######## block 1 ########
Fig. 1: block 1, clock routing
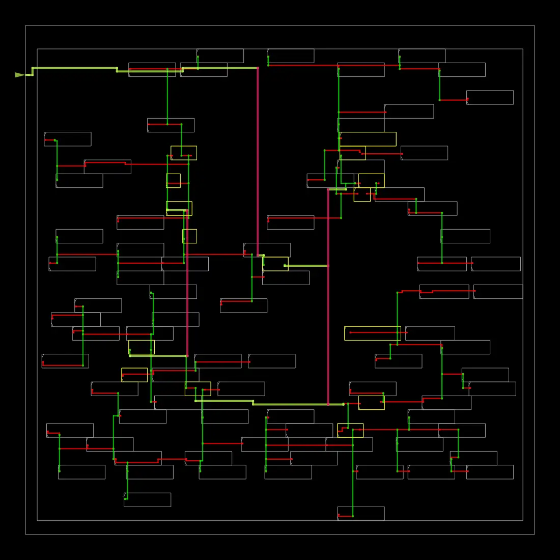

==> config.mk <==
export PLATFORM = sky130hd
export DESIGN_NAME = seg7_scan_controller
export DESIGN_NICKNAME = d
export VERILOG_FILES = /design/src/rtl/seg7_scan_controller.sv
export SDC_FILE = /design/constraint.sdc
export NUM_CORES = 1
export LEC_CHECK = 0
export ABC_CLOCK_PERIOD_IN_PS = 2900
export CELL_PAD_IN_SITES_DETAIL_PLACEMENT = 1
export CELL_PAD_IN_SITES_GLOBAL_PLACEMENT = 1
export CORE_MARGIN = 2
export CORE_UTILIZATION = 40
export CTS_CLUSTER_DIAMETER = 120
export DETAILED_ROUTE_END_ITERATION = 8
export GPL_TIMING_DRIVEN = 1
export HOLD_SLACK_MARGIN = 0.15
export PLACE_DENSITY_LB_ADDON = 0.1
export SYNTH_ARGS = -nofsm -noshare
export SYNTH_HDL_FRONTEND = slang
export SYNTH_SLANG_ARGS = --single-unit
==> constraint.sdc <==
create_clock -name clk -period 2.9 [get_ports clk]
set_input_delay 0.725 -clock clk [delete_from_list [all_inputs] [get_ports clk]]
set_output_delay 0.725 -clock clk [all_outputs]
set_load 0.1 [all_outputs]
==> src/rtl/seg7_scan_controller.sv <==
// seg7_scan_controller: 4-digit common-anode seven-segment scanner with dead-time blanking,
// PWM brightness and a frame-synchronous shadow register. Define SEG7_LZ_BLANK_EN for leading-zero blanking.
module seg7_scan_controller #(
  parameter int REFRESH_DIV  = 100000,
  parameter int BLANK_CYCLES = 1000
) (
  input  logic        clk,
  input  logic        rst_n,
  input  logic        load,
  input  logic [15:0] data_in,
  input  logic [3:0]  dp_in,
  input  logic [3:0]  brightness,
  output logic [3:0]  anode,
  output logic [6:0]  seg,
  output logic        dp,
  output logic        pending,
  output logic        frame_done
);

  localparam int SLOT_W = (REFRESH_DIV > 2) ? $clog2(REFRESH_DIV) : 1;
  localparam logic [SLOT_W-1:0] SLOT_LAST = SLOT_W'(REFRESH_DIV - 1);
  localparam logic [SLOT_W-1:0] SLOT_ON   = SLOT_W'(BLANK_CYCLES);

  typedef enum logic [0:0] {
    ST_BLANK = 1'b0,
    ST_ON    = 1'b1
  } state_t;

  function automatic logic [6:0] hex_to_seg(input logic [3:0] nib);
    logic [6:0] code;
    case (nib)
      4'h0:    code = 7'b1000000;
      4'h1:    code = 7'b1111001;
      4'h2:    code = 7'b0100100;
      4'h3:    code = 7'b0110000;
      4'h4:    code = 7'b0011001;
      4'h5:    code = 7'b0010010;
      4'h6:    code = 7'b0000010;
      4'h7:    code = 7'b1111000;
      4'h8:    code = 7'b0000000;
      4'h9:    code = 7'b0010000;
      4'hA:    code = 7'b0001000;
      4'hB:    code = 7'b0000011;
      4'hC:    code = 7'b1000110;
      4'hD:    code = 7'b0100001;
      4'hE:    code = 7'b0000110;
      4'hF:    code = 7'b0001110;
      default: code = 7'b1111111;
    endcase
    return code;
  endfunction

`ifdef SEG7_LZ_BLANK_EN
  // A digit is a leading zero when it and every more significant nibble are zero.
  function automatic logic lz_blank(input logic [15:0] value, input logic [1:0] idx);
    logic blank;
    case (idx)
      2'd3:    blank = (value[15:12] == 4'h0);
      2'd2:    blank = (value[15:8] == 8'h00);
      2'd1:    blank = (value[15:4] == 12'h000);
      default: blank = 1'b0;
    endcase
    return blank;
  endfunction
`endif

  logic [SLOT_W-1:0] slot_cnt_r;
  logic [1:0]        digit_r;
  logic [3:0]        pwm_cnt_r;
  state_t            state_r;
  logic [15:0]       active_data_r;
  logic [3:0]        active_dp_r;
  logic [15:0]       pend_data_r;
  logic [3:0]        pend_dp_r;
  logic              pending_r;
  logic [3:0]        anode_r;
  logic [6:0]        seg_r;
  logic              dp_r;
  logic              frame_done_r;

  logic              slot_wrap_s;
  logic              frame_end_s;
  logic [SLOT_W-1:0] next_slot_s;
  logic              pwm_on_s;
  logic [3:0]        nibble_s;
  logic [3:0]        anode_sel_s;
  logic [6:0]        digit_seg_s;
  logic              digit_dp_s;

  // Slot boundary detection and selection of the digit currently being scanned.
  always_comb begin
    slot_wrap_s = (slot_cnt_r == SLOT_LAST);
    frame_end_s = slot_wrap_s && (digit_r == 2'd3);
    if (slot_wrap_s) begin
      next_slot_s = '0;
    end else begin
      next_slot_s = slot_cnt_r + SLOT_W'(1);
    end
    pwm_on_s   = (pwm_cnt_r <= brightness);
    digit_dp_s = active_dp_r[digit_r];
    case (digit_r)
      2'd0: begin
        nibble_s    = active_data_r[3:0];
        anode_sel_s = 4'b1110;
      end
      2'd1: begin
        nibble_s    = active_data_r[7:4];
        anode_sel_s = 4'b1101;
      end
      2'd2: begin
        nibble_s    = active_data_r[11:8];
        anode_sel_s = 4'b1011;
      end
      default: begin
        nibble_s    = active_data_r[15:12];
        anode_sel_s = 4'b0111;
      end
    endcase
`ifdef SEG7_LZ_BLANK_EN
    if (lz_blank(active_data_r, digit_r)) begin
      digit_seg_s = 7'h7F;
    end else begin
      digit_seg_s = hex_to_seg(nibble_s);
    end
`else
    digit_seg_s = hex_to_seg(nibble_s);
`endif
  end

  // Slot counter, digit sequencer and blank/on FSM.
  always_ff @(posedge clk or negedge rst_n) begin
    if (!rst_n) begin
      slot_cnt_r <= '0;
      digit_r    <= 2'd0;
      state_r    <= ST_BLANK;
    end else begin
      slot_cnt_r <= next_slot_s;
      if (slot_wrap_s) begin
        digit_r <= digit_r + 2'd1;
      end else begin
        digit_r <= digit_r;
      end
      case (state_r)
        ST_BLANK: state_r <= (next_slot_s == SLOT_ON) ? ST_ON : ST_BLANK;
        ST_ON:    state_r <= slot_wrap_s ? ST_BLANK : ST_ON;
        default:  state_r <= ST_BLANK;
      endcase
    end
  end

  // Free-running PWM phase counter.
  always_ff @(posedge clk or negedge rst_n) begin
    if (!rst_n) begin
      pwm_cnt_r <= 4'd0;
    end else begin
      pwm_cnt_r <= pwm_cnt_r + 4'd1;
    end
  end

  // Shadow register: pending transfers to active only at the frame boundary.
  always_ff @(posedge clk or negedge rst_n) begin
    if (!rst_n) begin
      active_data_r <= 16'h0000;
      active_dp_r   <= 4'h0;
      pend_data_r   <= 16'h0000;
      pend_dp_r     <= 4'h0;
      pending_r     <= 1'b0;
    end else begin
      if (frame_end_s && pending_r) begin
        active_data_r <= pend_data_r;
        active_dp_r   <= pend_dp_r;
      end else begin
        active_data_r <= active_data_r;
        active_dp_r   <= active_dp_r;
      end
      if (load) begin
        pend_data_r <= data_in;
        pend_dp_r   <= dp_in;
        pending_r   <= 1'b1;
      end else if (frame_end_s) begin
        pending_r <= 1'b0;
      end else begin
        pending_r <= pending_r;
      end
    end
  end

  // Registered display pins; segments are forced off during blanking so lines settle.
  always_ff @(posedge clk or negedge rst_n) begin
    if (!rst_n) begin
      anode_r      <= 4'hF;
      seg_r        <= 7'h7F;
      dp_r         <= 1'b1;
      frame_done_r <= 1'b0;
    end else begin
      frame_done_r <= frame_end_s;
      if (state_r == ST_ON) begin
        anode_r <= pwm_on_s ? anode_sel_s : 4'hF;
        seg_r   <= digit_seg_s;
        dp_r    <= ~digit_dp_s;
      end else begin
        anode_r <= 4'hF;
        seg_r   <= 7'h7F;
        dp_r    <= 1'b1;
      end
    end
  end

  assign anode      = anode_r;
  assign seg        = seg_r;
  assign dp         = dp_r;
  assign pending    = pending_r;
  assign frame_done = frame_done_r;

endmodule

######## block 2 ########
==> config.mk <==
export PLATFORM = sky130hd
export DESIGN_NAME = wb_scoreboard
export DESIGN_NICKNAME = d
export VERILOG_FILES = /design/src/rtl/wb_scoreboard.sv
export SDC_FILE = /design/constraint.sdc
export NUM_CORES = 1
export LEC_CHECK = 0
export CAP_MARGIN = 20
export CORE_AREA = 3 3 148 122
export CTS_BUF_LIST = sky130_fd_sc_hd__clkbuf_8
export CTS_CLUSTER_SIZE = 10
export DETAILED_ROUTE_END_ITERATION = 8
export DIE_AREA = 0 0 151 125
export PLACE_DENSITY = 0.68
export SYNTH_ARGS = -nofsm -noshare
export SYNTH_HDL_FRONTEND = slang
export SYNTH_SLANG_ARGS = --single-unit
==> constraint.sdc <==
create_clock -name clk_i -period 5.5 [get_ports clk_i]
set_input_delay 0.825 -clock clk_i [delete_from_list [all_inputs] [get_ports clk_i]]
set_output_delay 0.825 -clock clk_i [all_outputs]
set_load 0.1 [all_outputs]
==> src/rtl/wb_scoreboard.sv <==
// Per-register outstanding-write scoreboard between issue and writeback.
// It stalls issue on hazards and forwards from writeback when only one write is outstanding.
module wb_scoreboard #(
  parameter int CNT_W = 2,
  parameter int NREG  = 32
) (
  input  logic        clk_i,
  input  logic        rst_n_i,
  input  logic        issue_valid_i,
  input  logic [31:0] ir_i,
  output logic        issue_ack_o,
  output logic        stall_o,
  output logic [1:0]  fwd_o,
  output logic [31:0] fwd_data1_o,
  output logic [31:0] fwd_data2_o,
  input  logic        wb_valid_i,
  input  logic [4:0]  wb_reg_i,
  input  logic [31:0] wb_data_i,
  input  logic        flush_i,
  output logic [31:0] pending_o,
  output logic        wb_err_o
);

  typedef enum logic [3:0] {
    OP_LW, OP_SW, OP_LI, OP_ADDU, OP_ADDIU, OP_SLL, OP_MUL, OP_BGE, OP_J, OP_MULI
  } op_e;

  typedef struct packed {
    logic       has_dst;
    logic [4:0] dst;
    logic       has_s1;
    logic [4:0] s1;
    logic       has_s2;
    logic [4:0] s2;
  } dec_t;

  logic [CNT_W-1:0] cnt_q [NREG];
  logic [CNT_W-1:0] cnt_d [NREG];
  logic             wb_err_q;
  dec_t             dec;
  logic [CNT_W-1:0] cnt_s1, cnt_s2;
  logic             hit1, hit2, haz1, haz2, full;
  logic             unused_ir;

  assign unused_ir = ^ir_i[12:0];

  // NOTE: every field gets a default first so no path through the case leaves a latch.
  always_comb begin
    dec = '0;
    unique case (op_e'(ir_i[31:28]))
      OP_LW, OP_ADDIU, OP_SLL, OP_MULI: begin
        dec.has_dst = 1'b1; dec.dst = ir_i[27:23];
        dec.has_s1  = 1'b1; dec.s1  = ir_i[22:18];
      end
      OP_SW: begin
        dec.has_s1 = 1'b1; dec.s1 = ir_i[22:18];
        dec.has_s2 = 1'b1; dec.s2 = ir_i[27:23];
      end
      OP_LI: begin
        dec.has_dst = 1'b1; dec.dst = ir_i[27:23];
      end
      OP_ADDU, OP_MUL: begin
        dec.has_dst = 1'b1; dec.dst = ir_i[27:23];
        dec.has_s1  = 1'b1; dec.s1  = ir_i[22:18];
        dec.has_s2  = 1'b1; dec.s2  = ir_i[17:13];
      end
      OP_BGE: begin
        dec.has_s1 = 1'b1; dec.s1 = ir_i[27:23];
        dec.has_s2 = 1'b1; dec.s2 = ir_i[22:18];
      end
      default: dec = '0;
    endcase
  end

  // Hazard checks use the pre-increment count, so self-dependence sees older writes only.
  always_comb begin
    cnt_s1 = cnt_q[dec.s1];
    cnt_s2 = cnt_q[dec.s2];
    hit1   = wb_valid_i && (wb_reg_i == dec.s1);
    hit2   = wb_valid_i && (wb_reg_i == dec.s2);
    haz1   = dec.has_s1 && (cnt_s1 != '0) && !((cnt_s1 == CNT_W'(1)) && hit1);
    haz2   = dec.has_s2 && (cnt_s2 != '0) && !((cnt_s2 == CNT_W'(1)) && hit2);
    full   = dec.has_dst && (cnt_q[dec.dst] == '1)
             && !(wb_valid_i && (wb_reg_i == dec.dst));
  end

  always_comb begin
    fwd_o[0]    = issue_valid_i && dec.has_s1 && (cnt_s1 == CNT_W'(1)) && hit1;
    fwd_o[1]    = issue_valid_i && dec.has_s2 && (cnt_s2 == CNT_W'(1)) && hit2;
    fwd_data1_o = fwd_o[0] ? wb_data_i : 32'h0;
    fwd_data2_o = fwd_o[1] ? wb_data_i : 32'h0;
    stall_o     = issue_valid_i && (haz1 || haz2 || full);
    issue_ack_o = issue_valid_i && !stall_o;
  end

  always_comb begin
    for (int r = 0; r < NREG; r++) begin
      logic inc, dec_r;
      inc   = issue_ack_o && dec.has_dst && (dec.dst == 5'(r));
      dec_r = wb_valid_i && (wb_reg_i == 5'(r)) && (cnt_q[r] != '0);
      cnt_d[r] = cnt_q[r];
      if (inc && !dec_r)      cnt_d[r] = cnt_q[r] + CNT_W'(1);
      else if (dec_r && !inc) cnt_d[r] = cnt_q[r] - CNT_W'(1);
    end
  end

  always_comb begin
    pending_o = '0;
    for (int r = 0; r < NREG; r++) pending_o[r] = (cnt_q[r] != '0);
  end

  assign wb_err_o = wb_err_q;

  // NOTE: state uses non-blocking assignments so every flop samples pre-edge values.
  always_ff @(posedge clk_i or negedge rst_n_i) begin
    if (!rst_n_i) begin
      for (int r = 0; r < NREG; r++) cnt_q[r] <= '0;
      wb_err_q <= 1'b0;
    end else begin
      if (wb_valid_i && (cnt_q[wb_reg_i] == '0)) wb_err_q <= 1'b1;
      for (int r = 0; r < NREG; r++) cnt_q[r] <= flush_i ? '0 : cnt_d[r];
    end
  end

endmodule

######## block 3 ########
$ cat src/rtl/regfile_wb_scoreboard.sv
// rtl/regfile_wb_scoreboard.sv - 32x32 register file with writeback bypass and pending-write scoreboard
// Reads bypass the in-flight writeback; per-register counters gate issue on unresolved writes.
module regfile_wb_scoreboard #(
   parameter int PEND_W = 2
) (
   input  logic        clk_i,
   input  logic        rst_i,
   input  logic        wb_wren_i,
   input  logic [4:0]  wb_addr_i,
   input  logic [31:0] wb_data_i,
   input  logic [4:0]  rs1_addr_i,
   input  logic [4:0]  rs2_addr_i,
   output logic [31:0] rs1_data_o,
   output logic [31:0] rs2_data_o,
   input  logic        issue_valid_i,
   input  logic        issue_rd_wren_i,
   input  logic [4:0]  issue_rd_addr_i,
   input  logic        rs1_used_i,
   input  logic        rs2_used_i,
   input  logic        kill_valid_i,
   input  logic [4:0]  kill_rd_addr_i,
   output logic        stall_o,
   output logic        sb_err_o
);

   localparam int                    DW       = PEND_W + 2;
   localparam logic [PEND_W-1:0]     CNT_MAX  = '1;
   localparam logic [PEND_W-1:0]     CNT_ONE  = PEND_W'(1);
   localparam logic signed [DW-1:0]  S_ONE    = DW'(1);
   localparam logic signed [DW-1:0]  S_ZERO   = '0;
   localparam logic signed [DW-1:0]  S_MAX    = $signed({2'b00, CNT_MAX});

   logic [31:0]       r_regs  [32];
   logic [PEND_W-1:0] r_count [32];
   logic              r_sb_err;

   logic              w_wb_hit;
   logic              w_kill_hit;
   logic              w_rs1_haz;
   logic              w_rs2_haz;
   logic              w_dst_haz;
   logic              w_stall;
   logic              w_issue_inc;
   logic [PEND_W-1:0] w_cnt_rs1;
   logic [PEND_W-1:0] w_cnt_rs2;
   logic [PEND_W-1:0] w_cnt_rd;
   logic [PEND_W-1:0] w_count_nxt [32];
   logic              w_err_set;
   logic signed [DW-1:0] w_sum;

   assign w_wb_hit   = wb_wren_i && (wb_addr_i != 5'd0);
   assign w_kill_hit = kill_valid_i && (kill_rd_addr_i != 5'd0);

   always_comb begin
      rs1_data_o = '0;
      if (rs1_addr_i != 5'd0) begin
         if (w_wb_hit && (wb_addr_i == rs1_addr_i)) rs1_data_o = wb_data_i;
         else                                      rs1_data_o = r_regs[rs1_addr_i];
      end
   end

   always_comb begin
      rs2_data_o = '0;
      if (rs2_addr_i != 5'd0) begin
         if (w_wb_hit && (wb_addr_i == rs2_addr_i)) rs2_data_o = wb_data_i;
         else                                      rs2_data_o = r_regs[rs2_addr_i];
      end
   end

   assign w_cnt_rs1 = r_count[rs1_addr_i];
   assign w_cnt_rs2 = r_count[rs2_addr_i];
   assign w_cnt_rd  = r_count[issue_rd_addr_i];

   // A single outstanding write is resolved if its writeback lands this very cycle.
   assign w_rs1_haz = rs1_used_i && (rs1_addr_i != 5'd0) &&
                      ((w_cnt_rs1 > CNT_ONE) ||
                       ((w_cnt_rs1 == CNT_ONE) && !(w_wb_hit && (wb_addr_i == rs1_addr_i))));
   assign w_rs2_haz = rs2_used_i && (rs2_addr_i != 5'd0) &&
                      ((w_cnt_rs2 > CNT_ONE) ||
                       ((w_cnt_rs2 == CNT_ONE) && !(w_wb_hit && (wb_addr_i == rs2_addr_i))));
   assign w_dst_haz = issue_rd_wren_i && (issue_rd_addr_i != 5'd0) && (w_cnt_rd == CNT_MAX) &&
                      !(w_wb_hit && (wb_addr_i == issue_rd_addr_i)) &&
                      !(w_kill_hit && (kill_rd_addr_i == issue_rd_addr_i));

   assign w_stall     = issue_valid_i && (w_rs1_haz || w_rs2_haz || w_dst_haz);
   assign w_issue_inc = issue_valid_i && !w_stall && issue_rd_wren_i && (issue_rd_addr_i != 5'd0);
   assign stall_o     = w_stall;
   assign sb_err_o    = r_sb_err;

   // Net delta per register, then clamp into 0..CNT_MAX and flag the clamp.
   always_comb begin
      w_err_set = 1'b0;
      w_sum     = S_ZERO;
      for (int i = 0; i < 32; i++) begin
         w_count_nxt[i] = '0;
         if (i != 0) begin
            w_sum = $signed({2'b00, r_count[i]});
            if (w_issue_inc && (issue_rd_addr_i == 5'(i))) w_sum = w_sum + S_ONE;
            if (w_wb_hit && (wb_addr_i == 5'(i)))          w_sum = w_sum - S_ONE;
            if (w_kill_hit && (kill_rd_addr_i == 5'(i)))   w_sum = w_sum - S_ONE;
            if (w_sum < S_ZERO) begin
               w_count_nxt[i] = '0;
               w_err_set      = 1'b1;
            end else if (w_sum > S_MAX) begin
               w_count_nxt[i] = CNT_MAX;
               w_err_set      = 1'b1;
            end else begin
               w_count_nxt[i] = w_sum[PEND_W-1:0];
            end
         end
      end
   end

   always_ff @(posedge clk_i or posedge rst_i) begin
      if (rst_i) begin
         for (int i = 0; i < 32; i++) begin
            r_regs[i]  <= '0;
            r_count[i] <= '0;
         end
         r_sb_err <= 1'b0;
      end else begin
         if (w_wb_hit) r_regs[wb_addr_i] <= wb_data_i;
         for (int i = 0; i < 32; i++) r_count[i] <= w_count_nxt[i];
         if (w_err_set) r_sb_err <= 1'b1;
      end
   end

endmodule

$ cat config.mk
export PLATFORM = sky130hd
export DESIGN_NAME = regfile_wb_scoreboard
export DESIGN_NICKNAME = d
export VERILOG_FILES = /design/src/rtl/regfile_wb_scoreboard.sv
export SDC_FILE = /design/constraint.sdc
export NUM_CORES = 2
export LEC_CHECK = 0
export CELL_PAD_IN_SITES_DETAIL_PLACEMENT = 1
export CELL_PAD_IN_SITES_GLOBAL_PLACEMENT = 2
export CORE_ASPECT_RATIO = 0.6
export CORE_UTILIZATION = 30
export DETAILED_ROUTE_END_ITERATION = 6
export GPL_ROUTABILITY_DRIVEN = 0
export PLACE_DENSITY_LB_ADDON = 0.1
export SYNTH_ARGS = -nofsm -noshare
export SYNTH_HDL_FRONTEND = slang
export SYNTH_SLANG_ARGS = --single-unit
$ cat constraint.sdc
create_clock -name clk_i -period 54 [get_ports clk_i]
set_input_delay 10.8 -clock clk_i [delete_from_list [all_inputs] [get_ports clk_i]]
set_output_delay 10.8 -clock clk_i [all_outputs]
set_load 0.05 [all_outputs]
######## block 4 ########
**src/rtl/or16_arb_pkg.sv**
```systemverilog
// Shared sizing and reset constants for the OR16 arbiter slice.
// Only the grant-index helper lives here; no logic state.
package or16_arb_pkg;

  localparam int ARB_NREQ = 4;
  localparam int ARB_WIDTH = 16;
  localparam int ARB_ID_W = 2;
  // Reset pointer of 3 makes requester 0 the first in the search order.
  localparam logic [ARB_ID_W-1:0] ARB_PTR_RST = 2'd3;

  function automatic logic [ARB_ID_W-1:0] onehot_to_idx(input logic [ARB_NREQ-1:0] oh);
    logic [ARB_ID_W-1:0] idx;
    idx = '0;
    for (int i = 0; i < ARB_NREQ; i++) begin
      if (oh[i]) idx = ARB_ID_W'(i);
    end
    return idx;
  endfunction

endpackage

```
**src/rtl/or16_arbiter_gates.sv**
```systemverilog
// Gate library used by the OR16 datapath: 2-input OR, 8-way OR reduce, 16-bit bitwise OR.
// Purely combinational, no latency, no flow control.
module student_or (
  input  logic a,
  input  logic b,
  output logic y
);
  assign y = ~(~a & ~b);
endmodule

module student_or8way (
  input  logic [7:0] d,
  output logic       y
);
  logic [3:0] l1;
  logic [1:0] l2;

  student_or u_l1_0 (.a(d[0]), .b(d[1]), .y(l1[0]));
  student_or u_l1_1 (.a(d[2]), .b(d[3]), .y(l1[1]));
  student_or u_l1_2 (.a(d[4]), .b(d[5]), .y(l1[2]));
  student_or u_l1_3 (.a(d[6]), .b(d[7]), .y(l1[3]));
  student_or u_l2_0 (.a(l1[0]), .b(l1[1]), .y(l2[0]));
  student_or u_l2_1 (.a(l1[2]), .b(l1[3]), .y(l2[1]));
  student_or u_l3   (.a(l2[0]), .b(l2[1]), .y(y));
endmodule

module student_or16 (
  input  logic [15:0] a,
  input  logic [15:0] b,
  output logic [15:0] y
);
  for (genvar k = 0; k < 16; k++) begin : g_bit
    student_or u_or (.a(a[k]), .b(b[k]), .y(y[k]));
  end
endmodule

```
**src/rtl/or16_arbiter_rr.sv**
```systemverilog
// Four-way round-robin grant, search starts at ptr+1 and wraps; gnt is one-hot or zero.
// Combinational; en low (stall or reset) forces gnt to zero.
module rr_arbiter4
  import or16_arb_pkg::*;
(
  input  logic [3:0] req,
  input  logic [1:0] ptr,
  input  logic       en,
  output logic [3:0] gnt
);
  logic [1:0] idx;

  // Walk from lowest to highest priority so the last hit is the winner.
  always_comb begin
    gnt = '0;
    idx = '0;
    if (en) begin
      for (int k = ARB_NREQ; k >= 1; k--) begin
        idx = ptr + k[1:0];
        if (req[idx]) gnt = 4'b0001 << idx;
      end
    end
  end
endmodule

```
**src/rtl/or16_arbiter.sv**
```systemverilog
// Shares one 16-bit OR unit among four requesters via round-robin; result registered.
// Latency 1 cycle grant-to-rsp_valid; rsp_valid && !rsp_ready stalls grants and holds the response.
module or16_arbiter
  import or16_arb_pkg::*;
#(
  parameter int NREQ  = ARB_NREQ,
  parameter int WIDTH = ARB_WIDTH
) (
  input  logic                    clk,
  input  logic                    rst,
  input  logic [NREQ-1:0]         req,
  input  logic [NREQ*WIDTH-1:0]   a_bus,
  input  logic [NREQ*WIDTH-1:0]   b_bus,
  output logic [NREQ-1:0]         gnt,
  output logic                    rsp_valid,
  input  logic                    rsp_ready,
  output logic [ARB_ID_W-1:0]     rsp_id,
  output logic [WIDTH-1:0]        rsp_data,
  output logic                    rsp_any
);
  logic                accept;
  logic [ARB_ID_W-1:0] ptr;
  logic [ARB_ID_W-1:0] gnt_id;
  logic [WIDTH-1:0]    a_sel;
  logic [WIDTH-1:0]    b_sel;
  logic [WIDTH-1:0]    or_res;
  logic                any_lo;
  logic                any_hi;
  logic                any_res;

  assign accept = ~(rsp_valid & ~rsp_ready);

  rr_arbiter4 u_rr (
    .req (req),
    .ptr (ptr),
    .en  (accept & ~rst),
    .gnt (gnt)
  );

  assign gnt_id = onehot_to_idx(gnt);

  always_comb begin
    a_sel = '0;
    b_sel = '0;
    for (int i = 0; i < NREQ; i++) begin
      if (gnt[i]) begin
        a_sel = a_bus[i*WIDTH +: WIDTH];
        b_sel = b_bus[i*WIDTH +: WIDTH];
      end
    end
  end

  student_or16 u_or16 (.a(a_sel), .b(b_sel), .y(or_res));

  student_or8way u_any_lo (.d(or_res[7:0]),  .y(any_lo));
  student_or8way u_any_hi (.d(or_res[15:8]), .y(any_hi));
  student_or     u_any    (.a(any_lo), .b(any_hi), .y(any_res));

  always_ff @(posedge clk or posedge rst) begin
    if (rst) begin
      rsp_valid <= 1'b0;
      rsp_data  <= '0;
      rsp_id    <= '0;
      rsp_any   <= 1'b0;
      ptr       <= ARB_PTR_RST;
    end else if (gnt != '0) begin
      rsp_valid <= 1'b1;
      rsp_data  <= or_res;
      rsp_id    <= gnt_id;
      rsp_any   <= any_res;
      ptr       <= gnt_id;
    end else if (rsp_valid && rsp_ready) begin
      rsp_valid <= 1'b0;
    end
  end
endmodule

```
**config.mk**
```make
export PLATFORM = sky130hd
export DESIGN_NAME = or16_arbiter
export DESIGN_NICKNAME = d
export VERILOG_FILES = /design/src/rtl/or16_arb_pkg.sv /design/src/rtl/or16_arbiter_gates.sv /design/src/rtl/or16_arbiter_rr.sv /design/src/rtl/or16_arbiter.sv
export SDC_FILE = /design/constraint.sdc
export NUM_CORES = 1
export LEC_CHECK = 0
export ABC_AREA = 1
export ABC_CLOCK_PERIOD_IN_PS = 3550
export CAP_MARGIN = 40
export CORE_ASPECT_RATIO = 1.2
export CORE_MARGIN = 2
export CORE_UTILIZATION = 37
export CTS_BUF_LIST = sky130_fd_sc_hd__clkbuf_4
export DETAILED_ROUTE_END_ITERATION = 16
export PLACE_DENSITY_LB_ADDON = 0.05
export SYNTH_ARGS = -nofsm -noshare
export SYNTH_HDL_FRONTEND = slang
export SYNTH_SLANG_ARGS = --single-unit
```
**constraint.sdc**
```tcl
create_clock -name clk -period 3.55 [get_ports clk]
set_clock_uncertainty 0.1 [all_clocks]
set_input_delay 0.71 -clock clk [delete_from_list [all_inputs] [get_ports clk]]
set_output_delay 0.71 -clock clk [all_outputs]
set_load 0.02 [all_outputs]
```
Fig. 2: block 1, cell classes on the final placement
Scale: 3 px per um.
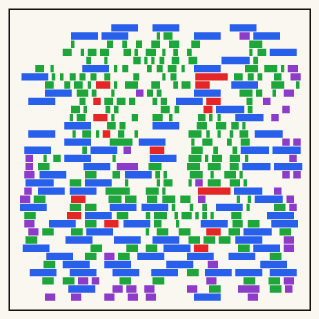
| colour | class | cells |
|---|---|---|
| purple | other buffers and delay cells | 47 |
| green | all other logic | 212 |
| blue | flip-flops | 78 |
| red | clock drivers and dummy loads | 15 |

Fig. 3: block 1, port wiring
Scale: 4 px per um.
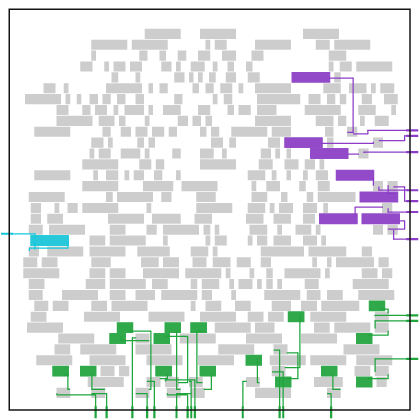
| colour | port | bits | direction | end cells | buffers | wire |
|---|---|---|---|---|---|---|
| purple | `seg` | 7 | output | 7 | 7 | 120 um |
| green | `data_in` | 16 | input | 16 | 16 | 316 um |
| cyan | `dp` | 1 | output | 1 | 1 | 21.4 um |

About Fig. 1:
Clock Sinks: 78
Clk Latency, worst-skew pair: 0.35 ns

==> reports/metrics.yaml, block 1 <==
clock_tree:
  ctsResizeCount: 0
  cts.hold.buffers_added: 0
  root_buffer: "clkbuf_8"
  cts_tree: "yes"
  cts.path.max_buffers: 2
setup_path:
  crit_path_end_kind: "register"
  path_cells: "inv_1, ha_1, a222oi_1, a21oi_1, inv_1, ha_1, nand2_1, o21ai_0, nand2_1, o311ai_0"
  cp-startpoint: "digit_r[0]"
  arrival_ns: 2.63
status:
  status: "finished clean"
timing:
  worst_slack_ns: 0.485
  maxSlewHeadroom: 0.453
  min_period_ns: 2.41
detailed_routing:
  drt_wl_total_um: 7200
  route.met3.wl_um: 317
  routed.top_layer: "met4"
  vias_per_cell: 5.30
  dr.pass1.iters: 6
final_layout:
  lay_top_count: "dfrtp_1"
  nets: 392
  finalNonFillerCells: 460
  postLayoutCellArea_um2: 4390
placement:
  port_buffers: 40
synthesis:
  xor_area_frac: 0.0477
  yosys-top-cells-count: "dfrtp_1, mux2_2, nand2_1"
  simple_gate_share: 0.118
  synthMuxAreaShare: 0.151
  synthesis.nets: 349
  yosysSeqAreaShare: 0.536
  ys.flops: 78
  synthTopLogicFamily: "multiplexers"
floorplan:
  chipArea_um2: 9960
  die_y_um: 99.8
  die_x_um: 99.8
power_and_ir_drop:
  combinationalPowerShare: 0.047
  internal_power_mw: 1.68
global_route:
  met2_usage: 0.242
  grt_max_degree: 44
block 1: layout make-up:
class	instances	area [um2]
clock inverter	5	83.8
multi-input combinational	199	1580
fill	943	4410
timing repair buffer	47	440
inverter	13	48.8
clock buffer	10	138
tap	108	135
sequential	78	1970
block 1: power groups by stage:
stage	logic, mW	registers (mW)	clock network (mW)
5_1_grt	0.112	1.13	0.983
3_5_place_dp	0.104	1.15	0
3_3_place_gp	0.101	1.15	0
6_report	0.100	1.13	0.903
2_1_floorplan	0.0376	1.14	0
4_1_cts	0.104	1.13	0.933
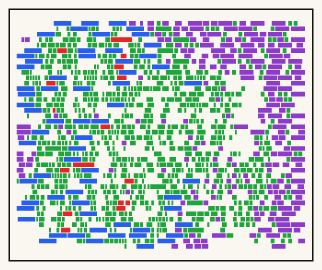
Fig. 4. Cell classes on the final placement (block 2).
Scale: 2 px per um.
| colour | class | cells |
|---|---|---|
| purple | other buffers and delay cells | 221 |
| green | all other logic | 868 |
| red | clock drivers and dummy loads | 16 |
| blue | flip-flops | 65 |

==> reports/metrics.yaml, block 2 <==
detailed_routing:
  vias_per_cell: 6.30
  via_count: 8756
global_route:
  grt_max_degree: 66
clock_tree:
  ctsResizeCount: 0
  clock_sinks: 65
power_and_ir_drop:
  power.total_mw: 1.40
  powerDensity_nw_per_um2: 134
  power-top-group: "clock"
  switching_share: 0.351
  seq-power_uw: 483
final_layout:
  signal_buffers: 221
  clock_area_frac: 0.0218
  utilization: 0.634
  sh_seq_area: 0.156
  buffer_area_frac: 0.265
  flops: 65
  final_cell_mix: "nand2_1, clkdlybuf4s50_1, a21oi_1, nor2_1, and2_1"
  diodes: 0
setup_path:
  arrival_ns: 4.48
  rrSetupSlack_ns: 2.17
  cp-endpoint: "fwd_data1_o[11]"
  critPathMaxStageDelay_ns: 0.56
placement:
  gp_congestion: 1.04
synthesis:
  fa_ha_area_frac: 0
  xor_area_frac: 0.0529
  ys.flops: 65
  async_flop_share: 1.00
  yosysUniqueCellTypes: 78
  synth_area_per_cell_um2: 7.46
  top_cell: "nand2_1"
timing:
  finalClockSkew_ns: 0.00632
  min_period_ns: 5.31
  rsz0062_at_grt: "false"
min_path:
  holdPathEnd: "wb_err_o"
floorplan:
  die_x_um: 151
  fp_util: 0.452
status:
  status: "finished clean"
==> block 2: metrics by stage <==
| stage | area [um2] | instances |
|---|---|---|
| global placement | 10200 | 1374 |
| CTS | 10400 | 1390 |
| floorplan | 7460 | 999 |
| finish | 10500 | 1390 |
| detailed placement | 10200 | 1374 |
| global route | 10500 | 1390 |
==> block 2: layer usage <==
metal,part of all wire,global-route usage
met3,0.13,0.0796
met1,0.40,0.428
met2,0.44,0.495
met5,0,0
met4,0.034,0.109
==> block 2: sequential cells by signal, indices dropped and copies added (netlist names) <==
name and flops:
cnt_q 64, wb_err_o 1
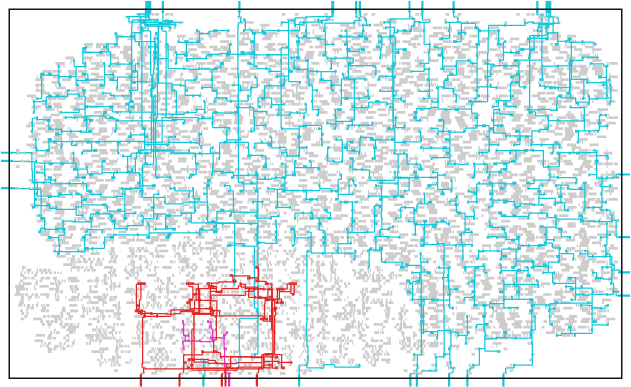
Fig. 5. Port wiring (block 3).
Scale: 1 px per um.
| colour | port | bits | direction | end cells | buffers | wire |
|---|---|---|---|---|---|---|
| red | `issue_rd_addr_i` | 5 | input | 63 | 8 | 2130 um |
| magenta | `wb_wren_i` | 1 | input | 12 | 1 | 159 um |
| cyan | `wb_data_i` | 32 | input | 1056 | 62 | 16600 um |
I/O Buffers: 130
Top Ports: 131

Fig. 6: block 3, cell classes on the final placement
Scale: 1 px per um.
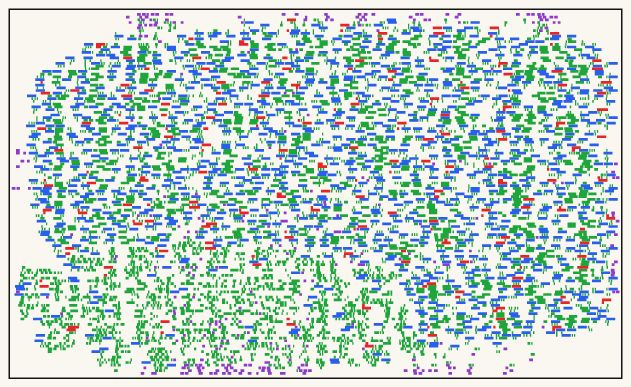
| colour | class | cells |
|---|---|---|
| blue | flip-flops | 1087 |
| red | clock drivers and dummy loads | 215 |
| green | all other logic | 4592 |
| purple | other buffers and delay cells | 290 |

==> reports/metrics.yaml, block 3 <==
timing:
  hold_viol: 0
  slew_viol_final: 0
  finalClockSkew_ns: 0.0159
  tightest_slew_ns: 1.35
  whs_ns: 0.394
  finalSetupViolCount: 0
global_route:
  grt_pass1_wl_um: 434000
  grt_max_degree: 152
clock_tree:
  h-tree-depth: 3
  root_buffer: "clkbuf_16"
  post_cts_buffers: 0
setup_path:
  path_cells: "buf_8, buf_4, buf_4, buf_4, mux4_2, mux4_2, mux2i_1, a211oi_1, clkdlybuf4s50_1"
  r2r_end: "sb_err_o"
  start_kind: "input pin"
  path_depth: 9
  cp.required_ns: 43.20
  worst_path_most_repeated_cell: "buf_4"
final_layout:
  final_cell_mix: "nand2_1, dfrtp_1, mux4_2, mux2_2, nor2_1"
  sh_seq_area: 0.361
  nets: 6246
  ff_latch_area_um2: 27200
  drive_above_1_share: 0.244
power_and_ir_drop:
  power-top-group: "registers"
  ir_drop_v: 0.0000239
  powerDensity_nw_per_um2: 39.2
  pg_clk_uw: 884
  combinationalPowerShare: 0.302
detailed_routing:
  drc: 0
  dr.pass1.iters: 6
  route.met3.wl_um: 17800
  via_count: 52334
  wl_met1_um: 152000
  ant_nets: 0
synthesis:
  synth_cells: 6230
  synthesis.nets: 6388
  async_flop_share: 1.00
  post-synth-top-area-cell: "dfrtp_1"
floorplan:
  die_y_um: 367
  n_tap_cell: 2970
job:
  max_cap_violations: 0
status:
  status: "finished clean"
==> block 3: kinds of logic (layout without fill, tap and decap cells) <==
kind of cell             Yosys count  count (layout)  synth area share
flip-flops                      1087            1087             0.407
other                              0               9                 0
multiplexers                    1184            1184             0.308
buffers and inverters            574             528            0.0343
AND/OR/NAND/NOR                 2789            2789             0.174
XOR/XNOR                         192             192            0.0258
adder cells (fa/ha/maj)           93              93            0.0174
AND-OR/OR-AND                    311             311            0.0332
Fig. 7: block 4, clock distribution
Scale: 6 px per um.
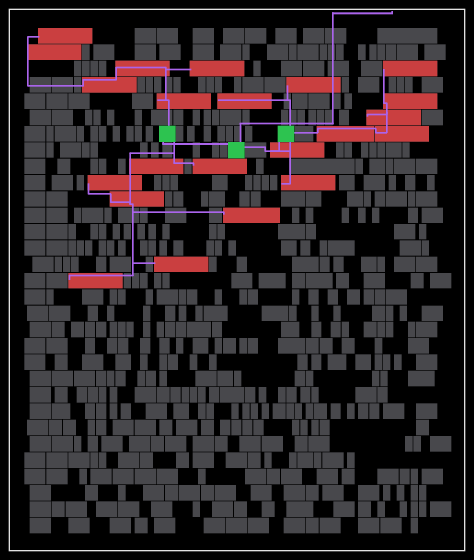
[purple] clock wires | length: 268 um
[green] cells driving clock nets | count: 3
[red] flip-flops | count: 22
routed clock nets: 4
clock-net power: 192 uW
clock power share: 0.053
Clk Latency, worst-skew pair: 0.32 ns

==> reports/metrics.yaml, block 4 <==
status:
  status: "finished clean"
final_layout:
  comb_area_frac: 0.377
  postLayoutCellArea_um2: 4090
  nets: 699
  ff_latch_area_um2: 553
  sh_seq_area: 0.135
placement:
  dp_hpwl_um: 7280
clock_tree:
  root_buffer: "clkbuf_4"
detailed_routing:
  wl_met2_um: 4610
  dr.first_iter.drc_count: 133
  ant_nets: 0
setup_path:
  crit_family: "buffers and inverters"
  critPathMaxStageDelay_ns: 0.60
  critPathMaxFanout: 8
global_route:
  met2_usage: 0.483
  grt_max_degree: 19
  grt_pass1_vias: 3207
synthesis:
  xor_area_frac: 0
  synth_area_per_cell_um2: 5.89
floorplan:
  core_um2: 6010
timing:
  whs_ns: 0.398
  slew_viol_final: 0
  maxSlewHeadroom: 0.794
power_and_ir_drop:
  power.total_mw: 3.62
==> block 4: cells in the mapped netlist (2+ instances only) <==
cell type,count
nand2_1,152
o21ai_0,7
buf_6,3
nand3_1,53
ha_1,7
inv_1,26
buf_2,3
nor2_1,45
nand2_4,3
inv_2,6
nand3_2,4
a21oi_1,4
dfrtp_1,20
o21ai_1,3
nand2_2,12
or2_2,28
dfstp_2,2
buf_4,2
==> block 4: registers in the layout (all words and copies together) (netlist names) <==
name,cells
ptr,2
rsp_valid,1
rsp_any,1
rsp_data,16
rsp_id,2

==> gallery <==
Clock routing.
picture 1
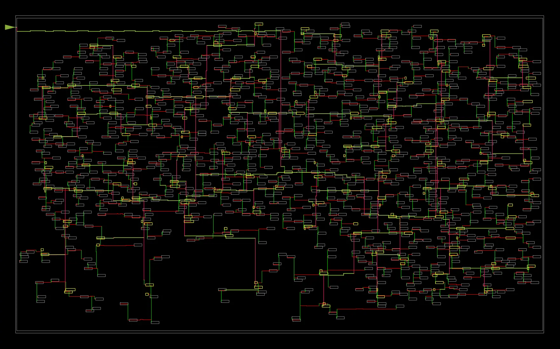
picture 2
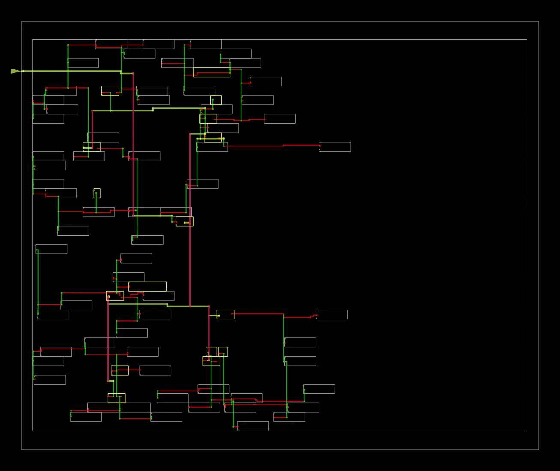
picture 3
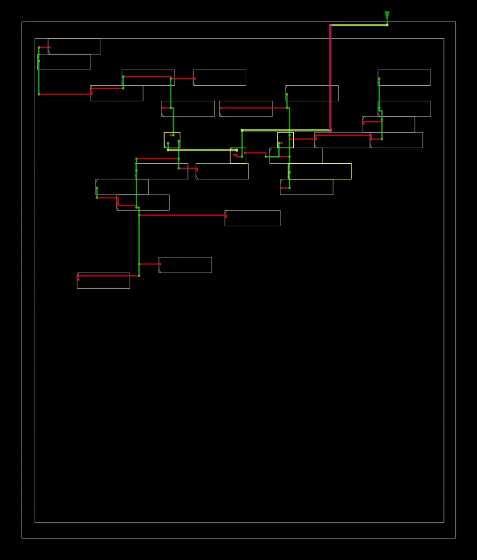
Picture 3 is block 4.
Picture 2 is block 2.
Picture 1 is block 3.
The one with the most sequential cells is picture 1.
The one with the fewest sequential cells is picture 3.


######## block 5 ########
Fig. 8: block 5, cell classes on the final placement
Scale: 2 px per um.
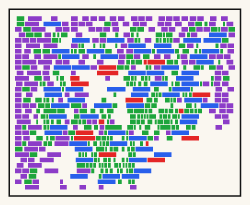

File: src/rtl/sdram_pkg.sv
// Shared definitions for the SDRAM port arbiter family: FSM encoding,
// default widths and the watchdog counter size.
package sdram_pkg;

  localparam int AW_DEF      = 21;
  localparam int DW_DEF      = 16;
  localparam int LW_DEF      = 8;
  localparam int TIMEOUT_DEF = 4095;
  localparam int TOW         = 12;  // watchdog counter width

  // One-hot burst FSM encoding, also exported on the debug port.
  typedef enum logic [3:0] {
    ST_IDLE  = 4'b0001,
    ST_ISSUE = 4'b0010,
    ST_XFER  = 4'b0100,
    ST_DONE  = 4'b1000
  } arb_state_t;

  // Width of a port index; a single-port build still gets one bit.
  function automatic int idx_width(input int n);
    return (n > 1) ? $clog2(n) : 1;
  endfunction

endpackage

File: src/rtl/rr_pick.sv
// Round-robin picker: the first requester at or after ptr wins, wrapping
// modulo NPORT. Purely combinational so it can be shared by other arbiters.
module rr_pick
  import sdram_pkg::*;
#(
  parameter int NPORT = 2,
  parameter int IW    = idx_width(NPORT)
) (
  input  logic [NPORT-1:0] req,
  input  logic [IW-1:0]    ptr,
  output logic [NPORT-1:0] gnt,
  output logic [IW-1:0]    idx,
  output logic             any
);

  // Scan offsets 0..NPORT-1 from ptr; the first hit sets the one-hot grant.
  always_comb begin
    gnt = '0;
    idx = '0;
    any = 1'b0;
    for (int off = 0; off < NPORT; off++) begin
      for (int i = 0; i < NPORT; i++) begin
        if (!any && req[i] && (i == ((int'(ptr) + off) % NPORT))) begin
          any    = 1'b1;
          gnt[i] = 1'b1;
          idx    = IW'(i);
        end
      end
    end
  end

endmodule

File: src/rtl/sdram_port_arbiter.sv
// Shares one SDRAM controller command/data interface between NPORT burst
// requesters. Handshake: a port raises req (with we/addr/len stable) and
// holds it until gnt; the arbiter pulses wr_trig/rd_trig once, steers the
// controller's beat strobes to the granted port only, and pulses done (plus
// err if the watchdog fired) for one cycle before releasing gnt.
module sdram_port_arbiter
  import sdram_pkg::*;
#(
  parameter int NPORT   = 2,
  parameter int AW      = AW_DEF,
  parameter int DW      = DW_DEF,
  parameter int LW      = LW_DEF,
  parameter int TIMEOUT = TIMEOUT_DEF
) (
  input  logic                sclk,
  input  logic                srst_n,
  input  logic [NPORT-1:0]    req,
  input  logic [NPORT-1:0]    req_we,
  input  logic [NPORT*AW-1:0] req_addr,
  input  logic [NPORT*LW-1:0] req_len,
  input  logic [NPORT*DW-1:0] req_wdata,
  output logic [NPORT-1:0]    gnt,
  output logic [NPORT-1:0]    port_wdata_en,
  output logic [DW-1:0]       port_rdata,
  output logic [NPORT-1:0]    port_rdata_vld,
  output logic [NPORT-1:0]    done,
  output logic [NPORT-1:0]    err,
  output logic                wr_trig,
  output logic                rd_trig,
  output logic [LW-1:0]       wr_len,
  output logic [LW-1:0]       rd_len,
  output logic [AW-1:0]       wr_addr,
  output logic [AW-1:0]       rd_addr,
  output logic [DW-1:0]       wr_data,
  input  logic                wr_data_en,
  input  logic [DW-1:0]       rd_data,
  input  logic                rd_data_en,
  output arb_state_t          dbg_state
);

  localparam int             IW         = idx_width(NPORT);
  localparam logic [TOW-1:0] IDLE_LIMIT = TOW'(TIMEOUT - 1);

  arb_state_t       state_q, state_d;
  logic [IW-1:0]    ptr_q, idx_q;
  logic             we_q, abort_q;
  logic [AW-1:0]    addr_q;
  logic [LW-1:0]    len_q, beat_q;
  logic [TOW-1:0]   idle_q;
  logic [NPORT-1:0] gnt_q;
  logic             wr_trig_q, rd_trig_q;

  logic [NPORT-1:0] pick_gnt;
  logic [IW-1:0]    pick_idx;
  logic             pick_any;
  logic [AW-1:0]    addr_arr  [NPORT];
  logic [LW-1:0]    len_arr   [NPORT];
  logic [DW-1:0]    wdata_arr [NPORT];
  logic [AW-1:0]    sel_addr;
  logic [LW-1:0]    sel_len;
  logic             sel_we;
  logic             strobe, last_beat, timeout;

  rr_pick #(.NPORT(NPORT), .IW(IW)) u_pick (
    .req (req),
    .ptr (ptr_q),
    .gnt (pick_gnt),
    .idx (pick_idx),
    .any (pick_any)
  );

  // Unpack the per-port buses into arrays indexed by port number.
  always_comb begin
    for (int i = 0; i < NPORT; i++) begin
      addr_arr[i]  = req_addr[i*AW +: AW];
      len_arr[i]   = req_len[i*LW +: LW];
      wdata_arr[i] = req_wdata[i*DW +: DW];
    end
  end

  assign sel_addr  = addr_arr[pick_idx];
  assign sel_len   = len_arr[pick_idx];
  assign sel_we    = req_we[pick_idx];
  // Only strobes in the latched direction count; the other one is ignored.
  assign strobe    = we_q ? wr_data_en : rd_data_en;
  assign last_beat = strobe && ((beat_q + LW'(1)) == len_q);
  assign timeout   = !strobe && (idle_q == IDLE_LIMIT);

  // State register.
  always_ff @(posedge sclk or negedge srst_n) begin
    if (!srst_n) state_q <= ST_IDLE;
    else         state_q <= state_d;
  end

  // Next-state logic; zero-length bursts skip the controller entirely.
  always_comb begin
    state_d = state_q;
    unique case (state_q)
      ST_IDLE:  if (pick_any) state_d = (sel_len == '0) ? ST_DONE : ST_ISSUE;
      ST_ISSUE: state_d = ST_XFER;
      ST_XFER:  if (last_beat || timeout) state_d = ST_DONE;
      ST_DONE:  state_d = ST_IDLE;
      default:  state_d = ST_IDLE;
    endcase
  end

  // Burst context, beat/watchdog counters, triggers and rr pointer.
  always_ff @(posedge sclk or negedge srst_n) begin
    if (!srst_n) begin
      ptr_q     <= '0;
      idx_q     <= '0;
      we_q      <= 1'b0;
      abort_q   <= 1'b0;
      addr_q    <= '0;
      len_q     <= '0;
      beat_q    <= '0;
      idle_q    <= '0;
      gnt_q     <= '0;
      wr_trig_q <= 1'b0;
      rd_trig_q <= 1'b0;
    end else begin
      wr_trig_q <= 1'b0;
      rd_trig_q <= 1'b0;
      unique case (state_q)
        ST_IDLE: begin
          if (pick_any) begin
            idx_q     <= pick_idx;
            we_q      <= sel_we;
            addr_q    <= sel_addr;
            len_q     <= sel_len;
            gnt_q     <= pick_gnt;
            abort_q   <= 1'b0;
            beat_q    <= '0;
            idle_q    <= '0;
            wr_trig_q <= sel_we && (sel_len != '0);
            rd_trig_q <= !sel_we && (sel_len != '0);
          end
        end
        ST_XFER: begin
          if (strobe) begin
            beat_q <= beat_q + LW'(1);
            idle_q <= '0;
          end else begin
            idle_q <= idle_q + TOW'(1);
            if (timeout) abort_q <= 1'b1;
          end
        end
        ST_DONE: begin
          gnt_q <= '0;
          ptr_q <= (int'(idx_q) == NPORT - 1) ? '0 : idx_q + IW'(1);
        end
        default: ;
      endcase
    end
  end

  assign gnt            = gnt_q;
  assign done           = (state_q == ST_DONE) ? gnt_q : '0;
  assign err            = abort_q ? done : '0;
  assign wr_trig        = wr_trig_q;
  assign rd_trig        = rd_trig_q;
  assign wr_len         = len_q;
  assign rd_len         = len_q;
  assign wr_addr        = addr_q;
  assign rd_addr        = addr_q;
  assign wr_data        = wdata_arr[idx_q];
  assign port_rdata     = rd_data;
  assign port_wdata_en  = (wr_data_en && we_q) ? gnt_q : '0;
  assign port_rdata_vld = (rd_data_en && !we_q) ? gnt_q : '0;
  assign dbg_state      = state_q;

endmodule

File: config.mk
export PLATFORM = sky130hd
export DESIGN_NAME = sdram_port_arbiter
export DESIGN_NICKNAME = d
export VERILOG_FILES = /design/src/rtl/sdram_pkg.sv /design/src/rtl/rr_pick.sv /design/src/rtl/sdram_port_arbiter.sv
export SDC_FILE = /design/constraint.sdc
export NUM_CORES = 1
export LEC_CHECK = 0
export CAP_MARGIN = 20
export CORE_ASPECT_RATIO = 0.8
export CORE_MARGIN = 2
export CORE_UTILIZATION = 39
export DETAILED_ROUTE_END_ITERATION = 8
export HOLD_SLACK_MARGIN = 0.12
export PLACE_DENSITY = 0.82
export SLEW_MARGIN = 10
export SYNTH_ARGS = -nofsm -noshare
export SYNTH_HDL_FRONTEND = slang
export SYNTH_HIERARCHICAL = 1
export SYNTH_SLANG_ARGS = --single-unit
File: constraint.sdc
create_clock -name sclk -period 2.15 [get_ports sclk]
set_input_delay 0.43 -clock sclk [delete_from_list [all_inputs] [get_ports sclk]]
set_output_delay 0.43 -clock sclk [all_outputs]
set_load 0.05 [all_outputs]
######## block 6 ########
### config.mk
export PLATFORM = sky130hd
export DESIGN_NAME = cop_rsp_scoreboard
export DESIGN_NICKNAME = d
export VERILOG_FILES = /design/src/rtl/cop_rsp_scoreboard.sv
export SDC_FILE = /design/constraint.sdc
export NUM_CORES = 1
export LEC_CHECK = 0
export CORE_UTILIZATION = 30
export CTS_CLUSTER_SIZE = 40
export DETAILED_ROUTE_END_ITERATION = 16
export HOLD_SLACK_MARGIN = 0.03
export PLACE_DENSITY = 0.53
export SKIP_LAST_GASP = 1
export SYNTH_ARGS = -nofsm -noshare
export SYNTH_HDL_FRONTEND = slang
export SYNTH_SLANG_ARGS = --single-unit
### constraint.sdc
create_clock -name g_clk -period 4.68 [get_ports g_clk]
set_clock_uncertainty 0.2 [all_clocks]
set_input_delay 0.936 -clock g_clk [delete_from_list [all_inputs] [get_ports g_clk]]
set_output_delay 0.936 -clock g_clk [all_outputs]
set_load 0.005 [all_outputs]
### src/rtl/cop_rsp_scoreboard.sv
// In-order expected-vs-actual scoreboard: the reference model pushes expected results, the DUT
// pops and compares them against the oldest entry, with bypass, flush, error flags and counters.
module cop_rsp_scoreboard #(
    parameter int unsigned DEPTH   = 4,
    parameter int unsigned WRES    = 3,
    parameter int unsigned WADDR   = 5,
    parameter int unsigned WDATA   = 32,
    parameter int unsigned MAX_LAT = 64
) (
    input  logic                       g_clk,
    input  logic                       g_resetn,
    input  logic                       grm_valid,
    input  logic [WRES-1:0]            grm_result,
    input  logic                       grm_rd_wen,
    input  logic [WADDR-1:0]           grm_rd_addr,
    input  logic [WDATA-1:0]           grm_rd_data,
    input  logic                       dut_valid,
    input  logic [WRES-1:0]            dut_result,
    input  logic                       dut_rd_wen,
    input  logic [WADDR-1:0]           dut_rd_addr,
    input  logic [WDATA-1:0]           dut_rd_data,
    input  logic                       flush,
    input  logic                       clr_err,
    output logic [$clog2(DEPTH):0]     sb_count,
    output logic                       sb_full,
    output logic                       sb_empty,
    output logic                       chk_valid,
    output logic                       chk_fail,
    output logic [3:0]                 chk_field,
    output logic                       err_overflow,
    output logic                       err_underflow,
    output logic                       err_timeout,
    output logic [31:0]                n_checked,
    output logic [15:0]                n_failed
);

    localparam int unsigned PW = $clog2(DEPTH);
    localparam int unsigned CW = PW + 1;
    localparam int unsigned LW = $clog2(MAX_LAT + 1);
    localparam int unsigned EW = WRES + 1 + WADDR + WDATA;
    localparam logic [CW-1:0] FULL_CNT = CW'(DEPTH);
    localparam logic [LW-1:0] LAT_MAX  = LW'(MAX_LAT);
    localparam logic [LW-1:0] LAT_LAST = LW'(MAX_LAT - 1);

    logic [EW-1:0] mem_q [DEPTH];
    logic [EW-1:0] mem_d [DEPTH];
    logic [PW-1:0] wr_ptr_q, wr_ptr_d, rd_ptr_q, rd_ptr_d;
    logic [CW-1:0] count_q, count_d;
    logic [LW-1:0] lat_q, lat_d;
    logic          chk_valid_q, chk_valid_d, chk_fail_q, chk_fail_d;
    logic [3:0]    chk_field_q, chk_field_d, field;
    logic          ovf_q, ovf_d, udf_q, udf_d, tmo_q, tmo_d;
    logic [31:0]   n_checked_q, n_checked_d;
    logic [15:0]   n_failed_q, n_failed_d;

    logic          empty, full, no_head, use_head, bypass, underflow, cmp, pop, push, wr;
    logic          overflow, timeout_set;
    logic [EW-1:0] grm_ent, exp_ent;
    logic [WRES-1:0]  exp_result;
    logic             exp_wen;
    logic [WADDR-1:0] exp_addr;
    logic [WDATA-1:0] exp_data;

    assign grm_ent = {grm_result, grm_rd_wen, grm_rd_addr, grm_rd_data};

    always_comb begin
        empty     = (count_q == '0);
        full      = (count_q == FULL_CNT);
        // A flush hides the FIFO from target selection, so only a bypass can still compare.
        no_head   = empty || flush;
        use_head  = dut_valid && !no_head;
        bypass    = dut_valid && no_head && grm_valid;
        underflow = dut_valid && no_head && !grm_valid;
        cmp       = use_head || bypass;
        pop       = use_head;
        push      = grm_valid && !bypass && !flush;
        wr        = push && (!full || pop);
        overflow  = push && full && !pop;

        exp_ent    = use_head ? mem_q[rd_ptr_q] : grm_ent;
        exp_result = exp_ent[EW-1 -: WRES];
        exp_wen    = exp_ent[WADDR+WDATA];
        exp_addr   = exp_ent[WDATA +: WADDR];
        exp_data   = exp_ent[WDATA-1:0];

        field[0] = (exp_result != dut_result);
        field[1] = (exp_wen != dut_rd_wen);
        field[2] = exp_wen && (exp_addr != dut_rd_addr);
        field[3] = exp_wen && (exp_data != dut_rd_data);

        mem_d = mem_q;
        if (wr) begin
            mem_d[wr_ptr_q] = grm_ent;
        end

        wr_ptr_d = wr_ptr_q;
        rd_ptr_d = rd_ptr_q;
        count_d  = count_q;
        if (flush) begin
            wr_ptr_d = '0;
            rd_ptr_d = '0;
            count_d  = '0;
        end else begin
            if (wr)  wr_ptr_d = wr_ptr_q + PW'(1);
            if (pop) rd_ptr_d = rd_ptr_q + PW'(1);
            if (wr && !pop)      count_d = count_q + CW'(1);
            else if (pop && !wr) count_d = count_q - CW'(1);
        end

        // Flag fires only on the step into MAX_LAT so clr_err can clear it while saturated.
        lat_d       = lat_q;
        timeout_set = 1'b0;
        if (flush || pop || empty) begin
            lat_d = '0;
        end else if (lat_q != LAT_MAX) begin
            lat_d       = lat_q + LW'(1);
            timeout_set = (lat_q == LAT_LAST);
        end

        chk_valid_d = cmp;
        chk_fail_d  = cmp && (|field);
        chk_field_d = cmp ? field : 4'b0;

        ovf_d = overflow  || (ovf_q && !clr_err);
        udf_d = underflow || (udf_q && !clr_err);
        tmo_d = timeout_set || (tmo_q && !clr_err);

        n_checked_d = n_checked_q;
        n_failed_d  = n_failed_q;
        if (cmp && !(&n_checked_q))            n_checked_d = n_checked_q + 32'd1;
        if (cmp && (|field) && !(&n_failed_q)) n_failed_d  = n_failed_q + 16'd1;
    end

    always_ff @(posedge g_clk or negedge g_resetn) begin
        if (!g_resetn) begin
            for (int unsigned i = 0; i < DEPTH; i++) mem_q[i] <= '0;
            wr_ptr_q    <= '0;
            rd_ptr_q    <= '0;
            count_q     <= '0;
            lat_q       <= '0;
            chk_valid_q <= 1'b0;
            chk_fail_q  <= 1'b0;
            chk_field_q <= '0;
            ovf_q       <= 1'b0;
            udf_q       <= 1'b0;
            tmo_q       <= 1'b0;
            n_checked_q <= '0;
            n_failed_q  <= '0;
        end else begin
            mem_q       <= mem_d;
            wr_ptr_q    <= wr_ptr_d;
            rd_ptr_q    <= rd_ptr_d;
            count_q     <= count_d;
            lat_q       <= lat_d;
            chk_valid_q <= chk_valid_d;
            chk_fail_q  <= chk_fail_d;
            chk_field_q <= chk_field_d;
            ovf_q       <= ovf_d;
            udf_q       <= udf_d;
            tmo_q       <= tmo_d;
            n_checked_q <= n_checked_d;
            n_failed_q  <= n_failed_d;
        end
    end

    assign sb_count      = count_q;
    assign sb_full       = (count_q == FULL_CNT);
    assign sb_empty      = (count_q == '0);
    assign chk_valid     = chk_valid_q;
    assign chk_fail      = chk_fail_q;
    assign chk_field     = chk_field_q;
    assign err_overflow  = ovf_q;
    assign err_underflow = udf_q;
    assign err_timeout   = tmo_q;
    assign n_checked     = n_checked_q;
    assign n_failed      = n_failed_q;

endmodule
######## block 7 ########
File: src/rtl/display_scan_controller.sv
// Scans one shared BCD-to-7-segment decoder across DIGITS common-anode digits,
// with a tear-free double buffer updated only at frame boundaries.
module display_scan_controller #(
    parameter int unsigned DIGITS       = 4,
    parameter int unsigned PRESCALE     = 50000,
    parameter int unsigned BLANK_CYCLES = 2
) (
    input  logic                  clk,
    input  logic                  rst_n,
    input  logic                  enable,
    input  logic                  load,
    input  logic [4*DIGITS-1:0]   digits,
    input  logic [DIGITS-1:0]     blank,
    output logic [3:0]            bcd,
    output logic [DIGITS-1:0]     digit_sel,
    output logic                  frame_tick,
    output logic                  update_done
);

    localparam int unsigned IDX_W   = (DIGITS > 1) ? $clog2(DIGITS) : 1;
    localparam int unsigned CNT_MAX = (PRESCALE > BLANK_CYCLES) ? PRESCALE : BLANK_CYCLES;
    localparam int unsigned CNT_W   = $clog2(CNT_MAX + 1);

    localparam logic [1:0] IDLE = 2'd0;
    localparam logic [1:0] SHOW = 2'd1;
    localparam logic [1:0] GAP  = 2'd2;

    logic [1:0]            state, state_n;
    logic [IDX_W-1:0]      idx, idx_n;
    logic [CNT_W-1:0]      cnt, cnt_n;
    logic                  pending;
    logic [4*DIGITS-1:0]   shadow, active, view_digits;
    logic [DIGITS-1:0]     shadow_blank, active_blank, view_blank;
    logic                  advance, boundary, apply;
    logic [3:0]            code;
    logic [3:0]            bcd_n;
    logic [DIGITS-1:0]     sel_n;

    // Next-state, slot sequencing and next registered outputs
    always_comb begin
        state_n     = state;
        idx_n       = idx;
        cnt_n       = cnt;
        advance     = 1'b0;
        boundary    = 1'b0;
        apply       = 1'b0;
        view_digits = active;
        view_blank  = active_blank;
        code        = 4'h0;
        bcd_n       = bcd;
        sel_n       = '1;

        case (state)
            IDLE: begin
                if (enable) begin
                    state_n = SHOW;
                    idx_n   = '0;
                    cnt_n   = '0;
                end
            end
            SHOW: begin
                if (cnt == CNT_W'(PRESCALE - 1)) begin
                    cnt_n = '0;
                    if (BLANK_CYCLES > 0) state_n = GAP;
                    else                  advance = 1'b1;
                end else begin
                    cnt_n = cnt + CNT_W'(1);
                end
            end
            GAP: begin
                if (cnt == CNT_W'(BLANK_CYCLES - 1)) begin
                    cnt_n   = '0;
                    state_n = SHOW;
                    advance = 1'b1;
                end else begin
                    cnt_n = cnt + CNT_W'(1);
                end
            end
            default: state_n = IDLE;
        endcase

        if (advance) begin
            if (idx == IDX_W'(DIGITS - 1)) begin
                idx_n    = '0;
                boundary = 1'b1;
            end else begin
                idx_n = idx + IDX_W'(1);
            end
        end

        if (!enable) begin
            state_n  = IDLE;
            idx_n    = '0;
            cnt_n    = '0;
            boundary = 1'b0;
        end

        // A boundary update is shown in the very slot it lands in
        apply = boundary && pending;
        if (apply) begin
            view_digits = shadow;
            view_blank  = shadow_blank;
        end

        if (state_n == SHOW) begin
            code  = view_digits[{idx_n, 2'b00} +: 4];
            bcd_n = code;
            if (!view_blank[idx_n] && (code <= 4'd9)) sel_n[idx_n] = 1'b0;
        end
    end

    // State, buffers and registered outputs; active blank mask resets dark so nothing lights before the first update
    always_ff @(posedge clk or negedge rst_n) begin
        if (!rst_n) begin
            state        <= IDLE;
            idx          <= '0;
            cnt          <= '0;
            pending      <= 1'b0;
            shadow       <= '0;
            shadow_blank <= '0;
            active       <= '0;
            active_blank <= '1;
            bcd          <= 4'h0;
            digit_sel    <= '1;
            frame_tick   <= 1'b0;
            update_done  <= 1'b0;
        end else begin
            state       <= state_n;
            idx         <= idx_n;
            cnt         <= cnt_n;
            bcd         <= bcd_n;
            digit_sel   <= sel_n;
            frame_tick  <= boundary;
            update_done <= apply;
            pending     <= load | (pending & ~apply);
            if (load) begin
                shadow       <= digits;
                shadow_blank <= blank;
            end
            if (apply) begin
                active       <= shadow;
                active_blank <= shadow_blank;
            end
        end
    end

endmodule

File: config.mk
export PLATFORM = sky130hd
export DESIGN_NAME = display_scan_controller
export DESIGN_NICKNAME = d
export VERILOG_FILES = /design/src/rtl/display_scan_controller.sv
export SDC_FILE = /design/constraint.sdc
export NUM_CORES = 1
export LEC_CHECK = 0
export CAP_MARGIN = 10
export CORE_ASPECT_RATIO = 1.4
export CORE_MARGIN = 3
export CORE_UTILIZATION = 60
export CTS_BUF_LIST = sky130_fd_sc_hd__clkbuf_16
export CTS_CLUSTER_SIZE = 24
export DETAILED_ROUTE_END_ITERATION = 8
export PLACE_DENSITY = 0.84
export SLEW_MARGIN = 40
export SYNTH_ARGS = -nofsm -noshare
export SYNTH_HDL_FRONTEND = slang
export SYNTH_SLANG_ARGS = --single-unit
File: constraint.sdc
create_clock -name clk -period 6.2 [get_ports clk]
set_input_delay 1.24 -clock clk [delete_from_list [all_inputs] [get_ports clk]]
set_output_delay 1.24 -clock clk [all_outputs]
set_load 0.02 [all_outputs]
######## block 8 ########
==> config.mk <==
export PLATFORM = sky130hd
export DESIGN_NAME = dw_lp_cntr_updn_range
export DESIGN_NICKNAME = d
export VERILOG_FILES = /design/src/rtl/dw_lp_cntr_updn_range.sv
export SDC_FILE = /design/constraint.sdc
export NUM_CORES = 1
export LEC_CHECK = 0
export CELL_PAD_IN_SITES_DETAIL_PLACEMENT = 0
export CELL_PAD_IN_SITES_GLOBAL_PLACEMENT = 1
export CORE_MARGIN = 5
export CORE_UTILIZATION = 30
export DETAILED_ROUTE_END_ITERATION = 16
export PLACE_DENSITY = 0.82
export SLEW_MARGIN = 5
export SYNTH_ARGS = -nofsm -noshare
export SYNTH_HDL_FRONTEND = slang
export SYNTH_SLANG_ARGS = --single-unit
export TNS_END_PERCENT = 30
==> constraint.sdc <==
create_clock -name clk -period 3.3 [get_ports clk]
set_input_delay 0.495 -clock clk [delete_from_list [all_inputs] [get_ports clk]]
set_output_delay 0.495 -clock clk [all_outputs]
set_load 0.03 [all_outputs]
==> src/rtl/dw_lp_cntr_updn_range.sv <==
// dw_lp_cntr_updn_range: up/down counter with programmable step, count window
// [min_val, max_val] and wrap / saturate / one-shot limit handling.
// Optional limit-event counter enabled by defining DW_CNTR_EVT_CNT_EN.
module dw_lp_cntr_updn_range #(
  parameter int WIDTH  = 8,
  parameter int STEP_W = 4
) (
  input  logic              clk,
  input  logic              rst,
  input  logic              enable,
  input  logic              up_dn,
  input  logic              ld_n,
  input  logic [WIDTH-1:0]  ld_count,
  input  logic [STEP_W-1:0] step,
  input  logic [WIDTH-1:0]  min_val,
  input  logic [WIDTH-1:0]  max_val,
  input  logic [WIDTH-1:0]  term_val,
  input  logic [1:0]        mode,
  output logic [WIDTH-1:0]  count,
  output logic              term_count_n,
  output logic              limit,
  output logic              done,
  output logic              cfg_err,
  output logic [WIDTH-1:0]  evt_count
);

  typedef enum logic {
    RUN  = 1'b0,
    DONE = 1'b1
  } state_t;

  state_t           r_state, w_state_nxt;
  logic [WIDTH-1:0] r_count, w_count_nxt;
  logic             r_limit, w_limit_nxt;

  logic [WIDTH-1:0] w_step;
  logic [WIDTH:0]   w_sum;
  logic [WIDTH:0]   w_min_plus_step;
  logic [WIDTH-1:0] w_diff;
  logic             w_out_rng;
  logic             w_ovf;
  logic             w_unf;
  logic             w_sat_mode;
  logic             w_oneshot;
  logic             w_hit_term;
  logic             w_frozen;

  // Step arithmetic and limit detection; sums carry one extra bit so the
  // bound compares cannot alias on overflow.
  always_comb begin
    w_step          = WIDTH'(step);
    w_sum           = {1'b0, r_count} + {1'b0, w_step};
    w_min_plus_step = {1'b0, min_val} + {1'b0, w_step};
    w_diff          = r_count - w_step;
    w_out_rng       = (r_count < min_val) || (r_count > max_val);
    w_ovf           = w_out_rng || (w_sum > {1'b0, max_val});
    w_unf           = w_out_rng || ({1'b0, r_count} < w_min_plus_step);
    w_sat_mode      = (mode == 2'b01) || (mode == 2'b10);
    w_oneshot       = (mode == 2'b10);
    w_hit_term      = (r_state == RUN) && w_oneshot && (r_count == term_val);
    w_frozen        = !enable || (step == '0) || cfg_err || (r_state == DONE);
  end

  // Next-state / next-count selection: load > one-shot terminal > count > hold.
  always_comb begin
    w_state_nxt = r_state;
    w_count_nxt = r_count;
    w_limit_nxt = 1'b0;
    if (!ld_n) begin
      w_state_nxt = RUN;
      w_count_nxt = ld_count;
    end else if (w_hit_term) begin
      w_state_nxt = DONE;
    end else if (!w_frozen) begin
      if (up_dn) begin
        if (w_ovf) begin
          w_count_nxt = w_sat_mode ? max_val : min_val;
          w_limit_nxt = 1'b1;
        end else begin
          w_count_nxt = w_sum[WIDTH-1:0];
        end
      end else begin
        if (w_unf) begin
          w_count_nxt = w_sat_mode ? min_val : max_val;
          w_limit_nxt = 1'b1;
        end else begin
          w_count_nxt = w_diff;
        end
      end
    end
  end

  // State, count and limit-pulse registers.
  always_ff @(posedge clk) begin
    if (rst) begin
      r_state <= RUN;
      r_count <= '0;
      r_limit <= 1'b0;
    end else begin
      r_state <= w_state_nxt;
      r_count <= w_count_nxt;
      r_limit <= w_limit_nxt;
    end
  end

`ifdef DW_CNTR_EVT_CNT_EN
  logic [WIDTH-1:0] r_evt;

  // Count limit events; load and reset clear the tally.
  always_ff @(posedge clk) begin
    if (rst || !ld_n) begin
      r_evt <= '0;
    end else if (w_limit_nxt) begin
      r_evt <= r_evt + 1'b1;
    end
  end

  assign evt_count = r_evt;
`else
  assign evt_count = '0;
`endif

  assign count        = r_count;
  assign limit        = r_limit;
  assign done         = (r_state == DONE);
  assign cfg_err      = (min_val > max_val);
  assign term_count_n = !(r_count == term_val);

endmodule

######## block 9 ########
<file path="config.mk">
export PLATFORM = sky130hd
export DESIGN_NAME = rr_arbiter_4
export DESIGN_NICKNAME = d
export VERILOG_FILES = /design/src/rtl/rr_arbiter_4.sv
export SDC_FILE = /design/constraint.sdc
export NUM_CORES = 1
export LEC_CHECK = 0
export CORE_MARGIN = 5
export CORE_UTILIZATION = 52
export DETAILED_ROUTE_END_ITERATION = 6
export PLACE_DENSITY = 0.82
export SLEW_MARGIN = 10
export SYNTH_ARGS = -nofsm -noshare
export SYNTH_HDL_FRONTEND = slang
export SYNTH_SLANG_ARGS = --single-unit
</file>
<file path="constraint.sdc">
create_clock -name clk -period 2.5 [get_ports clk]
set_input_delay 0.375 -clock clk [delete_from_list [all_inputs] [get_ports clk]]
set_output_delay 0.375 -clock clk [all_outputs]
set_load 0.01 [all_outputs]
</file>
<file path="src/rtl/rr_arbiter_4.sv">
// Four-way round-robin arbiter for a single shared resource slot.
// The owner keeps its grant until it releases it or the MAX_HOLD limit forces a handoff.
module rr_arbiter_4 #(
  parameter int unsigned MAX_HOLD = 16
) (
  input  logic       clk,
  input  logic       rst,
  input  logic [3:0] req,
  output logic [3:0] gnt,
  output logic [1:0] gnt_idx,
  output logic       busy,
  output logic       timeout
);

  localparam int CW = (MAX_HOLD == 0) ? 1 : $clog2(MAX_HOLD + 1);
  localparam logic [CW-1:0] CNT_LAST = (MAX_HOLD == 0) ? '0 : CW'(MAX_HOLD - 1);

  typedef enum logic {IDLE, BUSY} state_e;

  state_e        state_q;
  logic [1:0]    owner_q, last_q;
  logic [3:0]    gnt_q;
  logic [CW-1:0] cnt_q;
  logic          to_q, busy_q;

  logic [3:0]    cand_req;
  logic [1:0]    base, probe, win;
  logic          found, expire;

  function automatic logic [3:0] dec2(input logic [1:0] i);
    dec2 = 4'b0001 << i;
  endfunction

  // While busy the owner is masked and the scan starts just past it, so a
  // handoff is the same round-robin walk as an idle grant from last_q.
  always_comb begin
    base     = (state_q == BUSY) ? owner_q : last_q;
    cand_req = req;
    if (state_q == BUSY) cand_req[owner_q] = 1'b0;
    found = 1'b0;
    win   = base;
    probe = base;
    for (int k = 4; k >= 1; k--) begin
      probe = base + k[1:0];
      if (cand_req[probe]) begin
        found = 1'b1;
        win   = probe;
      end
    end
    expire = (MAX_HOLD != 0) && (cnt_q == CNT_LAST);
  end

  always_ff @(posedge clk) begin
    if (rst) begin
      state_q <= IDLE;
      owner_q <= 2'd0;
      last_q  <= 2'd3;
      gnt_q   <= 4'b0000;
      cnt_q   <= '0;
      to_q    <= 1'b0;
      busy_q  <= 1'b0;
    end else begin
      to_q <= 1'b0;
      case (state_q)
        IDLE: begin
          if (found) begin
            state_q <= BUSY;
            owner_q <= win;
            gnt_q   <= dec2(win);
            busy_q  <= 1'b1;
            cnt_q   <= '0;
          end
        end
        BUSY: begin
          if (!req[owner_q]) begin
            // Release outranks expiry, so no timeout pulse on this path.
            last_q <= owner_q;
            cnt_q  <= '0;
            if (found) begin
              owner_q <= win;
              gnt_q   <= dec2(win);
            end else begin
              state_q <= IDLE;
              gnt_q   <= 4'b0000;
              busy_q  <= 1'b0;
            end
          end else if (expire) begin
            cnt_q <= '0;
            if (found) begin
              last_q  <= owner_q;
              owner_q <= win;
              gnt_q   <= dec2(win);
              to_q    <= 1'b1;
            end
          end else if (cnt_q != '1) begin
            cnt_q <= cnt_q + CW'(1);
          end
        end
        default: begin
          state_q <= IDLE;
          gnt_q   <= 4'b0000;
          busy_q  <= 1'b0;
        end
      endcase
    end
  end

  assign gnt     = gnt_q;
  assign gnt_idx = owner_q;
  assign busy    = busy_q;
  assign timeout = to_q;

endmodule

</file>
Fig. 9: block 6, port wiring
Scale: 2 px per um.
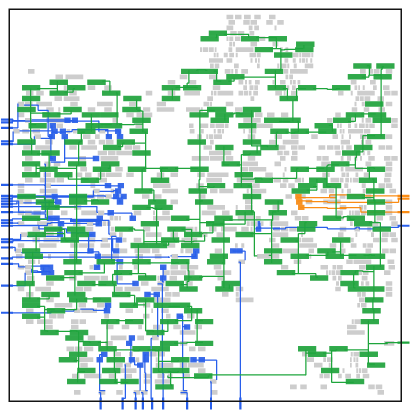
| colour | port | bits | direction | end cells | buffers | wire |
|---|---|---|---|---|---|---|
| orange | `dut_result` | 3 | input | 3 | 3 | 167 um |
| blue | `dut_rd_data` | 32 | input | 64 | 32 | 1590 um |
| green | `g_resetn` | 1 | input | 235 | 4 | 2190 um |
Top Ports: 150
I/O Buffers: 149

==> reports/metrics.yaml, block 6 <==
status:
  status: "finished clean"
global_route:
  antenna_found_initial: 3
  grt_pass1_wl_um: 44600
  grt_usage: 0.151
  grt_max_degree: 101
  grt_pass1_vias: 7427
timing:
  finalSetupViolCount: 0
  whs_ns: 0.222
  maxSlewHeadroom: 0.448
final_layout:
  finalNonFillerCells: 1474
  drive_above_1_share: 0.281
  diodes: 3
  nets: 1080
  n_all_inverters: 10
  logic_area_um2: 5120
  lay_top_count: "dfrtp_1"
floorplan:
  n_tap_cell: 468
  core_um2: 36700
  die_x_um: 195
detailed_routing:
  ant_nets: 0
  wl_per_cell_um: 19.0
  dr.pass1.iters: 4
  drc: 0
  dr.first_iter.drc_count: 270
synthesis:
  ys.flops: 235
  yosysSeqAreaShare: 0.525
  synthFlopType: "dfrtp_1"
  synth_cells: 817
power_and_ir_drop:
  powerDensity_nw_per_um2: 495
  internal_power_mw: 5.16
  ir_drop_v: 0.000250
  power-top-group: "registers"
  combinationalPower_mw: 1.87
setup_path:
  crit_family: "multiplexers"
  cp-startpoint: "rd_ptr_q[0]"
  crit_slowest_cell: "mux4_2"
  crit_type: "reg2reg"
  reg2regPathDepth: 9
clock_tree:
  post_cts_buffers: 0
  clock_sinks: 235
  clk_latency_ns: 0.54
job:
  max_cap_violations: 0
## block 6: flip-flops by register name, indices dropped and copies added (netlist names), 2 cells and up
register	count
n_failed	16
sb_count	3
chk_field	4
mem_q	164
rd_ptr_q	2
wr_ptr_q	2
lat_q	7
n_checked	32
## block 6: logic make-up after synthesis
kind of cell,share of synthesized area
flops,0.525
buf+inv,0.0188
compound gates,0.0188
mux,0.257
xor+xnor,0.0962
simple gates,0.0740
fa+ha+maj,0.0107
## block 6: routing by layer
metal	vias to the layer above	share of wire
met5	-	0.00046
met4	2	0.017
met1	3642	0.47
li1	3274	-
met2	167	0.45
met3	40	0.061
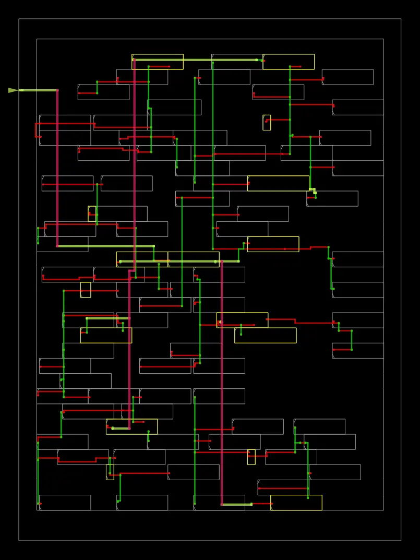
Fig. 10. Clock routing (block 7).
clock-net power: 531 uW
flop count: 71

==> reports/metrics.yaml, block 7 <==
timing:
  setup_tns_ns: 0
  finalClockSkew_ns: 0.00620
  timing.fmax_mhz: 290
  maxSlewHeadroom: 0.588
  hold_viol: 0
power_and_ir_drop:
  p_leak_nw: 1.82
  combinationalPower_uw: 77.2
  switching_share: 0.213
  ir_drop_v: 0.000235
  powerDensity_nw_per_um2: 278
status:
  status: "finished clean"
clock_tree:
  post_cts_buffers: 0
detailed_routing:
  dr.pass1.iters: 6
setup_path:
  crit_slowest_cell: "clkdlybuf4s50_1"
  cp.required_ns: 6.39
floorplan:
  fp_util: 0.625
global_route:
  grt_usage: 0.234
  grt_pass1_wl_um: 10800
  gr-total-overflow: 0
final_layout:
  logic_area_um2: 1440
  nets: 341
  diodes: 0
synthesis:
  fa_ha_area_frac: 0.0268
  synthTopLogicFamily: "simple AND/OR/NAND/NOR gates"
## block 7: state kept, by name, indices dropped and copies added, names as in the netlist
| signal | count |
|---|---|
| digit_sel | 4 |
| bcd | 4 |
| active | 16 |
| state | 2 |
| idx | 2 |
| pending | 1 |
| shadow_blank | 4 |
| active_blank | 4 |
| cnt | 16 |
| shadow | 16 |
| update_done | 1 |
| frame_tick | 1 |
## block 7: worst max-delay path: cells and delay by family
family                 cells  cell delay, ns
XOR/XNOR                   1            0.20
buffers and inverters      1            0.65
AND/OR/NAND/NOR            7            1.56
Fig. 11: block 5, met3 routing
Scale: 3 px per um.
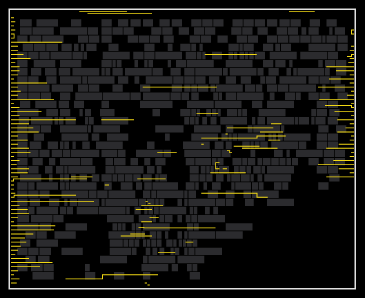
nets with wire on the layer: 125
share of all routed wire: 7.1%
Total Wirelength: 11900 um
M3 GR Usage: 0.0668
total number of vias: 3674

About Fig. 8:
| colour | class | cells |
|---|---|---|
| green | all other logic | 287 |
| blue | flip-flops | 61 |
| red | clock drivers and dummy loads | 16 |
| purple | other buffers and delay cells | 207 |
Core ar.: 9610 um2
sequential portion of the cell area: 0.249
Finished Core Util: 0.640
FP Rows: 32
cell area after layout: 6150 um2

==> reports/metrics.yaml, block 5 <==
timing:
  setup_tns_ns: 0
  tightest_slew_ns: 0.559
  maxSlewHeadroom: 0.627
synthesis:
  synth-edff-count: 0
  synth_cells: 414
  synthTopLogicFamily: "simple AND/OR/NAND/NOR gates"
  yosys.area.top_type_share: 0.392
  ys_chip_area_um2: 3830
placement:
  dp_cells: 673
detailed_routing:
  dr.pass1.iters: 5
  route.met3.wl_um: 849
power_and_ir_drop:
  ir_drop_v: 0.000831
  p_leak_nw: 2.52
clock_tree:
  cts_buffers: 9
  ctsResizeCount: 1
status:
  status: "finished clean"
min_path:
  hold_class: "reg2reg"
global_route:
  antenna_found_initial: 0
job:
  warnings: 27
final_layout:
  diodes: 0
==> block 5: power by group <==
group / leakage, nW / internal (mW) / switching, mW
combinational: 1.61 / 2.15 / 3.71
clock: 0.158 / 1.04 / 0.535
sequential: 0.748 / 1.54 / 0.474
total: 2.52 / 4.73 / 4.72
==> block 5: layer usage <==
| layer | GRT usage | up-vias |
|---|---|---|
| met1 | 0.270 | 1771 |
| met3 | 0.0668 | 15 |
| met2 | 0.399 | 165 |
| met4 | 0.0663 | 0 |
| met5 | 0 | - |
| li1 | - | 1723 |
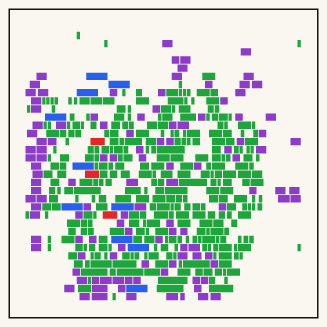
Fig. 12. Cell classes on the final placement (block 8).
Scale: 3 px per um.
| colour | class | cells |
|---|---|---|
| green | all other logic | 309 |
| purple | other buffers and delay cells | 116 |
| blue | flip-flops | 10 |
| red | cells driving clock nets | 3 |

==> reports/metrics.yaml, block 8 <==
status:
  status: "finished with violations"
  violations: "setup timing"
job:
  warnings: 33
timing:
  worst_slack_ns: -0.224
  hold_viol: 0
  finalSetupViolCount: 8
  min_period_ns: 3.52
setup_path:
  crit_family: "AND-OR/OR-AND gates"
  crit_path_end_kind: "register"
  crit_type: "in2reg"
synthesis:
  yosys.area.top_type_share: 0.249
  synthAoiAreaFrac: 0.229
final_layout:
  comb_area_frac: 0.606
  flops: 10
power_and_ir_drop:
  internal_power_uw: 546
  combinationalPowerShare: 0.711
  seq_power_share: 0.154
  power_switching_uw: 421
  combinationalPower_uw: 688
global_route:
  busiest_layer: "met2"
clock_tree:
  cts.path.max_buffers: 2
  ctsResizeCount: 56
  h-tree-depth: 1
detailed_routing:
  via_count: 2836
  vias_per_cell: 5.22
[block 8: metrics by stage]
stage | hold WS, ns | cells | setup TNS, ns
finish | 0.578 | 543 | -1.26
global route | 0.632 | 543 | -2.61
CTS | 0.578 | 538 | -1.03
detailed placement | 0.542 | 526 | -8.17
global placement | 0.543 | 526 | -7.61
floorplan | 0.572 | 338 | -0.302
[block 8: sequential cells by signal, indices dropped and copies added, names as in the netlist]
signal and count:
done 1, count 8, limit 1
[block 8: tightest hold or removal path, stage by stage, from the launching register on]
cell     delay (ns)
dfxtp_1        0.33
a31oi_1        0.06
nor3_1         0.13
Fig. 13: block 9, port wiring
Scale: 10 px per um.
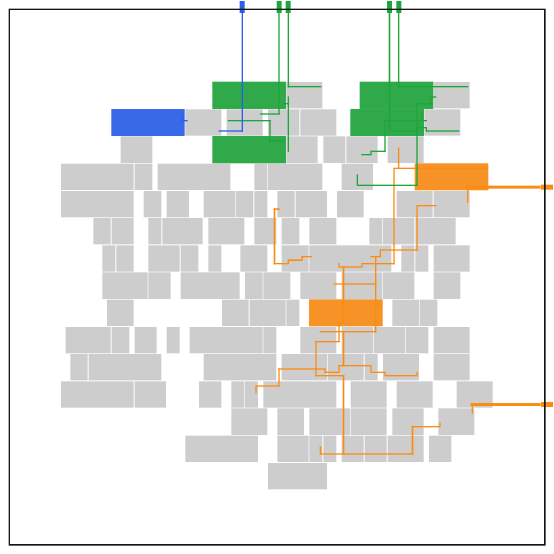
| colour | port | bits | direction | end cells | buffers | wire |
|---|---|---|---|---|---|---|
| orange | `gnt_idx` | 2 | output | 2 | 2 | 147 um |
| blue | `timeout` | 1 | output | 1 | 1 | 15.3 um |
| green | `gnt` | 4 | output | 4 | 4 | 98.1 um |

Fig. 14: block 9, met3 routing
Scale: 8 px per um.
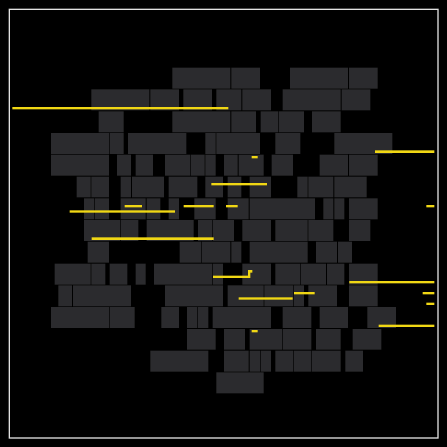
wire length on this layer: 109 um
main direction: horizontal
nets with wire on the layer: 14

==> reports/metrics.yaml, block 9 <==
setup_path:
  cp-startpoint: "gnt_idx[0]"
  crit_type: "reg2reg"
  reg2reg_from: "gnt_idx[0]"
  cp.required_ns: 2.71
  path_cells: "mux4_2, nand2_4, o32ai_2, or3_1, a211oi_2"
  crit_slowest_cell: "mux4_2"
final_layout:
  diodes: 0
  postLayoutCellArea_um2: 1150
  utilization: 0.652
  final_cell_mix: "dfxtp_1, clkdlybuf4s50_1, mux2i_1, nor2_1"
placement:
  dp_hpwl_um: 1650
  dpl_cell_area_um2: 1130
synthesis:
  xor_area_frac: 0.00894
  ys_cells: 102
  yosys.area.top_type_share: 0.327
  syn_area_um2: 980
  yosysSeqAreaShare: 0.327
  synth-edff-count: 0
  top_cell: "dfxtp_1"
  yosys-top-cells-count: "dfxtp_1, mux2i_1, nor2_1"
  post-synth-top-area-cell: "dfxtp_1"
detailed_routing:
  wl_met2_um: 1050
  dr.first_iter.drc_count: 15
  routed.top_layer: "met4"
  wl_met1_um: 958
global_route:
  grt_max_degree: 16
  met2_usage: 0.288
  gr-total-overflow: 0
  use_met1: 0.209
timing:
  setup_tns_ns: 0
  slew_viol_final: 0
power_and_ir_drop:
  powerDensity_nw_per_um2: 676
status:
  status: "finished clean"
floorplan:
  fp_util: 0.555
  die_x_um: 53.4
  rows: 15
min_path:
  min_from: "gnt[1]"
-- block 9: where the power goes --
| part | switching (mW) | leakage (nW) | internal [mW] |
|---|---|---|---|
| registers | 0.0437 | 0.131 | 0.288 |
| clock network | 0.0798 | 0.0138 | 0.0560 |
| logic | 0.151 | 0.291 | 0.158 |
| total | 0.274 | 0.436 | 0.502 |
-- block 9: final cells by class --
type / instances / area (um2)
flip-flops and latches: 16 / 320
clock buffers: 3 / 22.5
multi-input cells: 77 / 608
inverters: 4 / 15.0
repair buffers: 16 / 153
fillers: 164 / 614
well taps: 25 / 31.3

## Gallery

Clock distribution.
panel A
Scale: 4 px per um.
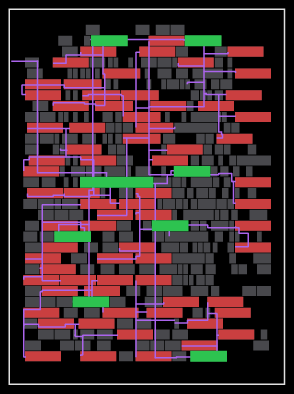
panel B
Scale: 10 px per um.
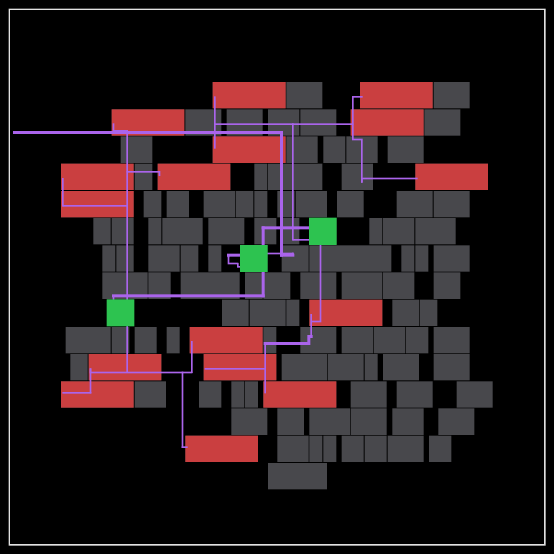
panel C
Scale: 4 px per um.
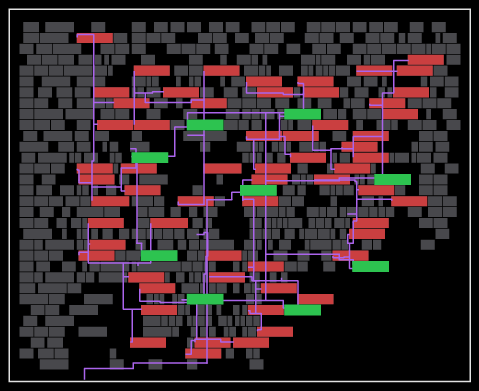
panel D
Scale: 4 px per um.
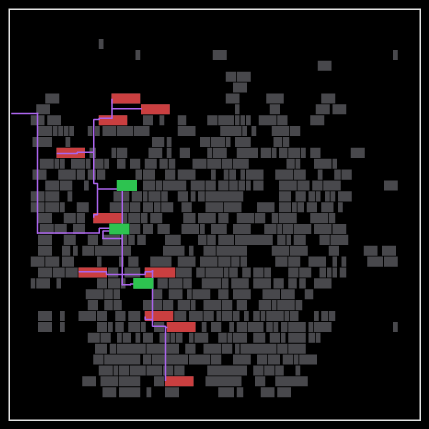
panel E
Scale: 2 px per um.
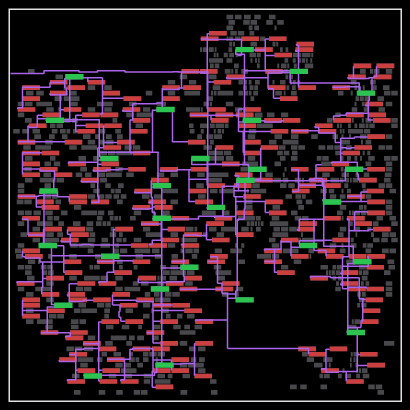
- panel A = block 7
- panel E = block 6
- panel B = block 9
- panel D = block 8
- panel C = block 5

Key to panel E:
[red] flip-flops | count: 235
[green] cells driving clock nets | count: 28
[purple] clock wires | length: 3560 um
flops lie: spread over the die
routed clock nets: 29


######## block 10 ########
Fig. 15: block 10, met3 routing
Scale: 8 px per um.
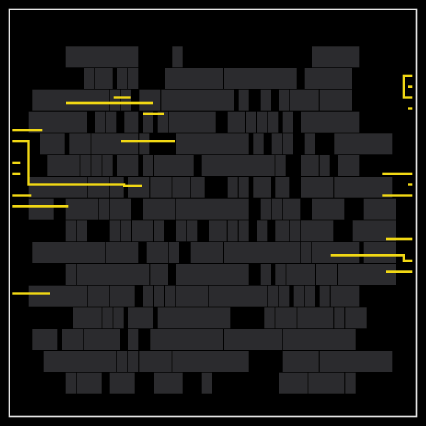

<file path="config.mk">
export PLATFORM = sky130hd
export DESIGN_NAME = stdcore_bfifo_ctrl
export DESIGN_NICKNAME = d
export VERILOG_FILES = /design/src/rtl/stdcore_bfifo_ctrl_pkg.sv /design/src/rtl/stdcore_bfifo_blkcnt.sv /design/src/rtl/stdcore_bfifo_ctrl.sv
export SDC_FILE = /design/constraint.sdc
export NUM_CORES = 1
export LEC_CHECK = 0
export ABC_AREA = 1
export CORE_MARGIN = 2
export CORE_UTILIZATION = 40
export CTS_CLUSTER_DIAMETER = 80
export DETAILED_ROUTE_END_ITERATION = 16
export PLACE_DENSITY = 0.73
export SLEW_MARGIN = 20
export SYNTH_ARGS = -nofsm -noshare
export SYNTH_HDL_FRONTEND = slang
export SYNTH_SLANG_ARGS = --single-unit
</file>
<file path="constraint.sdc">
create_clock -name clk -period 1.17 [get_ports clk]
set_input_delay 0.117 -clock clk [delete_from_list [all_inputs] [get_ports clk]]
set_output_delay 0.117 -clock clk [all_outputs]
set_load 0.05 [all_outputs]
</file>
<file path="src/rtl/stdcore_bfifo_ctrl_pkg.sv">
// -----------------------------------------------------------------------------
// stdcore_bfifo_ctrl_pkg
// Shared definitions for the block FIFO sequencer:
//   - push / pull FSM state encodings
//   - idle levels of the active-low FIFO strobes
//   - blk_size_allowed(): legality of one candidate block size against DEPTH
// No ports (package).
// -----------------------------------------------------------------------------
package stdcore_bfifo_ctrl_pkg;

   typedef enum logic [1:0] {
      P_IDLE   = 2'd0,
      P_FILL   = 2'd1,
      P_COMMIT = 2'd2
   } push_state_e;

   typedef enum logic [1:0] {
      C_IDLE   = 2'd0,
      C_READ   = 2'd1,
      C_COMMIT = 2'd2
   } pull_state_e;

   // Inactive level of the active-low FIFO write / read strobes
   localparam logic LP_WE_N_IDLE = 1'b1;
   localparam logic LP_RE_N_IDLE = 1'b1;
   // Active level of the same strobes
   localparam logic LP_STROBE_ON = 1'b0;

   // A size is usable when it is non-zero, fits the FIFO and (optionally)
   // tiles the FIFO exactly. Only ever called with constant blk, so it folds.
   function automatic logic blk_size_allowed(input int unsigned depth,
                                             input int unsigned blk,
                                             input logic        chk_div);
      logic ok;
      ok = (blk != 32'd0) && (blk <= depth);
      if (ok && chk_div) begin
         ok = ((depth % blk) == 32'd0);
      end else begin
         ok = ok;
      end
      return ok;
   endfunction

endpackage

</file>
<file path="src/rtl/stdcore_bfifo_blkcnt.sv">
// -----------------------------------------------------------------------------
// stdcore_bfifo_blkcnt
// Per-side block tracker: latches the granted block size and counts beats
// 0..blk-1, flagging the terminal beat.
// Ports:
//   clk, arst_n  clock, asynchronous active-low reset
//   i_clr        synchronous clear (counter and size to 0)
//   i_load       latch i_blk, restart count at 0
//   i_blk        block size to latch (AW+1 bits)
//   i_inc        advance the beat counter
//   o_cnt        in-block address (AW bits)
//   o_blk        latched block size
//   o_term       current count is the last beat of the block
// -----------------------------------------------------------------------------
module stdcore_bfifo_blkcnt #(
   parameter int AW = 1
) (
   input  logic          clk,
   input  logic          arst_n,
   input  logic          i_clr,
   input  logic          i_load,
   input  logic [AW:0]   i_blk,
   input  logic          i_inc,
   output logic [AW-1:0] o_cnt,
   output logic [AW:0]   o_blk,
   output logic          o_term
);

   logic [AW:0] r_cnt;
   logic [AW:0] r_blk;

   // Size latch and beat counter
   always_ff @(posedge clk or negedge arst_n) begin
      if (!arst_n) begin
         r_cnt <= {(AW+1){1'b0}};
         r_blk <= {(AW+1){1'b0}};
      end else if (i_clr) begin
         r_cnt <= {(AW+1){1'b0}};
         r_blk <= {(AW+1){1'b0}};
      end else if (i_load) begin
         r_cnt <= {(AW+1){1'b0}};
         r_blk <= i_blk;
      end else if (i_inc) begin
         r_cnt <= r_cnt + {{AW{1'b0}}, 1'b1};
      end else begin
         r_cnt <= r_cnt;
      end
   end

   assign o_cnt  = r_cnt[AW-1:0];
   assign o_blk  = r_blk;
   assign o_term = (r_cnt == (r_blk - {{AW{1'b0}}, 1'b1}));

endmodule

</file>
<file path="src/rtl/stdcore_bfifo_ctrl.sv">
// -----------------------------------------------------------------------------
// stdcore_bfifo_ctrl
// Block-level sequencer for a block FIFO. The push side turns a valid/ready
// stream into in-block writes followed by a one-cycle push commit; the pull
// side turns a consumer block request into sequential in-block reads
// followed by a one-cycle pull release. The two sides run independently.
//
// Optional feature macro: STDCORE_BFIFO_CTRL_ERRCHK_EN
//   defined   : illegal sizes (0, >DEPTH, not dividing DEPTH) raise sticky
//               err bits {pull, push} and are never granted
//   undefined : err tied to 0; sizes of 0 or >DEPTH are simply not granted
//
// Ports:
//   clk, arst_n, rst_n         clock, async reset, sync clear (all active-low)
//   s_valid/s_ready/s_data     producer stream, s_blk = block size
//   f_p, f_p_waddr, f_p_we_n   FIFO write data / in-block address / strobe
//   f_p_pblk                   push commit size (0 when idle), f_p_vc vacancy
//   m_req, m_blk, m_ack        consumer block request / size / accept pulse
//   m_valid, m_data, m_last    consumer read data stream
//   f_c, f_c_raddr, f_c_re_n   FIFO read data / in-block address / strobe
//   f_c_pblk                   pull release size (0 when idle), f_c_st stock
//   err                        sticky {pull, push} size errors
// -----------------------------------------------------------------------------
module stdcore_bfifo_ctrl
   import stdcore_bfifo_ctrl_pkg::*;
#(
   parameter int DW    = 1,
   parameter int AW    = 1,
   parameter int DEPTH = 1
) (
   input  logic          clk,
   input  logic          arst_n,
   input  logic          rst_n,
   input  logic          s_valid,
   output logic          s_ready,
   input  logic [DW-1:0] s_data,
   input  logic [AW:0]   s_blk,
   output logic [DW-1:0] f_p,
   output logic [AW-1:0] f_p_waddr,
   output logic          f_p_we_n,
   output logic [AW:0]   f_p_pblk,
   input  logic [AW:0]   f_p_vc,
   input  logic          m_req,
   input  logic [AW:0]   m_blk,
   output logic          m_ack,
   output logic          m_valid,
   output logic [DW-1:0] m_data,
   output logic          m_last,
   input  logic [DW-1:0] f_c,
   output logic [AW-1:0] f_c_raddr,
   output logic          f_c_re_n,
   output logic [AW:0]   f_c_pblk,
   input  logic [AW:0]   f_c_st,
   output logic [1:0]    err
);

`ifdef STDCORE_BFIFO_CTRL_ERRCHK_EN
   localparam logic LP_CHK_DIV = 1'b1;
`else
   localparam logic LP_CHK_DIV = 1'b0;
`endif

   // Size legality as a mux over every encodable size; each leg is constant.
   function automatic logic size_ok(input logic [AW:0] blk);
      logic ok;
      ok = 1'b0;
      for (int unsigned k = 32'd1; k < (32'd1 << (AW + 32'd1)); k++) begin
         ok = ok | ((32'(blk) == k) && blk_size_allowed(32'(DEPTH), k, LP_CHK_DIV));
      end
      return ok;
   endfunction

   // Both resets hold the FSMs quiet, including their combinational outputs
   logic        w_run;
   assign w_run = arst_n & rst_n;

   // ---------------------------------------------------------------- push side
   push_state_e r_p_state;
   push_state_e w_p_state_nxt;
   logic        w_p_size_ok;
   logic        w_p_grant;
   logic        w_p_load;
   logic        w_p_inc;
   logic [AW-1:0] w_p_cnt;
   logic [AW:0]   w_p_blk;
   logic          w_p_term;

   assign w_p_size_ok = size_ok(s_blk);
   // Vacancy may lag a commit by a cycle; it only ever understates space
   assign w_p_grant   = s_valid && w_p_size_ok && (f_p_vc >= s_blk);

   stdcore_bfifo_blkcnt #(.AW(AW)) u_p_cnt (
      .clk    (clk),
      .arst_n (arst_n),
      .i_clr  (~rst_n),
      .i_load (w_p_load),
      .i_blk  (s_blk),
      .i_inc  (w_p_inc),
      .o_cnt  (w_p_cnt),
      .o_blk  (w_p_blk),
      .o_term (w_p_term)
   );

   // Push FSM state register
   always_ff @(posedge clk or negedge arst_n) begin
      if (!arst_n) begin
         r_p_state <= P_IDLE;
      end else if (!rst_n) begin
         r_p_state <= P_IDLE;
      end else begin
         r_p_state <= w_p_state_nxt;
      end
   end

   // Push FSM next state and write-side outputs
   always_comb begin
      w_p_state_nxt = r_p_state;
      w_p_load      = 1'b0;
      w_p_inc       = 1'b0;
      s_ready       = 1'b0;
      f_p_we_n      = LP_WE_N_IDLE;
      f_p_pblk      = {(AW+1){1'b0}};
      if (w_run) begin
         case (r_p_state)
            P_IDLE: begin
               if (w_p_grant) begin
                  w_p_state_nxt = P_FILL;
                  w_p_load      = 1'b1;
               end else begin
                  w_p_state_nxt = P_IDLE;
               end
            end
            P_FILL: begin
               s_ready  = 1'b1;
               f_p_we_n = ~s_valid;
               if (s_valid) begin
                  w_p_inc = 1'b1;
                  if (w_p_term) begin
                     w_p_state_nxt = P_COMMIT;
                  end else begin
                     w_p_state_nxt = P_FILL;
                  end
               end else begin
                  w_p_state_nxt = P_FILL;
               end
            end
            P_COMMIT: begin
               f_p_pblk      = w_p_blk;
               w_p_state_nxt = P_IDLE;
            end
            default: begin
               w_p_state_nxt = P_IDLE;
            end
         endcase
      end else begin
         w_p_state_nxt = P_IDLE;
      end
   end

   assign f_p       = s_data;
   assign f_p_waddr = w_p_cnt;

   // ---------------------------------------------------------------- pull side
   pull_state_e r_c_state;
   pull_state_e w_c_state_nxt;
   logic        w_c_size_ok;
   logic        w_c_grant;
   logic        w_c_load;
   logic        w_c_inc;
   logic [AW-1:0] w_c_cnt;
   logic [AW:0]   w_c_blk;
   logic          w_c_term;
   logic          r_m_valid;
   logic          r_m_last;

   assign w_c_size_ok = size_ok(m_blk);
   assign w_c_grant   = m_req && w_c_size_ok && (f_c_st >= m_blk);

   stdcore_bfifo_blkcnt #(.AW(AW)) u_c_cnt (
      .clk    (clk),
      .arst_n (arst_n),
      .i_clr  (~rst_n),
      .i_load (w_c_load),
      .i_blk  (m_blk),
      .i_inc  (w_c_inc),
      .o_cnt  (w_c_cnt),
      .o_blk  (w_c_blk),
      .o_term (w_c_term)
   );

   // Pull FSM state register
   always_ff @(posedge clk or negedge arst_n) begin
      if (!arst_n) begin
         r_c_state <= C_IDLE;
      end else if (!rst_n) begin
         r_c_state <= C_IDLE;
      end else begin
         r_c_state <= w_c_state_nxt;
      end
   end

   // Pull FSM next state and read-side outputs
   always_comb begin
      w_c_state_nxt = r_c_state;
      w_c_load      = 1'b0;
      w_c_inc       = 1'b0;
      m_ack         = 1'b0;
      f_c_re_n      = LP_RE_N_IDLE;
      f_c_pblk      = {(AW+1){1'b0}};
      if (w_run) begin
         case (r_c_state)
            C_IDLE: begin
               if (w_c_grant) begin
                  m_ack         = 1'b1;
                  w_c_load      = 1'b1;
                  w_c_state_nxt = C_READ;
               end else begin
                  w_c_state_nxt = C_IDLE;
               end
            end
            C_READ: begin
               // Consumer cannot stall: one read per cycle until the block ends
               f_c_re_n = LP_STROBE_ON;
               w_c_inc  = 1'b1;
               if (w_c_term) begin
                  w_c_state_nxt = C_COMMIT;
               end else begin
                  w_c_state_nxt = C_READ;
               end
            end
            C_COMMIT: begin
               f_c_pblk      = w_c_blk;
               w_c_state_nxt = C_IDLE;
            end
            default: begin
               w_c_state_nxt = C_IDLE;
            end
         endcase
      end else begin
         w_c_state_nxt = C_IDLE;
      end
   end

   // Read qualifiers trail the strobe by the FIFO's one-cycle read latency
   always_ff @(posedge clk or negedge arst_n) begin
      if (!arst_n) begin
         r_m_valid <= 1'b0;
         r_m_last  <= 1'b0;
      end else if (!rst_n) begin
         r_m_valid <= 1'b0;
         r_m_last  <= 1'b0;
      end else begin
         r_m_valid <= (r_c_state == C_READ);
         r_m_last  <= (r_c_state == C_READ) && w_c_term;
      end
   end

   assign m_valid   = r_m_valid;
   assign m_last    = r_m_last;
   assign m_data    = f_c;
   assign f_c_raddr = w_c_cnt;

   // ---------------------------------------------------------------- errors
`ifdef STDCORE_BFIFO_CTRL_ERRCHK_EN
   logic [1:0] r_err;
   logic       w_p_bad;
   logic       w_c_bad;

   assign w_p_bad = w_run && (r_p_state == P_IDLE) && s_valid && !w_p_size_ok;
   assign w_c_bad = w_run && (r_c_state == C_IDLE) && m_req   && !w_c_size_ok;

   // Sticky size-error flags, cleared only by a reset
   always_ff @(posedge clk or negedge arst_n) begin
      if (!arst_n) begin
         r_err <= 2'b00;
      end else if (!rst_n) begin
         r_err <= 2'b00;
      end else begin
         r_err <= r_err | {w_c_bad, w_p_bad};
      end
   end

   assign err = r_err;
`else
   assign err = 2'b00;
`endif

endmodule

</file>
######## block 11 ########
$ cat config.mk
export PLATFORM = sky130hd
export DESIGN_NAME = pc_fetch_unit
export DESIGN_NICKNAME = d
export VERILOG_FILES = /design/src/rtl/pc_fetch_unit.sv
export SDC_FILE = /design/constraint.sdc
export NUM_CORES = 1
export LEC_CHECK = 0
export CORE_MARGIN = 2
export CORE_UTILIZATION = 50
export CTS_BUF_LIST = sky130_fd_sc_hd__clkbuf_8 sky130_fd_sc_hd__clkbuf_16
export CTS_CLUSTER_SIZE = 30
export DETAILED_ROUTE_END_ITERATION = 16
export PLACE_DENSITY = 0.82
export SYNTH_ARGS = -nofsm -noshare
export SYNTH_HDL_FRONTEND = slang
export SYNTH_SLANG_ARGS = --single-unit
export TNS_END_PERCENT = 50
$ cat constraint.sdc
create_clock -name clk -period 7.25 [get_ports clk]
set_clock_uncertainty 0.15 [all_clocks]
set_input_delay 1.45 -clock clk [delete_from_list [all_inputs] [get_ports clk]]
set_output_delay 1.45 -clock clk [all_outputs]
set_load 0.01 [all_outputs]
$ cat src/rtl/pc_fetch_unit.sv
// MIPS fetch stage + IF/ID register: 1-cycle pc_f->id_instr latency; stall freezes pc_f, IF/ID and the imem address.
// Optional PFU_ALIGN_CHK_EN: misaligned next-PC redirects to EXC_VECTOR and sets a sticky fetch_err.
module pc_fetch_unit #(
  parameter logic [31:0] RESET_PC   = 32'h0000_3000,
  parameter logic [31:0] EXC_VECTOR = 32'h0000_4180
) (
  input  logic        clk,
  input  logic        rst_n,
  input  logic [2:0]  pc_src,
  input  logic        stall,
  input  logic [31:0] rs_data,
  output logic [31:0] imem_addr,
  input  logic [31:0] imem_rdata,
  output logic [31:0] id_instr,
  output logic [31:0] id_pc,
  output logic [31:0] id_pc_plus8,
  output logic        id_valid,
  output logic        fetch_err
);

  localparam logic [2:0] PFU_OP_NEXT      = 3'd0;
  localparam logic [2:0] PFU_OP_OFFSET_16 = 3'd1;
  localparam logic [2:0] PFU_OP_OFFSET_26 = 3'd2;
  localparam logic [2:0] PFU_OP_JUMP      = 3'd3;
  localparam logic [2:0] PFU_OP_RS        = 3'd4;

  localparam logic [0:0] ST_BOOT = 1'b0;
  localparam logic [0:0] ST_RUN  = 1'b1;

  logic [0:0]  state;
  logic [31:0] pc_f;
  logic [31:0] id_pc_plus4;
  logic [31:0] pc_sel;
  logic [31:0] pc_target;
  logic        advance;

  assign id_pc_plus4 = id_pc + 32'd4;
  assign id_pc_plus8 = id_pc + 32'd8;

  // Branch/jump targets come from the instruction already in decode, so the
  // word currently in flight at pc_f becomes the delay slot.
  always_comb begin
    pc_sel = pc_f + 32'd4;
    case (pc_src)
      PFU_OP_NEXT:      pc_sel = pc_f + 32'd4;
      PFU_OP_OFFSET_16: pc_sel = id_pc_plus4 + {{14{id_instr[15]}}, id_instr[15:0], 2'b00};
      PFU_OP_OFFSET_26: pc_sel = id_pc_plus4 + {{4{id_instr[25]}}, id_instr[25:0], 2'b00};
      PFU_OP_JUMP:      pc_sel = {id_pc_plus4[31:28], id_instr[25:0], 2'b00};
      PFU_OP_RS:        pc_sel = rs_data;
      default:          pc_sel = pc_f + 32'd4;
    endcase
  end

  assign advance = (state == ST_RUN) && !stall;

`ifdef PFU_ALIGN_CHK_EN
  logic misaligned;
  assign misaligned = (pc_sel[1:0] != 2'b00);
  assign pc_target  = misaligned ? EXC_VECTOR : pc_sel;

  always_ff @(posedge clk or negedge rst_n) begin
    if (!rst_n) begin
      fetch_err <= 1'b0;
    end else if (advance && misaligned) begin
      fetch_err <= 1'b1;
    end
  end
`else
  logic unused_exc_vector;
  assign unused_exc_vector = ^EXC_VECTOR;
  assign pc_target = pc_sel;
  assign fetch_err = 1'b0;
`endif

  // Holding pc_f on the address bus while stalled or booting makes the
  // synchronous memory re-present the same word next cycle.
  assign imem_addr = advance ? pc_target : pc_f;

  always_ff @(posedge clk or negedge rst_n) begin
    if (!rst_n) begin
      state    <= ST_BOOT;
      pc_f     <= RESET_PC;
      id_instr <= 32'd0;
      id_pc    <= 32'd0;
      id_valid <= 1'b0;
    end else if (state == ST_BOOT) begin
      state <= ST_RUN;
    end else if (!stall) begin
      pc_f     <= imem_addr;
      id_instr <= imem_rdata;
      id_pc    <= pc_f;
      id_valid <= 1'b1;
    end
  end

endmodule

Fig. 16: block 10, port wiring
Scale: 10 px per um.
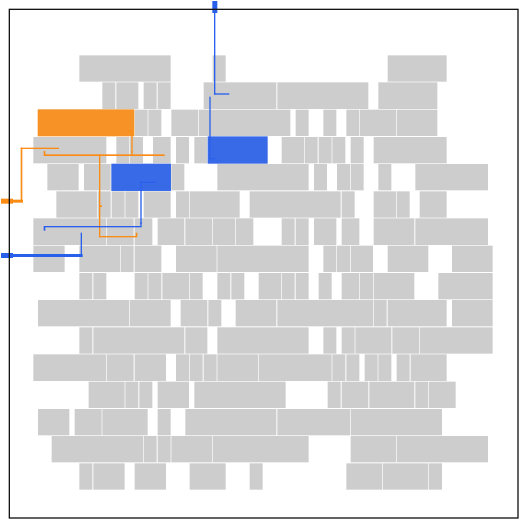
| colour | port | bits | direction | end cells | buffers | wire |
|---|---|---|---|---|---|---|
| orange | `f_c_raddr` | 1 | output | 1 | 1 | 37.1 um |
| blue | `f_c_pblk` | 2 | output | 2 | 2 | 40.8 um |
Top Ports: 31
I/O Buffers: 24

Notes on Fig. 15 above:
nets with wire on the layer: 19
longest straight run: 12.0 um
main direction: horizontal
M3 GR Usage: 0.0298
Total Wirelength: 2300 um
total number of vias: 895

==> reports/metrics.yaml, block 10 <==
placement:
  dp_slack_ns: -0.365
detailed_routing:
  routed.top_layer: "met3"
  dr.pass1.iters: 4
status:
  status: "finished with violations"
  violations: "setup timing"
final_layout:
  n_all_inverters: 24
  fillers: 133
  buffer_area_frac: 0.288
floorplan:
  die_y_um: 50.7
clock_tree:
  ctsResizeCount: 29
  h-tree-depth: 1
  cts_buffers: 3
  clkTransAtPathRegs_ns: 0.08
job:
  warnings: 29
setup_path:
  critPathMaxStageDelay_ns: 0.40
  cp-endpoint: "m_ack"
power_and_ir_drop:
  p_leak_nw: 0.759
timing:
  finalClockSkew_ns: 0.00454
  worst_slack_ns: -0.159
  finalSetupViolCount: 9
min_path:
  hold_class: "in2async"
synthesis:
  synth_area_per_cell_um2: 7.16
-- block 10: registers in the layout, summed over array words and instances (netlist names) --
name / cells
m_last: 1
u_p_cnt.r_cnt: 2
u_p_cnt.o_blk: 2
u_c_cnt.r_cnt: 2
r_p_state: 2
m_valid: 1
u_c_cnt.o_blk: 2
r_c_state: 2
-- block 10: report_power, final --
part	internal [mW]	leakage, nW	switching (mW)
sequential	0.488	0.190	0.00348
combinational	0.0863	0.548	0.121
clock	0.189	0.0210	0.143
total	0.763	0.759	0.268
Fig. 17: block 11, cell classes on the final placement
Scale: 2 px per um.
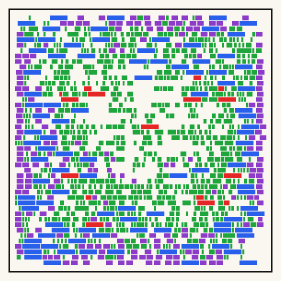
| colour | class | cells |
|---|---|---|
| blue | flip-flops | 98 |
| green | all other logic | 883 |
| red | clock drivers and dummy loads | 16 |
| purple | other buffers and delay cells | 225 |

==> reports/metrics.yaml, block 11 <==
synthesis:
  synthesis.nets: 1157
  synthFlopType: "dfrtp_1"
  synth_cells: 1051
setup_path:
  timing.critical_path.buf_inv: 3
  reg2regPathDepth: 17
timing:
  finalSetupViolCount: 0
  fin_crit_sh: 0.951
  worst_slack_ns: 0.359
  min_period_ns: 6.89
power_and_ir_drop:
  combinationalPower_mw: 1.43
final_layout:
  diodes: 0
  flops: 98
  finalNonFillerCells: 1438
status:
  status: "finished clean"
detailed_routing:
  drt_wl_total_um: 29900
clock_tree:
  cts.hold.buffers_added: 0
## block 11: cells in the mapped netlist (all sizes together) (16+ instances only)
cell type | instances | area [um2]
nand3 | 27 | 148
o21ai | 49 | 245
dfrtp | 96 | 2400
nor2 | 80 | 300
o22ai | 16 | 100
a21o | 23 | 173
xor2 | 39 | 349
nand4 | 21 | 131
clkbuf | 45 | 170
buf | 25 | 129
xnor2 | 50 | 438
inv | 23 | 86.3
ha | 35 | 438
a21oi | 88 | 440
nand2 | 246 | 923

######## block 12 ########
Fig. 18: block 12, clock routing
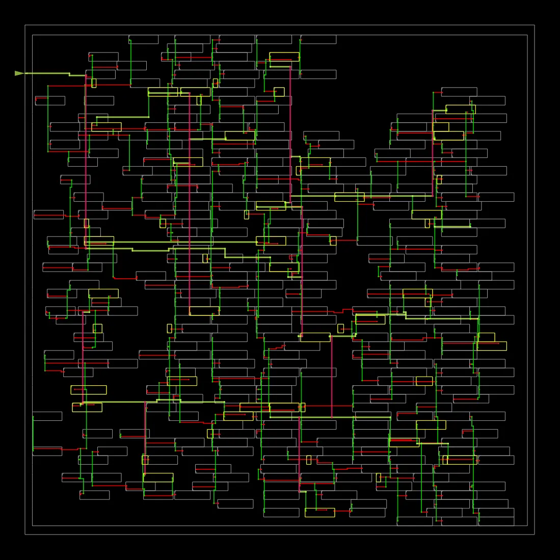

**src/rtl/fetch_prefetch_buffer.sv**
```systemverilog
// Instruction prefetch buffer between the instruction memory port and IF2ID.
// It fetches sequential words ahead of the pipeline into a small FIFO and
// presents the head instruction with its PC+4. A redirect flushes the FIFO,
// drops any in-flight response and restarts fetching at the new PC.
// Optional statistics counters are enabled with `define FETCH_PREFETCH_STATS_EN.
module fetch_prefetch_buffer #(
    parameter int          DEPTH    = 4,
    parameter logic [31:0] RESET_PC = 32'h0000_0000
) (
    input  logic                     clk,
    input  logic                     rst,
    input  logic                     redirect,
    input  logic [31:0]              redirect_pc,
    input  logic                     freeze,
    output logic                     imem_req,
    output logic [31:0]              imem_addr,
    input  logic                     imem_ack,
    input  logic [31:0]              imem_rdata,
    output logic                     valid,
    output logic [31:0]              instruction,
    output logic [31:0]              PCplus4,
    output logic [$clog2(DEPTH):0]   count
`ifdef FETCH_PREFETCH_STATS_EN
    ,
    output logic [15:0]              drop_cnt,
    output logic [15:0]              stall_cnt
`endif
);

    localparam int AW = $clog2(DEPTH);
    localparam int CW = AW + 1;

    // IDLE: no request outstanding; REQ: live request; DISCARD: stale request
    // whose response must be thrown away.
    typedef enum logic [1:0] {IDLE, REQ, DISCARD} state_t;

    state_t         state, state_next;
    logic [31:0]    fetch_pc, fetch_pc_next;
    logic           req_next;
    logic [31:0]    addr_next;
    logic           push, pop;
    logic [CW-1:0]  count_next;
    logic [AW-1:0]  rd_ptr, wr_ptr;
    logic [31:0]    pc_mem    [DEPTH];
    logic [31:0]    instr_mem [DEPTH];

    // Head entry drives the outputs; an empty FIFO presents a nop.
    always_comb begin
        valid       = (count != '0);
        instruction = valid ? instr_mem[rd_ptr] : 32'h0;
        PCplus4     = valid ? pc_mem[rd_ptr] + 32'd4 : 32'h0;
    end

    // Next-state logic; redirect beats every other event.
    always_comb begin
        // NOTE: every combinational output gets a default first so no path
        // leaves it unassigned, which would infer a latch.
        state_next    = state;
        req_next      = imem_req;
        addr_next     = imem_addr;
        fetch_pc_next = fetch_pc;
        push          = (state == REQ) && imem_ack && !redirect;
        pop           = valid && !freeze && !redirect;
        count_next    = count + CW'(push) - CW'(pop);

        if (redirect) begin
            fetch_pc_next = redirect_pc;
            unique case (state)
                IDLE:    state_next = IDLE;
                REQ: begin
                    if (imem_ack) begin
                        state_next = IDLE;
                        req_next   = 1'b0;
                    end else begin
                        state_next = DISCARD;
                    end
                end
                DISCARD: begin
                    // The outstanding request completes here even while
                    // redirected again; waiting for a second ack would hang.
                    if (imem_ack) begin
                        state_next = IDLE;
                        req_next   = 1'b0;
                    end
                end
                default: state_next = IDLE;
            endcase
        end else begin
            unique case (state)
                IDLE: begin
                    if (count < CW'(DEPTH)) begin
                        state_next = REQ;
                        req_next   = 1'b1;
                        addr_next  = fetch_pc;
                    end
                end
                REQ: begin
                    if (imem_ack) begin
                        fetch_pc_next = fetch_pc + 32'd4;
                        if (count_next < CW'(DEPTH)) begin
                            addr_next = fetch_pc + 32'd4;
                        end else begin
                            state_next = IDLE;
                            req_next   = 1'b0;
                        end
                    end
                end
                DISCARD: begin
                    if (imem_ack) begin
                        state_next = IDLE;
                        req_next   = 1'b0;
                    end
                end
                default: state_next = IDLE;
            endcase
        end
    end

    // FSM state, fetch PC and the registered memory request.
    always_ff @(posedge clk or negedge rst) begin
        if (!rst) begin
            state     <= IDLE;
            fetch_pc  <= RESET_PC;
            imem_req  <= 1'b0;
            imem_addr <= RESET_PC;
        end else begin
            // NOTE: sequential state uses non-blocking assignments so every
            // register samples pre-edge values regardless of statement order.
            state     <= state_next;
            fetch_pc  <= fetch_pc_next;
            imem_req  <= req_next;
            imem_addr <= addr_next;
        end
    end

    // FIFO pointers and occupancy; a redirect empties the FIFO.
    always_ff @(posedge clk or negedge rst) begin
        if (!rst) begin
            rd_ptr <= '0;
            wr_ptr <= '0;
            count  <= '0;
        end else if (redirect) begin
            rd_ptr <= '0;
            wr_ptr <= '0;
            count  <= '0;
        end else begin
            if (push) wr_ptr <= wr_ptr + AW'(1);
            if (pop)  rd_ptr <= rd_ptr + AW'(1);
            count <= count_next;
        end
    end

    // FIFO storage writes on push.
    // NOTE: storage has no reset; occupancy gates every read, so stale
    // contents are never observable and the array can map to plain RAM.
    always_ff @(posedge clk) begin
        if (push) begin
            pc_mem[wr_ptr]    <= fetch_pc;
            instr_mem[wr_ptr] <= imem_rdata;
        end
    end

`ifdef FETCH_PREFETCH_STATS_EN
    logic drop_evt;
    logic stall_evt;
    assign drop_evt  = imem_ack && (((state == REQ) && redirect) || (state == DISCARD));
    assign stall_evt = valid && freeze;

    // Saturating counters of dropped responses and frozen cycles with data.
    always_ff @(posedge clk or negedge rst) begin
        if (!rst) begin
            drop_cnt  <= 16'h0;
            stall_cnt <= 16'h0;
        end else begin
            if (drop_evt && (drop_cnt != 16'hFFFF))   drop_cnt  <= drop_cnt + 16'd1;
            if (stall_evt && (stall_cnt != 16'hFFFF)) stall_cnt <= stall_cnt + 16'd1;
        end
    end
`endif

endmodule
```
**config.mk**
```make
export PLATFORM = sky130hd
export DESIGN_NAME = fetch_prefetch_buffer
export DESIGN_NICKNAME = d
export VERILOG_FILES = /design/src/rtl/fetch_prefetch_buffer.sv
export SDC_FILE = /design/constraint.sdc
export NUM_CORES = 1
export LEC_CHECK = 0
export CAP_MARGIN = 20
export CORE_MARGIN = 2
export CORE_UTILIZATION = 60
export DETAILED_ROUTE_END_ITERATION = 16
export PLACE_DENSITY = 0.85
export SETUP_SLACK_MARGIN = 0.1
export SLEW_MARGIN = 20
export SYNTH_ARGS = -nofsm -noshare
export SYNTH_HDL_FRONTEND = slang
export SYNTH_SLANG_ARGS = --single-unit
```
**constraint.sdc**
```tcl
create_clock -name clk -period 6.71 [get_ports clk]
set_input_delay 1.342 -clock clk [delete_from_list [all_inputs] [get_ports clk]]
set_output_delay 1.342 -clock clk [all_outputs]
set_load 0.01 [all_outputs]
```
######## block 13 ########
===== src/rtl/sensor_node_pkg.sv =====
// rtl/sensor_node_pkg.sv - shared packet constants, FSM state type and checksum helper
package sensor_node_pkg;

  localparam logic [7:0] PKT_HEADER   = 8'hA5;
  localparam int         PKT_OVERHEAD = 3;

  typedef enum logic [2:0] {
    ST_IDLE,
    ST_HDR,
    ST_SEQ,
    ST_PAYLOAD,
    ST_CSUM
  } pkt_state_t;

  // Byte that brings the running packet sum to zero mod 256.
  function automatic logic [7:0] csum_byte(input logic [7:0] sum);
    return 8'(~sum + 8'd1);
  endfunction

endpackage


===== src/rtl/sensor_packetizer_if.sv =====
// rtl/sensor_packetizer_if.sv - valid/ready byte stream towards the radio transmit stage
interface sensor_packetizer_if;

  logic [7:0] tx_data;
  logic       tx_valid;
  logic       tx_ready;

  modport master (
    output tx_data,
    output tx_valid,
    input  tx_ready
  );

  modport slave (
    input  tx_data,
    input  tx_valid,
    output tx_ready
  );

endinterface


===== src/rtl/sample_fifo.sv =====
// rtl/sample_fifo.sv - synchronous FIFO with occupancy count and simultaneous push/pop
module sample_fifo #(
  parameter  int WIDTH = 8,
  parameter  int DEPTH = 16,
  localparam int AW    = (DEPTH > 1) ? $clog2(DEPTH) : 1,
  localparam int CW    = $clog2(DEPTH + 1)
) (
  input  logic             clk,
  input  logic             rst_n,
  input  logic             push_i,
  input  logic [WIDTH-1:0] push_data_i,
  input  logic             pop_i,
  output logic [WIDTH-1:0] head_o,
  output logic [CW-1:0]    count_o,
  output logic             full_o,
  output logic             empty_o
);

  logic [WIDTH-1:0] mem_q [DEPTH];
  logic [AW-1:0]    wr_ptr_q, wr_ptr_d;
  logic [AW-1:0]    rd_ptr_q, rd_ptr_d;
  logic [CW-1:0]    count_q, count_d;
  logic             do_push, do_pop;

  function automatic logic [AW-1:0] ptr_inc(input logic [AW-1:0] p);
    return (p == AW'(DEPTH - 1)) ? '0 : p + 1'b1;
  endfunction

  assign full_o  = (count_q == CW'(DEPTH));
  assign empty_o = (count_q == '0);
  assign count_o = count_q;
  assign head_o  = mem_q[rd_ptr_q];

  // A full FIFO still takes a push when the head leaves in the same cycle.
  assign do_pop  = pop_i && !empty_o;
  assign do_push = push_i && (!full_o || do_pop);

  always_comb begin
    wr_ptr_d = wr_ptr_q;
    rd_ptr_d = rd_ptr_q;
    count_d  = count_q;
    if (do_push) wr_ptr_d = ptr_inc(wr_ptr_q);
    if (do_pop)  rd_ptr_d = ptr_inc(rd_ptr_q);
    case ({do_push, do_pop})
      2'b10:   count_d = count_q + 1'b1;
      2'b01:   count_d = count_q - 1'b1;
      default: count_d = count_q;
    endcase
  end

  always_ff @(posedge clk) begin
    if (!rst_n) begin
      wr_ptr_q <= '0;
      rd_ptr_q <= '0;
      count_q  <= '0;
    end else begin
      wr_ptr_q <= wr_ptr_d;
      rd_ptr_q <= rd_ptr_d;
      count_q  <= count_d;
    end
  end

  always_ff @(posedge clk) begin
    if (do_push) mem_q[wr_ptr_q] <= push_data_i;
  end

endmodule


===== src/rtl/sensor_packetizer.sv =====
// rtl/sensor_packetizer.sv - paces sensor strobes, buffers readings and frames them into checksummed byte packets
module sensor_packetizer
  import sensor_node_pkg::*;
#(
  parameter int SAMPLE_DIV      = 1000,
  parameter int SAMPLES_PER_PKT = 8
) (
  input  logic                clk,
  input  logic                rst_n,
  input  logic                start,
  output logic                sensor_en,
  input  logic [7:0]          sensor_data,
  sensor_packetizer_if.master tx,
  output logic                overrun
);

  localparam int DEPTH = 2 * SAMPLES_PER_PKT;
  localparam int DIV_W = $clog2(SAMPLE_DIV);
  localparam int CW    = $clog2(DEPTH + 1);
  localparam int PW    = $clog2(SAMPLES_PER_PKT + 1);

  logic [DIV_W-1:0] div_q, div_d;
  logic             div_wrap;
  logic             cap_q, cap_d;

  pkt_state_t       state_q, state_d;
  logic [7:0]       seq_q, seq_d;
  logic [7:0]       sum_q, sum_d;
  logic [PW-1:0]    pay_cnt_q, pay_cnt_d;

  logic             byte_valid;
  logic [7:0]       byte_data;

  logic             fifo_pop;
  logic [7:0]       fifo_head;
  logic [CW-1:0]    fifo_count;
  logic             fifo_full, fifo_empty;

  assign div_wrap  = (div_q == DIV_W'(SAMPLE_DIV - 1));
  assign sensor_en = rst_n && start && div_wrap;

  // The sensor presents its reading one cycle after the strobe.
  assign cap_d   = sensor_en;
  assign overrun = cap_q && fifo_full && !fifo_pop;

  always_comb begin
    div_d = '0;
    if (start) div_d = div_wrap ? '0 : div_q + 1'b1;
  end

  sample_fifo #(
    .WIDTH (8),
    .DEPTH (DEPTH)
  ) u_fifo (
    .clk         (clk),
    .rst_n       (rst_n),
    .push_i      (cap_q),
    .push_data_i (sensor_data),
    .pop_i       (fifo_pop),
    .head_o      (fifo_head),
    .count_o     (fifo_count),
    .full_o      (fifo_full),
    .empty_o     (fifo_empty)
  );

  always_comb begin
    state_d    = state_q;
    seq_d      = seq_q;
    sum_d      = sum_q;
    pay_cnt_d  = pay_cnt_q;
    byte_valid = 1'b0;
    byte_data  = 8'h00;
    fifo_pop   = 1'b0;

    case (state_q)
      ST_IDLE: begin
        if (fifo_count >= CW'(SAMPLES_PER_PKT)) state_d = ST_HDR;
      end
      ST_HDR: begin
        byte_valid = 1'b1;
        byte_data  = PKT_HEADER;
        if (tx.tx_ready) begin
          sum_d   = PKT_HEADER;
          state_d = ST_SEQ;
        end
      end
      ST_SEQ: begin
        byte_valid = 1'b1;
        byte_data  = seq_q;
        if (tx.tx_ready) begin
          sum_d     = sum_q + seq_q;
          pay_cnt_d = '0;
          state_d   = ST_PAYLOAD;
        end
      end
      ST_PAYLOAD: begin
        byte_valid = 1'b1;
        byte_data  = fifo_head;
        if (tx.tx_ready) begin
          fifo_pop = !fifo_empty;
          sum_d    = sum_q + fifo_head;
          if (pay_cnt_q == PW'(SAMPLES_PER_PKT - 1)) begin
            state_d = ST_CSUM;
          end else begin
            pay_cnt_d = pay_cnt_q + 1'b1;
          end
        end
      end
      ST_CSUM: begin
        byte_valid = 1'b1;
        byte_data  = csum_byte(sum_q);
        if (tx.tx_ready) begin
          seq_d   = seq_q + 8'd1;
          state_d = ST_IDLE;
        end
      end
      default: state_d = ST_IDLE;
    endcase
  end

  assign tx.tx_valid = byte_valid;
  assign tx.tx_data  = byte_data;

  always_ff @(posedge clk) begin
    if (!rst_n) begin
      div_q     <= '0;
      cap_q     <= 1'b0;
      state_q   <= ST_IDLE;
      seq_q     <= 8'h00;
      sum_q     <= 8'h00;
      pay_cnt_q <= '0;
    end else begin
      div_q     <= div_d;
      cap_q     <= cap_d;
      state_q   <= state_d;
      seq_q     <= seq_d;
      sum_q     <= sum_d;
      pay_cnt_q <= pay_cnt_d;
    end
  end

endmodule


===== src/flat_wrapper.sv =====
// flat-port wrapper written by rule: the top's interface ports become plain ports
module sensor_packetizer_flat import sensor_node_pkg::*;
#(
  parameter int SAMPLE_DIV      = 1000,
  parameter int SAMPLES_PER_PKT = 8
)
  (clk, rst_n, start, sensor_en, sensor_data, overrun, tx_tx_data, tx_tx_valid, tx_tx_ready);
  sensor_packetizer_if tx_i ();
  input  logic clk;
  input  logic rst_n;
  input  logic start;
  output logic sensor_en;
  input  logic [7:0] sensor_data;
  output logic overrun;
  output wire logic [$bits(tx_i.tx_data)-1:0] tx_tx_data;
  output wire logic [$bits(tx_i.tx_valid)-1:0] tx_tx_valid;
  input wire logic [$bits(tx_i.tx_ready)-1:0] tx_tx_ready;
  assign tx_tx_data = tx_i.tx_data;
  assign tx_tx_valid = tx_i.tx_valid;
  assign tx_i.tx_ready = tx_tx_ready;
  sensor_packetizer #(.SAMPLE_DIV(SAMPLE_DIV), .SAMPLES_PER_PKT(SAMPLES_PER_PKT)) u_core (.clk(clk), .rst_n(rst_n), .start(start), .sensor_en(sensor_en), .sensor_data(sensor_data), .tx(tx_i), .overrun(overrun));
endmodule

===== config.mk =====
export PLATFORM = sky130hd
export DESIGN_NAME = sensor_packetizer_flat
export DESIGN_NICKNAME = d
export VERILOG_FILES = /design/src/rtl/sensor_node_pkg.sv /design/src/rtl/sensor_packetizer_if.sv /design/src/rtl/sample_fifo.sv /design/src/rtl/sensor_packetizer.sv /design/src/flat_wrapper.sv
export SDC_FILE = /design/constraint.sdc
export NUM_CORES = 1
export LEC_CHECK = 0
export ABC_AREA = 1
export CORE_MARGIN = 10
export CORE_UTILIZATION = 35
export CTS_BUF_LIST = sky130_fd_sc_hd__clkbuf_8
export DETAILED_ROUTE_END_ITERATION = 16
export GPL_ROUTABILITY_DRIVEN = 0
export HOLD_SLACK_MARGIN = 0.08
export PLACE_DENSITY = 0.49
export SETUP_SLACK_MARGIN = 0.4
export SLEW_MARGIN = 20
export SYNTH_ARGS = -nofsm -noshare
export SYNTH_HDL_FRONTEND = slang
export SYNTH_HIERARCHICAL = 1
export SYNTH_SLANG_ARGS = --single-unit

===== constraint.sdc =====
create_clock -name clk -period 6 [get_ports clk]
set_clock_uncertainty 0.1 [all_clocks]
set_input_delay 0.6 -clock clk [delete_from_list [all_inputs] [get_ports clk]]
set_output_delay 0.6 -clock clk [all_outputs]
set_load 0.02 [all_outputs]

######## block 14 ########
<file path="config.mk">
export PLATFORM = sky130hd
export DESIGN_NAME = seg_scan_ctrl
export DESIGN_NICKNAME = d
export VERILOG_FILES = /design/src/rtl/seg_scan_ctrl.sv
export SDC_FILE = /design/constraint.sdc
export NUM_CORES = 1
export LEC_CHECK = 0
export CORE_UTILIZATION = 40
export CTS_BUF_LIST = sky130_fd_sc_hd__clkbuf_16
export DETAILED_ROUTE_END_ITERATION = 8
export GPL_TIMING_DRIVEN = 0
export SETUP_SLACK_MARGIN = 0.5
export SYNTH_ARGS = -nofsm -noshare
export SYNTH_HDL_FRONTEND = slang
export SYNTH_SLANG_ARGS = --single-unit
</file>
<file path="constraint.sdc">
create_clock -name clk -period 3.25 [get_ports clk]
set_input_delay 0.4875 -clock clk [delete_from_list [all_inputs] [get_ports clk]]
set_output_delay 0.4875 -clock clk [all_outputs]
set_load 0.1 [all_outputs]
</file>
<file path="src/rtl/seg_scan_ctrl.sv">
// Four-digit multiplexed display scanner with pending/active content banks.
// New contents are committed only at a frame boundary, so no frame mixes old and new digits.
module seg_scan_ctrl #(
  parameter int PRESCALE = 50000
) (
  input  logic        clk,
  input  logic        rst,
  input  logic        en,
  input  logic        load,
  input  logic [15:0] data_in,
  input  logic [3:0]  points,
  input  logic [3:0]  blank,
  output logic [1:0]  s,
  output logic [3:0]  an,
  output logic [3:0]  digit,
  output logic        dp,
  output logic        busy,
  output logic        frame_done
);

  localparam int CW = (PRESCALE > 2) ? $clog2(PRESCALE) : 1;
  localparam logic [CW-1:0] LAST = CW'(PRESCALE - 1);

  typedef struct packed {
    logic [15:0] data;
    logic [3:0]  points;
    logic [3:0]  blank;
  } bank_t;

  logic [CW-1:0] r_presc;
  logic [1:0]    r_idx;
  bank_t         r_pend;
  bank_t         r_act;
  logic          r_busy;
  logic [1:0]    r_s;
  logic [3:0]    r_an;
  logic [3:0]    r_digit;
  logic          r_dp;
  logic          r_frameDone;

  logic          w_tick;
  logic          w_wrap;
  logic          w_commit;
  logic          w_lit;
  logic [3:0]    w_anNext;
  logic [3:0]    w_digitNext;
  logic          w_dpNext;

  assign w_tick   = en && (r_presc == LAST);
  assign w_wrap   = w_tick && (r_idx == 2'd3);
  // With scanning stopped there is no frame to tear, so pending contents commit immediately.
  assign w_commit = r_busy && (w_wrap || !en);

  assign w_lit       = en && !r_act.blank[r_idx];
  assign w_anNext    = w_lit ? ~(4'b0001 << r_idx) : 4'b1111;
  assign w_digitNext = r_act.data[{r_idx, 2'b00} +: 4];
  assign w_dpNext    = w_lit ? ~r_act.points[r_idx] : 1'b1;

  always_ff @(posedge clk or posedge rst) begin
    if (rst) begin
      r_presc <= '0;
      r_idx   <= '0;
    end else if (en) begin
      if (w_tick) begin
        r_presc <= '0;
        r_idx   <= r_idx + 2'd1;
      end else begin
        r_presc <= r_presc + CW'(1);
      end
    end
  end

  // A load coinciding with a commit moves the old pending value forward and keeps busy set.
  always_ff @(posedge clk or posedge rst) begin
    if (rst) begin
      r_pend <= '0;
      r_act  <= '0;
      r_busy <= 1'b0;
    end else begin
      if (w_commit) begin
        r_act <= r_pend;
      end
      if (load) begin
        r_pend <= {data_in, points, blank};
      end
      r_busy <= load | (r_busy & ~w_commit);
    end
  end

  always_ff @(posedge clk or posedge rst) begin
    if (rst) begin
      r_s         <= 2'b00;
      r_an        <= 4'b1111;
      r_digit     <= 4'b0000;
      r_dp        <= 1'b1;
      r_frameDone <= 1'b0;
    end else begin
      r_s         <= r_idx;
      r_an        <= w_anNext;
      r_digit     <= w_digitNext;
      r_dp        <= w_dpNext;
      r_frameDone <= w_wrap;
    end
  end

  assign s          = r_s;
  assign an         = r_an;
  assign digit      = r_digit;
  assign dp         = r_dp;
  assign busy       = r_busy;
  assign frame_done = r_frameDone;

endmodule

</file>
######## block 15 ########
File: config.mk
export PLATFORM = sky130hd
export DESIGN_NAME = pc_sequencer
export DESIGN_NICKNAME = d
export VERILOG_FILES = /design/src/rtl/pc_seq_pkg.sv /design/src/rtl/return_addr_stack.sv /design/src/rtl/pc_sequencer.sv
export SDC_FILE = /design/constraint.sdc
export NUM_CORES = 1
export LEC_CHECK = 0
export CAP_MARGIN = 20
export CORE_AREA = 2 2 172 174
export CTS_CLUSTER_DIAMETER = 80
export DETAILED_ROUTE_END_ITERATION = 8
export DIE_AREA = 0 0 174 176
export SLEW_MARGIN = 20
export SYNTH_ARGS = -nofsm -noshare
export SYNTH_HDL_FRONTEND = slang
export SYNTH_SLANG_ARGS = --single-unit
File: constraint.sdc
create_clock -name clk -period 9.1 [get_ports clk]
set_clock_uncertainty 0.15 [all_clocks]
set_input_delay 1.365 -clock clk [delete_from_list [all_inputs] [get_ports clk]]
set_output_delay 1.365 -clock clk [all_outputs]
set_load 0.02 [all_outputs]
File: src/rtl/pc_seq_pkg.sv
// Package: pc_seq_pkg
// Shared constants and types for the program-counter sequencer.
//   TYPE_*  : decoded instruction-class codes (types input)
//   OP_*    : opcode values that select jump / branch behaviour
//   state_e : sequencer run state, also exported on the debug port
package pc_seq_pkg;

    localparam logic [1:0] TYPE_JUMP   = 2'b10;
    localparam logic [1:0] TYPE_BRANCH = 2'b11;

    localparam logic [3:0] OP_JMP   = 4'b0011;
    localparam logic [3:0] OP_BEQNE = 4'b0100;
    localparam logic [3:0] OP_BLTGE = 4'b0101;

    typedef enum logic {
        RUN  = 1'b0,
        HALT = 1'b1
    } state_e;

endpackage

File: src/rtl/return_addr_stack.sv
// Module: return_addr_stack
// Circular return-address stack. A push while full overwrites the oldest
// entry and leaves the count saturated at DEPTH. Push has priority over pop;
// a pop while empty is ignored.
// Ports:
//   clk, rst      clock, synchronous active-high reset (empties the stack)
//   push_i        write push_data_i as the new top
//   pop_i         discard the current top
//   push_data_i   value to push
//   top_o         current top (meaningful only when !empty_o)
//   count_o       occupancy, 0..DEPTH
//   full_o        count_o == DEPTH
//   empty_o       count_o == 0
module return_addr_stack #(
    parameter int WIDTH = 19,
    parameter int DEPTH = 8
) (
    input  logic                       clk,
    input  logic                       rst,
    input  logic                       push_i,
    input  logic                       pop_i,
    input  logic [WIDTH-1:0]           push_data_i,
    output logic [WIDTH-1:0]           top_o,
    output logic [$clog2(DEPTH):0]     count_o,
    output logic                       full_o,
    output logic                       empty_o
);

    localparam int PTR_W = $clog2(DEPTH);
    localparam int CNT_W = PTR_W + 1;

    logic [WIDTH-1:0] mem_q [DEPTH];
    logic [PTR_W-1:0] sp_q;     // next free slot; top lives at sp_q-1
    logic [PTR_W-1:0] sp_d;
    logic [CNT_W-1:0] cnt_q;
    logic [CNT_W-1:0] cnt_d;

    assign full_o  = (cnt_q == CNT_W'(DEPTH));
    assign empty_o = (cnt_q == '0);
    assign count_o = cnt_q;
    // DEPTH is a power of two, so the pointer wraps naturally.
    assign top_o   = mem_q[sp_q - PTR_W'(1)];

    always_comb begin
        sp_d  = sp_q;
        cnt_d = cnt_q;
        if (push_i) begin
            sp_d = sp_q + PTR_W'(1);
            if (!full_o) begin
                cnt_d = cnt_q + CNT_W'(1);
            end
        end else if (pop_i && !empty_o) begin
            sp_d  = sp_q - PTR_W'(1);
            cnt_d = cnt_q - CNT_W'(1);
        end
    end

    always_ff @(posedge clk) begin
        if (rst) begin
            sp_q  <= '0;
            cnt_q <= '0;
        end else begin
            sp_q  <= sp_d;
            cnt_q <= cnt_d;
        end
    end

    // Storage needs no reset: entries are only read after being written.
    always_ff @(posedge clk) begin
        if (!rst && push_i) begin
            mem_q[sp_q] <= push_data_i;
        end
    end

endmodule

File: src/rtl/pc_sequencer.sv
// Module: pc_sequencer
// Registered program-counter sequencer. Each unstalled cycle in RUN it picks
// the next PC from call / return / jump / branch / sequential, keeps a
// return-address stack for call/ret, and enters a sticky HALT on program_end.
// Ports:
//   clk, rst        clock, synchronous active-high reset
//   stall           hold pc, RAS and flags for this cycle
//   types, opcode   decoded instruction class / opcode
//   is_call/is_ret  decoded call / return
//   program_end     end-of-program marker (enters HALT)
//   readdata1/2     branch compare operands
//   jump_addr       jump / call target
//   branch_addr     [BR_W-1:1] branch target, [0] condition select
//   pc              current PC (drives imem address)
//   redirect        1 for the cycle after a non-sequential commit
//   halted          sticky halt indication
//   ras_count       return-stack occupancy
//   ras_overflow    sticky: call pushed while stack full
//   ras_underflow   sticky: ret issued while stack empty
//   dbg_state       current FSM state
module pc_sequencer
    import pc_seq_pkg::*;
#(
    parameter int              PC_W      = 19,
    parameter int              DATA_W    = 19,
    parameter int              JUMP_W    = 11,
    parameter int              BR_W      = 8,
    parameter int              RAS_DEPTH = 8,
    parameter logic [PC_W-1:0] RESET_PC  = '0,
    parameter int              EXT_COND  = 1
) (
    input  logic                         clk,
    input  logic                         rst,
    input  logic                         stall,
    input  logic [1:0]                   types,
    input  logic [3:0]                   opcode,
    input  logic                         is_call,
    input  logic                         is_ret,
    input  logic                         program_end,
    input  logic [DATA_W-1:0]            readdata1,
    input  logic [DATA_W-1:0]            readdata2,
    input  logic [JUMP_W-1:0]            jump_addr,
    input  logic [BR_W-1:0]              branch_addr,
    output logic [PC_W-1:0]              pc,
    output logic                         redirect,
    output logic                         halted,
    output logic [$clog2(RAS_DEPTH):0]   ras_count,
    output logic                         ras_overflow,
    output logic                         ras_underflow,
    output state_e                       dbg_state
);

    logic [PC_W-1:0] pc_q, pc_d;
    logic            redirect_q, redirect_d;
    logic            ovf_q, ovf_d;
    logic            unf_q, unf_d;
    state_e          state_q, state_d;

    logic [PC_W-1:0] pc_inc;
    logic [PC_W-1:0] jmp_target;
    logic [PC_W-1:0] br_target;
    logic            ops_eq;
    logic            ops_lt;
    logic            is_jmp;
    logic            is_beqne;
    logic            is_bltge;
    logic            br_taken;

    logic            ras_push;
    logic            ras_pop;
    logic [PC_W-1:0] ras_top;
    logic            ras_full;
    logic            ras_empty;

    return_addr_stack #(
        .WIDTH (PC_W),
        .DEPTH (RAS_DEPTH)
    ) u_ras (
        .clk         (clk),
        .rst         (rst),
        .push_i      (ras_push),
        .pop_i       (ras_pop),
        .push_data_i (pc_inc),
        .top_o       (ras_top),
        .count_o     (ras_count),
        .full_o      (ras_full),
        .empty_o     (ras_empty)
    );

    assign pc_inc     = pc_q + PC_W'(1);
    assign jmp_target = PC_W'(jump_addr);
    assign br_target  = PC_W'(branch_addr[BR_W-1:1]);

    assign ops_eq   = (readdata1 == readdata2);
    assign ops_lt   = ($signed(readdata1) < $signed(readdata2));

    assign is_jmp   = (types == TYPE_JUMP)   && (opcode == OP_JMP);
    assign is_beqne = (types == TYPE_BRANCH) && (opcode == OP_BEQNE);
    assign is_bltge = (EXT_COND != 0) && (types == TYPE_BRANCH) && (opcode == OP_BLTGE);

    // Condition bit 0 selects the base compare, 1 selects its inverse
    // (eq/ne, lt/ge).
    always_comb begin
        br_taken = 1'b0;
        if (is_beqne) begin
            br_taken = ops_eq ^ branch_addr[0];
        end else if (is_bltge) begin
            br_taken = ops_lt ^ branch_addr[0];
        end
    end

    always_comb begin
        pc_d       = pc_q;
        redirect_d = 1'b0;
        state_d    = state_q;
        ovf_d      = ovf_q;
        unf_d      = unf_q;
        ras_push   = 1'b0;
        ras_pop    = 1'b0;

        if (state_q == RUN && !stall) begin
            if (program_end) begin
                state_d = HALT;
            end else if (is_call) begin
                // Call wins over a simultaneous ret; nothing is popped.
                pc_d       = jmp_target;
                redirect_d = 1'b1;
                ras_push   = 1'b1;
                if (ras_full) begin
                    ovf_d = 1'b1;
                end
            end else if (is_ret) begin
                if (ras_empty) begin
                    // No return address available: fall through sequentially.
                    pc_d  = pc_inc;
                    unf_d = 1'b1;
                end else begin
                    pc_d       = ras_top;
                    redirect_d = 1'b1;
                    ras_pop    = 1'b1;
                end
            end else if (is_jmp) begin
                pc_d       = jmp_target;
                redirect_d = 1'b1;
            end else if (br_taken) begin
                pc_d       = br_target;
                redirect_d = 1'b1;
            end else begin
                pc_d = pc_inc;
            end
        end
    end

    always_ff @(posedge clk) begin
        if (rst) begin
            pc_q       <= RESET_PC;
            redirect_q <= 1'b0;
            state_q    <= RUN;
            ovf_q      <= 1'b0;
            unf_q      <= 1'b0;
        end else begin
            pc_q       <= pc_d;
            redirect_q <= redirect_d;
            state_q    <= state_d;
            ovf_q      <= ovf_d;
            unf_q      <= unf_d;
        end
    end

    assign pc            = pc_q;
    assign redirect      = redirect_q;
    assign halted        = (state_q == HALT);
    assign ras_overflow  = ovf_q;
    assign ras_underflow = unf_q;
    assign dbg_state     = state_q;

endmodule
Fig. 19: block 14, clock distribution
Scale: 4 px per um.
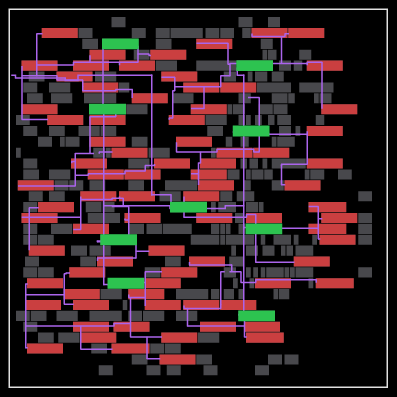
[purple] clock wires | length: 974 um
[red] flip-flops | count: 79
[green] cells driving clock nets | count: 9
routed clock nets: 10
flops lie: spread over the die
Worst Skew: 0.00759 ns
clock-net power: 960 uW

Fig. 20: block 14, port wiring
Scale: 4 px per um.
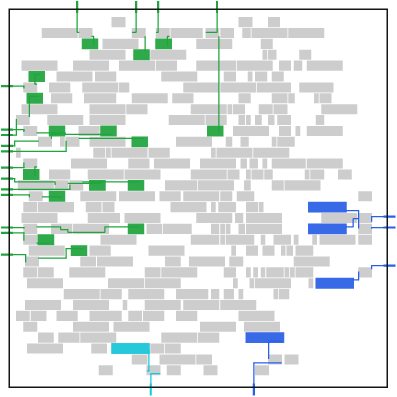
| colour | port | bits | direction | end cells | buffers | wire |
|---|---|---|---|---|---|---|
| blue | `an` | 4 | output | 4 | 4 | 48.6 um |
| cyan | `dp` | 1 | output | 1 | 1 | 10.8 um |
| green | `data_in` | 16 | input | 16 | 16 | 272 um |

==> reports/metrics.yaml, block 14 <==
status:
  status: "finished clean"
timing:
  whs_ns: 0.443
  hold_viol: 0
  slew_viol_final: 0
  tightest_slew_ns: 0.970
clock_tree:
  root_buffer: "clkbuf_16"
  cts.path.max_buffers: 2
  post_cts_buffers: 0
floorplan:
  chipArea_um2: 8870
  die_x_um: 94.2
synthesis:
  syn_area_um2: 3400
  synthMuxAreaShare: 0.227
  yosys.area.top_type_share: 0.545
  yosysWarnings: 0
  yosysUniqueCellTypes: 37
detailed_routing:
  wl_per_cell_um: 15.2
  ant_nets: 0
placement:
  dpl_cell_area_um2: 3940
global_route:
  met2_usage: 0.238
setup_path:
  crit_slowest_cell: "clkdlybuf4s50_1"
  timing.critical_path.buf_inv: 1
  critPathMaxStageDelay_ns: 1.12
final_layout:
  area_growth_pct: 24.3
==> block 14: power breakdown <==
group          internal [mW]  leakage (nW)  switching [mW]  total [mW]
logic                  0.237         0.810           0.235       0.472
registers               1.13         0.931           0.111        1.24
clock network          0.532         0.138           0.428       0.960
total                   1.90          1.88           0.775        2.68
==> block 14: cell type report <==
type,instances,area [um2],area share
flip-flops and latches,79,1980,0.469
multi-input cells,127,1310,0.311
repair buffers,39,408,0.0966
clock buffers,9,225,0.0533
well taps,105,131,0.0311
plain buffers,9,71.3,0.0169
clock inverters,7,60.1,0.0142
inverters,8,32.5,0.00770
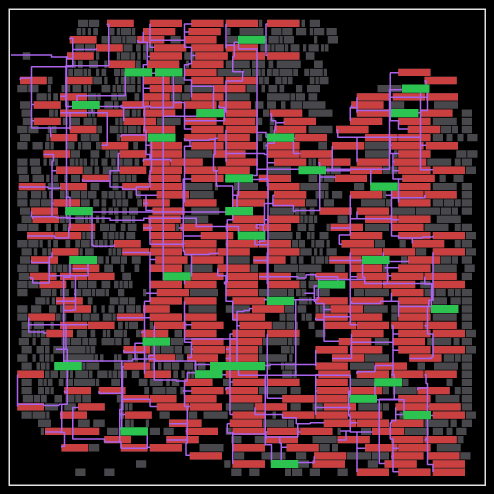
Fig. 21. Clock distribution (block 12).
Scale: 3 px per um.
[red] flip-flops | count: 330
[purple] clock wires | length: 3410 um
[green] cells driving clock nets | count: 31
flops lie: spread over the die
routed clock nets: 32
clock-net power: 1.63 mW
Clk Latency, worst-skew pair: 0.55 ns
Worst Skew: 0.0124 ns
clock power share: 0.260

About Fig. 18:
clkbuf count: 46
flop count: 330
Clock Sinks: 330

==> reports/metrics.yaml, block 12 <==
status:
  status: "finished clean"
final_layout:
  logic_area_um2: 4450
  final_cell_mix: "edfxtp_1, clkdlybuf4s50_1, nand2_1, dfrtp_1, nor2_1"
  reg.largest.list: "instr_mem (128), pc_mem (128)"
  largest_class: "sequential cells"
  nets: 1191
  n_all_inverters: 17
synthesis:
  simple_gate_share: 0.106
  ys_cells: 942
  top_cell: "edfxtp_1"
  async_flop_share: 0.224
  synth_area_per_cell_um2: 15.1
  synthFlopType: "edfxtp_1"
  synth_cells: 942
  top_cells_by_area: "edfxtp_1, dfrtp_1, mux4_2"
job:
  max_cap_violations: 0
  warnings: 31
clock_tree:
  post_cts_buffers: 0
  h-tree-depth: 1
  clkTransAtPathRegs_ns: 0.06
  cts.hold.buffers_added: 0
global_route:
  grt_pass1_vias: 8424
  gr-total-overflow: 0
timing:
  setup_tns_ns: 0
  maxSlewHeadroom: 0.305
  timing.fmax_mhz: 185
setup_path:
  cp.required_ns: 5.37
  crit_type: "reg2out"
power_and_ir_drop:
  internal_power_mw: 4.40
  seq-power_mw: 2.63
detailed_routing:
  drt_wl_total_um: 29500
  dr.pass1.iters: 4
  wl_met1_um: 12400
min_path:
  hold_depth: 2
floorplan:
  die_y_um: 158
  rows: 56
block 12: worst max-delay path: cells and delay by family (launching register included):
family                   cells  cell delay, ns
flip-flops                   1            1.08
adder cells (fa/ha/maj)      1            0.27
multiplexers                 1            0.51
XOR/XNOR                     1            0.17
buffers and inverters        1            0.55
AND/OR/NAND/NOR              4            0.92
block 12: per-stage QoR:
step	hold WS, ns	worst slack, ns
3_3_place_gp	0.475	1.82
5_1_grt	0.518	1.02
2_1_floorplan	0.474	2.32
4_1_cts	0.498	1.28
3_5_place_dp	0.473	1.66
6_report	0.494	1.32
Fig. 22: block 15, port wiring
Scale: 3 px per um.
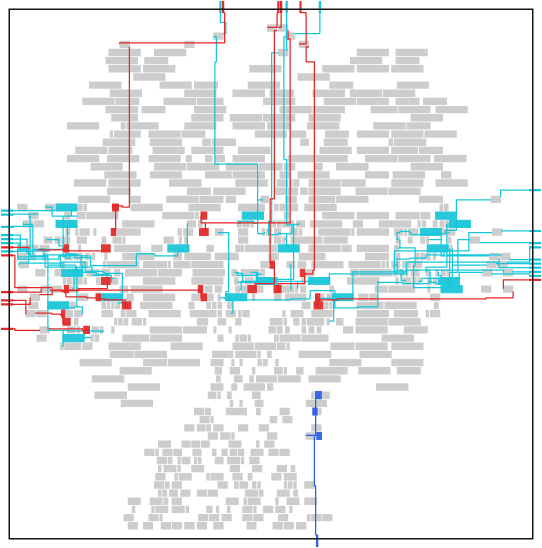
| colour | port | bits | direction | end cells | buffers | wire |
|---|---|---|---|---|---|---|
| cyan | `pc` | 19 | output | 19 | 19 | 1590 um |
| red | `jump_addr` | 11 | input | 21 | 11 | 754 um |
| blue | `program_end` | 1 | input | 3 | 1 | 51.7 um |
Top Ports: 97
I/O Buffers: 96

==> reports/metrics.yaml, block 15 <==
status:
  status: "finished clean"
timing:
  maxSlewHeadroom: 0.404
  tightest_slew_ns: 0.894
floorplan:
  die_y_um: 176
final_layout:
  n_all_inverters: 33
  comb.multi_input.count: 365
  largest_class: "sequential cells"
  diodes: 0
clock_tree:
  root_buffer: "clkbuf_16"
setup_path:
  reg2reg_from: "u_ras.sp_q[0]"
  start_kind: "input pin"
  crit_type: "in2reg"
  cp-endpoint: "pc[6]"
power_and_ir_drop:
  clock_power_share: 0.377
synthesis:
  yosys.area.top_type_share: 0.537
## block 15: metal layers
metal	global-route usage	up-vias	wire, um
met5	0	-	0
met4	0.0431	0	383
met3	0.0332	28	1250
met2	0.254	173	11100
met1	0.180	2745	8860
li1	-	2536	-
## block 15: through the flow
step	util	hold slack (ns)	power (mW)	cell area, um2	std cells
global placement	0.346	0.323	1.16	9870	1069
CTS	0.366	0.347	1.84	10500	1102
finish	0.367	0.344	1.83	10500	1102
detailed placement	0.347	0.337	1.16	9900	1070
floorplan	-	0.399	1.07	8490	609
global route	0.367	0.365	1.89	10500	1102
Fig. 23: block 13, clock distribution
Scale: 3 px per um.
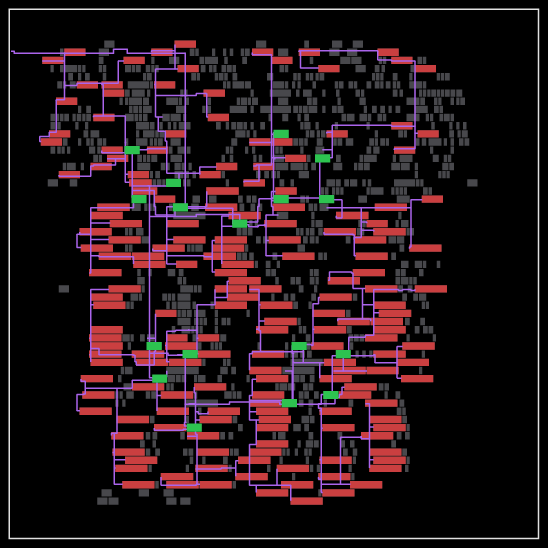
[green] cells driving clock nets | count: 17
[red] flip-flops | count: 179
[purple] clock wires | length: 2120 um
routed clock nets: 18
clock-net power: 952 uW
Clk Latency, worst-skew pair: 0.46 ns

==> reports/metrics.yaml, block 13 <==
status:
  status: "finished clean"
final_layout:
  flops: 179
  diodes: 0
  ff_latch_area_um2: 4870
  sh_seq_area: 0.515
detailed_routing:
  wl_per_cell_um: 15.8
power_and_ir_drop:
  combinationalPowerShare: 0.149
synthesis:
  ys_cells: 895
  yosysSeqAreaShare: 0.572
  top_cell: "nand2_1"
  async_flop_share: 0
setup_path:
  crit_slowest_cell: "dfxtp_4"
  start_kind: "register"
  path_cells: "buf_4, a21oi_1, o21ai_0, nand3_1, nand3_1, nand2_1, a21oi_1, nand2_1, clkdlybuf4s50_1"
  timing.critical_path.buf_inv: 2
  rrSetupSlack_ns: 2.57
clock_tree:
  cts.path.max_buffers: 2
  clock_sinks: 179
placement:
  port_buffers: 22
global_route:
  use_met1: 0.173
timing:
  finalSetupViolCount: 0
-- block 13: sequential cells by signal, summed over array words and instances, names as in the netlist, 4 cells and up, named ones only --
name	flops
u_core/u_fifo/mem_q	128
u_core/div_q	10
u_core/seq_q	8
u_core/sum_q	8
u_core/u_fifo/count_o	5
u_core/pay_cnt_q	4
u_core/u_fifo/rd_ptr_q	4
u_core/u_fifo/wr_ptr_q	4

==> gallery <==
Met3 routing.
image #1
Scale: 2 px per um.
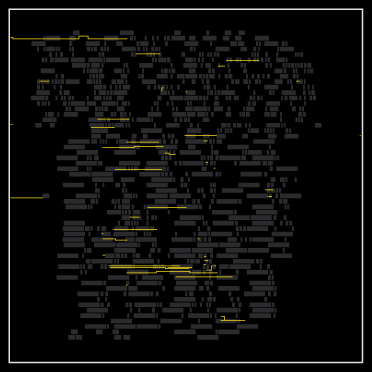
image #2
Scale: 2 px per um.
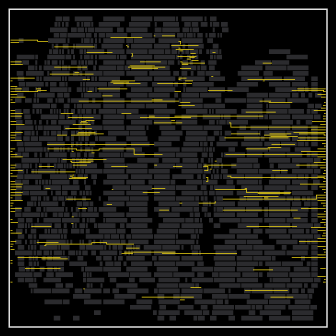
image #3
Scale: 4 px per um.
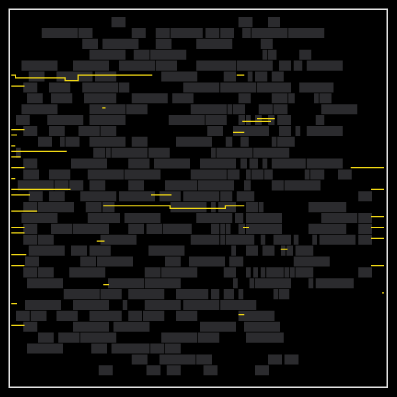
image #4
Scale: 2 px per um.
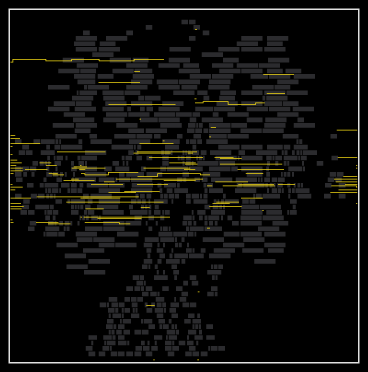
| picture | from |
|---|---|
| image #2 | block 12 |
| image #4 | block 15 |
| image #3 | block 14 |
| image #1 | block 13 |
The one with the smallest die is image #3.

Key to image #3:
main direction: horizontal
nets with wire on the layer: 29
share of all routed wire: 3.3%
longest straight run: 18.4 um


######## block 16 ########
Fig. 24: block 16, cell classes on the final placement
Scale: 1.5 px per um.
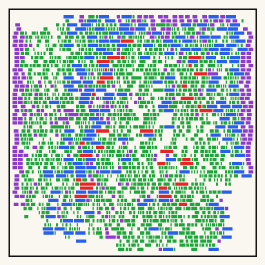

## config.mk

```make
export PLATFORM = sky130hd
export DESIGN_NAME = muldiv_sequencer
export DESIGN_NICKNAME = d
export VERILOG_FILES = /design/src/rtl/muldiv_sequencer.sv
export SDC_FILE = /design/constraint.sdc
export NUM_CORES = 1
export LEC_CHECK = 0
export CORE_UTILIZATION = 55
export DETAILED_ROUTE_END_ITERATION = 7
export PLACE_DENSITY = 0.89
export SLEW_MARGIN = 30
export SYNTH_ARGS = -nofsm -noshare
export SYNTH_HDL_FRONTEND = slang
export SYNTH_SLANG_ARGS = --single-unit
```

## constraint.sdc

```tcl
create_clock -name clk -period 4 [get_ports clk]
set_clock_uncertainty 0.05 [all_clocks]
set_input_delay 1 -clock clk [delete_from_list [all_inputs] [get_ports clk]]
set_output_delay 1 -clock clk [all_outputs]
set_load 0.05 [all_outputs]
```

## src/rtl/muldiv_sequencer.sv

```systemverilog
// muldiv_sequencer: iterative 32-step multiply/divide unit that owns the HI/LO
// registers. Signed operands are reduced to magnitudes, processed by an
// unsigned shift-add or restoring-divide datapath, then sign-corrected.
//
//   state | meaning
//   ------+--------------------------------------------------------------
//   IDLE  | waiting for start; MTHI/MTLO writes accepted; div-by-zero trap
//   RUN   | one datapath iteration per cycle, counter 0..31
//   FIX   | sign-correct results, write HI/LO, pulse done
module muldiv_sequencer #(
    parameter int WIDTH = 32
) (
    input  logic             clk,
    input  logic             reset,
    input  logic             start,
    input  logic [1:0]       op,
    input  logic [WIDTH-1:0] a,
    input  logic [WIDTH-1:0] b,
    input  logic             hi_we,
    input  logic             lo_we,
    input  logic [WIDTH-1:0] wdata,
    output logic             busy,
    output logic             done,
    output logic             div_by_zero,
    output logic [WIDTH-1:0] hi,
    output logic [WIDTH-1:0] lo
);

    localparam int CW = $clog2(WIDTH);

    typedef enum logic [1:0] {
        IDLE = 2'd0,
        RUN  = 2'd1,
        FIX  = 2'd2
    } state_t;

    state_t state, state_next;

    logic [CW-1:0]    count;
    logic             is_div;     // latched op[1]
    logic             sign_q;     // product sign (multiply) or quotient sign
    logic             sign_r;     // remainder sign, divide only
    logic [WIDTH-1:0] opnd;       // multiplicand or divisor magnitude
    logic [WIDTH-1:0] reg_hi;     // accumulator / partial remainder
    logic [WIDTH-1:0] reg_lo;     // multiplier / dividend-then-quotient
    logic             done_next;
    logic             dbz_next;

    // Request decode and operand magnitudes (only signed ops take |x|).
    logic             signed_in;
    logic             b_zero;
    logic             dbz_req;
    logic             accept;
    logic [WIDTH-1:0] abs_a;
    logic [WIDTH-1:0] abs_b;

    assign signed_in = ~op[0];
    assign b_zero    = (b == '0);
    assign dbz_req   = (state == IDLE) && start && op[1] && b_zero;
    assign accept    = (state == IDLE) && start && !(op[1] && b_zero);
    assign abs_a     = (signed_in && a[WIDTH-1]) ? -a : a;
    assign abs_b     = (signed_in && b[WIDTH-1]) ? -b : b;

    // Multiply step: conditional add into the accumulator, then shift the
    // 64-bit {acc, multiplier} pair right by one with the carry shifted in.
    logic [WIDTH:0]   mul_sum;
    logic [WIDTH-1:0] mul_hi_next;
    logic [WIDTH-1:0] mul_lo_next;

    assign mul_sum     = {1'b0, reg_hi} + (reg_lo[0] ? {1'b0, opnd} : '0);
    assign mul_hi_next = mul_sum[WIDTH:1];
    assign mul_lo_next = {mul_sum[0], reg_lo[WIDTH-1:1]};

    // Divide step: the shifted partial remainder is 33 bits. Its top bit is
    // kept separately so the trial subtract only needs the low 32 bits plus
    // a borrow; a set top bit always means the divisor fits.
    logic             rem_top;
    logic [WIDTH-1:0] rem_low;
    logic [WIDTH:0]   trial;
    logic             fits;
    logic [WIDTH-1:0] div_hi_next;
    logic [WIDTH-1:0] div_lo_next;

    assign rem_top     = reg_hi[WIDTH-1];
    assign rem_low     = {reg_hi[WIDTH-2:0], reg_lo[WIDTH-1]};
    assign trial       = {1'b0, rem_low} - {1'b0, opnd};
    assign fits        = rem_top | ~trial[WIDTH];
    assign div_hi_next = fits ? trial[WIDTH-1:0] : rem_low;
    assign div_lo_next = {reg_lo[WIDTH-2:0], fits};

    // Final sign correction: 64-bit product, or quotient/remainder separately.
    logic [2*WIDTH-1:0] prod;
    logic [2*WIDTH-1:0] prod_fix;
    logic [WIDTH-1:0]   quo_fix;
    logic [WIDTH-1:0]   rem_fix;
    logic [WIDTH-1:0]   hi_fix;
    logic [WIDTH-1:0]   lo_fix;

    assign prod     = {reg_hi, reg_lo};
    assign prod_fix = sign_q ? -prod : prod;
    assign quo_fix  = sign_q ? -reg_lo : reg_lo;
    assign rem_fix  = sign_r ? -reg_hi : reg_hi;
    assign hi_fix   = is_div ? rem_fix : prod_fix[2*WIDTH-1:WIDTH];
    assign lo_fix   = is_div ? quo_fix : prod_fix[WIDTH-1:0];

    assign busy = (state != IDLE);

    // State register.
    always_ff @(posedge clk) begin
        if (reset) begin
            state <= IDLE;
        end else begin
            state <= state_next;
        end
    end

    // Next-state and done/div-by-zero pulse decode.
    always_comb begin
        state_next = state;
        done_next  = 1'b0;
        dbz_next   = 1'b0;
        case (state)
            IDLE: begin
                if (dbz_req) begin
                    done_next = 1'b1;
                    dbz_next  = 1'b1;
                end else if (accept) begin
                    state_next = RUN;
                end
            end
            RUN: begin
                if (count == '1) begin
                    state_next = FIX;
                end
            end
            FIX: begin
                state_next = IDLE;
                done_next  = 1'b1;
            end
            default: state_next = IDLE;
        endcase
    end

    // Datapath, counter and architectural HI/LO registers.
    always_ff @(posedge clk) begin
        if (reset) begin
            count       <= '0;
            is_div      <= 1'b0;
            sign_q      <= 1'b0;
            sign_r      <= 1'b0;
            opnd        <= '0;
            reg_hi      <= '0;
            reg_lo      <= '0;
            hi          <= '0;
            lo          <= '0;
            done        <= 1'b0;
            div_by_zero <= 1'b0;
        end else begin
            done        <= done_next;
            div_by_zero <= dbz_next;
            case (state)
                IDLE: begin
                    if (hi_we) hi <= wdata;
                    if (lo_we) lo <= wdata;
                    if (accept) begin
                        count  <= '0;
                        is_div <= op[1];
                        sign_q <= signed_in & (a[WIDTH-1] ^ b[WIDTH-1]);
                        sign_r <= signed_in & op[1] & a[WIDTH-1];
                        reg_hi <= '0;
                        opnd   <= op[1] ? abs_b : abs_a;
                        reg_lo <= op[1] ? abs_a : abs_b;
                    end
                end
                RUN: begin
                    count <= count + CW'(1);
                    if (is_div) begin
                        reg_hi <= div_hi_next;
                        reg_lo <= div_lo_next;
                    end else begin
                        reg_hi <= mul_hi_next;
                        reg_lo <= mul_lo_next;
                    end
                end
                FIX: begin
                    hi <= hi_fix;
                    lo <= lo_fix;
                end
                default: ;
            endcase
        end
    end

endmodule

```

######## block 17 ########
`config.mk`:
```
export PLATFORM = sky130hd
export DESIGN_NAME = jtag_user_dr_flat
export DESIGN_NICKNAME = d
export VERILOG_FILES = /design/src/rtl/jtag_user_dr_if.sv /design/src/rtl/jtag_user_dr.sv /design/src/flat_wrapper.sv
export SDC_FILE = /design/constraint.sdc
export NUM_CORES = 1
export LEC_CHECK = 0
export CELL_PAD_IN_SITES_DETAIL_PLACEMENT = 1
export CELL_PAD_IN_SITES_GLOBAL_PLACEMENT = 1
export CORE_ASPECT_RATIO = 0.5
export CORE_MARGIN = 2
export CORE_UTILIZATION = 38
export CTS_CLUSTER_SIZE = 14
export DETAILED_ROUTE_END_ITERATION = 10
export PLACE_DENSITY_LB_ADDON = 0.1
export SLEW_MARGIN = 20
export SYNTH_ARGS = -nofsm -noshare
export SYNTH_HDL_FRONTEND = slang
export SYNTH_SLANG_ARGS = --single-unit
export TNS_END_PERCENT = 10
```
`constraint.sdc`:
```
create_clock -name TCK -period 2.7 [get_ports TCK]
set_input_delay 0.54 -clock TCK [delete_from_list [all_inputs] [get_ports TCK]]
set_output_delay 0.54 -clock TCK [all_outputs]
set_load 0.1 [all_outputs]
```
`src/rtl/jtag_user_dr_if.sv`:
```
// Bundle between the TAP controller/core and the user DR stage: strobes, serial data, parallel regs.
// Latency: none, the bundle is wires only; timing is owned by the connected modules.
// Backpressure: none; JTAG strobes are fire-and-forget and the core must accept DR_STB when it pulses.
interface jtag_user_dr_if #(
    parameter int IR_LEN = 4,
    parameter int DR_LEN = 16
) ();
    // TAP side to DR stage
    logic              TDI;
    logic              TLRESET;
    logic              CAP_DR;
    logic              SHFT_DR;
    logic              SHFT_IR;
    logic              UPDT_DR;
    logic              UPDT_IR;
    // Core status into the read register
    logic [DR_LEN-1:0] STATUS;
    // DR stage back to the chain and the core
    logic              TDO;
    logic [IR_LEN-1:0] INSTR;
    logic [DR_LEN-1:0] DR_Q;
    logic              DR_STB;

    // Driver of strobes/status (TAP controller plus core, or a testbench)
    modport master (
        output TDI, TLRESET, CAP_DR, SHFT_DR, SHFT_IR, UPDT_DR, UPDT_IR, STATUS,
        input  TDO, INSTR, DR_Q, DR_STB
    );

    // The IR/DR stage itself
    modport slave (
        input  TDI, TLRESET, CAP_DR, SHFT_DR, SHFT_IR, UPDT_DR, UPDT_IR, STATUS,
        output TDO, INSTR, DR_Q, DR_STB
    );
endinterface

```
`src/rtl/jtag_user_dr.sv`:
```
// JTAG IR plus user DRs (bypass, write reg, status read); optional IDCODE via JTAG_USER_DR_IDCODE_EN.
// Latency: each strobe acts on the TCK edge it is sampled at; DR_Q/INSTR registered, TDO combinational.
// Backpressure: none; the TAP dictates every cycle, DR_STB is a single-cycle pulse the core must take.
module jtag_user_dr #(
    parameter int                IR_LEN     = 4,
    parameter int                DR_LEN     = 16,
    parameter logic [IR_LEN-1:0] CMD_WR     = 'h2,
    parameter logic [IR_LEN-1:0] CMD_RD     = 'h3,
    parameter logic [IR_LEN-1:0] IR_RST     = 'hF
`ifdef JTAG_USER_DR_IDCODE_EN
    ,
    parameter logic [31:0]       IDCODE_VAL = 32'h0000_0001
`endif
) (
    input  logic          TCK,
    input  logic          TRST_N,
    jtag_user_dr_if.slave bus
);

    // Pattern loaded into the IR shifter on reset and every Update_IR;
    // the mandatory "...01" lets the chain verify IR length on the next scan.
    localparam logic [IR_LEN-1:0] IR_CAPTURE = {{(IR_LEN-1){1'b0}}, 1'b1};

    // ------------------------------------------------------------------
    // State
    // ------------------------------------------------------------------
    logic [IR_LEN-1:0] r_instr;
    logic [IR_LEN-1:0] r_ir_sr;
    logic [DR_LEN-1:0] r_dr_sr;     // shared shifter for write and status registers
    logic [DR_LEN-1:0] r_dr_q;
    logic              r_dr_stb;
    logic              r_bypass;
`ifdef JTAG_USER_DR_IDCODE_EN
    logic [31:0]       r_idcode_sr;
`endif

    // ------------------------------------------------------------------
    // Strobe arbitration: at most one action per edge
    // ------------------------------------------------------------------
    logic w_do_tlr;
    logic w_do_uir;
    logic w_do_udr;
    logic w_do_cdr;
    logic w_do_sir;
    logic w_do_sdr;

    // Fixed priority TLRESET > UPDT_IR > UPDT_DR > CAP_DR > SHFT_IR > SHFT_DR
    always_comb begin
        w_do_tlr = 1'b0;
        w_do_uir = 1'b0;
        w_do_udr = 1'b0;
        w_do_cdr = 1'b0;
        w_do_sir = 1'b0;
        w_do_sdr = 1'b0;
        if (bus.TLRESET)      w_do_tlr = 1'b1;
        else if (bus.UPDT_IR) w_do_uir = 1'b1;
        else if (bus.UPDT_DR) w_do_udr = 1'b1;
        else if (bus.CAP_DR)  w_do_cdr = 1'b1;
        else if (bus.SHFT_IR) w_do_sir = 1'b1;
        else if (bus.SHFT_DR) w_do_sdr = 1'b1;
    end

    // ------------------------------------------------------------------
    // Instruction decode: which DR sits between TDI and TDO
    // ------------------------------------------------------------------
    logic w_sel_wr;
    logic w_sel_rd;
    logic w_sel_sr;      // either register that lives in r_dr_sr
`ifdef JTAG_USER_DR_IDCODE_EN
    logic w_sel_id;
`endif

    // Decode the held instruction; unlisted opcodes fall through to bypass
    always_comb begin
        w_sel_wr = (r_instr == CMD_WR);
        w_sel_rd = (r_instr == CMD_RD);
        w_sel_sr = w_sel_wr | w_sel_rd;
`ifdef JTAG_USER_DR_IDCODE_EN
        w_sel_id = (r_instr == IR_RST);
`endif
    end

    // ------------------------------------------------------------------
    // IR path
    // ------------------------------------------------------------------
    // Instruction shifter and held instruction; TLRESET forces the reset opcode
    always_ff @(posedge TCK) begin
        if (!TRST_N) begin
            r_instr <= IR_RST;
            r_ir_sr <= IR_CAPTURE;
        end else if (w_do_tlr) begin
            r_instr <= IR_RST;
            r_ir_sr <= IR_CAPTURE;
        end else if (w_do_uir) begin
            r_instr <= r_ir_sr;
            r_ir_sr <= IR_CAPTURE;
        end else if (w_do_sir) begin
            r_ir_sr <= {bus.TDI, r_ir_sr[IR_LEN-1:1]};
        end
    end

    // ------------------------------------------------------------------
    // DR shift path
    // ------------------------------------------------------------------
    // Capture then shift LSB first into whichever DR is selected; shift count is not policed
    always_ff @(posedge TCK) begin
        if (!TRST_N) begin
            r_dr_sr  <= '0;
            r_bypass <= 1'b0;
        end else if (w_do_cdr) begin
            r_bypass <= 1'b0;
            if (w_sel_wr)
                r_dr_sr <= r_dr_q;
            else if (w_sel_rd)
                r_dr_sr <= bus.STATUS;
        end else if (w_do_sdr) begin
            if (w_sel_sr)
                r_dr_sr <= {bus.TDI, r_dr_sr[DR_LEN-1:1]};
`ifdef JTAG_USER_DR_IDCODE_EN
            else if (w_sel_id)
                r_dr_sr <= r_dr_sr;
`endif
            else
                r_bypass <= bus.TDI;
        end
    end

`ifdef JTAG_USER_DR_IDCODE_EN
    // IDCODE register: reloaded on every capture so each scan starts from the fixed value
    always_ff @(posedge TCK) begin
        if (!TRST_N) begin
            r_idcode_sr <= IDCODE_VAL;
        end else if (w_do_cdr && w_sel_id) begin
            r_idcode_sr <= IDCODE_VAL;
        end else if (w_do_sdr && w_sel_id) begin
            r_idcode_sr <= {bus.TDI, r_idcode_sr[31:1]};
        end
    end
`endif

    // ------------------------------------------------------------------
    // Parallel update to the core
    // ------------------------------------------------------------------
    // Write register commits only under CMD_WR; the strobe lasts exactly one TCK
    always_ff @(posedge TCK) begin
        if (!TRST_N) begin
            r_dr_q   <= '0;
            r_dr_stb <= 1'b0;
        end else begin
            r_dr_stb <= 1'b0;
            if (w_do_udr && w_sel_wr) begin
                r_dr_q   <= r_dr_sr;
                r_dr_stb <= 1'b1;
            end
        end
    end

    // ------------------------------------------------------------------
    // Serial output
    // ------------------------------------------------------------------
    logic w_tdo;

    // TDO is a pure mux of register LSBs so there is never a TDI-to-TDO path
    always_comb begin
        w_tdo = r_bypass;
        if (bus.SHFT_IR)
            w_tdo = r_ir_sr[0];
        else if (w_sel_sr)
            w_tdo = r_dr_sr[0];
`ifdef JTAG_USER_DR_IDCODE_EN
        else if (w_sel_id)
            w_tdo = r_idcode_sr[0];
`endif
    end

    assign bus.TDO    = w_tdo;
    assign bus.INSTR  = r_instr;
    assign bus.DR_Q   = r_dr_q;
    assign bus.DR_STB = r_dr_stb;

endmodule

```
`src/flat_wrapper.sv`:
```
// flat-port wrapper written by rule: the top's interface ports become plain ports
module jtag_user_dr_flat 
#(
    parameter int                IR_LEN     = 4,
    parameter int                DR_LEN     = 16,
    parameter logic [IR_LEN-1:0] CMD_WR     = 'h2,
    parameter logic [IR_LEN-1:0] CMD_RD     = 'h3,
    parameter logic [IR_LEN-1:0] IR_RST     = 'hF

)
  (TCK, TRST_N, bus_TDI, bus_TLRESET, bus_CAP_DR, bus_SHFT_DR, bus_SHFT_IR, bus_UPDT_DR, bus_UPDT_IR, bus_STATUS, bus_TDO, bus_INSTR, bus_DR_Q, bus_DR_STB);
  jtag_user_dr_if #(.IR_LEN(IR_LEN), .DR_LEN(DR_LEN)) bus_i ();
  input  logic TCK;
  input  logic TRST_N;
  input wire logic [$bits(bus_i.TDI)-1:0] bus_TDI;
  input wire logic [$bits(bus_i.TLRESET)-1:0] bus_TLRESET;
  input wire logic [$bits(bus_i.CAP_DR)-1:0] bus_CAP_DR;
  input wire logic [$bits(bus_i.SHFT_DR)-1:0] bus_SHFT_DR;
  input wire logic [$bits(bus_i.SHFT_IR)-1:0] bus_SHFT_IR;
  input wire logic [$bits(bus_i.UPDT_DR)-1:0] bus_UPDT_DR;
  input wire logic [$bits(bus_i.UPDT_IR)-1:0] bus_UPDT_IR;
  input wire logic [$bits(bus_i.STATUS)-1:0] bus_STATUS;
  output wire logic [$bits(bus_i.TDO)-1:0] bus_TDO;
  output wire logic [$bits(bus_i.INSTR)-1:0] bus_INSTR;
  output wire logic [$bits(bus_i.DR_Q)-1:0] bus_DR_Q;
  output wire logic [$bits(bus_i.DR_STB)-1:0] bus_DR_STB;
  assign bus_i.TDI = bus_TDI;
  assign bus_i.TLRESET = bus_TLRESET;
  assign bus_i.CAP_DR = bus_CAP_DR;
  assign bus_i.SHFT_DR = bus_SHFT_DR;
  assign bus_i.SHFT_IR = bus_SHFT_IR;
  assign bus_i.UPDT_DR = bus_UPDT_DR;
  assign bus_i.UPDT_IR = bus_UPDT_IR;
  assign bus_i.STATUS = bus_STATUS;
  assign bus_TDO = bus_i.TDO;
  assign bus_INSTR = bus_i.INSTR;
  assign bus_DR_Q = bus_i.DR_Q;
  assign bus_DR_STB = bus_i.DR_STB;
  jtag_user_dr #(.IR_LEN(IR_LEN), .DR_LEN(DR_LEN), .CMD_WR(CMD_WR), .CMD_RD(CMD_RD), .IR_RST(IR_RST)) u_core (.TCK(TCK), .TRST_N(TRST_N), .bus(bus_i));
endmodule
```
Fig. 25: block 17, clock routing
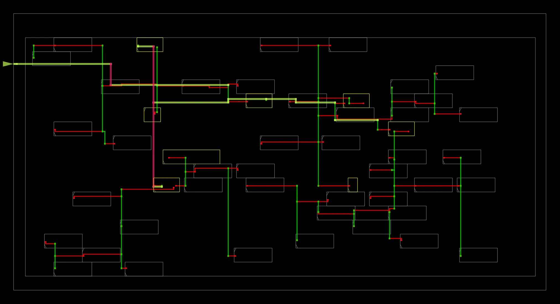
Clock Sinks: 42
Num CTS Buffers: 5

==> reports/metrics.yaml, block 17 <==
status:
  status: "finished clean"
setup_path:
  path_cells: "nor3b_2, mux2i_1, o21ai_4, buf_12"
  arrival_ns: 1.62
  crit_slowest_cell: "dfxtp_1"
  crit_family: "flip-flops"
  cp-startpoint: "u_core.bus.INSTR[1]"
  timing.critical_path.buf_inv: 1
clock_tree:
  post_cts_buffers: 0
final_layout:
  drive_above_1_share: 0.162
  final_cell_mix: "nand2_1, dfxtp_1, buf_4, clkdlybuf4s50_1, mux2i_1"
global_route:
  grt_usage: 0.189
  antenna_found_initial: 0
  grt_pass1_vias: 1528
timing:
  tightest_slew_ns: 0.792
  timing.fmax_mhz: 463
floorplan:
  die_x_um: 103
synthesis:
  synth-edff-count: 0
  yosys-top-cells-count: "dfxtp_1, nand2_1, mux2i_1"
detailed_routing:
  drt_wl_total_um: 4970
job:
  warnings: 26
==> block 17: where the power goes <==
| group | internal, mW | total (mW) | leakage, nW | switching (mW) |
|---|---|---|---|---|
| clock network | 0.277 | 0.512 | 0.0585 | 0.234 |
| logic | 0.0516 | 0.112 | 0.724 | 0.0604 |
| registers | 0.621 | 0.626 | 0.339 | 0.00454 |
==> block 17: state kept, by name, indices dropped and copies added (netlist names) <==
name and count:
u_core.bus.DR_Q 16, u_core.r_dr_sr 16, u_core.bus.INSTR 4, u_core.r_ir_sr 4, u_core.bus.DR_STB 1, u_core.r_bypass 1
Fig. 26: block 16, clock distribution
Scale: 3 px per um.
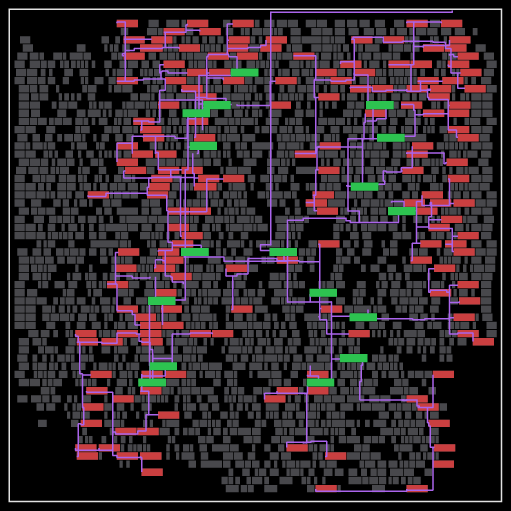
[green] cells driving clock nets | count: 17
[purple] clock wires | length: 2310 um
[red] flip-flops | count: 172
routed clock nets: 18

Notes on Fig. 24 above:
| colour | class | cells |
|---|---|---|
| purple | other buffers and delay cells | 274 |
| red | clock drivers and dummy loads | 32 |
| blue | flip-flops | 172 |
| green | all other logic | 1674 |
sequential portion of the cell area: 0.197
cell area after layout: 17500 um2
FP Rows: 58
Core ar.: 25400 um2
Finished Core Util: 0.688

==> reports/metrics.yaml, block 16 <==
final_layout:
  nets: 2314
  finalNonFillerCells: 2482
  diodes: 0
timing:
  fin_crit_sh: 0.963
  whs_ns: 0.410
  maxSlewHeadroom: 0.441
  rsz0062_at_grt: "false"
floorplan:
  n_tap_cell: 330
synthesis:
  post-synth-top-area-cell: "dfxtp_1"
  yosys.area.top_type_share: 0.240
  top_cell: "nor2_1"
  yosys-top-cells-count: "nor2_1, a21oi_1, nand2_1"
  async_flop_share: 0
global_route:
  grt_max_degree: 93
detailed_routing:
  dr.pass1.iters: 8
clock_tree:
  clock_sinks: 172
  cts.path.max_buffers: 2
setup_path:
  path_depth: 10
  reg2reg_from: "reg_lo[0]"
placement:
  dp_cells: 2450
status:
  status: "finished clean"
[block 16: placed cells by master (no fill, tap or decap), types with 76 or more instances in the layout]
master           synthesis  routed
dfxtp_1                172     170
a211oi_1                98      98
xor2_1                  76      76
nor2_1                 262     261
buf_4                    1     101
a21oi_1                205     204
nand2_1                202     202
o21ai_0                100     100
xnor2_1                 86      86
clkdlybuf4s50_1          0     167
[block 16: routing by layer]
layer  global-route usage  part of all wire
met3               0.0675              0.11
met4                0.198             0.049
met5                    0                 0
met1                0.517              0.40
met2                0.620              0.44

######## block 18 ########
Fig. 27: block 18, met3 routing
Scale: 1.5 px per um.
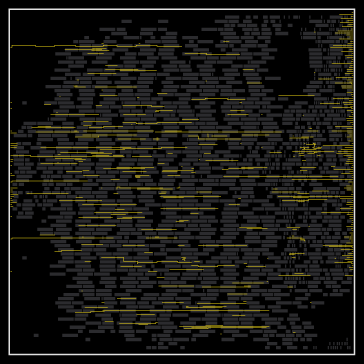

<file path="src/rtl/gpio_seq_master.sv">
// AHB-Lite master that plays a pattern table into the GPIO peripheral: one DIR write,
// then an OUT write, an IN readback and a programmable hold for each pattern.
module gpio_seq_master #(
    parameter logic [31:0] BASE_ADDR = 32'h4000_8000,
    parameter int          DEPTH     = 16,
    parameter int          AW        = 4,
    parameter int          HOLD_W    = 16
) (
    input  logic              HCLK,
    input  logic              HRESETn,
    input  logic              start,
    input  logic              abort,
    input  logic              loop_en,
    input  logic [31:0]       dir_value,
    input  logic [AW:0]       num_patterns,
    input  logic [HOLD_W-1:0] hold_cycles,
    input  logic              pat_we,
    input  logic [AW-1:0]     pat_addr,
    input  logic [31:0]       pat_data,
    output logic [31:0]       HADDR,
    output logic [1:0]        HTRANS,
    output logic              HWRITE,
    output logic [2:0]        HSIZE,
    output logic [31:0]       HWDATA,
    input  logic [31:0]       HRDATA,
    input  logic              HREADY,
    output logic              busy,
    output logic              done,
    output logic              rd_valid,
    output logic [31:0]       rd_data,
    output logic [AW-1:0]     pat_idx
);

    localparam logic [1:0]  HT_IDLE   = 2'b00;
    localparam logic [1:0]  HT_NONSEQ = 2'b10;
    localparam logic [31:0] ADDR_DIR  = BASE_ADDR;
    localparam logic [31:0] ADDR_OUT  = BASE_ADDR + 32'h4;
    localparam logic [31:0] ADDR_IN   = BASE_ADDR + 32'h8;
    localparam logic [AW:0] DEPTH_N   = (AW+1)'(DEPTH);

    typedef enum logic [3:0] {
        S_IDLE, S_DIR_A, S_DIR_D, S_OUT_A, S_OUT_D, S_IN_A, S_IN_D, S_HOLD, S_DONE
    } state_t;

    state_t            state, state_nxt;
    logic [31:0]       pat_mem [DEPTH];
    logic [31:0]       wdata;
    logic [31:0]       dir_lat;
    logic [AW:0]       cnt_lat;
    logic [HOLD_W-1:0] hold_lat;
    logic [HOLD_W-1:0] hold_cnt;
    logic              loop_lat;
    logic [AW:0]       num_clamped;
    logic              last_pat;

    assign num_clamped = (num_patterns > DEPTH_N) ? DEPTH_N : num_patterns;
    assign last_pat    = ({1'b0, pat_idx} == (cnt_lat - 1'b1));
    assign HSIZE       = 3'b010;

    always_ff @(posedge HCLK or negedge HRESETn) begin
        if (!HRESETn) state <= S_IDLE;
        else          state <= state_nxt;
    end

    always_comb begin
        state_nxt = state;
        unique case (state)
            S_IDLE:  if (start) state_nxt = S_DIR_A;
            S_DIR_A: if (abort) state_nxt = S_DONE;
                     else if (HREADY) state_nxt = S_DIR_D;
            S_DIR_D: if (HREADY) state_nxt = (cnt_lat != '0) ? S_OUT_A : S_DONE;
            S_OUT_A: if (abort) state_nxt = S_DONE;
                     else if (HREADY) state_nxt = S_OUT_D;
            S_OUT_D: if (HREADY) state_nxt = S_IN_A;
            S_IN_A:  if (HREADY) state_nxt = S_IN_D;
            S_IN_D:  if (HREADY) state_nxt = S_HOLD;
            S_HOLD:  if (abort) state_nxt = S_DONE;
                     else if (hold_cnt == '0)
                         state_nxt = (last_pat && !loop_lat) ? S_DONE : S_OUT_A;
            S_DONE:  state_nxt = S_IDLE;
            default: state_nxt = S_IDLE;
        endcase
    end

    // Address-phase states drop NONSEQ when abort is seen so no transfer is started.
    always_comb begin
        HADDR  = '0;
        HTRANS = HT_IDLE;
        HWRITE = 1'b0;
        HWDATA = '0;
        busy   = (state != S_IDLE);
        done   = (state == S_DONE);
        case (state)
            S_DIR_A: begin
                HADDR  = ADDR_DIR;
                HWRITE = 1'b1;
                if (!abort) HTRANS = HT_NONSEQ;
            end
            S_DIR_D: begin
                HADDR  = ADDR_DIR;
                HWRITE = 1'b1;
                HWDATA = dir_lat;
            end
            S_OUT_A: begin
                HADDR  = ADDR_OUT;
                HWRITE = 1'b1;
                if (!abort) HTRANS = HT_NONSEQ;
            end
            S_OUT_D: begin
                HADDR  = ADDR_OUT;
                HWRITE = 1'b1;
                HWDATA = wdata;
            end
            S_IN_A: begin
                HADDR  = ADDR_IN;
                HTRANS = HT_NONSEQ;
            end
            S_IN_D:  HADDR = ADDR_IN;
            default: ;
        endcase
    end

    always_ff @(posedge HCLK or negedge HRESETn) begin
        if (!HRESETn) begin
            pat_idx  <= '0;
            rd_valid <= 1'b0;
            rd_data  <= '0;
            cnt_lat  <= '0;
            hold_lat <= '0;
            hold_cnt <= '0;
            dir_lat  <= '0;
            loop_lat <= 1'b0;
        end else begin
            rd_valid <= 1'b0;
            case (state)
                S_IDLE: if (start) begin
                    cnt_lat  <= num_clamped;
                    hold_lat <= hold_cycles;
                    dir_lat  <= dir_value;
                    loop_lat <= loop_en;
                    pat_idx  <= '0;
                end
                S_IN_D: if (HREADY) begin
                    rd_data  <= HRDATA;
                    rd_valid <= 1'b1;
                    hold_cnt <= hold_lat;
                end
                S_HOLD: if (!abort) begin
                    if (hold_cnt != '0)  hold_cnt <= hold_cnt - 1'b1;
                    else if (!last_pat)  pat_idx  <= pat_idx + 1'b1;
                    else if (loop_lat)   pat_idx  <= '0;
                end
                default: ;
            endcase
        end
    end

    // Fetch reads before the same-edge table write lands, so a colliding write yields the old entry.
    always_ff @(posedge HCLK) begin
        if (pat_we)            pat_mem[pat_addr] <= pat_data;
        if (state == S_OUT_A)  wdata <= pat_mem[pat_idx];
    end

endmodule

</file>
<file path="config.mk">
export PLATFORM = sky130hd
export DESIGN_NAME = gpio_seq_master
export DESIGN_NICKNAME = d
export VERILOG_FILES = /design/src/rtl/gpio_seq_master.sv
export SDC_FILE = /design/constraint.sdc
export NUM_CORES = 1
export LEC_CHECK = 0
export CAP_MARGIN = 20
export CORE_UTILIZATION = 50
export DETAILED_ROUTE_END_ITERATION = 16
export MAX_ROUTING_LAYER = met4
export PLACE_DENSITY = 0.74
export SETUP_SLACK_MARGIN = 0.4
export SYNTH_ARGS = -nofsm -noshare
export SYNTH_HDL_FRONTEND = slang
export SYNTH_SLANG_ARGS = --single-unit
</file>
<file path="constraint.sdc">
create_clock -name HCLK -period 3.35 [get_ports HCLK]
set_input_delay 1.005 -clock HCLK [delete_from_list [all_inputs] [get_ports HCLK]]
set_output_delay 1.005 -clock HCLK [all_outputs]
set_load 0.1 [all_outputs]
</file>
######## block 19 ########
`src/rtl/snake_input_ctrl_if.sv`:
```
// Button/tick/game-state inputs and direction/start/restart outputs of snake_input_ctrl.
// No valid/ready here: game_start and game_rst are single-cycle pulses, the other outputs are levels.
interface snake_input_ctrl_if;
  logic       btn_up;
  logic       btn_down;
  logic       btn_left;
  logic       btn_right;
  logic       btn_start;
  logic       tick;
  logic [1:0] game_state;
  logic [1:0] mov_dir;
  logic       game_start;
  logic       game_rst;
  logic [1:0] phase;

  modport master (
    output btn_up, btn_down, btn_left, btn_right, btn_start, tick, game_state,
    input  mov_dir, game_start, game_rst, phase
  );

  modport slave (
    input  btn_up, btn_down, btn_left, btn_right, btn_start, tick, game_state,
    output mov_dir, game_start, game_rst, phase
  );
endinterface

```
`src/rtl/snake_input_ctrl.sv`:
```
// Button front end for snake_controller: sync + debounce, game-phase FSM,
// one-deep pending direction committed on tick with reversal rejection.
module snake_input_ctrl #(
  parameter int         DEBOUNCE_CYCLES = 252000,
  parameter logic [1:0] GAME_STATE_DEAD = 2'b01
) (
  input  logic               clk_25_2,
  input  logic               rst_n,
  snake_input_ctrl_if.slave  ctrl
);

  localparam int NB = 5;
  localparam int CW = $clog2(DEBOUNCE_CYCLES + 1);
  localparam logic [CW-1:0] CNT_LAST = CW'(DEBOUNCE_CYCLES - 1);

  typedef enum logic [1:0] {
    PH_IDLE = 2'b00,
    PH_RUN  = 2'b01,
    PH_DEAD = 2'b10
  } phase_e;

  // Button index order: 0 up, 1 down, 2 left, 3 right, 4 start.
  logic [NB-1:0] btn_raw;
  logic [NB-1:0] sync1_q, sync2_q;
  logic [NB-1:0] db_q, db_d, db_prev_q;
  logic [CW-1:0] cnt_q [NB];
  logic [CW-1:0] cnt_d [NB];
  logic [NB-1:0] press;

  assign btn_raw = {ctrl.btn_start, ctrl.btn_right, ctrl.btn_left,
                    ctrl.btn_down, ctrl.btn_up};

  // db toggles on the cycle the counter would reach DEBOUNCE_CYCLES.
  always_comb begin
    for (int i = 0; i < NB; i++) begin
      db_d[i]  = db_q[i];
      cnt_d[i] = '0;
      if (sync2_q[i] != db_q[i]) begin
        if (cnt_q[i] == CNT_LAST) begin
          db_d[i] = ~db_q[i];
        end else begin
          cnt_d[i] = cnt_q[i] + 1'b1;
        end
      end
    end
  end

  always_ff @(posedge clk_25_2 or negedge rst_n) begin
    if (!rst_n) begin
      sync1_q   <= '0;
      sync2_q   <= '0;
      db_q      <= '0;
      db_prev_q <= '0;
      for (int i = 0; i < NB; i++) cnt_q[i] <= '0;
    end else begin
      sync1_q   <= btn_raw;
      sync2_q   <= sync1_q;
      db_q      <= db_d;
      db_prev_q <= db_q;
      for (int i = 0; i < NB; i++) cnt_q[i] <= cnt_d[i];
    end
  end

  assign press = db_q & ~db_prev_q;

  logic       dir_ev;
  logic [1:0] dir_win;
  logic       start_ev;

  assign dir_ev   = |press[3:0];
  assign start_ev = press[4];

  always_comb begin
    dir_win = 2'b00;
    if (press[0])      dir_win = 2'b11;
    else if (press[1]) dir_win = 2'b01;
    else if (press[2]) dir_win = 2'b10;
    else               dir_win = 2'b00;
  end

  phase_e     phase_q, phase_d;
  logic [1:0] mov_dir_q, mov_dir_d;
  logic [1:0] pending_q, pending_d;
  logic       game_start_q, game_start_d;
  logic       game_rst_q, game_rst_d;
  logic [1:0] ref_dir;

  // On a tick cycle the pending direction is what the snake is about to take.
  assign ref_dir = ctrl.tick ? pending_q : mov_dir_q;

  always_comb begin
    phase_d      = phase_q;
    mov_dir_d    = mov_dir_q;
    pending_d    = pending_q;
    game_start_d = 1'b0;
    game_rst_d   = 1'b0;
    case (phase_q)
      PH_IDLE: begin
        mov_dir_d = 2'b00;
        pending_d = 2'b00;
        if (start_ev) begin
          game_start_d = 1'b1;
          phase_d      = PH_RUN;
        end
      end
      PH_RUN: begin
        if (dir_ev && (dir_win != (ref_dir ^ 2'b10))) pending_d = dir_win;
        if (ctrl.tick) mov_dir_d = pending_q;
        if (ctrl.game_state == GAME_STATE_DEAD) phase_d = PH_DEAD;
      end
      PH_DEAD: begin
        if (start_ev) begin
          game_rst_d = 1'b1;
          phase_d    = PH_IDLE;
        end
      end
      default: phase_d = PH_IDLE;
    endcase
  end

  always_ff @(posedge clk_25_2 or negedge rst_n) begin
    if (!rst_n) begin
      phase_q      <= PH_IDLE;
      mov_dir_q    <= 2'b00;
      pending_q    <= 2'b00;
      game_start_q <= 1'b0;
      game_rst_q   <= 1'b0;
    end else begin
      phase_q      <= phase_d;
      mov_dir_q    <= mov_dir_d;
      pending_q    <= pending_d;
      game_start_q <= game_start_d;
      game_rst_q   <= game_rst_d;
    end
  end

  assign ctrl.mov_dir    = mov_dir_q;
  assign ctrl.game_start = game_start_q;
  assign ctrl.game_rst   = game_rst_q;
  assign ctrl.phase      = phase_q;

endmodule

```
`src/flat_wrapper.sv`:
```
// flat-port wrapper written by rule: the top's interface ports become plain ports
module snake_input_ctrl_flat 
#(
  parameter int         DEBOUNCE_CYCLES = 252000,
  parameter logic [1:0] GAME_STATE_DEAD = 2'b01
)
  (clk_25_2, rst_n, ctrl_btn_up, ctrl_btn_down, ctrl_btn_left, ctrl_btn_right, ctrl_btn_start, ctrl_tick, ctrl_game_state, ctrl_mov_dir, ctrl_game_start, ctrl_game_rst, ctrl_phase);
  snake_input_ctrl_if ctrl_i ();
  input  logic clk_25_2;
  input  logic rst_n;
  input wire logic [$bits(ctrl_i.btn_up)-1:0] ctrl_btn_up;
  input wire logic [$bits(ctrl_i.btn_down)-1:0] ctrl_btn_down;
  input wire logic [$bits(ctrl_i.btn_left)-1:0] ctrl_btn_left;
  input wire logic [$bits(ctrl_i.btn_right)-1:0] ctrl_btn_right;
  input wire logic [$bits(ctrl_i.btn_start)-1:0] ctrl_btn_start;
  input wire logic [$bits(ctrl_i.tick)-1:0] ctrl_tick;
  input wire logic [$bits(ctrl_i.game_state)-1:0] ctrl_game_state;
  output wire logic [$bits(ctrl_i.mov_dir)-1:0] ctrl_mov_dir;
  output wire logic [$bits(ctrl_i.game_start)-1:0] ctrl_game_start;
  output wire logic [$bits(ctrl_i.game_rst)-1:0] ctrl_game_rst;
  output wire logic [$bits(ctrl_i.phase)-1:0] ctrl_phase;
  assign ctrl_i.btn_up = ctrl_btn_up;
  assign ctrl_i.btn_down = ctrl_btn_down;
  assign ctrl_i.btn_left = ctrl_btn_left;
  assign ctrl_i.btn_right = ctrl_btn_right;
  assign ctrl_i.btn_start = ctrl_btn_start;
  assign ctrl_i.tick = ctrl_tick;
  assign ctrl_i.game_state = ctrl_game_state;
  assign ctrl_mov_dir = ctrl_i.mov_dir;
  assign ctrl_game_start = ctrl_i.game_start;
  assign ctrl_game_rst = ctrl_i.game_rst;
  assign ctrl_phase = ctrl_i.phase;
  snake_input_ctrl #(.DEBOUNCE_CYCLES(DEBOUNCE_CYCLES), .GAME_STATE_DEAD(GAME_STATE_DEAD)) u_core (.clk_25_2(clk_25_2), .rst_n(rst_n), .ctrl(ctrl_i));
endmodule
```
`config.mk`:
```
export PLATFORM = sky130hd
export DESIGN_NAME = snake_input_ctrl_flat
export DESIGN_NICKNAME = d
export VERILOG_FILES = /design/src/rtl/snake_input_ctrl_if.sv /design/src/rtl/snake_input_ctrl.sv /design/src/flat_wrapper.sv
export SDC_FILE = /design/constraint.sdc
export NUM_CORES = 1
export LEC_CHECK = 0
export CORE_UTILIZATION = 55
export DETAILED_ROUTE_END_ITERATION = 10
export PLACE_DENSITY = 0.73
export SETUP_SLACK_MARGIN = 0.2
export SLEW_MARGIN = 20
export SYNTH_ARGS = -nofsm -noshare
export SYNTH_HDL_FRONTEND = slang
export SYNTH_SLANG_ARGS = --single-unit
```
`constraint.sdc`:
```
create_clock -name clk_25_2 -period 1.55 [get_ports clk_25_2]
set_input_delay 0.155 -clock clk_25_2 [delete_from_list [all_inputs] [get_ports clk_25_2]]
set_output_delay 0.155 -clock clk_25_2 [all_outputs]
set_load 0.005 [all_outputs]
```
######## block 20 ########
[src/rtl/isa_defs.sv]
// Shared ISA definitions for the 16-bit processor.
// Contents: operand width, register count, instruction field positions,
// opcode encoding, flag bit order {N,Z,C,V} and small opcode-class helpers
// used by the decode stage.
package isa_defs;

  localparam int DATA_W = 16;
  localparam int NREGS  = 16;
  localparam int REG_AW = 4;

  // Instruction fields: [15:12] op, [11:8] rd, [7:4] rs, [3:0] rt/imm4
  localparam int OP_LSB = 12;
  localparam int RD_LSB = 8;
  localparam int RS_LSB = 4;
  localparam int RT_LSB = 0;

  // Flag register bit order {N,Z,C,V}
  localparam int FLAG_N = 3;
  localparam int FLAG_Z = 2;
  localparam int FLAG_C = 1;
  localparam int FLAG_V = 0;

  typedef enum logic [3:0] {
    OP_JMP = 4'd0,  OP_ADD = 4'd1,  OP_SUB = 4'd2,  OP_LSL = 4'd3,
    OP_LSR = 4'd4,  OP_AND = 4'd5,  OP_OR  = 4'd6,  OP_XOR = 4'd7,
    OP_LD  = 4'd8,  OP_ST  = 4'd9,  OP_MOV = 4'd10, OP_BEQ = 4'd11,
    OP_BNE = 4'd12, OP_BLT = 4'd13, OP_BGT = 4'd14, OP_CMP = 4'd15
  } opcode_e;

  // ALU ops and CMP read rt and update flags
  function automatic logic is_alu_rr(input logic [3:0] op);
    return (op inside {[OP_ADD:OP_XOR], OP_CMP});
  endfunction

  function automatic logic writes_dest(input logic [3:0] op);
    return (op inside {[OP_ADD:OP_LD], OP_MOV});
  endfunction

  function automatic logic is_branch(input logic [3:0] op);
    return (op inside {[OP_BEQ:OP_BGT]});
  endfunction

  function automatic logic uses_imm4(input logic [3:0] op);
    return (op inside {OP_LD, OP_ST});
  endfunction

endpackage

[src/rtl/regfile.sv]
// Register file: NREGS x DATA_W, two asynchronous read ports, one
// synchronous write port. R0 always reads zero and ignores writes.
// Ports:
//   clk, rst        clock, async active-high reset (clears all registers)
//   we, waddr, wdata write port (committed on rising edge)
//   raddr0/rdata0   read port 0
//   raddr1/rdata1   read port 1
module regfile
  import isa_defs::*;
(
  input  logic              clk,
  input  logic              rst,
  input  logic              we,
  input  logic [REG_AW-1:0] waddr,
  input  logic [DATA_W-1:0] wdata,
  input  logic [REG_AW-1:0] raddr0,
  output logic [DATA_W-1:0] rdata0,
  input  logic [REG_AW-1:0] raddr1,
  output logic [DATA_W-1:0] rdata1
);

  logic [DATA_W-1:0] regs [NREGS];

  always_ff @(posedge clk or posedge rst) begin
    if (rst) begin
      for (int i = 0; i < NREGS; i++) regs[i] <= '0;
    end else if (we && (waddr != '0)) begin
      regs[waddr] <= wdata;
    end
  end

  assign rdata0 = (raddr0 == '0) ? '0 : regs[raddr0];
  assign rdata1 = (raddr1 == '0) ? '0 : regs[raddr1];

endmodule

[src/rtl/decode_stage.sv]
// Instruction decode and operand-issue stage feeding the ALU.
// Accepts an instruction over valid/ready, reads operands from the register
// file, tracks outstanding register/flag writes in a scoreboard and drives a
// registered ALU command. Write-back returns results and flags.
// Build option: WB_BYPASS_EN forwards same-cycle write-back data/flags into
// the issuing command and clears the matching hazard.
// Ports:
//   clk, rst                       clock, async active-high reset
//   instr_valid, instr, instr_ready fetch handshake
//   alu_valid, alu_ready           ALU command handshake
//   func, OP0, OP1, flag_en, flag_in, dest, dest_we  registered command
//   wb_en, wb_addr, wb_data        register write-back
//   wb_flag_en, wb_flags           flag write-back
module decode_stage
  import isa_defs::*;
(
  input  logic              clk,
  input  logic              rst,
  input  logic              instr_valid,
  input  logic [15:0]       instr,
  output logic              instr_ready,
  output logic              alu_valid,
  input  logic              alu_ready,
  output logic [3:0]        func,
  output logic [DATA_W-1:0] OP0,
  output logic [DATA_W-1:0] OP1,
  output logic              flag_en,
  output logic [3:0]        flag_in,
  output logic [3:0]        dest,
  output logic              dest_we,
  input  logic              wb_en,
  input  logic [3:0]        wb_addr,
  input  logic [DATA_W-1:0] wb_data,
  input  logic              wb_flag_en,
  input  logic [3:0]        wb_flags
);

  logic [3:0]        op, rd, rs, rt;
  logic              d_dest_we, d_flag_en, d_reads_rt, d_branch;
  logic [DATA_W-1:0] rf_rs, rf_rt, rs_val, rt_val, op1_val;
  logic [3:0]        flags_q, fl_val;
  logic [NREGS-1:0]  pend_q, pend_nxt;
  logic              fpend_q, fpend_nxt;
  logic              fwd_rs, fwd_rt, fwd_fl;
  logic              hazard, accept;

  assign op = instr[OP_LSB +: 4];
  assign rd = instr[RD_LSB +: 4];
  assign rs = instr[RS_LSB +: 4];
  assign rt = instr[RT_LSB +: 4];

  assign d_dest_we  = writes_dest(op) && (rd != 4'd0);
  assign d_flag_en  = is_alu_rr(op);
  assign d_reads_rt = is_alu_rr(op);
  assign d_branch   = is_branch(op);

  regfile u_regfile (
    .clk    (clk),
    .rst    (rst),
    .we     (wb_en),
    .waddr  (wb_addr),
    .wdata  (wb_data),
    .raddr0 (rs),
    .rdata0 (rf_rs),
    .raddr1 (rt),
    .rdata1 (rf_rt)
  );

`ifdef WB_BYPASS_EN
  // R0 is never forwarded: writes to it are dropped, so it must stay zero.
  assign fwd_rs = wb_en && (wb_addr == rs) && (rs != 4'd0);
  assign fwd_rt = wb_en && (wb_addr == rt) && (rt != 4'd0);
  assign fwd_fl = wb_flag_en;
`else
  assign fwd_rs = 1'b0;
  assign fwd_rt = 1'b0;
  assign fwd_fl = 1'b0;
`endif

  assign rs_val = fwd_rs ? wb_data  : rf_rs;
  assign rt_val = fwd_rt ? wb_data  : rf_rt;
  assign fl_val = fwd_fl ? wb_flags : flags_q;

  always_comb begin
    op1_val = '0;
    if (d_reads_rt)     op1_val = rt_val;
    else if (uses_imm4(op)) op1_val = {{(DATA_W-4){1'b0}}, rt};
  end

  // rs is read by every opcode; WAW is not forwarded even with bypass.
  assign hazard = (pend_q[rs] && !fwd_rs)
                | (d_reads_rt && pend_q[rt] && !fwd_rt)
                | (d_branch && fpend_q && !fwd_fl)
                | (d_dest_we && pend_q[rd]);

  assign instr_ready = (!alu_valid || alu_ready) && !hazard;
  assign accept      = instr_valid && instr_ready;

  // Clear first, then set, so an issue on the same edge as a write-back
  // to the same register leaves it pending.
  always_comb begin
    pend_nxt  = pend_q;
    fpend_nxt = fpend_q;
    if (wb_en)      pend_nxt[wb_addr] = 1'b0;
    if (wb_flag_en) fpend_nxt = 1'b0;
    if (accept && d_dest_we) pend_nxt[rd] = 1'b1;
    if (accept && d_flag_en) fpend_nxt = 1'b1;
  end

  always_ff @(posedge clk or posedge rst) begin
    if (rst) begin
      pend_q  <= '0;
      fpend_q <= 1'b0;
      flags_q <= '0;
    end else begin
      pend_q  <= pend_nxt;
      fpend_q <= fpend_nxt;
      if (wb_flag_en) flags_q <= wb_flags;
    end
  end

  always_ff @(posedge clk or posedge rst) begin
    if (rst) begin
      alu_valid <= 1'b0;
      func      <= '0;
      OP0       <= '0;
      OP1       <= '0;
      flag_en   <= 1'b0;
      flag_in   <= '0;
      dest      <= '0;
      dest_we   <= 1'b0;
    end else if (accept) begin
      alu_valid <= 1'b1;
      func      <= op;
      OP0       <= rs_val;
      OP1       <= op1_val;
      flag_en   <= d_flag_en;
      flag_in   <= fl_val;
      dest      <= rd;
      dest_we   <= d_dest_we;
    end else if (alu_ready) begin
      alu_valid <= 1'b0;
    end
  end

endmodule

[config.mk]
export PLATFORM = sky130hd
export DESIGN_NAME = decode_stage
export DESIGN_NICKNAME = d
export VERILOG_FILES = /design/src/rtl/isa_defs.sv /design/src/rtl/regfile.sv /design/src/rtl/decode_stage.sv
export SDC_FILE = /design/constraint.sdc
export NUM_CORES = 1
export LEC_CHECK = 0
export CAP_MARGIN = 20
export CORE_UTILIZATION = 40
export CTS_BUF_LIST = sky130_fd_sc_hd__clkbuf_4 sky130_fd_sc_hd__clkbuf_8
export DETAILED_ROUTE_END_ITERATION = 6
export GPL_ROUTABILITY_DRIVEN = 0
export GPL_TIMING_DRIVEN = 0
export PLACE_DENSITY_LB_ADDON = 0.2
export SETUP_SLACK_MARGIN = 0.15
export SYNTH_ARGS = -nofsm -noshare
export SYNTH_HDL_FRONTEND = slang
export SYNTH_SLANG_ARGS = --single-unit
[constraint.sdc]
create_clock -name clk -period 11.2 [get_ports clk]
set_input_delay 1.68 -clock clk [delete_from_list [all_inputs] [get_ports clk]]
set_output_delay 1.68 -clock clk [all_outputs]
set_load 0.005 [all_outputs]
######## block 21 ########
<file path="src/rtl/regfile_scoreboard.sv">
// Integer register file: 2 async read ports, 1 sync write port, busy scoreboard.
// Ports: clk, rst_n, r1/r2 read ports (+busy), rd write port, issue port, busy_count.
// Optional: define REGFILE_BYPASS_EN for same-cycle write-through forwarding.
module regfile_scoreboard #(
  parameter int DATA_WIDTH = 32,
  parameter int ADDR_WIDTH = 5,
  parameter int ZERO_REG   = 1
) (
  input  logic                  clk,
  input  logic                  rst_n,
  input  logic [ADDR_WIDTH-1:0] r1_address,
  input  logic [ADDR_WIDTH-1:0] r2_address,
  output logic [DATA_WIDTH-1:0] r1_out,
  output logic [DATA_WIDTH-1:0] r2_out,
  output logic                  r1_busy,
  output logic                  r2_busy,
  input  logic [ADDR_WIDTH-1:0] rd_address,
  input  logic [DATA_WIDTH-1:0] rd_data_in,
  input  logic                  rd_write_enb,
  input  logic                  issue_enb,
  input  logic [ADDR_WIDTH-1:0] issue_address,
  output logic [ADDR_WIDTH:0]   busy_count
);

  localparam int NUM_REGS = 1 << ADDR_WIDTH;

  logic [DATA_WIDTH-1:0] regs [NUM_REGS];
  logic [NUM_REGS-1:0]   busy;
  logic [NUM_REGS-1:0]   busy_nxt;
  logic [ADDR_WIDTH:0]   count_nxt;
  logic                  wr_ok;
  logic                  iss_ok;
  logic                  z1;
  logic                  z2;

  // x0 is hardwired: its writes and issues are dropped
  assign wr_ok  = rd_write_enb
                & ~((ZERO_REG != 0) & (rd_address == '0));
  assign iss_ok = issue_enb
                & ~((ZERO_REG != 0) & (issue_address == '0));

  // Set beats clear: a fresh producer supersedes the completing one
  always_comb begin
    busy_nxt  = busy;
    count_nxt = '0;
    for (int i = 0; i < NUM_REGS; i++) begin
      if (iss_ok && issue_address == ADDR_WIDTH'(i))
        busy_nxt[i] = 1'b1;
      else if (wr_ok && rd_address == ADDR_WIDTH'(i))
        busy_nxt[i] = 1'b0;
      count_nxt = count_nxt + (ADDR_WIDTH+1)'(busy_nxt[i]);
    end
  end

  always_ff @(posedge clk or negedge rst_n) begin
    if (!rst_n) begin
      busy       <= '0;
      busy_count <= '0;
    end else begin
      busy       <= busy_nxt;
      busy_count <= count_nxt;
    end
  end

  always_ff @(posedge clk or negedge rst_n) begin
    if (!rst_n) begin
      for (int i = 0; i < NUM_REGS; i++)
        regs[i] <= '0;
    end else if (wr_ok) begin
      regs[rd_address] <= rd_data_in;
    end
  end

  assign z1 = (ZERO_REG != 0) & (r1_address == '0);
  assign z2 = (ZERO_REG != 0) & (r2_address == '0);

`ifdef REGFILE_BYPASS_EN
  logic fwd1;
  logic fwd2;

  // rst_n gate keeps reads at 0 while reset is held
  assign fwd1 = rst_n & wr_ok & (rd_address == r1_address);
  assign fwd2 = rst_n & wr_ok & (rd_address == r2_address);

  always_comb begin
    r1_out  = z1 ? '0 : regs[r1_address];
    r1_busy = ~z1 & busy[r1_address];
    r2_out  = z2 ? '0 : regs[r2_address];
    r2_busy = ~z2 & busy[r2_address];
    if (fwd1) begin
      r1_out  = rd_data_in;
      r1_busy = iss_ok & (issue_address == r1_address);
    end
    if (fwd2) begin
      r2_out  = rd_data_in;
      r2_busy = iss_ok & (issue_address == r2_address);
    end
  end
`else
  always_comb begin
    r1_out  = z1 ? '0 : regs[r1_address];
    r1_busy = ~z1 & busy[r1_address];
    r2_out  = z2 ? '0 : regs[r2_address];
    r2_busy = ~z2 & busy[r2_address];
  end
`endif

endmodule

</file>
<file path="config.mk">
export PLATFORM = sky130hd
export DESIGN_NAME = regfile_scoreboard
export DESIGN_NICKNAME = d
export VERILOG_FILES = /design/src/rtl/regfile_scoreboard.sv
export SDC_FILE = /design/constraint.sdc
export NUM_CORES = 2
export LEC_CHECK = 0
export CAP_MARGIN = 10
export CELL_PAD_IN_SITES_DETAIL_PLACEMENT = 1
export CELL_PAD_IN_SITES_GLOBAL_PLACEMENT = 1
export CORE_MARGIN = 2
export CORE_UTILIZATION = 30
export CTS_CLUSTER_SIZE = 20
export DETAILED_ROUTE_END_ITERATION = 16
export HOLD_SLACK_MARGIN = 0.12
export PLACE_DENSITY_LB_ADDON = 0.1
export SYNTH_ARGS = -nofsm -noshare
export SYNTH_HDL_FRONTEND = slang
export SYNTH_SLANG_ARGS = --single-unit
</file>
<file path="constraint.sdc">
create_clock -name clk -period 9 [get_ports clk]
set_clock_uncertainty 0.1 [all_clocks]
set_input_delay 1.8 -clock clk [delete_from_list [all_inputs] [get_ports clk]]
set_output_delay 1.8 -clock clk [all_outputs]
set_load 0.02 [all_outputs]
</file>

==> notes/layouts.md <==
Pictures saved along the way, in no particular order.

Clock distribution.
(a)
Scale: 4 px per um.
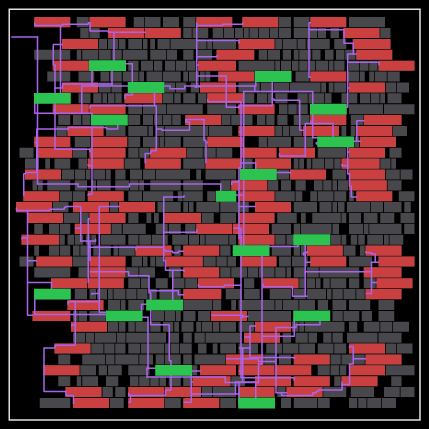
(b)
Scale: 1 px per um.
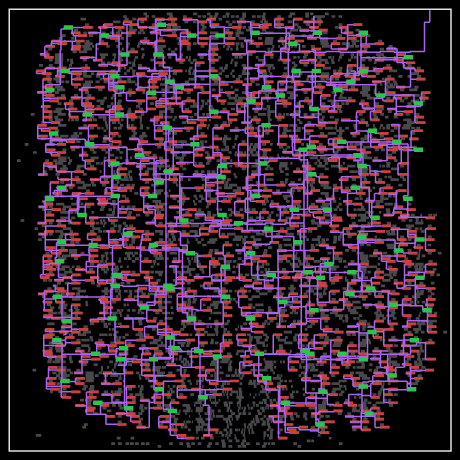
(c)
Scale: 2 px per um.
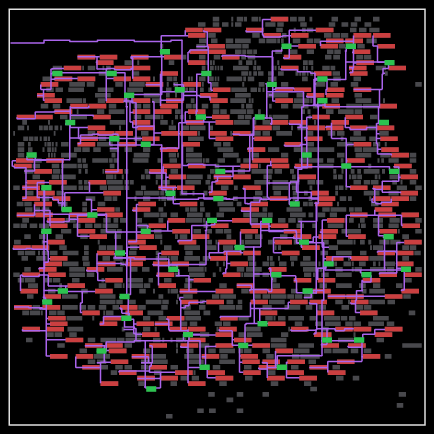
(d)
Scale: 2 px per um.
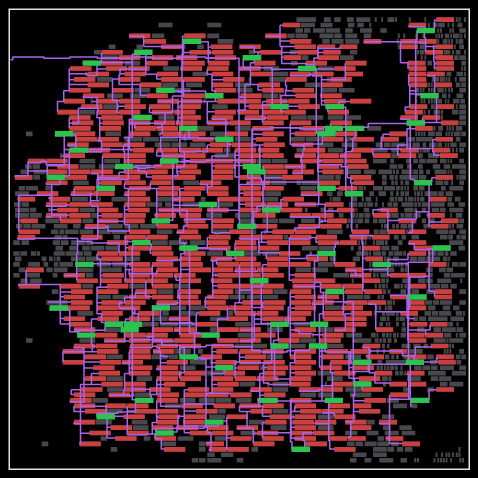
Of these, most sequential cells: (b)
Of these, fewest sequential cells: (a)
- block 20 = (c)
- block 19 = (a)
- block 18 = (d)
- block 21 = (b)

Fig. 28: block 18, clock routing
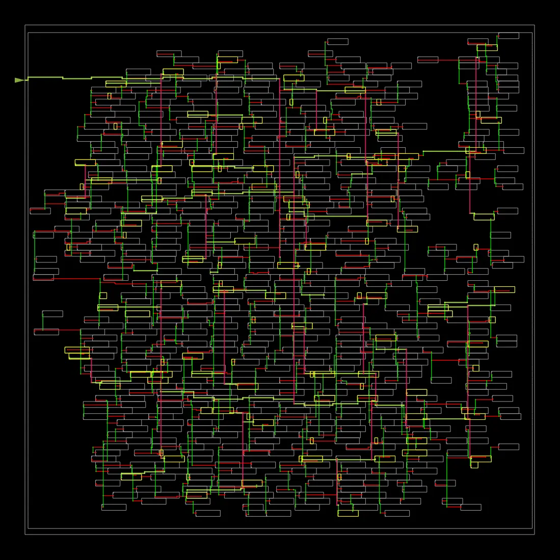
clkbuf count: 94
Worst Skew: 0.0121 ns
Clock Sinks: 655
flop count: 655

Fig. 29: block 18, cell classes on the final placement
Scale: 1 px per um.
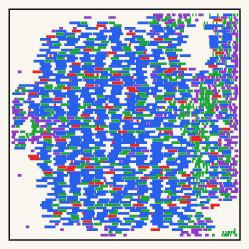
| colour | class | cells |
|---|---|---|
| blue | flip-flops | 655 |
| purple | other buffers and delay cells | 275 |
| red | clock drivers and dummy loads | 120 |
| green | all other logic | 592 |

## Picture notes: Fig. 27
wire length on this layer: 4140 um
nets with wire on the layer: 275
longest straight run: 111 um

==> reports/metrics.yaml, block 18 <==
final_layout:
  utilization: 0.636
  lay_top_count: "edfxtp_1"
global_route:
  grt_pass1_vias: 13982
  antenna_found_initial: 3
synthesis:
  fa_ha_area_frac: 0.00145
  ys_cells: 1320
clock_tree:
  h-tree-depth: 3
  root_buffer: "clkbuf_16"
  cts.hold.buffers_added: 0
  clk_latency_ns: 0.57
detailed_routing:
  drc: 0
  wl_met1_um: 24400
  via_count: 13554
  routed.top_layer: "met4"
power_and_ir_drop:
  p_leak_nw: 10.9
  pg_clk_mw: 7.28
setup_path:
  crit_slowest_cell: "dfrtp_1"
  cp-endpoint: "HWDATA[17]"
  path_cells: "or2b_4, nor3_4, buf_6, buf_12, buf_16, a22o_4, buf_12"
timing:
  worst_slack_ns: 0.198
  min_period_ns: 3.15
status:
  status: "finished clean"
[block 18: synth_stat cells, types with 3 or more instances]
cell type  count
buf_2          9
nand3_1       12
nand3b_1       3
nor3_1        17
buf_6          3
o32ai_1        4
buf_1         10
clkbuf_1      44
o21ai_0       21
nor2_1        28
xor2_1         3
mux4_2       160
o22ai_1        5
edfxtp_1     544
inv_1          9
a22o_1        34
o2bb2ai_1      6
xnor2_1        4
buf_4         33
ha_1           3
dfrtp_1      111
clkbuf_8       3
nand2b_1       8
o31ai_1        3
a21oi_1       28
nand2_1      119
mux2_2        50
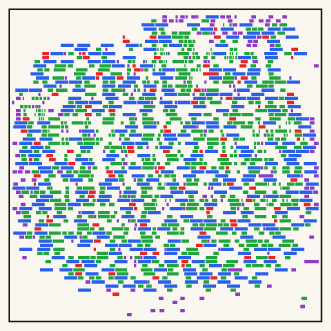
Fig. 30. Cell classes on the final placement (block 20).
Scale: 1.5 px per um.
| colour | class | cells |
|---|---|---|
| purple | other buffers and delay cells | 205 |
| blue | flip-flops | 324 |
| red | clock drivers and dummy loads | 100 |
| green | all other logic | 681 |
sequential portion of the cell area: 0.411
cell area after layout: 19700 um2

Fig. 31: block 20, clock routing
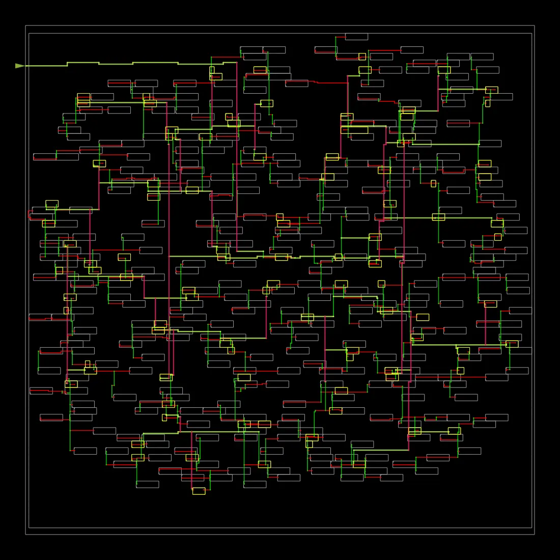
Clock Sinks: 324
flop count: 324

==> reports/metrics.yaml, block 20 <==
status:
  status: "finished clean"
setup_path:
  reg2reg_from: "pend_q[0]"
  crit_family: "buffers and inverters"
  start_kind: "input pin"
  critPathMaxStageDelay_ns: 0.73
  critPathMaxFanout: 6
timing:
  maxSlewHeadroom: 0.260
  finalClockSkew_ns: 0.0177
  rsz0062_at_grt: "false"
  min_period_ns: 5.75
final_layout:
  utilization: 0.479
  largest_reg_flops: 256
  clock_area_frac: 0.0632
  largest_class: "multi-input combinational cells"
  final_cell_mix: "dfrtp_1, mux2_2, mux4_2, clkdlybuf4s50_1, clkbuf_8"
  nets: 1314
detailed_routing:
  vias_per_cell: 5.82
  via_count: 10728
  dr.pass1.iters: 5
power_and_ir_drop:
  power_switching_mw: 1.10
  pg_clk_mw: 1.18
  ir_drop_v: 0.000136
  power-top-group: "registers"
  switching_share: 0.279
clock_tree:
  post_cts_buffers: 0
  h-tree-depth: 2
min_path:
  hold_depth: 1
floorplan:
  n_tap_cell: 532
job:
  max_cap_violations: 0
synthesis:
  synth-edff-count: 0
  ys_cells: 1120
global_route:
  grt_use_met3: 0.0487
block 20: how the worst max path moves through the flow:
stage          startpoint                   to
6_report         instr[6]          instr_ready
5_1_grt          instr[6]          instr_ready
4_1_cts          instr[6]          instr_ready
3_5_place_dp     instr[6]          instr_ready
3_3_place_gp          rst  u_regfile.regs[253]
2_1_floorplan         rst               OP0[0]
block 20: Yosys cell counts (all sizes together) (4+ instances only):
library cell,number
mux2i,41
clkbuf,71
nand3,5
nand2,18
inv,13
a211oi,57
a21oi,4
buf,44
a32o,9
nand2b,4
nor2,19
nor2b,36
a31o,6
and2,4
dfrtp,324
mux4,137
o21ai,8
mux2,293
Fig. 32: block 19, met3 routing
Scale: 4 px per um.
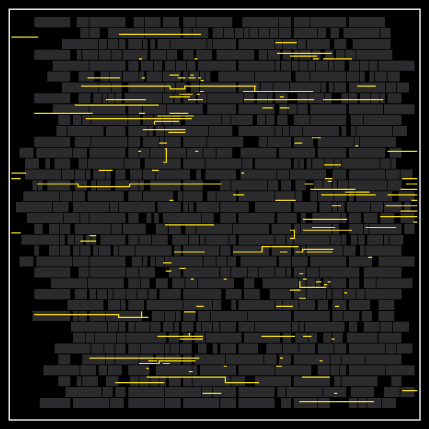
longest straight run: 27.1 um
share of all routed wire: 4.9%
wire length on this layer: 770 um
M3 GR Usage: 0.0663
Total Wirelength: 15700 um
total number of vias: 4600

==> reports/metrics.yaml, block 19 <==
status:
  status: "finished with violations"
  violations: "setup timing"
final_layout:
  signal_buffers: 121
  logic_area_um2: 3370
  comb_area_frac: 0.405
  area_growth_pct: 50.5
  flops: 118
  n_clock_buffer: 23
  n_all_inverters: 15
  final_cell_mix: "dfrtp_1, buf_4, nor2_4, xor2_1, nor2_2"
  utilization: 0.852
  comb.multi_input.count: 379
  top_register: "u_core.cnt_q"
  lay_top_count: "dfrtp_1"
setup_path:
  arrival_ns: 2.16
  crit_family: "simple AND/OR/NAND/NOR gates"
  rrSetupSlack_ns: -0.21
  crit_type: "reg2reg"
  path_cells: "nand4_1, buf_4, nor3_4, buf_6, nand4_1, xor2_1, nor2_2"
  start_kind: "register"
power_and_ir_drop:
  power.total_mw: 7.49
  ir_drop_v: 0.000819
synthesis:
  yosys.area.top_type_share: 0.533
  synthTopLogicFamily: "simple AND/OR/NAND/NOR gates"
  ys_cells: 523
  synthMuxAreaShare: 0.0136
  top_cell: "dfrtp_1"
  yosysSeqAreaShare: 0.533
  synth-edff-count: 0
  synthFlopType: "dfrtp_1"
clock_tree:
  clock_sinks: 118
timing:
  finalSetupViolCount: 52
  maxSlewHeadroom: 0.573
  timing.fmax_mhz: 569
  worst_slack_ns: -0.208
detailed_routing:
  wl_met2_um: 7790
global_route:
  grt_pass1_vias: 4224
floorplan:
  io_pins: 16
  rows: 36
min_path:
  hold_class: "in2reg"
job:
  max_cap_violations: 0
## block 19: repair_timing
| item | 4_1_cts | 5_1_grt |
|---|---|---|
| gates cloned | 3 | 5 |
| gates resized | 86 | 148 |
| hold endpoints to repair | 118 | 0 |
| endpoints found under the setup margin | 100 | 96 |
| buffers inserted | 38 | 17 |
| hold buffers | 1 | 0 |
| pin swaps | 32 | 58 |
## block 19: power breakdown
part / leakage [nW] / internal (mW) / switching, mW
Combinational: 1.70 / 0.226 / 0.255
Clock: 0.276 / 2.44 / 1.39
Sequential: 1.59 / 3.13 / 0.0476
Total: 3.57 / 5.79 / 1.69
Fig. 33: block 21, clock routing
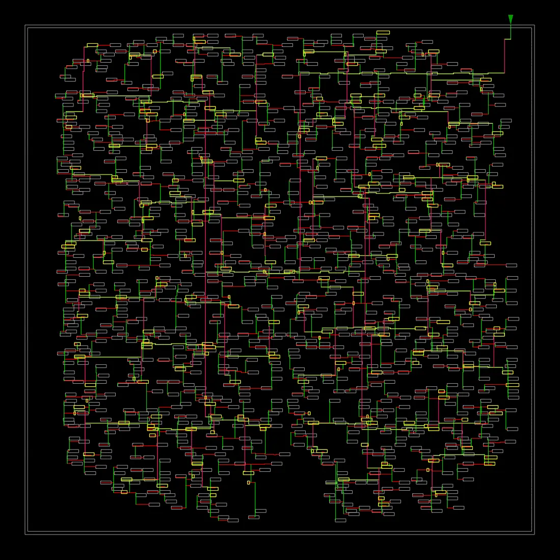
clkbuf count: 202
clock-net power: 5.52 mW

==> reports/metrics.yaml, block 21 <==
power_and_ir_drop:
  p_leak_nw: 28.2
  power_switching_mw: 5.05
  combinationalPowerShare: 0.271
  seq-power_mw: 6.47
  seq_power_share: 0.393
setup_path:
  start_kind: "input pin"
  arrival_ns: 5.61
  reg2regPathDepth: 17
  timing.critical_path.buf_inv: 3
  critPathMaxFanout: 32
  path_cells: "clkdlybuf4s50_1, or3_4, buf_4, o22ai_1, a2111oi_0, nor3_1, clkdlybuf4s50_1"
floorplan:
  die_x_um: 440
  core_um2: 190000
  io_pins: 128
min_path:
  holdPathEnd: "regs[1014]"
  hold_depth: 0
clock_tree:
  cts_buffers: 136
  clk_latency_ns: 0.78
global_route:
  grt_usage: 0.239
  antenna_found_initial: 14
final_layout:
  postLayoutCellArea_um2: 65600
  finalNonFillerCells: 6560
  area_growth_pct: 14.9
  diodes: 2
  buffer_area_frac: 0.0413
  comb_area_frac: 0.436
synthesis:
  ys_chip_area_um2: 57100
  syn_area_um2: 57100
  top_cells_by_area: "dfrtp_1, mux2_2, mux4_2"
  post-synth-top-area-cell: "dfrtp_1"
  synthFlopType: "dfrtp_1"
timing:
  maxSlewHeadroom: 0.183
  rsz0062_at_grt: "false"
placement:
  dp_hpwl_um: 134000
status:
  status: "finished clean"
[block 21: worst max-delay path by stage]
stage	start	end	slack, ns	cells past startpoint
finish	r1_address[3]	r1_out[20]	1.49	7
detailed placement	rd_address[0]	busy_count[4]	0.99	19
global route	r1_address[3]	r1_out[9]	1.26	7
CTS	r1_address[3]	r1_out[9]	1.44	7
floorplan	rd_address[0]	busy_count[4]	1.89	20
global placement	rd_address[0]	busy_count[4]	0.96	19
[block 21: routing by layer]
metal,vias up,track usage,wire length [um]
li1,15273,-,-
met5,-,0,42
met4,6,0.0729,6980
met1,20753,0.317,102000
met3,329,0.0342,8040
met2,759,0.404,114000

######## block 22 ########
$ cat src/rtl/bist_response_analyzer.sv
`default_nettype none
// ============================================================================
// Module   : bist_response_analyzer
// Purpose  : BIST session controller and MISR response compactor. On Start it
//            switches the mode mux to BIST data, waits one settle cycle,
//            compacts PATTERNS response words into an N-bit MISR, compares the
//            result against a golden signature and holds the verdict in DONE
//            until Start is released.
// Ports    : Clk           - sole clock, rising edge
//            Rst           - synchronous active-high reset
//            Start         - level request for one BIST session
//            From_Logic    - [N-1:0] core-logic response bits
//            Expected_Sig  - [N-1:0] golden signature, sampled in COMPARE
//            BIST_Mode_Sel - mode mux select, 1 = BIST data feeds logic
//            Busy          - high in SETTLE, CAPTURE, COMPARE
//            Done          - high in DONE
//            Pass          - compare verdict, valid while Done = 1
//            Signature     - [N-1:0] MISR contents, or zeros (see macro)
// Config   : BIST_SIGNATURE_OUT_EN - when defined, Signature exposes the MISR;
//            otherwise Signature is tied to zero.
// Revision : 1.0 - initial release
// ============================================================================
module bist_response_analyzer #(
  parameter int          N        = 6,
  parameter int          PATTERNS = 64,
  parameter logic [N-1:0] TAPS    = 6'b000011
) (
  input  logic         Clk,
  input  logic         Rst,
  input  logic         Start,
  input  logic [N-1:0] From_Logic,
  input  logic [N-1:0] Expected_Sig,
  output logic         BIST_Mode_Sel,
  output logic         Busy,
  output logic         Done,
  output logic         Pass,
  output logic [N-1:0] Signature
);

  localparam int          CW   = $clog2(PATTERNS + 1);
  localparam logic [CW-1:0] LAST = CW'(PATTERNS - 1);

  typedef enum logic [2:0] {
    S_IDLE    = 3'd0,
    S_SETTLE  = 3'd1,
    S_CAPTURE = 3'd2,
    S_COMPARE = 3'd3,
    S_DONE    = 3'd4
  } state_t;

  state_t        state;
  logic [N-1:0]  misr;
  logic [N-1:0]  misr_next;
  logic [CW-1:0] cnt;

  // Shift towards the MSB with a zero entering bit 0, fold in the response
  // word, and apply the feedback taps when the outgoing MSB is set.
  always_comb begin
    misr_next = {misr[N-2:0], 1'b0} ^ From_Logic ^ (TAPS & {N{misr[N-1]}});
  end

  always_ff @(posedge Clk) begin
    if (Rst) begin
      state         <= S_IDLE;
      misr          <= '0;
      cnt           <= '0;
      Pass          <= 1'b0;
      Busy          <= 1'b0;
      Done          <= 1'b0;
      BIST_Mode_Sel <= 1'b0;
    end else begin
      case (state)
        S_IDLE: begin
          if (Start) begin
            state         <= S_SETTLE;
            misr          <= '0;
            cnt           <= '0;
            Pass          <= 1'b0;
            Busy          <= 1'b1;
            BIST_Mode_Sel <= 1'b1;
          end
        end
        // One cycle for the mode mux to switch before responses are trusted.
        S_SETTLE: begin
          state <= S_CAPTURE;
        end
        S_CAPTURE: begin
          misr <= misr_next;
          cnt  <= cnt + 1'b1;
          if (cnt == LAST) begin
            state <= S_COMPARE;
          end
        end
        S_COMPARE: begin
          Pass          <= (misr == Expected_Sig);
          state         <= S_DONE;
          Busy          <= 1'b0;
          BIST_Mode_Sel <= 1'b0;
          Done          <= 1'b1;
        end
        // Holding Start high here must not start a second session, so the
        // return to IDLE waits for Start to drop.
        S_DONE: begin
          if (!Start) begin
            state <= S_IDLE;
            Done  <= 1'b0;
          end
        end
        default: begin
          state         <= S_IDLE;
          Busy          <= 1'b0;
          Done          <= 1'b0;
          BIST_Mode_Sel <= 1'b0;
        end
      endcase
    end
  end

`ifdef BIST_SIGNATURE_OUT_EN
  assign Signature = misr;
`else
  assign Signature = '0;
`endif

endmodule
`default_nettype wire

$ cat config.mk
export PLATFORM = sky130hd
export DESIGN_NAME = bist_response_analyzer
export DESIGN_NICKNAME = d
export VERILOG_FILES = /design/src/rtl/bist_response_analyzer.sv
export SDC_FILE = /design/constraint.sdc
export NUM_CORES = 1
export LEC_CHECK = 0
export CAP_MARGIN = 20
export CORE_ASPECT_RATIO = 2
export CORE_UTILIZATION = 30
export DETAILED_ROUTE_END_ITERATION = 10
export HOLD_SLACK_MARGIN = 0.02
export PLACE_DENSITY = 0.55
export SLEW_MARGIN = 20
export SYNTH_ARGS = -nofsm -noshare
export SYNTH_HDL_FRONTEND = slang
export SYNTH_SLANG_ARGS = --single-unit
export TNS_END_PERCENT = 20
$ cat constraint.sdc
create_clock -name Clk -period 1.2 [get_ports Clk]
set_input_delay 0.18 -clock Clk [delete_from_list [all_inputs] [get_ports Clk]]
set_output_delay 0.18 -clock Clk [all_outputs]
set_load 0.1 [all_outputs]
######## block 23 ########
File: config.mk
export PLATFORM = sky130hd
export DESIGN_NAME = hazard_ctrl
export DESIGN_NICKNAME = d
export VERILOG_FILES = /design/src/rtl/hazard_ctrl.sv
export SDC_FILE = /design/constraint.sdc
export NUM_CORES = 1
export LEC_CHECK = 0
export ABC_AREA = 1
export CORE_UTILIZATION = 43
export DETAILED_ROUTE_END_ITERATION = 16
export GPL_ROUTABILITY_DRIVEN = 0
export HOLD_SLACK_MARGIN = 0.1
export PLACE_DENSITY = 0.88
export SYNTH_ARGS = -nofsm -noshare
export SYNTH_HDL_FRONTEND = slang
export SYNTH_SLANG_ARGS = --single-unit
File: constraint.sdc
create_clock -name clk -period 2.55 [get_ports clk]
set_clock_uncertainty 0.1 [all_clocks]
set_input_delay 0.765 -clock clk [delete_from_list [all_inputs] [get_ports clk]]
set_output_delay 0.765 -clock clk [all_outputs]
set_load 0.1 [all_outputs]
File: src/rtl/hazard_ctrl.sv
// Pipeline hazard controller: load-use bubble, memory-busy hold and branch/jump squash,
// sequenced by a four-state FSM with saturating stall/flush performance counters.
module hazard_ctrl #(
    parameter int         CNT_W      = 16,
    parameter logic [1:0] LOAD_WBSEL = 2'b01
) (
    input  logic             clk,
    input  logic             rst,
    input  logic [4:0]       id_rs1addr,
    input  logic [4:0]       id_rs2addr,
    input  logic             id_rs1_used,
    input  logic             id_rs2_used,
    input  logic [4:0]       ex_rdaddr,
    input  logic             ex_regwr,
    input  logic [1:0]       ex_wbsel,
    input  logic             ex_isbr,
    input  logic             ex_brtaken,
    input  logic             ex_willjmp,
    input  logic             mem_busy,
    output logic             stall,
    output logic             pc_hold,
    output logic             flush_ifid,
    output logic             flush_idex,
    output logic [1:0]       state,
    output logic [CNT_W-1:0] stall_cycles,
    output logic [CNT_W-1:0] flush_events
);

    typedef enum logic [1:0] {
        RUN     = 2'd0,
        REPLAY  = 2'd1,
        MEMWAIT = 2'd2,
        FLUSH   = 2'd3
    } state_t;

    state_t           state_q, state_d;
    logic [CNT_W-1:0] stall_cnt_q, stall_cnt_d;
    logic [CNT_W-1:0] flush_cnt_q, flush_cnt_d;
    logic             hazard, redirect, flush_evt;

    function automatic logic [CNT_W-1:0] sat_inc(input logic [CNT_W-1:0] v);
        return (&v) ? v : v + {{(CNT_W-1){1'b0}}, 1'b1};
    endfunction

    assign hazard = ex_regwr && (ex_wbsel == LOAD_WBSEL) && (ex_rdaddr != 5'd0) &&
                    ((id_rs1_used && (id_rs1addr == ex_rdaddr)) ||
                     (id_rs2_used && (id_rs2addr == ex_rdaddr)));
    assign redirect = (ex_isbr && ex_brtaken) || ex_willjmp;

    always_comb begin
        state_d    = state_q;
        stall      = 1'b0;
        pc_hold    = 1'b0;
        flush_ifid = 1'b0;
        flush_idex = 1'b0;
        flush_evt  = 1'b0;
        case (state_q)
            RUN, REPLAY: begin
                if (redirect) begin
                    flush_ifid = 1'b1;
                    flush_idex = 1'b1;
                    flush_evt  = 1'b1;
                    state_d    = FLUSH;
                end else if (mem_busy) begin
                    stall   = 1'b1;
                    pc_hold = 1'b1;
                    state_d = MEMWAIT;
                end else if (state_q == REPLAY) begin
                    // Buffered ID instruction drains into EX this cycle.
                    pc_hold = 1'b1;
                    state_d = RUN;
                end else if (hazard) begin
                    stall   = 1'b1;
                    pc_hold = 1'b1;
                    state_d = REPLAY;
                end
            end
            MEMWAIT: begin
                pc_hold = 1'b1;
                if (mem_busy) begin
                    stall = 1'b1;
                end else begin
                    state_d = REPLAY;
                end
            end
            FLUSH: begin
                // Kill the fetch already in flight from synchronous instruction memory.
                flush_ifid = 1'b1;
                state_d    = RUN;
            end
            default: state_d = RUN;
        endcase
        if (!rst) begin
            stall      = 1'b0;
            pc_hold    = 1'b0;
            flush_ifid = 1'b0;
            flush_idex = 1'b0;
            flush_evt  = 1'b0;
            state_d    = RUN;
        end
    end

    assign stall_cnt_d = stall     ? sat_inc(stall_cnt_q) : stall_cnt_q;
    assign flush_cnt_d = flush_evt ? sat_inc(flush_cnt_q) : flush_cnt_q;

    always_ff @(posedge clk) begin
        if (!rst) begin
            state_q     <= RUN;
            stall_cnt_q <= '0;
            flush_cnt_q <= '0;
        end else begin
            state_q     <= state_d;
            stall_cnt_q <= stall_cnt_d;
            flush_cnt_q <= flush_cnt_d;
        end
    end

    assign state        = state_q;
    assign stall_cycles = stall_cnt_q;
    assign flush_events = flush_cnt_q;

endmodule

######## block 24 ########
$ cat config.mk
export PLATFORM = sky130hd
export DESIGN_NAME = program_loader
export DESIGN_NICKNAME = d
export VERILOG_FILES = /design/src/rtl/riscv_pkg.sv /design/src/rtl/word_assembler.sv /design/src/rtl/program_loader.sv
export SDC_FILE = /design/constraint.sdc
export NUM_CORES = 1
export LEC_CHECK = 0
export CAP_MARGIN = 25
export CORE_MARGIN = 4
export CORE_UTILIZATION = 50
export DETAILED_ROUTE_END_ITERATION = 12
export DONT_BUFFER_PORTS = 1
export PLACE_DENSITY_LB_ADDON = 0.1
export SLEW_MARGIN = 10
export SYNTH_ARGS = -nofsm -noshare
export SYNTH_HDL_FRONTEND = slang
export SYNTH_SLANG_ARGS = --single-unit
$ cat constraint.sdc
create_clock -name clock -period 2.81 [get_ports clock]
set_input_delay 0.281 -clock clock [delete_from_list [all_inputs] [get_ports clock]]
set_output_delay 0.281 -clock clock [all_outputs]
set_load 0.1 [all_outputs]
$ cat src/rtl/riscv_pkg.sv
// Shared types and constants for the boot-time program loader.
package riscv_pkg;

  typedef enum logic [2:0] {
    IDLE,
    CLEAR,
    LEN_LO,
    LEN_HI,
    BYTE,
    WRITE,
    DONE,
    ERROR
  } loader_state_t;

  localparam logic RW_WRITE = 1'b1;
  localparam logic RW_READ  = 1'b0;

  localparam int unsigned DEFAULT_PC_STEP = 4;

  // Number of instruction words that fit in the IF memory address space.
  function automatic int unsigned MAX_WORDS(input int unsigned pc_size,
                                            input int unsigned pc_step);
    return (32'd1 << pc_size) / pc_step;
  endfunction

endpackage

$ cat src/rtl/word_assembler.sv
// Little-endian byte-to-word packer; byte 0 lands in bits [7:0].
module word_assembler (
  input  logic        clock,
  input  logic        reset,
  input  logic        clear,
  input  logic        load,
  input  logic [1:0]  index,
  input  logic [7:0]  data,
  output logic [31:0] word,
  output logic        full
);

  logic [31:0] word_q;

  // Byte lane write; clear wipes any partial word between loads/words.
  always_ff @(posedge clock or negedge reset) begin
    if (!reset) begin
      word_q <= '0;
    end else if (clear) begin
      word_q <= '0;
    end else if (load) begin
      word_q[{index, 3'b000} +: 8] <= data;
    end
  end

  // Full when the most significant byte is being accepted.
  always_comb begin
    word = word_q;
    full = load && (index == 2'd3);
  end

endmodule

$ cat src/rtl/program_loader.sv
// Streams a length-prefixed byte image into IF instruction memory, holding
// the core in reset until every word has been written.
module program_loader
  import riscv_pkg::*;
#(
  parameter int unsigned PC_SIZE = 10,
  parameter int unsigned PC_STEP = DEFAULT_PC_STEP
) (
  input  logic               clock,
  input  logic               reset,
  input  logic               load_req,
  input  logic               byte_valid,
  input  logic [7:0]         byte_data,
  output logic               byte_ready,
  output logic               rw,
  output logic [PC_SIZE-1:0] PC_write,
  output logic [31:0]        instruction_in,
  output logic               reset_IF_memory,
  output logic               core_reset,
  output logic               done,
  output logic               error
);

  localparam int unsigned MAXW = MAX_WORDS(PC_SIZE, PC_STEP);

  loader_state_t      state, next_state;
  logic [7:0]         len_lo;
  logic [15:0]        len;
  logic [15:0]        wcount;
  logic [PC_SIZE-1:0] addr;
  logic [PC_SIZE-1:0] pc_hold;
  logic [31:0]        inst_hold;
  logic [1:0]         idx;
  logic               xfer;
  logic [15:0]        hdr_len;
  logic               len_bad;
  logic               last_word;
  logic [31:0]        asm_word;
  logic               asm_full;

  // Handshake and header decode.
  always_comb begin
    xfer      = byte_valid && byte_ready;
    hdr_len   = {byte_data, len_lo};
    len_bad   = (hdr_len == '0) || (32'(hdr_len) > MAXW);
    last_word = ((wcount + 16'd1) == len);
  end

  word_assembler u_asm (
    .clock (clock),
    .reset (reset),
    .clear ((state == CLEAR) || (state == WRITE)),
    .load  (xfer && (state == BYTE)),
    .index (idx),
    .data  (byte_data),
    .word  (asm_word),
    .full  (asm_full)
  );

  // State register.
  always_ff @(posedge clock or negedge reset) begin
    if (!reset) state <= IDLE;
    else        state <= next_state;
  end

  // Next-state logic.
  always_comb begin
    next_state = state;
    case (state)
      IDLE:    if (load_req) next_state = CLEAR;
      CLEAR:   next_state = LEN_LO;
      LEN_LO:  if (xfer) next_state = LEN_HI;
      LEN_HI:  if (xfer) next_state = len_bad ? ERROR : BYTE;
      BYTE:    if (asm_full) next_state = WRITE;
      WRITE:   next_state = last_word ? DONE : BYTE;
      DONE:    if (load_req) next_state = CLEAR;
      ERROR:   if (load_req) next_state = CLEAR;
      default: next_state = IDLE;
    endcase
  end

  // Length, address, word counter, byte index and held write outputs.
  always_ff @(posedge clock or negedge reset) begin
    if (!reset) begin
      len_lo    <= '0;
      len       <= '0;
      wcount    <= '0;
      addr      <= '0;
      pc_hold   <= '0;
      inst_hold <= '0;
      idx       <= '0;
    end else begin
      case (state)
        LEN_LO: if (xfer) len_lo <= byte_data;
        LEN_HI: begin
          if (xfer) begin
            len    <= hdr_len;
            addr   <= '0;
            wcount <= '0;
            idx    <= '0;
          end
        end
        BYTE:   if (xfer) idx <= idx + 2'd1;
        WRITE: begin
          pc_hold   <= addr;
          inst_hold <= asm_word;
          wcount    <= wcount + 16'd1;
          addr      <= addr + PC_SIZE'(PC_STEP);
          idx       <= '0;
        end
        default: ;
      endcase
    end
  end

  // Outputs; write address/data show live values in WRITE and hold otherwise.
  always_comb begin
    byte_ready      = (state == LEN_LO) || (state == LEN_HI) || (state == BYTE);
    rw              = (state == WRITE) ? RW_WRITE : RW_READ;
    PC_write        = (state == WRITE) ? addr : pc_hold;
    instruction_in  = (state == WRITE) ? asm_word : inst_hold;
    reset_IF_memory = (state == CLEAR);
    core_reset      = (state != DONE);
    done            = (state == DONE);
    error           = (state == ERROR);
  end

endmodule

Fig. 34: block 22, clock routing
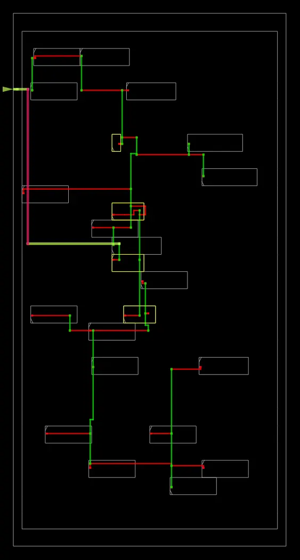
clock-net power: 455 uW
clkbuf count: 4
Num CTS Buffers: 3
Clk Latency, worst-skew pair: 0.25 ns
Worst Skew: 0.00179 ns

==> reports/metrics.yaml, block 22 <==
status:
  status: "finished with violations"
  violations: "setup timing"
detailed_routing:
  dr.first_iter.drc_count: 12
  via_count: 948
  dr.pass1.iters: 4
floorplan:
  core_um2: 3190
  rows: 29
  die_y_um: 84.5
  io_pins: 25
final_layout:
  final_cell_mix: "buf_4, nor2_1, dfxtp_1, clkdlybuf4s50_1, xor2_1"
  fillers: 318
  lay_top_count: "buf_4"
  drive_above_1_share: 0.346
global_route:
  gr-total-overflow: 0
clock_tree:
  h-tree-depth: 1
  root_buffer: "clkbuf_8"
  cts_tree: "yes"
power_and_ir_drop:
  power_switching_uw: 582
  powerDensity_nw_per_um2: 1120
synthesis:
  simple_gate_share: 0.207
  xor_area_frac: 0.129
  yosysUniqueCellTypes: 35
  post-synth-top-area-cell: "dfxtp_1"
  synthTopLogicFamily: "simple AND/OR/NAND/NOR gates"
  yosysWarnings: 0
timing:
  worst_slack_ns: -0.0136
  min_period_ns: 1.21
  slew_viol_final: 0
  finalSetupViolCount: 1
  timing.fmax_mhz: 824
  hold_viol: 0
setup_path:
  r2r_end: "cnt[5]"
  critPathMaxStageDelay_ns: 0.41
  crit_family: "simple AND/OR/NAND/NOR gates"
  start_kind: "register"
  crit_slowest_cell: "or3b_4"
  arrival_ns: 1.41
min_path:
  holdPathEnd: "state[0]"
placement:
  dp_cells: 181
  dp_hpwl_um: 1850
==> block 22: cell type report <==
cell class / count / area (um2) / area share
multi-input combinational: 88 / 628 / 0.408
clock buffer: 4 / 45.0 / 0.0293
sequential: 19 / 393 / 0.255
inverter: 1 / 3.75 / 0.00244
timing repair buffer: 44 / 429 / 0.279
tap: 31 / 38.8 / 0.0252
==> block 22: routing by layer <==
layer	vias to the layer above	GRT usage	wire [um]	share of wire
li1	478	-	-	-
met5	-	0	0	0
met4	0	0.0716	53	0.022
met2	20	0.267	1420	0.59
met3	4	0.0151	57	0.024
met1	446	0.146	870	0.36
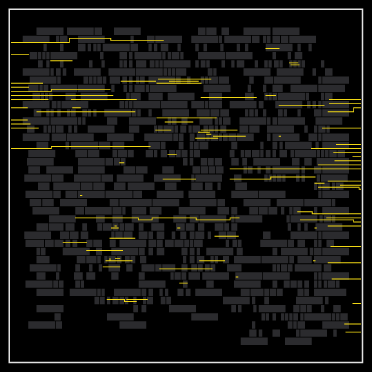
Fig. 35. Met3 routing (block 24).
Scale: 3 px per um.
nets with wire on the layer: 65
share of all routed wire: 6.9%

==> reports/metrics.yaml, block 24 <==
final_layout:
  final_cell_mix: "nand2_1, dfrtp_1, o21ai_0, buf_4, mux2_2"
  comb_area_frac: 0.359
  n_all_inverters: 10
  sh_seq_area: 0.445
  ff_latch_area_um2: 3180
  finalNonFillerCells: 836
timing:
  whs_ns: -0.437
  min_period_ns: 2.68
  fin_crit_sh: 0.955
  tightest_slew_ns: 0.998
  hold_viol: 127
placement:
  dp_hpwl_um: 8770
global_route:
  grt_use_met3: 0.0632
synthesis:
  synth_area_per_cell_um2: 9.34
  synth_cells: 639
  xor_area_frac: 0.0323
  yosysWarnings: 0
  synthesis.nets: 658
  post-synth-top-area-cell: "dfrtp_1"
setup_path:
  crit_type: "reg2out"
  crit_slowest_cell: "and2_1"
  reg2reg_from: "wcount[0]"
  crit_path_end_kind: "primary output"
clock_tree:
  clk_latency_ns: 0.41
  cts_tree: "yes"
power_and_ir_drop:
  p_leak_nw: 3.43
status:
  status: "finished with violations"
  violations: "hold timing"
detailed_routing:
  ant_nets: 0
  routed.top_layer: "met4"
  drc: 0
  via_count: 4671
block 24: worst paths after layout:
kind	to	slack [ns]	depth (start not counted)
setup reg to reg	state[1]	0.56	6
max in group asynchronous	state[0]	3.10	0
setup / recovery	PC_write[1]	0.13	4
hold / removal	pc_hold[3]	-0.44	0
hold reg to reg	u_asm.word[23]	0.48	2
min in group clock	u_asm.word[5]	0.01	2
block 24: power by group:
| part | switching (mW) | internal (mW) |
|---|---|---|
| clock network | 0.751 | 1.52 |
| registers | 0.293 | 2.21 |
| logic | 2.07 | 0.892 |
Fig. 36: block 23, port wiring
Scale: 6 px per um.
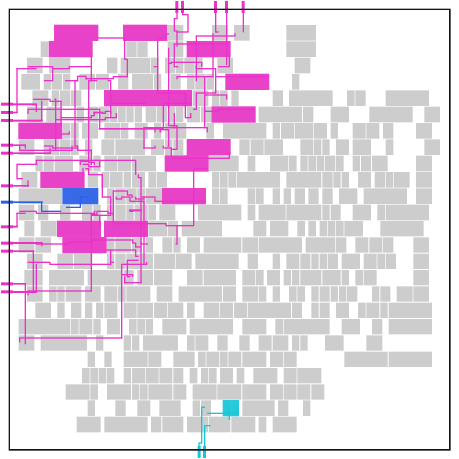
| colour | port | bits | direction | end cells | buffers | wire |
|---|---|---|---|---|---|---|
| cyan | `ex_wbsel` | 2 | input | 2 | 2 | 20.2 um |
| blue | `ex_isbr` | 1 | input | 1 | 1 | 15.0 um |
| magenta | `flush_events` | 16 | output | 16 | 16 | 736 um |

Fig. 37: block 23, cell classes on the final placement
Scale: 4 px per um.
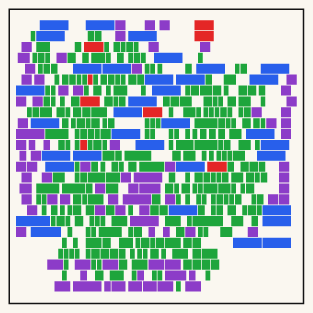
| colour | class | cells |
|---|---|---|
| purple | other buffers and delay cells | 83 |
| blue | flip-flops | 34 |
| red | clock drivers and dummy loads | 8 |
| green | all other logic | 295 |

==> reports/metrics.yaml, block 23 <==
status:
  status: "finished with violations"
  violations: "setup timing"
timing:
  finalSetupViolCount: 2
  slew_viol_final: 0
  timing.fmax_mhz: 362
  worst_slack_ns: -0.212
synthesis:
  async_flop_share: 0
  synth_cells: 337
  synthesis.nets: 365
  synthMuxAreaShare: 0
setup_path:
  rrSetupSlack_ns: 0.48
  crit_type: "in2out"
  path_cells: "buf_8, inv_8, nand2_2, nand2_2, nor2_2, nand3_2, nand2_2, a21oi_2, nor2_2, nor2_2, nor2_4, buf_12"
  crit_path_end_kind: "primary output"
  critPathMaxStageDelay_ns: 0.18
final_layout:
  buffer_area_frac: 0.222
  logic_area_um2: 1440
  drive_above_1_share: 0.367
  fillers: 418
clock_tree:
  clock_sinks: 34
  cts_tree: "yes"
  root_buffer: "clkbuf_8"
floorplan:
  die_x_um: 73.2
  chipArea_um2: 5350
  die_y_um: 73.2
global_route:
  grt_max_degree: 18
  use_met1: 0.317
job:
  max_cap_violations: 0
placement:
  dp_hpwl_um: 4530
power_and_ir_drop:
  clock_power_share: 0.321
  internal_power_uw: 879
  seq-power_uw: 551
detailed_routing:
  dr.first_iter.drc_count: 202
  wl_met1_um: 2670
-- block 23: per-stage QoR --
| step | worst slack, ns | power, mW | std cells |
|---|---|---|---|
| floorplan | -0.377 | 0.769 | 337 |
| global placement | -0.652 | 0.879 | 477 |
| detailed placement | -0.733 | 0.884 | 477 |
| CTS | -0.125 | 1.30 | 486 |
| global route | -0.271 | 1.37 | 487 |
| finish | -0.212 | 1.32 | 487 |

## Gallery

Clock distribution.
shot_01.png
Scale: 6 px per um.
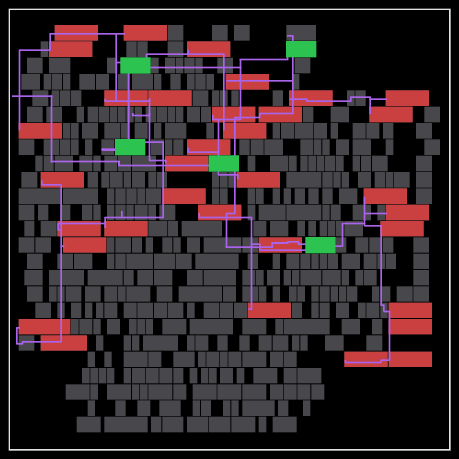
shot_02.png
Scale: 4 px per um.
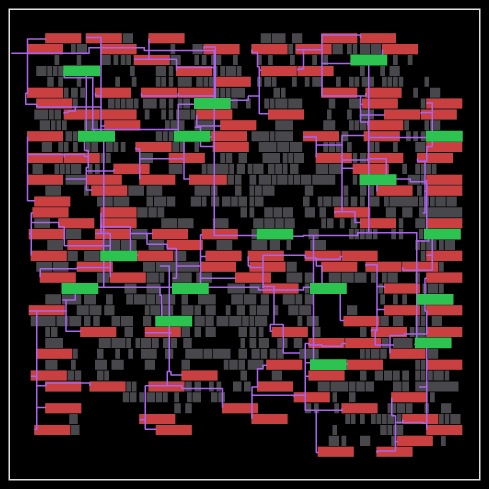
shot_03.png
Scale: 8 px per um.
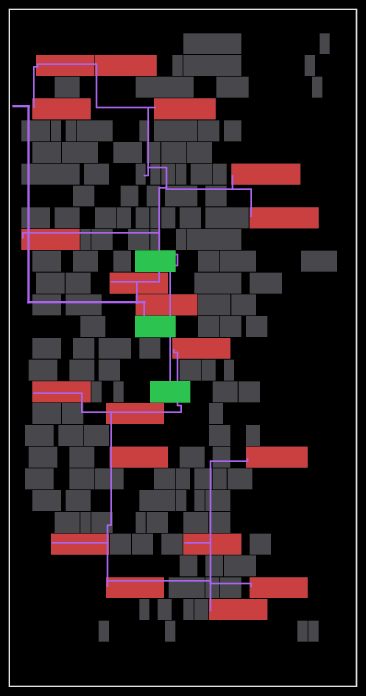
For block 23, see shot_01.png.
For block 22, see shot_03.png.
For block 24, see shot_02.png.
The one with the fewest sequential cells is shot_03.png.


######## block 25 ########
===== config.mk =====
export PLATFORM = sky130hd
export DESIGN_NAME = uart_tx_frame
export DESIGN_NICKNAME = d
export VERILOG_FILES = /design/src/rtl/uart_tx_frame.sv
export SDC_FILE = /design/constraint.sdc
export NUM_CORES = 1
export LEC_CHECK = 0
export ABC_AREA = 1
export CAP_MARGIN = 5
export CELL_PAD_IN_SITES_DETAIL_PLACEMENT = 0
export CELL_PAD_IN_SITES_GLOBAL_PLACEMENT = 2
export CORE_MARGIN = 1
export CORE_UTILIZATION = 41
export CTS_BUF_LIST = sky130_fd_sc_hd__clkbuf_8
export CTS_CLUSTER_SIZE = 12
export DETAILED_ROUTE_END_ITERATION = 7
export PLACE_DENSITY_LB_ADDON = 0.12
export SYNTH_ARGS = -nofsm -noshare
export SYNTH_HDL_FRONTEND = slang
export SYNTH_SLANG_ARGS = --single-unit

===== constraint.sdc =====
create_clock -name Clk -period 3.2 [get_ports Clk]
set_input_delay 0.32 -clock Clk [delete_from_list [all_inputs] [get_ports Clk]]
set_output_delay 0.32 -clock Clk [all_outputs]
set_load 0.03 [all_outputs]

===== src/rtl/uart_tx_frame.sv =====
// Buffered 8N1 UART transmitter: rising-edge byte strobe into a small FIFO,
// serialised LSB first on a registered Tx line at CLK/BAUD_DIV bits per second.
module uart_tx_frame #(
    parameter int unsigned BAUD_DIV = 434,
    parameter int unsigned FIFO_AW  = 2
) (
    input  logic       Clk,
    input  logic       Rst,
    input  logic       DataLock,
    input  logic [7:0] Send,
    output logic       Tx,
    output logic       Busy,
    output logic       Full,
    output logic       Overflow
);
    localparam int unsigned      DEPTH      = 1 << FIFO_AW;
    localparam logic [15:0]      TICK_MAX   = 16'(BAUD_DIV - 1);
    localparam logic [FIFO_AW:0] COUNT_FULL = (FIFO_AW + 1)'(DEPTH);
    localparam logic [FIFO_AW:0] COUNT_ONE  = (FIFO_AW + 1)'(1);
    localparam logic [FIFO_AW-1:0] PTR_ONE  = FIFO_AW'(1);

    typedef enum logic [1:0] {IDLE, START, DATA, STOP} stateT;

    stateT              state;
    stateT              stateNext;
    logic [15:0]        baudCnt;
    logic [2:0]         bitIdx;
    logic [7:0]         Sh;
    logic [7:0]         fifoMem [DEPTH];
    logic [FIFO_AW-1:0] wrPtr;
    logic [FIFO_AW-1:0] rdPtr;
    logic [FIFO_AW:0]   count;
    logic               DataLockD;
    logic               Wr;
    logic               BitTick;
    logic               fifoEmpty;
    logic               pop;
    logic               bitAdvance;
    logic               wrAccept;
    logic               wrDrop;
    logic               txNext;

    // Strobe contract: there is no ready back to the source. Each rising edge of
    // DataLock offers one byte (Send in that cycle); it is queued if room exists
    // (or a pop frees a slot in the same cycle), otherwise dropped and Overflow latches.
    assign Wr        = DataLock & ~DataLockD;
    assign fifoEmpty = (count == '0);
    assign Full      = (count == COUNT_FULL);
    assign BitTick   = (baudCnt == TICK_MAX);
    assign Busy      = (state != IDLE) || !fifoEmpty;
    assign wrAccept  = Wr & (!Full | pop);
    assign wrDrop    = Wr & Full & !pop;

    always_comb begin
        stateNext  = state;
        pop        = 1'b0;
        bitAdvance = 1'b0;
        txNext     = 1'b1;
        case (state)
            IDLE: begin
                if (!fifoEmpty) begin
                    pop       = 1'b1;
                    stateNext = START;
                end
            end
            START: begin
                txNext = 1'b0;
                if (BitTick) stateNext = DATA;
            end
            DATA: begin
                txNext = Sh[0];
                if (BitTick) begin
                    bitAdvance = 1'b1;
                    if (bitIdx == 3'd7) stateNext = STOP;
                end
            end
            STOP: begin
                // A queued byte starts its frame straight from the stop bit: no idle gap.
                if (BitTick) begin
                    if (!fifoEmpty) begin
                        pop       = 1'b1;
                        stateNext = START;
                    end else begin
                        stateNext = IDLE;
                    end
                end
            end
            default: stateNext = IDLE;
        endcase
    end

    always_ff @(posedge Clk or posedge Rst) begin
        if (Rst) begin
            state     <= IDLE;
            baudCnt   <= '0;
            bitIdx    <= '0;
            Sh        <= '0;
            wrPtr     <= '0;
            rdPtr     <= '0;
            count     <= '0;
            DataLockD <= 1'b0;
            Tx        <= 1'b1;
            Overflow  <= 1'b0;
        end else begin
            state     <= stateNext;
            DataLockD <= DataLock;
            Tx        <= txNext;

            // Every non-IDLE transition lands on BitTick, so this also restarts the bit timer.
            if (state == IDLE || BitTick) baudCnt <= '0;
            else                          baudCnt <= baudCnt + 16'd1;

            if (bitAdvance)         bitIdx <= bitIdx + 3'd1;
            else if (state != DATA) bitIdx <= '0;

            if (pop)             Sh <= fifoMem[rdPtr];
            else if (bitAdvance) Sh <= {1'b0, Sh[7:1]};

            if (wrAccept) wrPtr <= wrPtr + PTR_ONE;
            if (pop)      rdPtr <= rdPtr + PTR_ONE;

            if (wrAccept && !pop)      count <= count + COUNT_ONE;
            else if (pop && !wrAccept) count <= count - COUNT_ONE;

            if (wrDrop) Overflow <= 1'b1;
        end
    end

    always_ff @(posedge Clk) begin
        if (wrAccept) fifoMem[wrPtr] <= Send;
    end

endmodule


Fig. 38: block 25, cell classes on the final placement
Scale: 3 px per um.
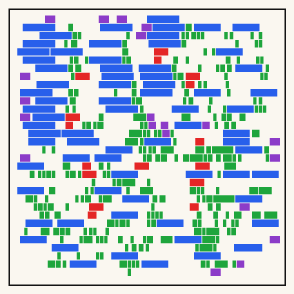
| colour | class | cells |
|---|---|---|
| blue | flip-flops | 71 |
| green | all other logic | 255 |
| red | clock drivers and dummy loads | 16 |
| purple | other buffers and delay cells | 20 |

Fig. 39: block 25, port wiring
Scale: 4 px per um.
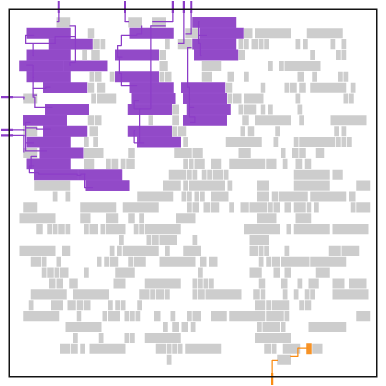
| colour | port | bits | direction | end cells | buffers | wire |
|---|---|---|---|---|---|---|
| purple | `Send` | 8 | input | 32 | 8 | 261 um |
| orange | `Rst` | 1 | input | 1 | 1 | 11.3 um |
I/O Buffers: 14
Top Ports: 15

==> layout by cell type, fill, tap and decap left out, types with 3 or more instances in the layout <==
cell              n
nand3_1          16
nor3b_1           3
nand2_2           7
nor2_1           60
nor2_2            3
xor2_1            3
o22ai_1           8
inv_2             3
a21oi_1           7
clkdlybuf4s50_1  14
inv_1            29
o21ai_0          23
ha_1             13
edfxtp_1         32
clkbuf_8          9
nor3_1            6
dfrtp_1          38
buf_4             6
inv_6             5
nand2_1          54
==> reports/metrics.yaml <==
timing:
  timing.fmax_mhz: 376
  finalSetupViolCount: 0
  worst_slack_ns: 0.543
  finalClockSkew_ns: 0.00994
  rsz0062_at_grt: "false"
  whs_ns: 0.405
global_route:
  grt_max_degree: 40
  grt_use_met3: 0.0360
  use_met1: 0.237
clock_tree:
  clkTransAtPathRegs_ns: 0.09
synthesis:
  ys_chip_area_um2: 3280
  yosysWarnings: 0
  synth-edff-count: 32
  yosys.area.top_type_share: 0.293
  xor_area_frac: 0.0133
  synthesis.nets: 356
  yosysUniqueCellTypes: 37
  yosysSeqAreaShare: 0.590
floorplan:
  die_x_um: 91.5
  rows: 32
  core_um2: 7730
  chipArea_um2: 8370
final_layout:
  reg.largest.list: "fifoMem (32), baudCnt (16), Sh (8)"
  drive_above_1_share: 0.113
  sh_seq_area: 0.518
  finalNonFillerCells: 464
  top_register: "fifoMem"
  signal_buffers: 20
  clock_area_frac: 0.0488
  diodes: 0
power_and_ir_drop:
  internal_power_mw: 1.43
detailed_routing:
  drc: 0
  drt_wl_total_um: 6090
  dr.pass1.iters: 4
job:
  warnings: 33
setup_path:
  timing.critical_path.buf_inv: 3
  cp-endpoint: "count[2]"
  cp-startpoint: "baudCnt[1]"
  crit_path_end_kind: "register"
  path_cells: "inv_1, ha_1, nand3_1, nor2_2, nand3_1, nand2_1, nand2_2, nand2_2, nand2_2, inv_1, ha_1, inv_1, fa_1, a21oi_1, o21ai_0, xor2_1"
status:
  status: "finished clean"
placement:
  gp_congestion: 0.746


==> notes/layouts.md <==
Pictures saved along the way, in no particular order.

Met3 routing.
Plate I
Scale: 4 px per um.
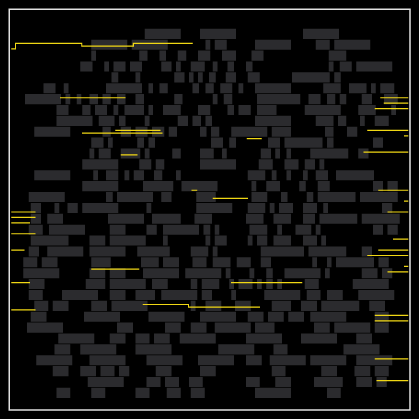
Plate II
Scale: 4 px per um.
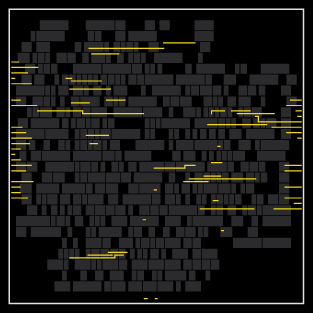
Plate III
Scale: 2 px per um.
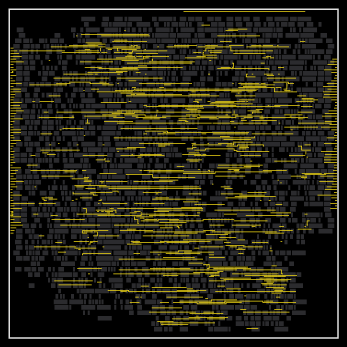
Plate IV
Scale: 2 px per um.
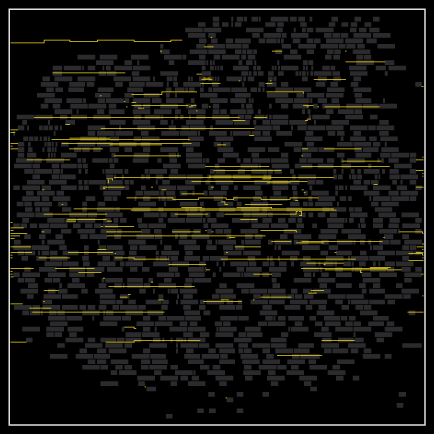
Plate V
Scale: 4 px per um.
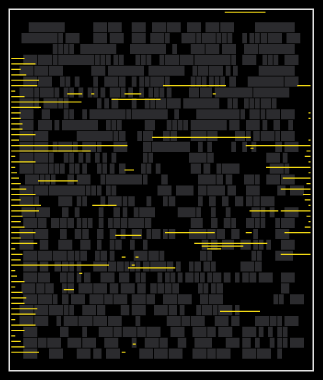
Plate VI
Scale: 3 px per um.
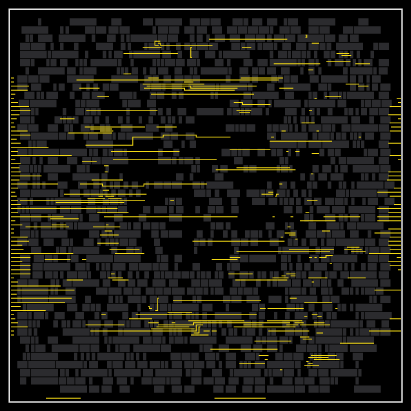
For block 1, see Plate I.
For block 23, see Plate II.
For block 11, see Plate VI.
For block 16, see Plate III.
For block 4, see Plate V.
For block 20, see Plate IV.

Key to Plate IV:
main direction: horizontal
nets with wire on the layer: 110
longest straight run: 110 um


==> screenshots <==
Clock routing.
Plate I
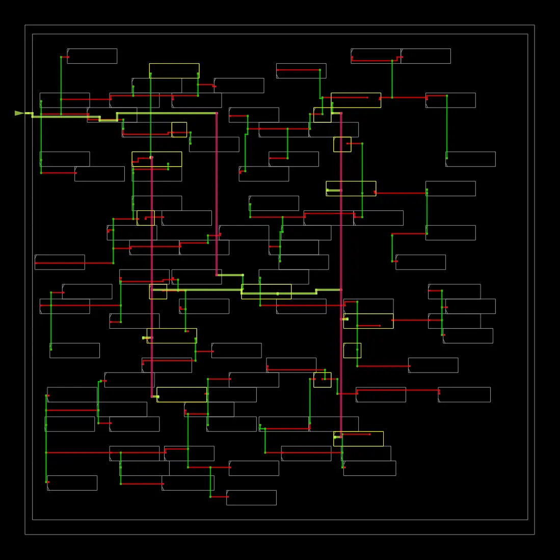
Plate II
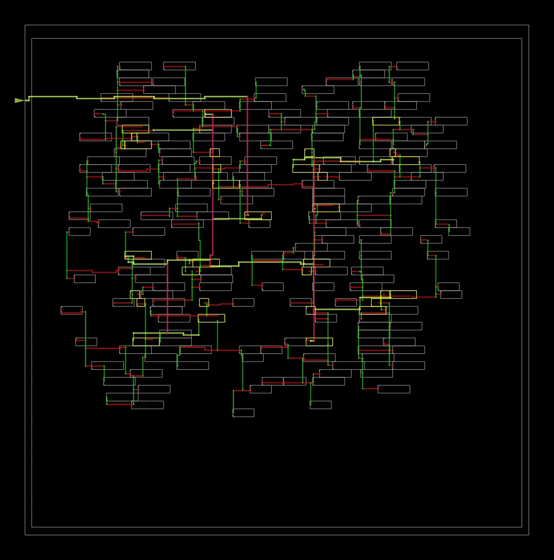
Plate III
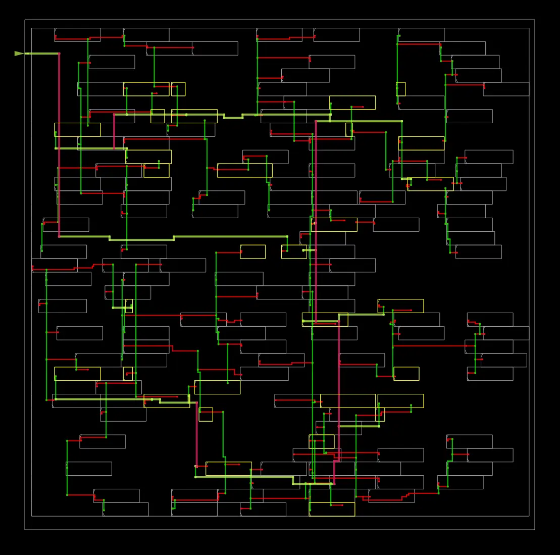
Plate IV
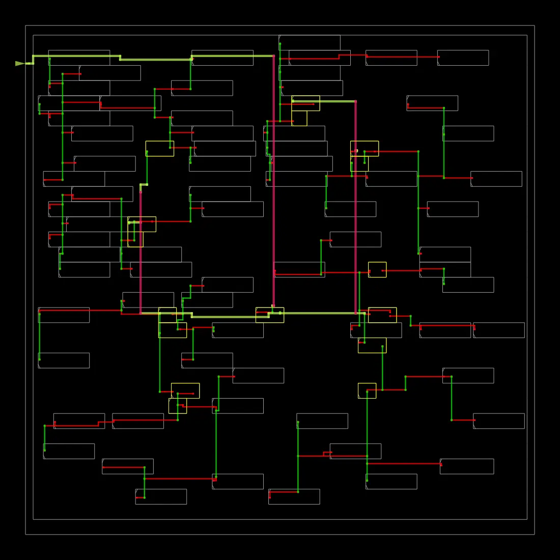
Plate V
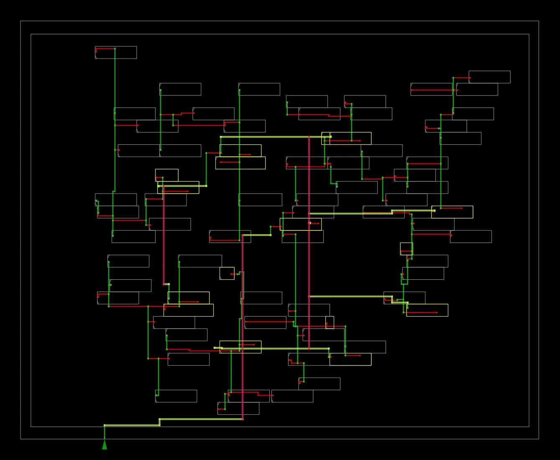
Plate VI
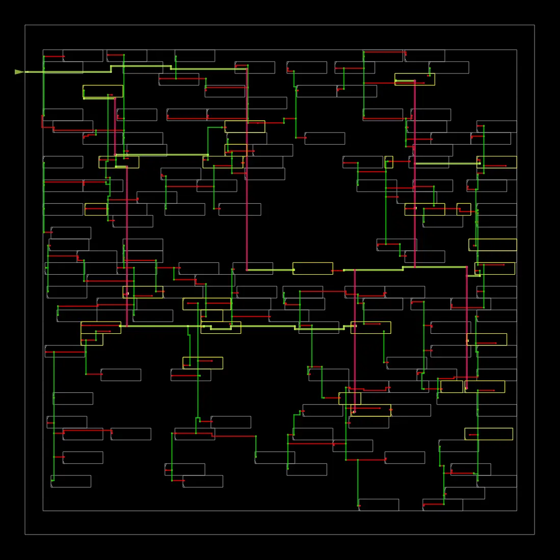
Plate V: block 5
Plate III: block 19
Plate VI: block 24
Plate II: block 15
Plate I: block 14
Plate IV: block 25
The one with the most sequential cells is Plate II.

No activity file was given, so power comes from the tool's default toggle rates.
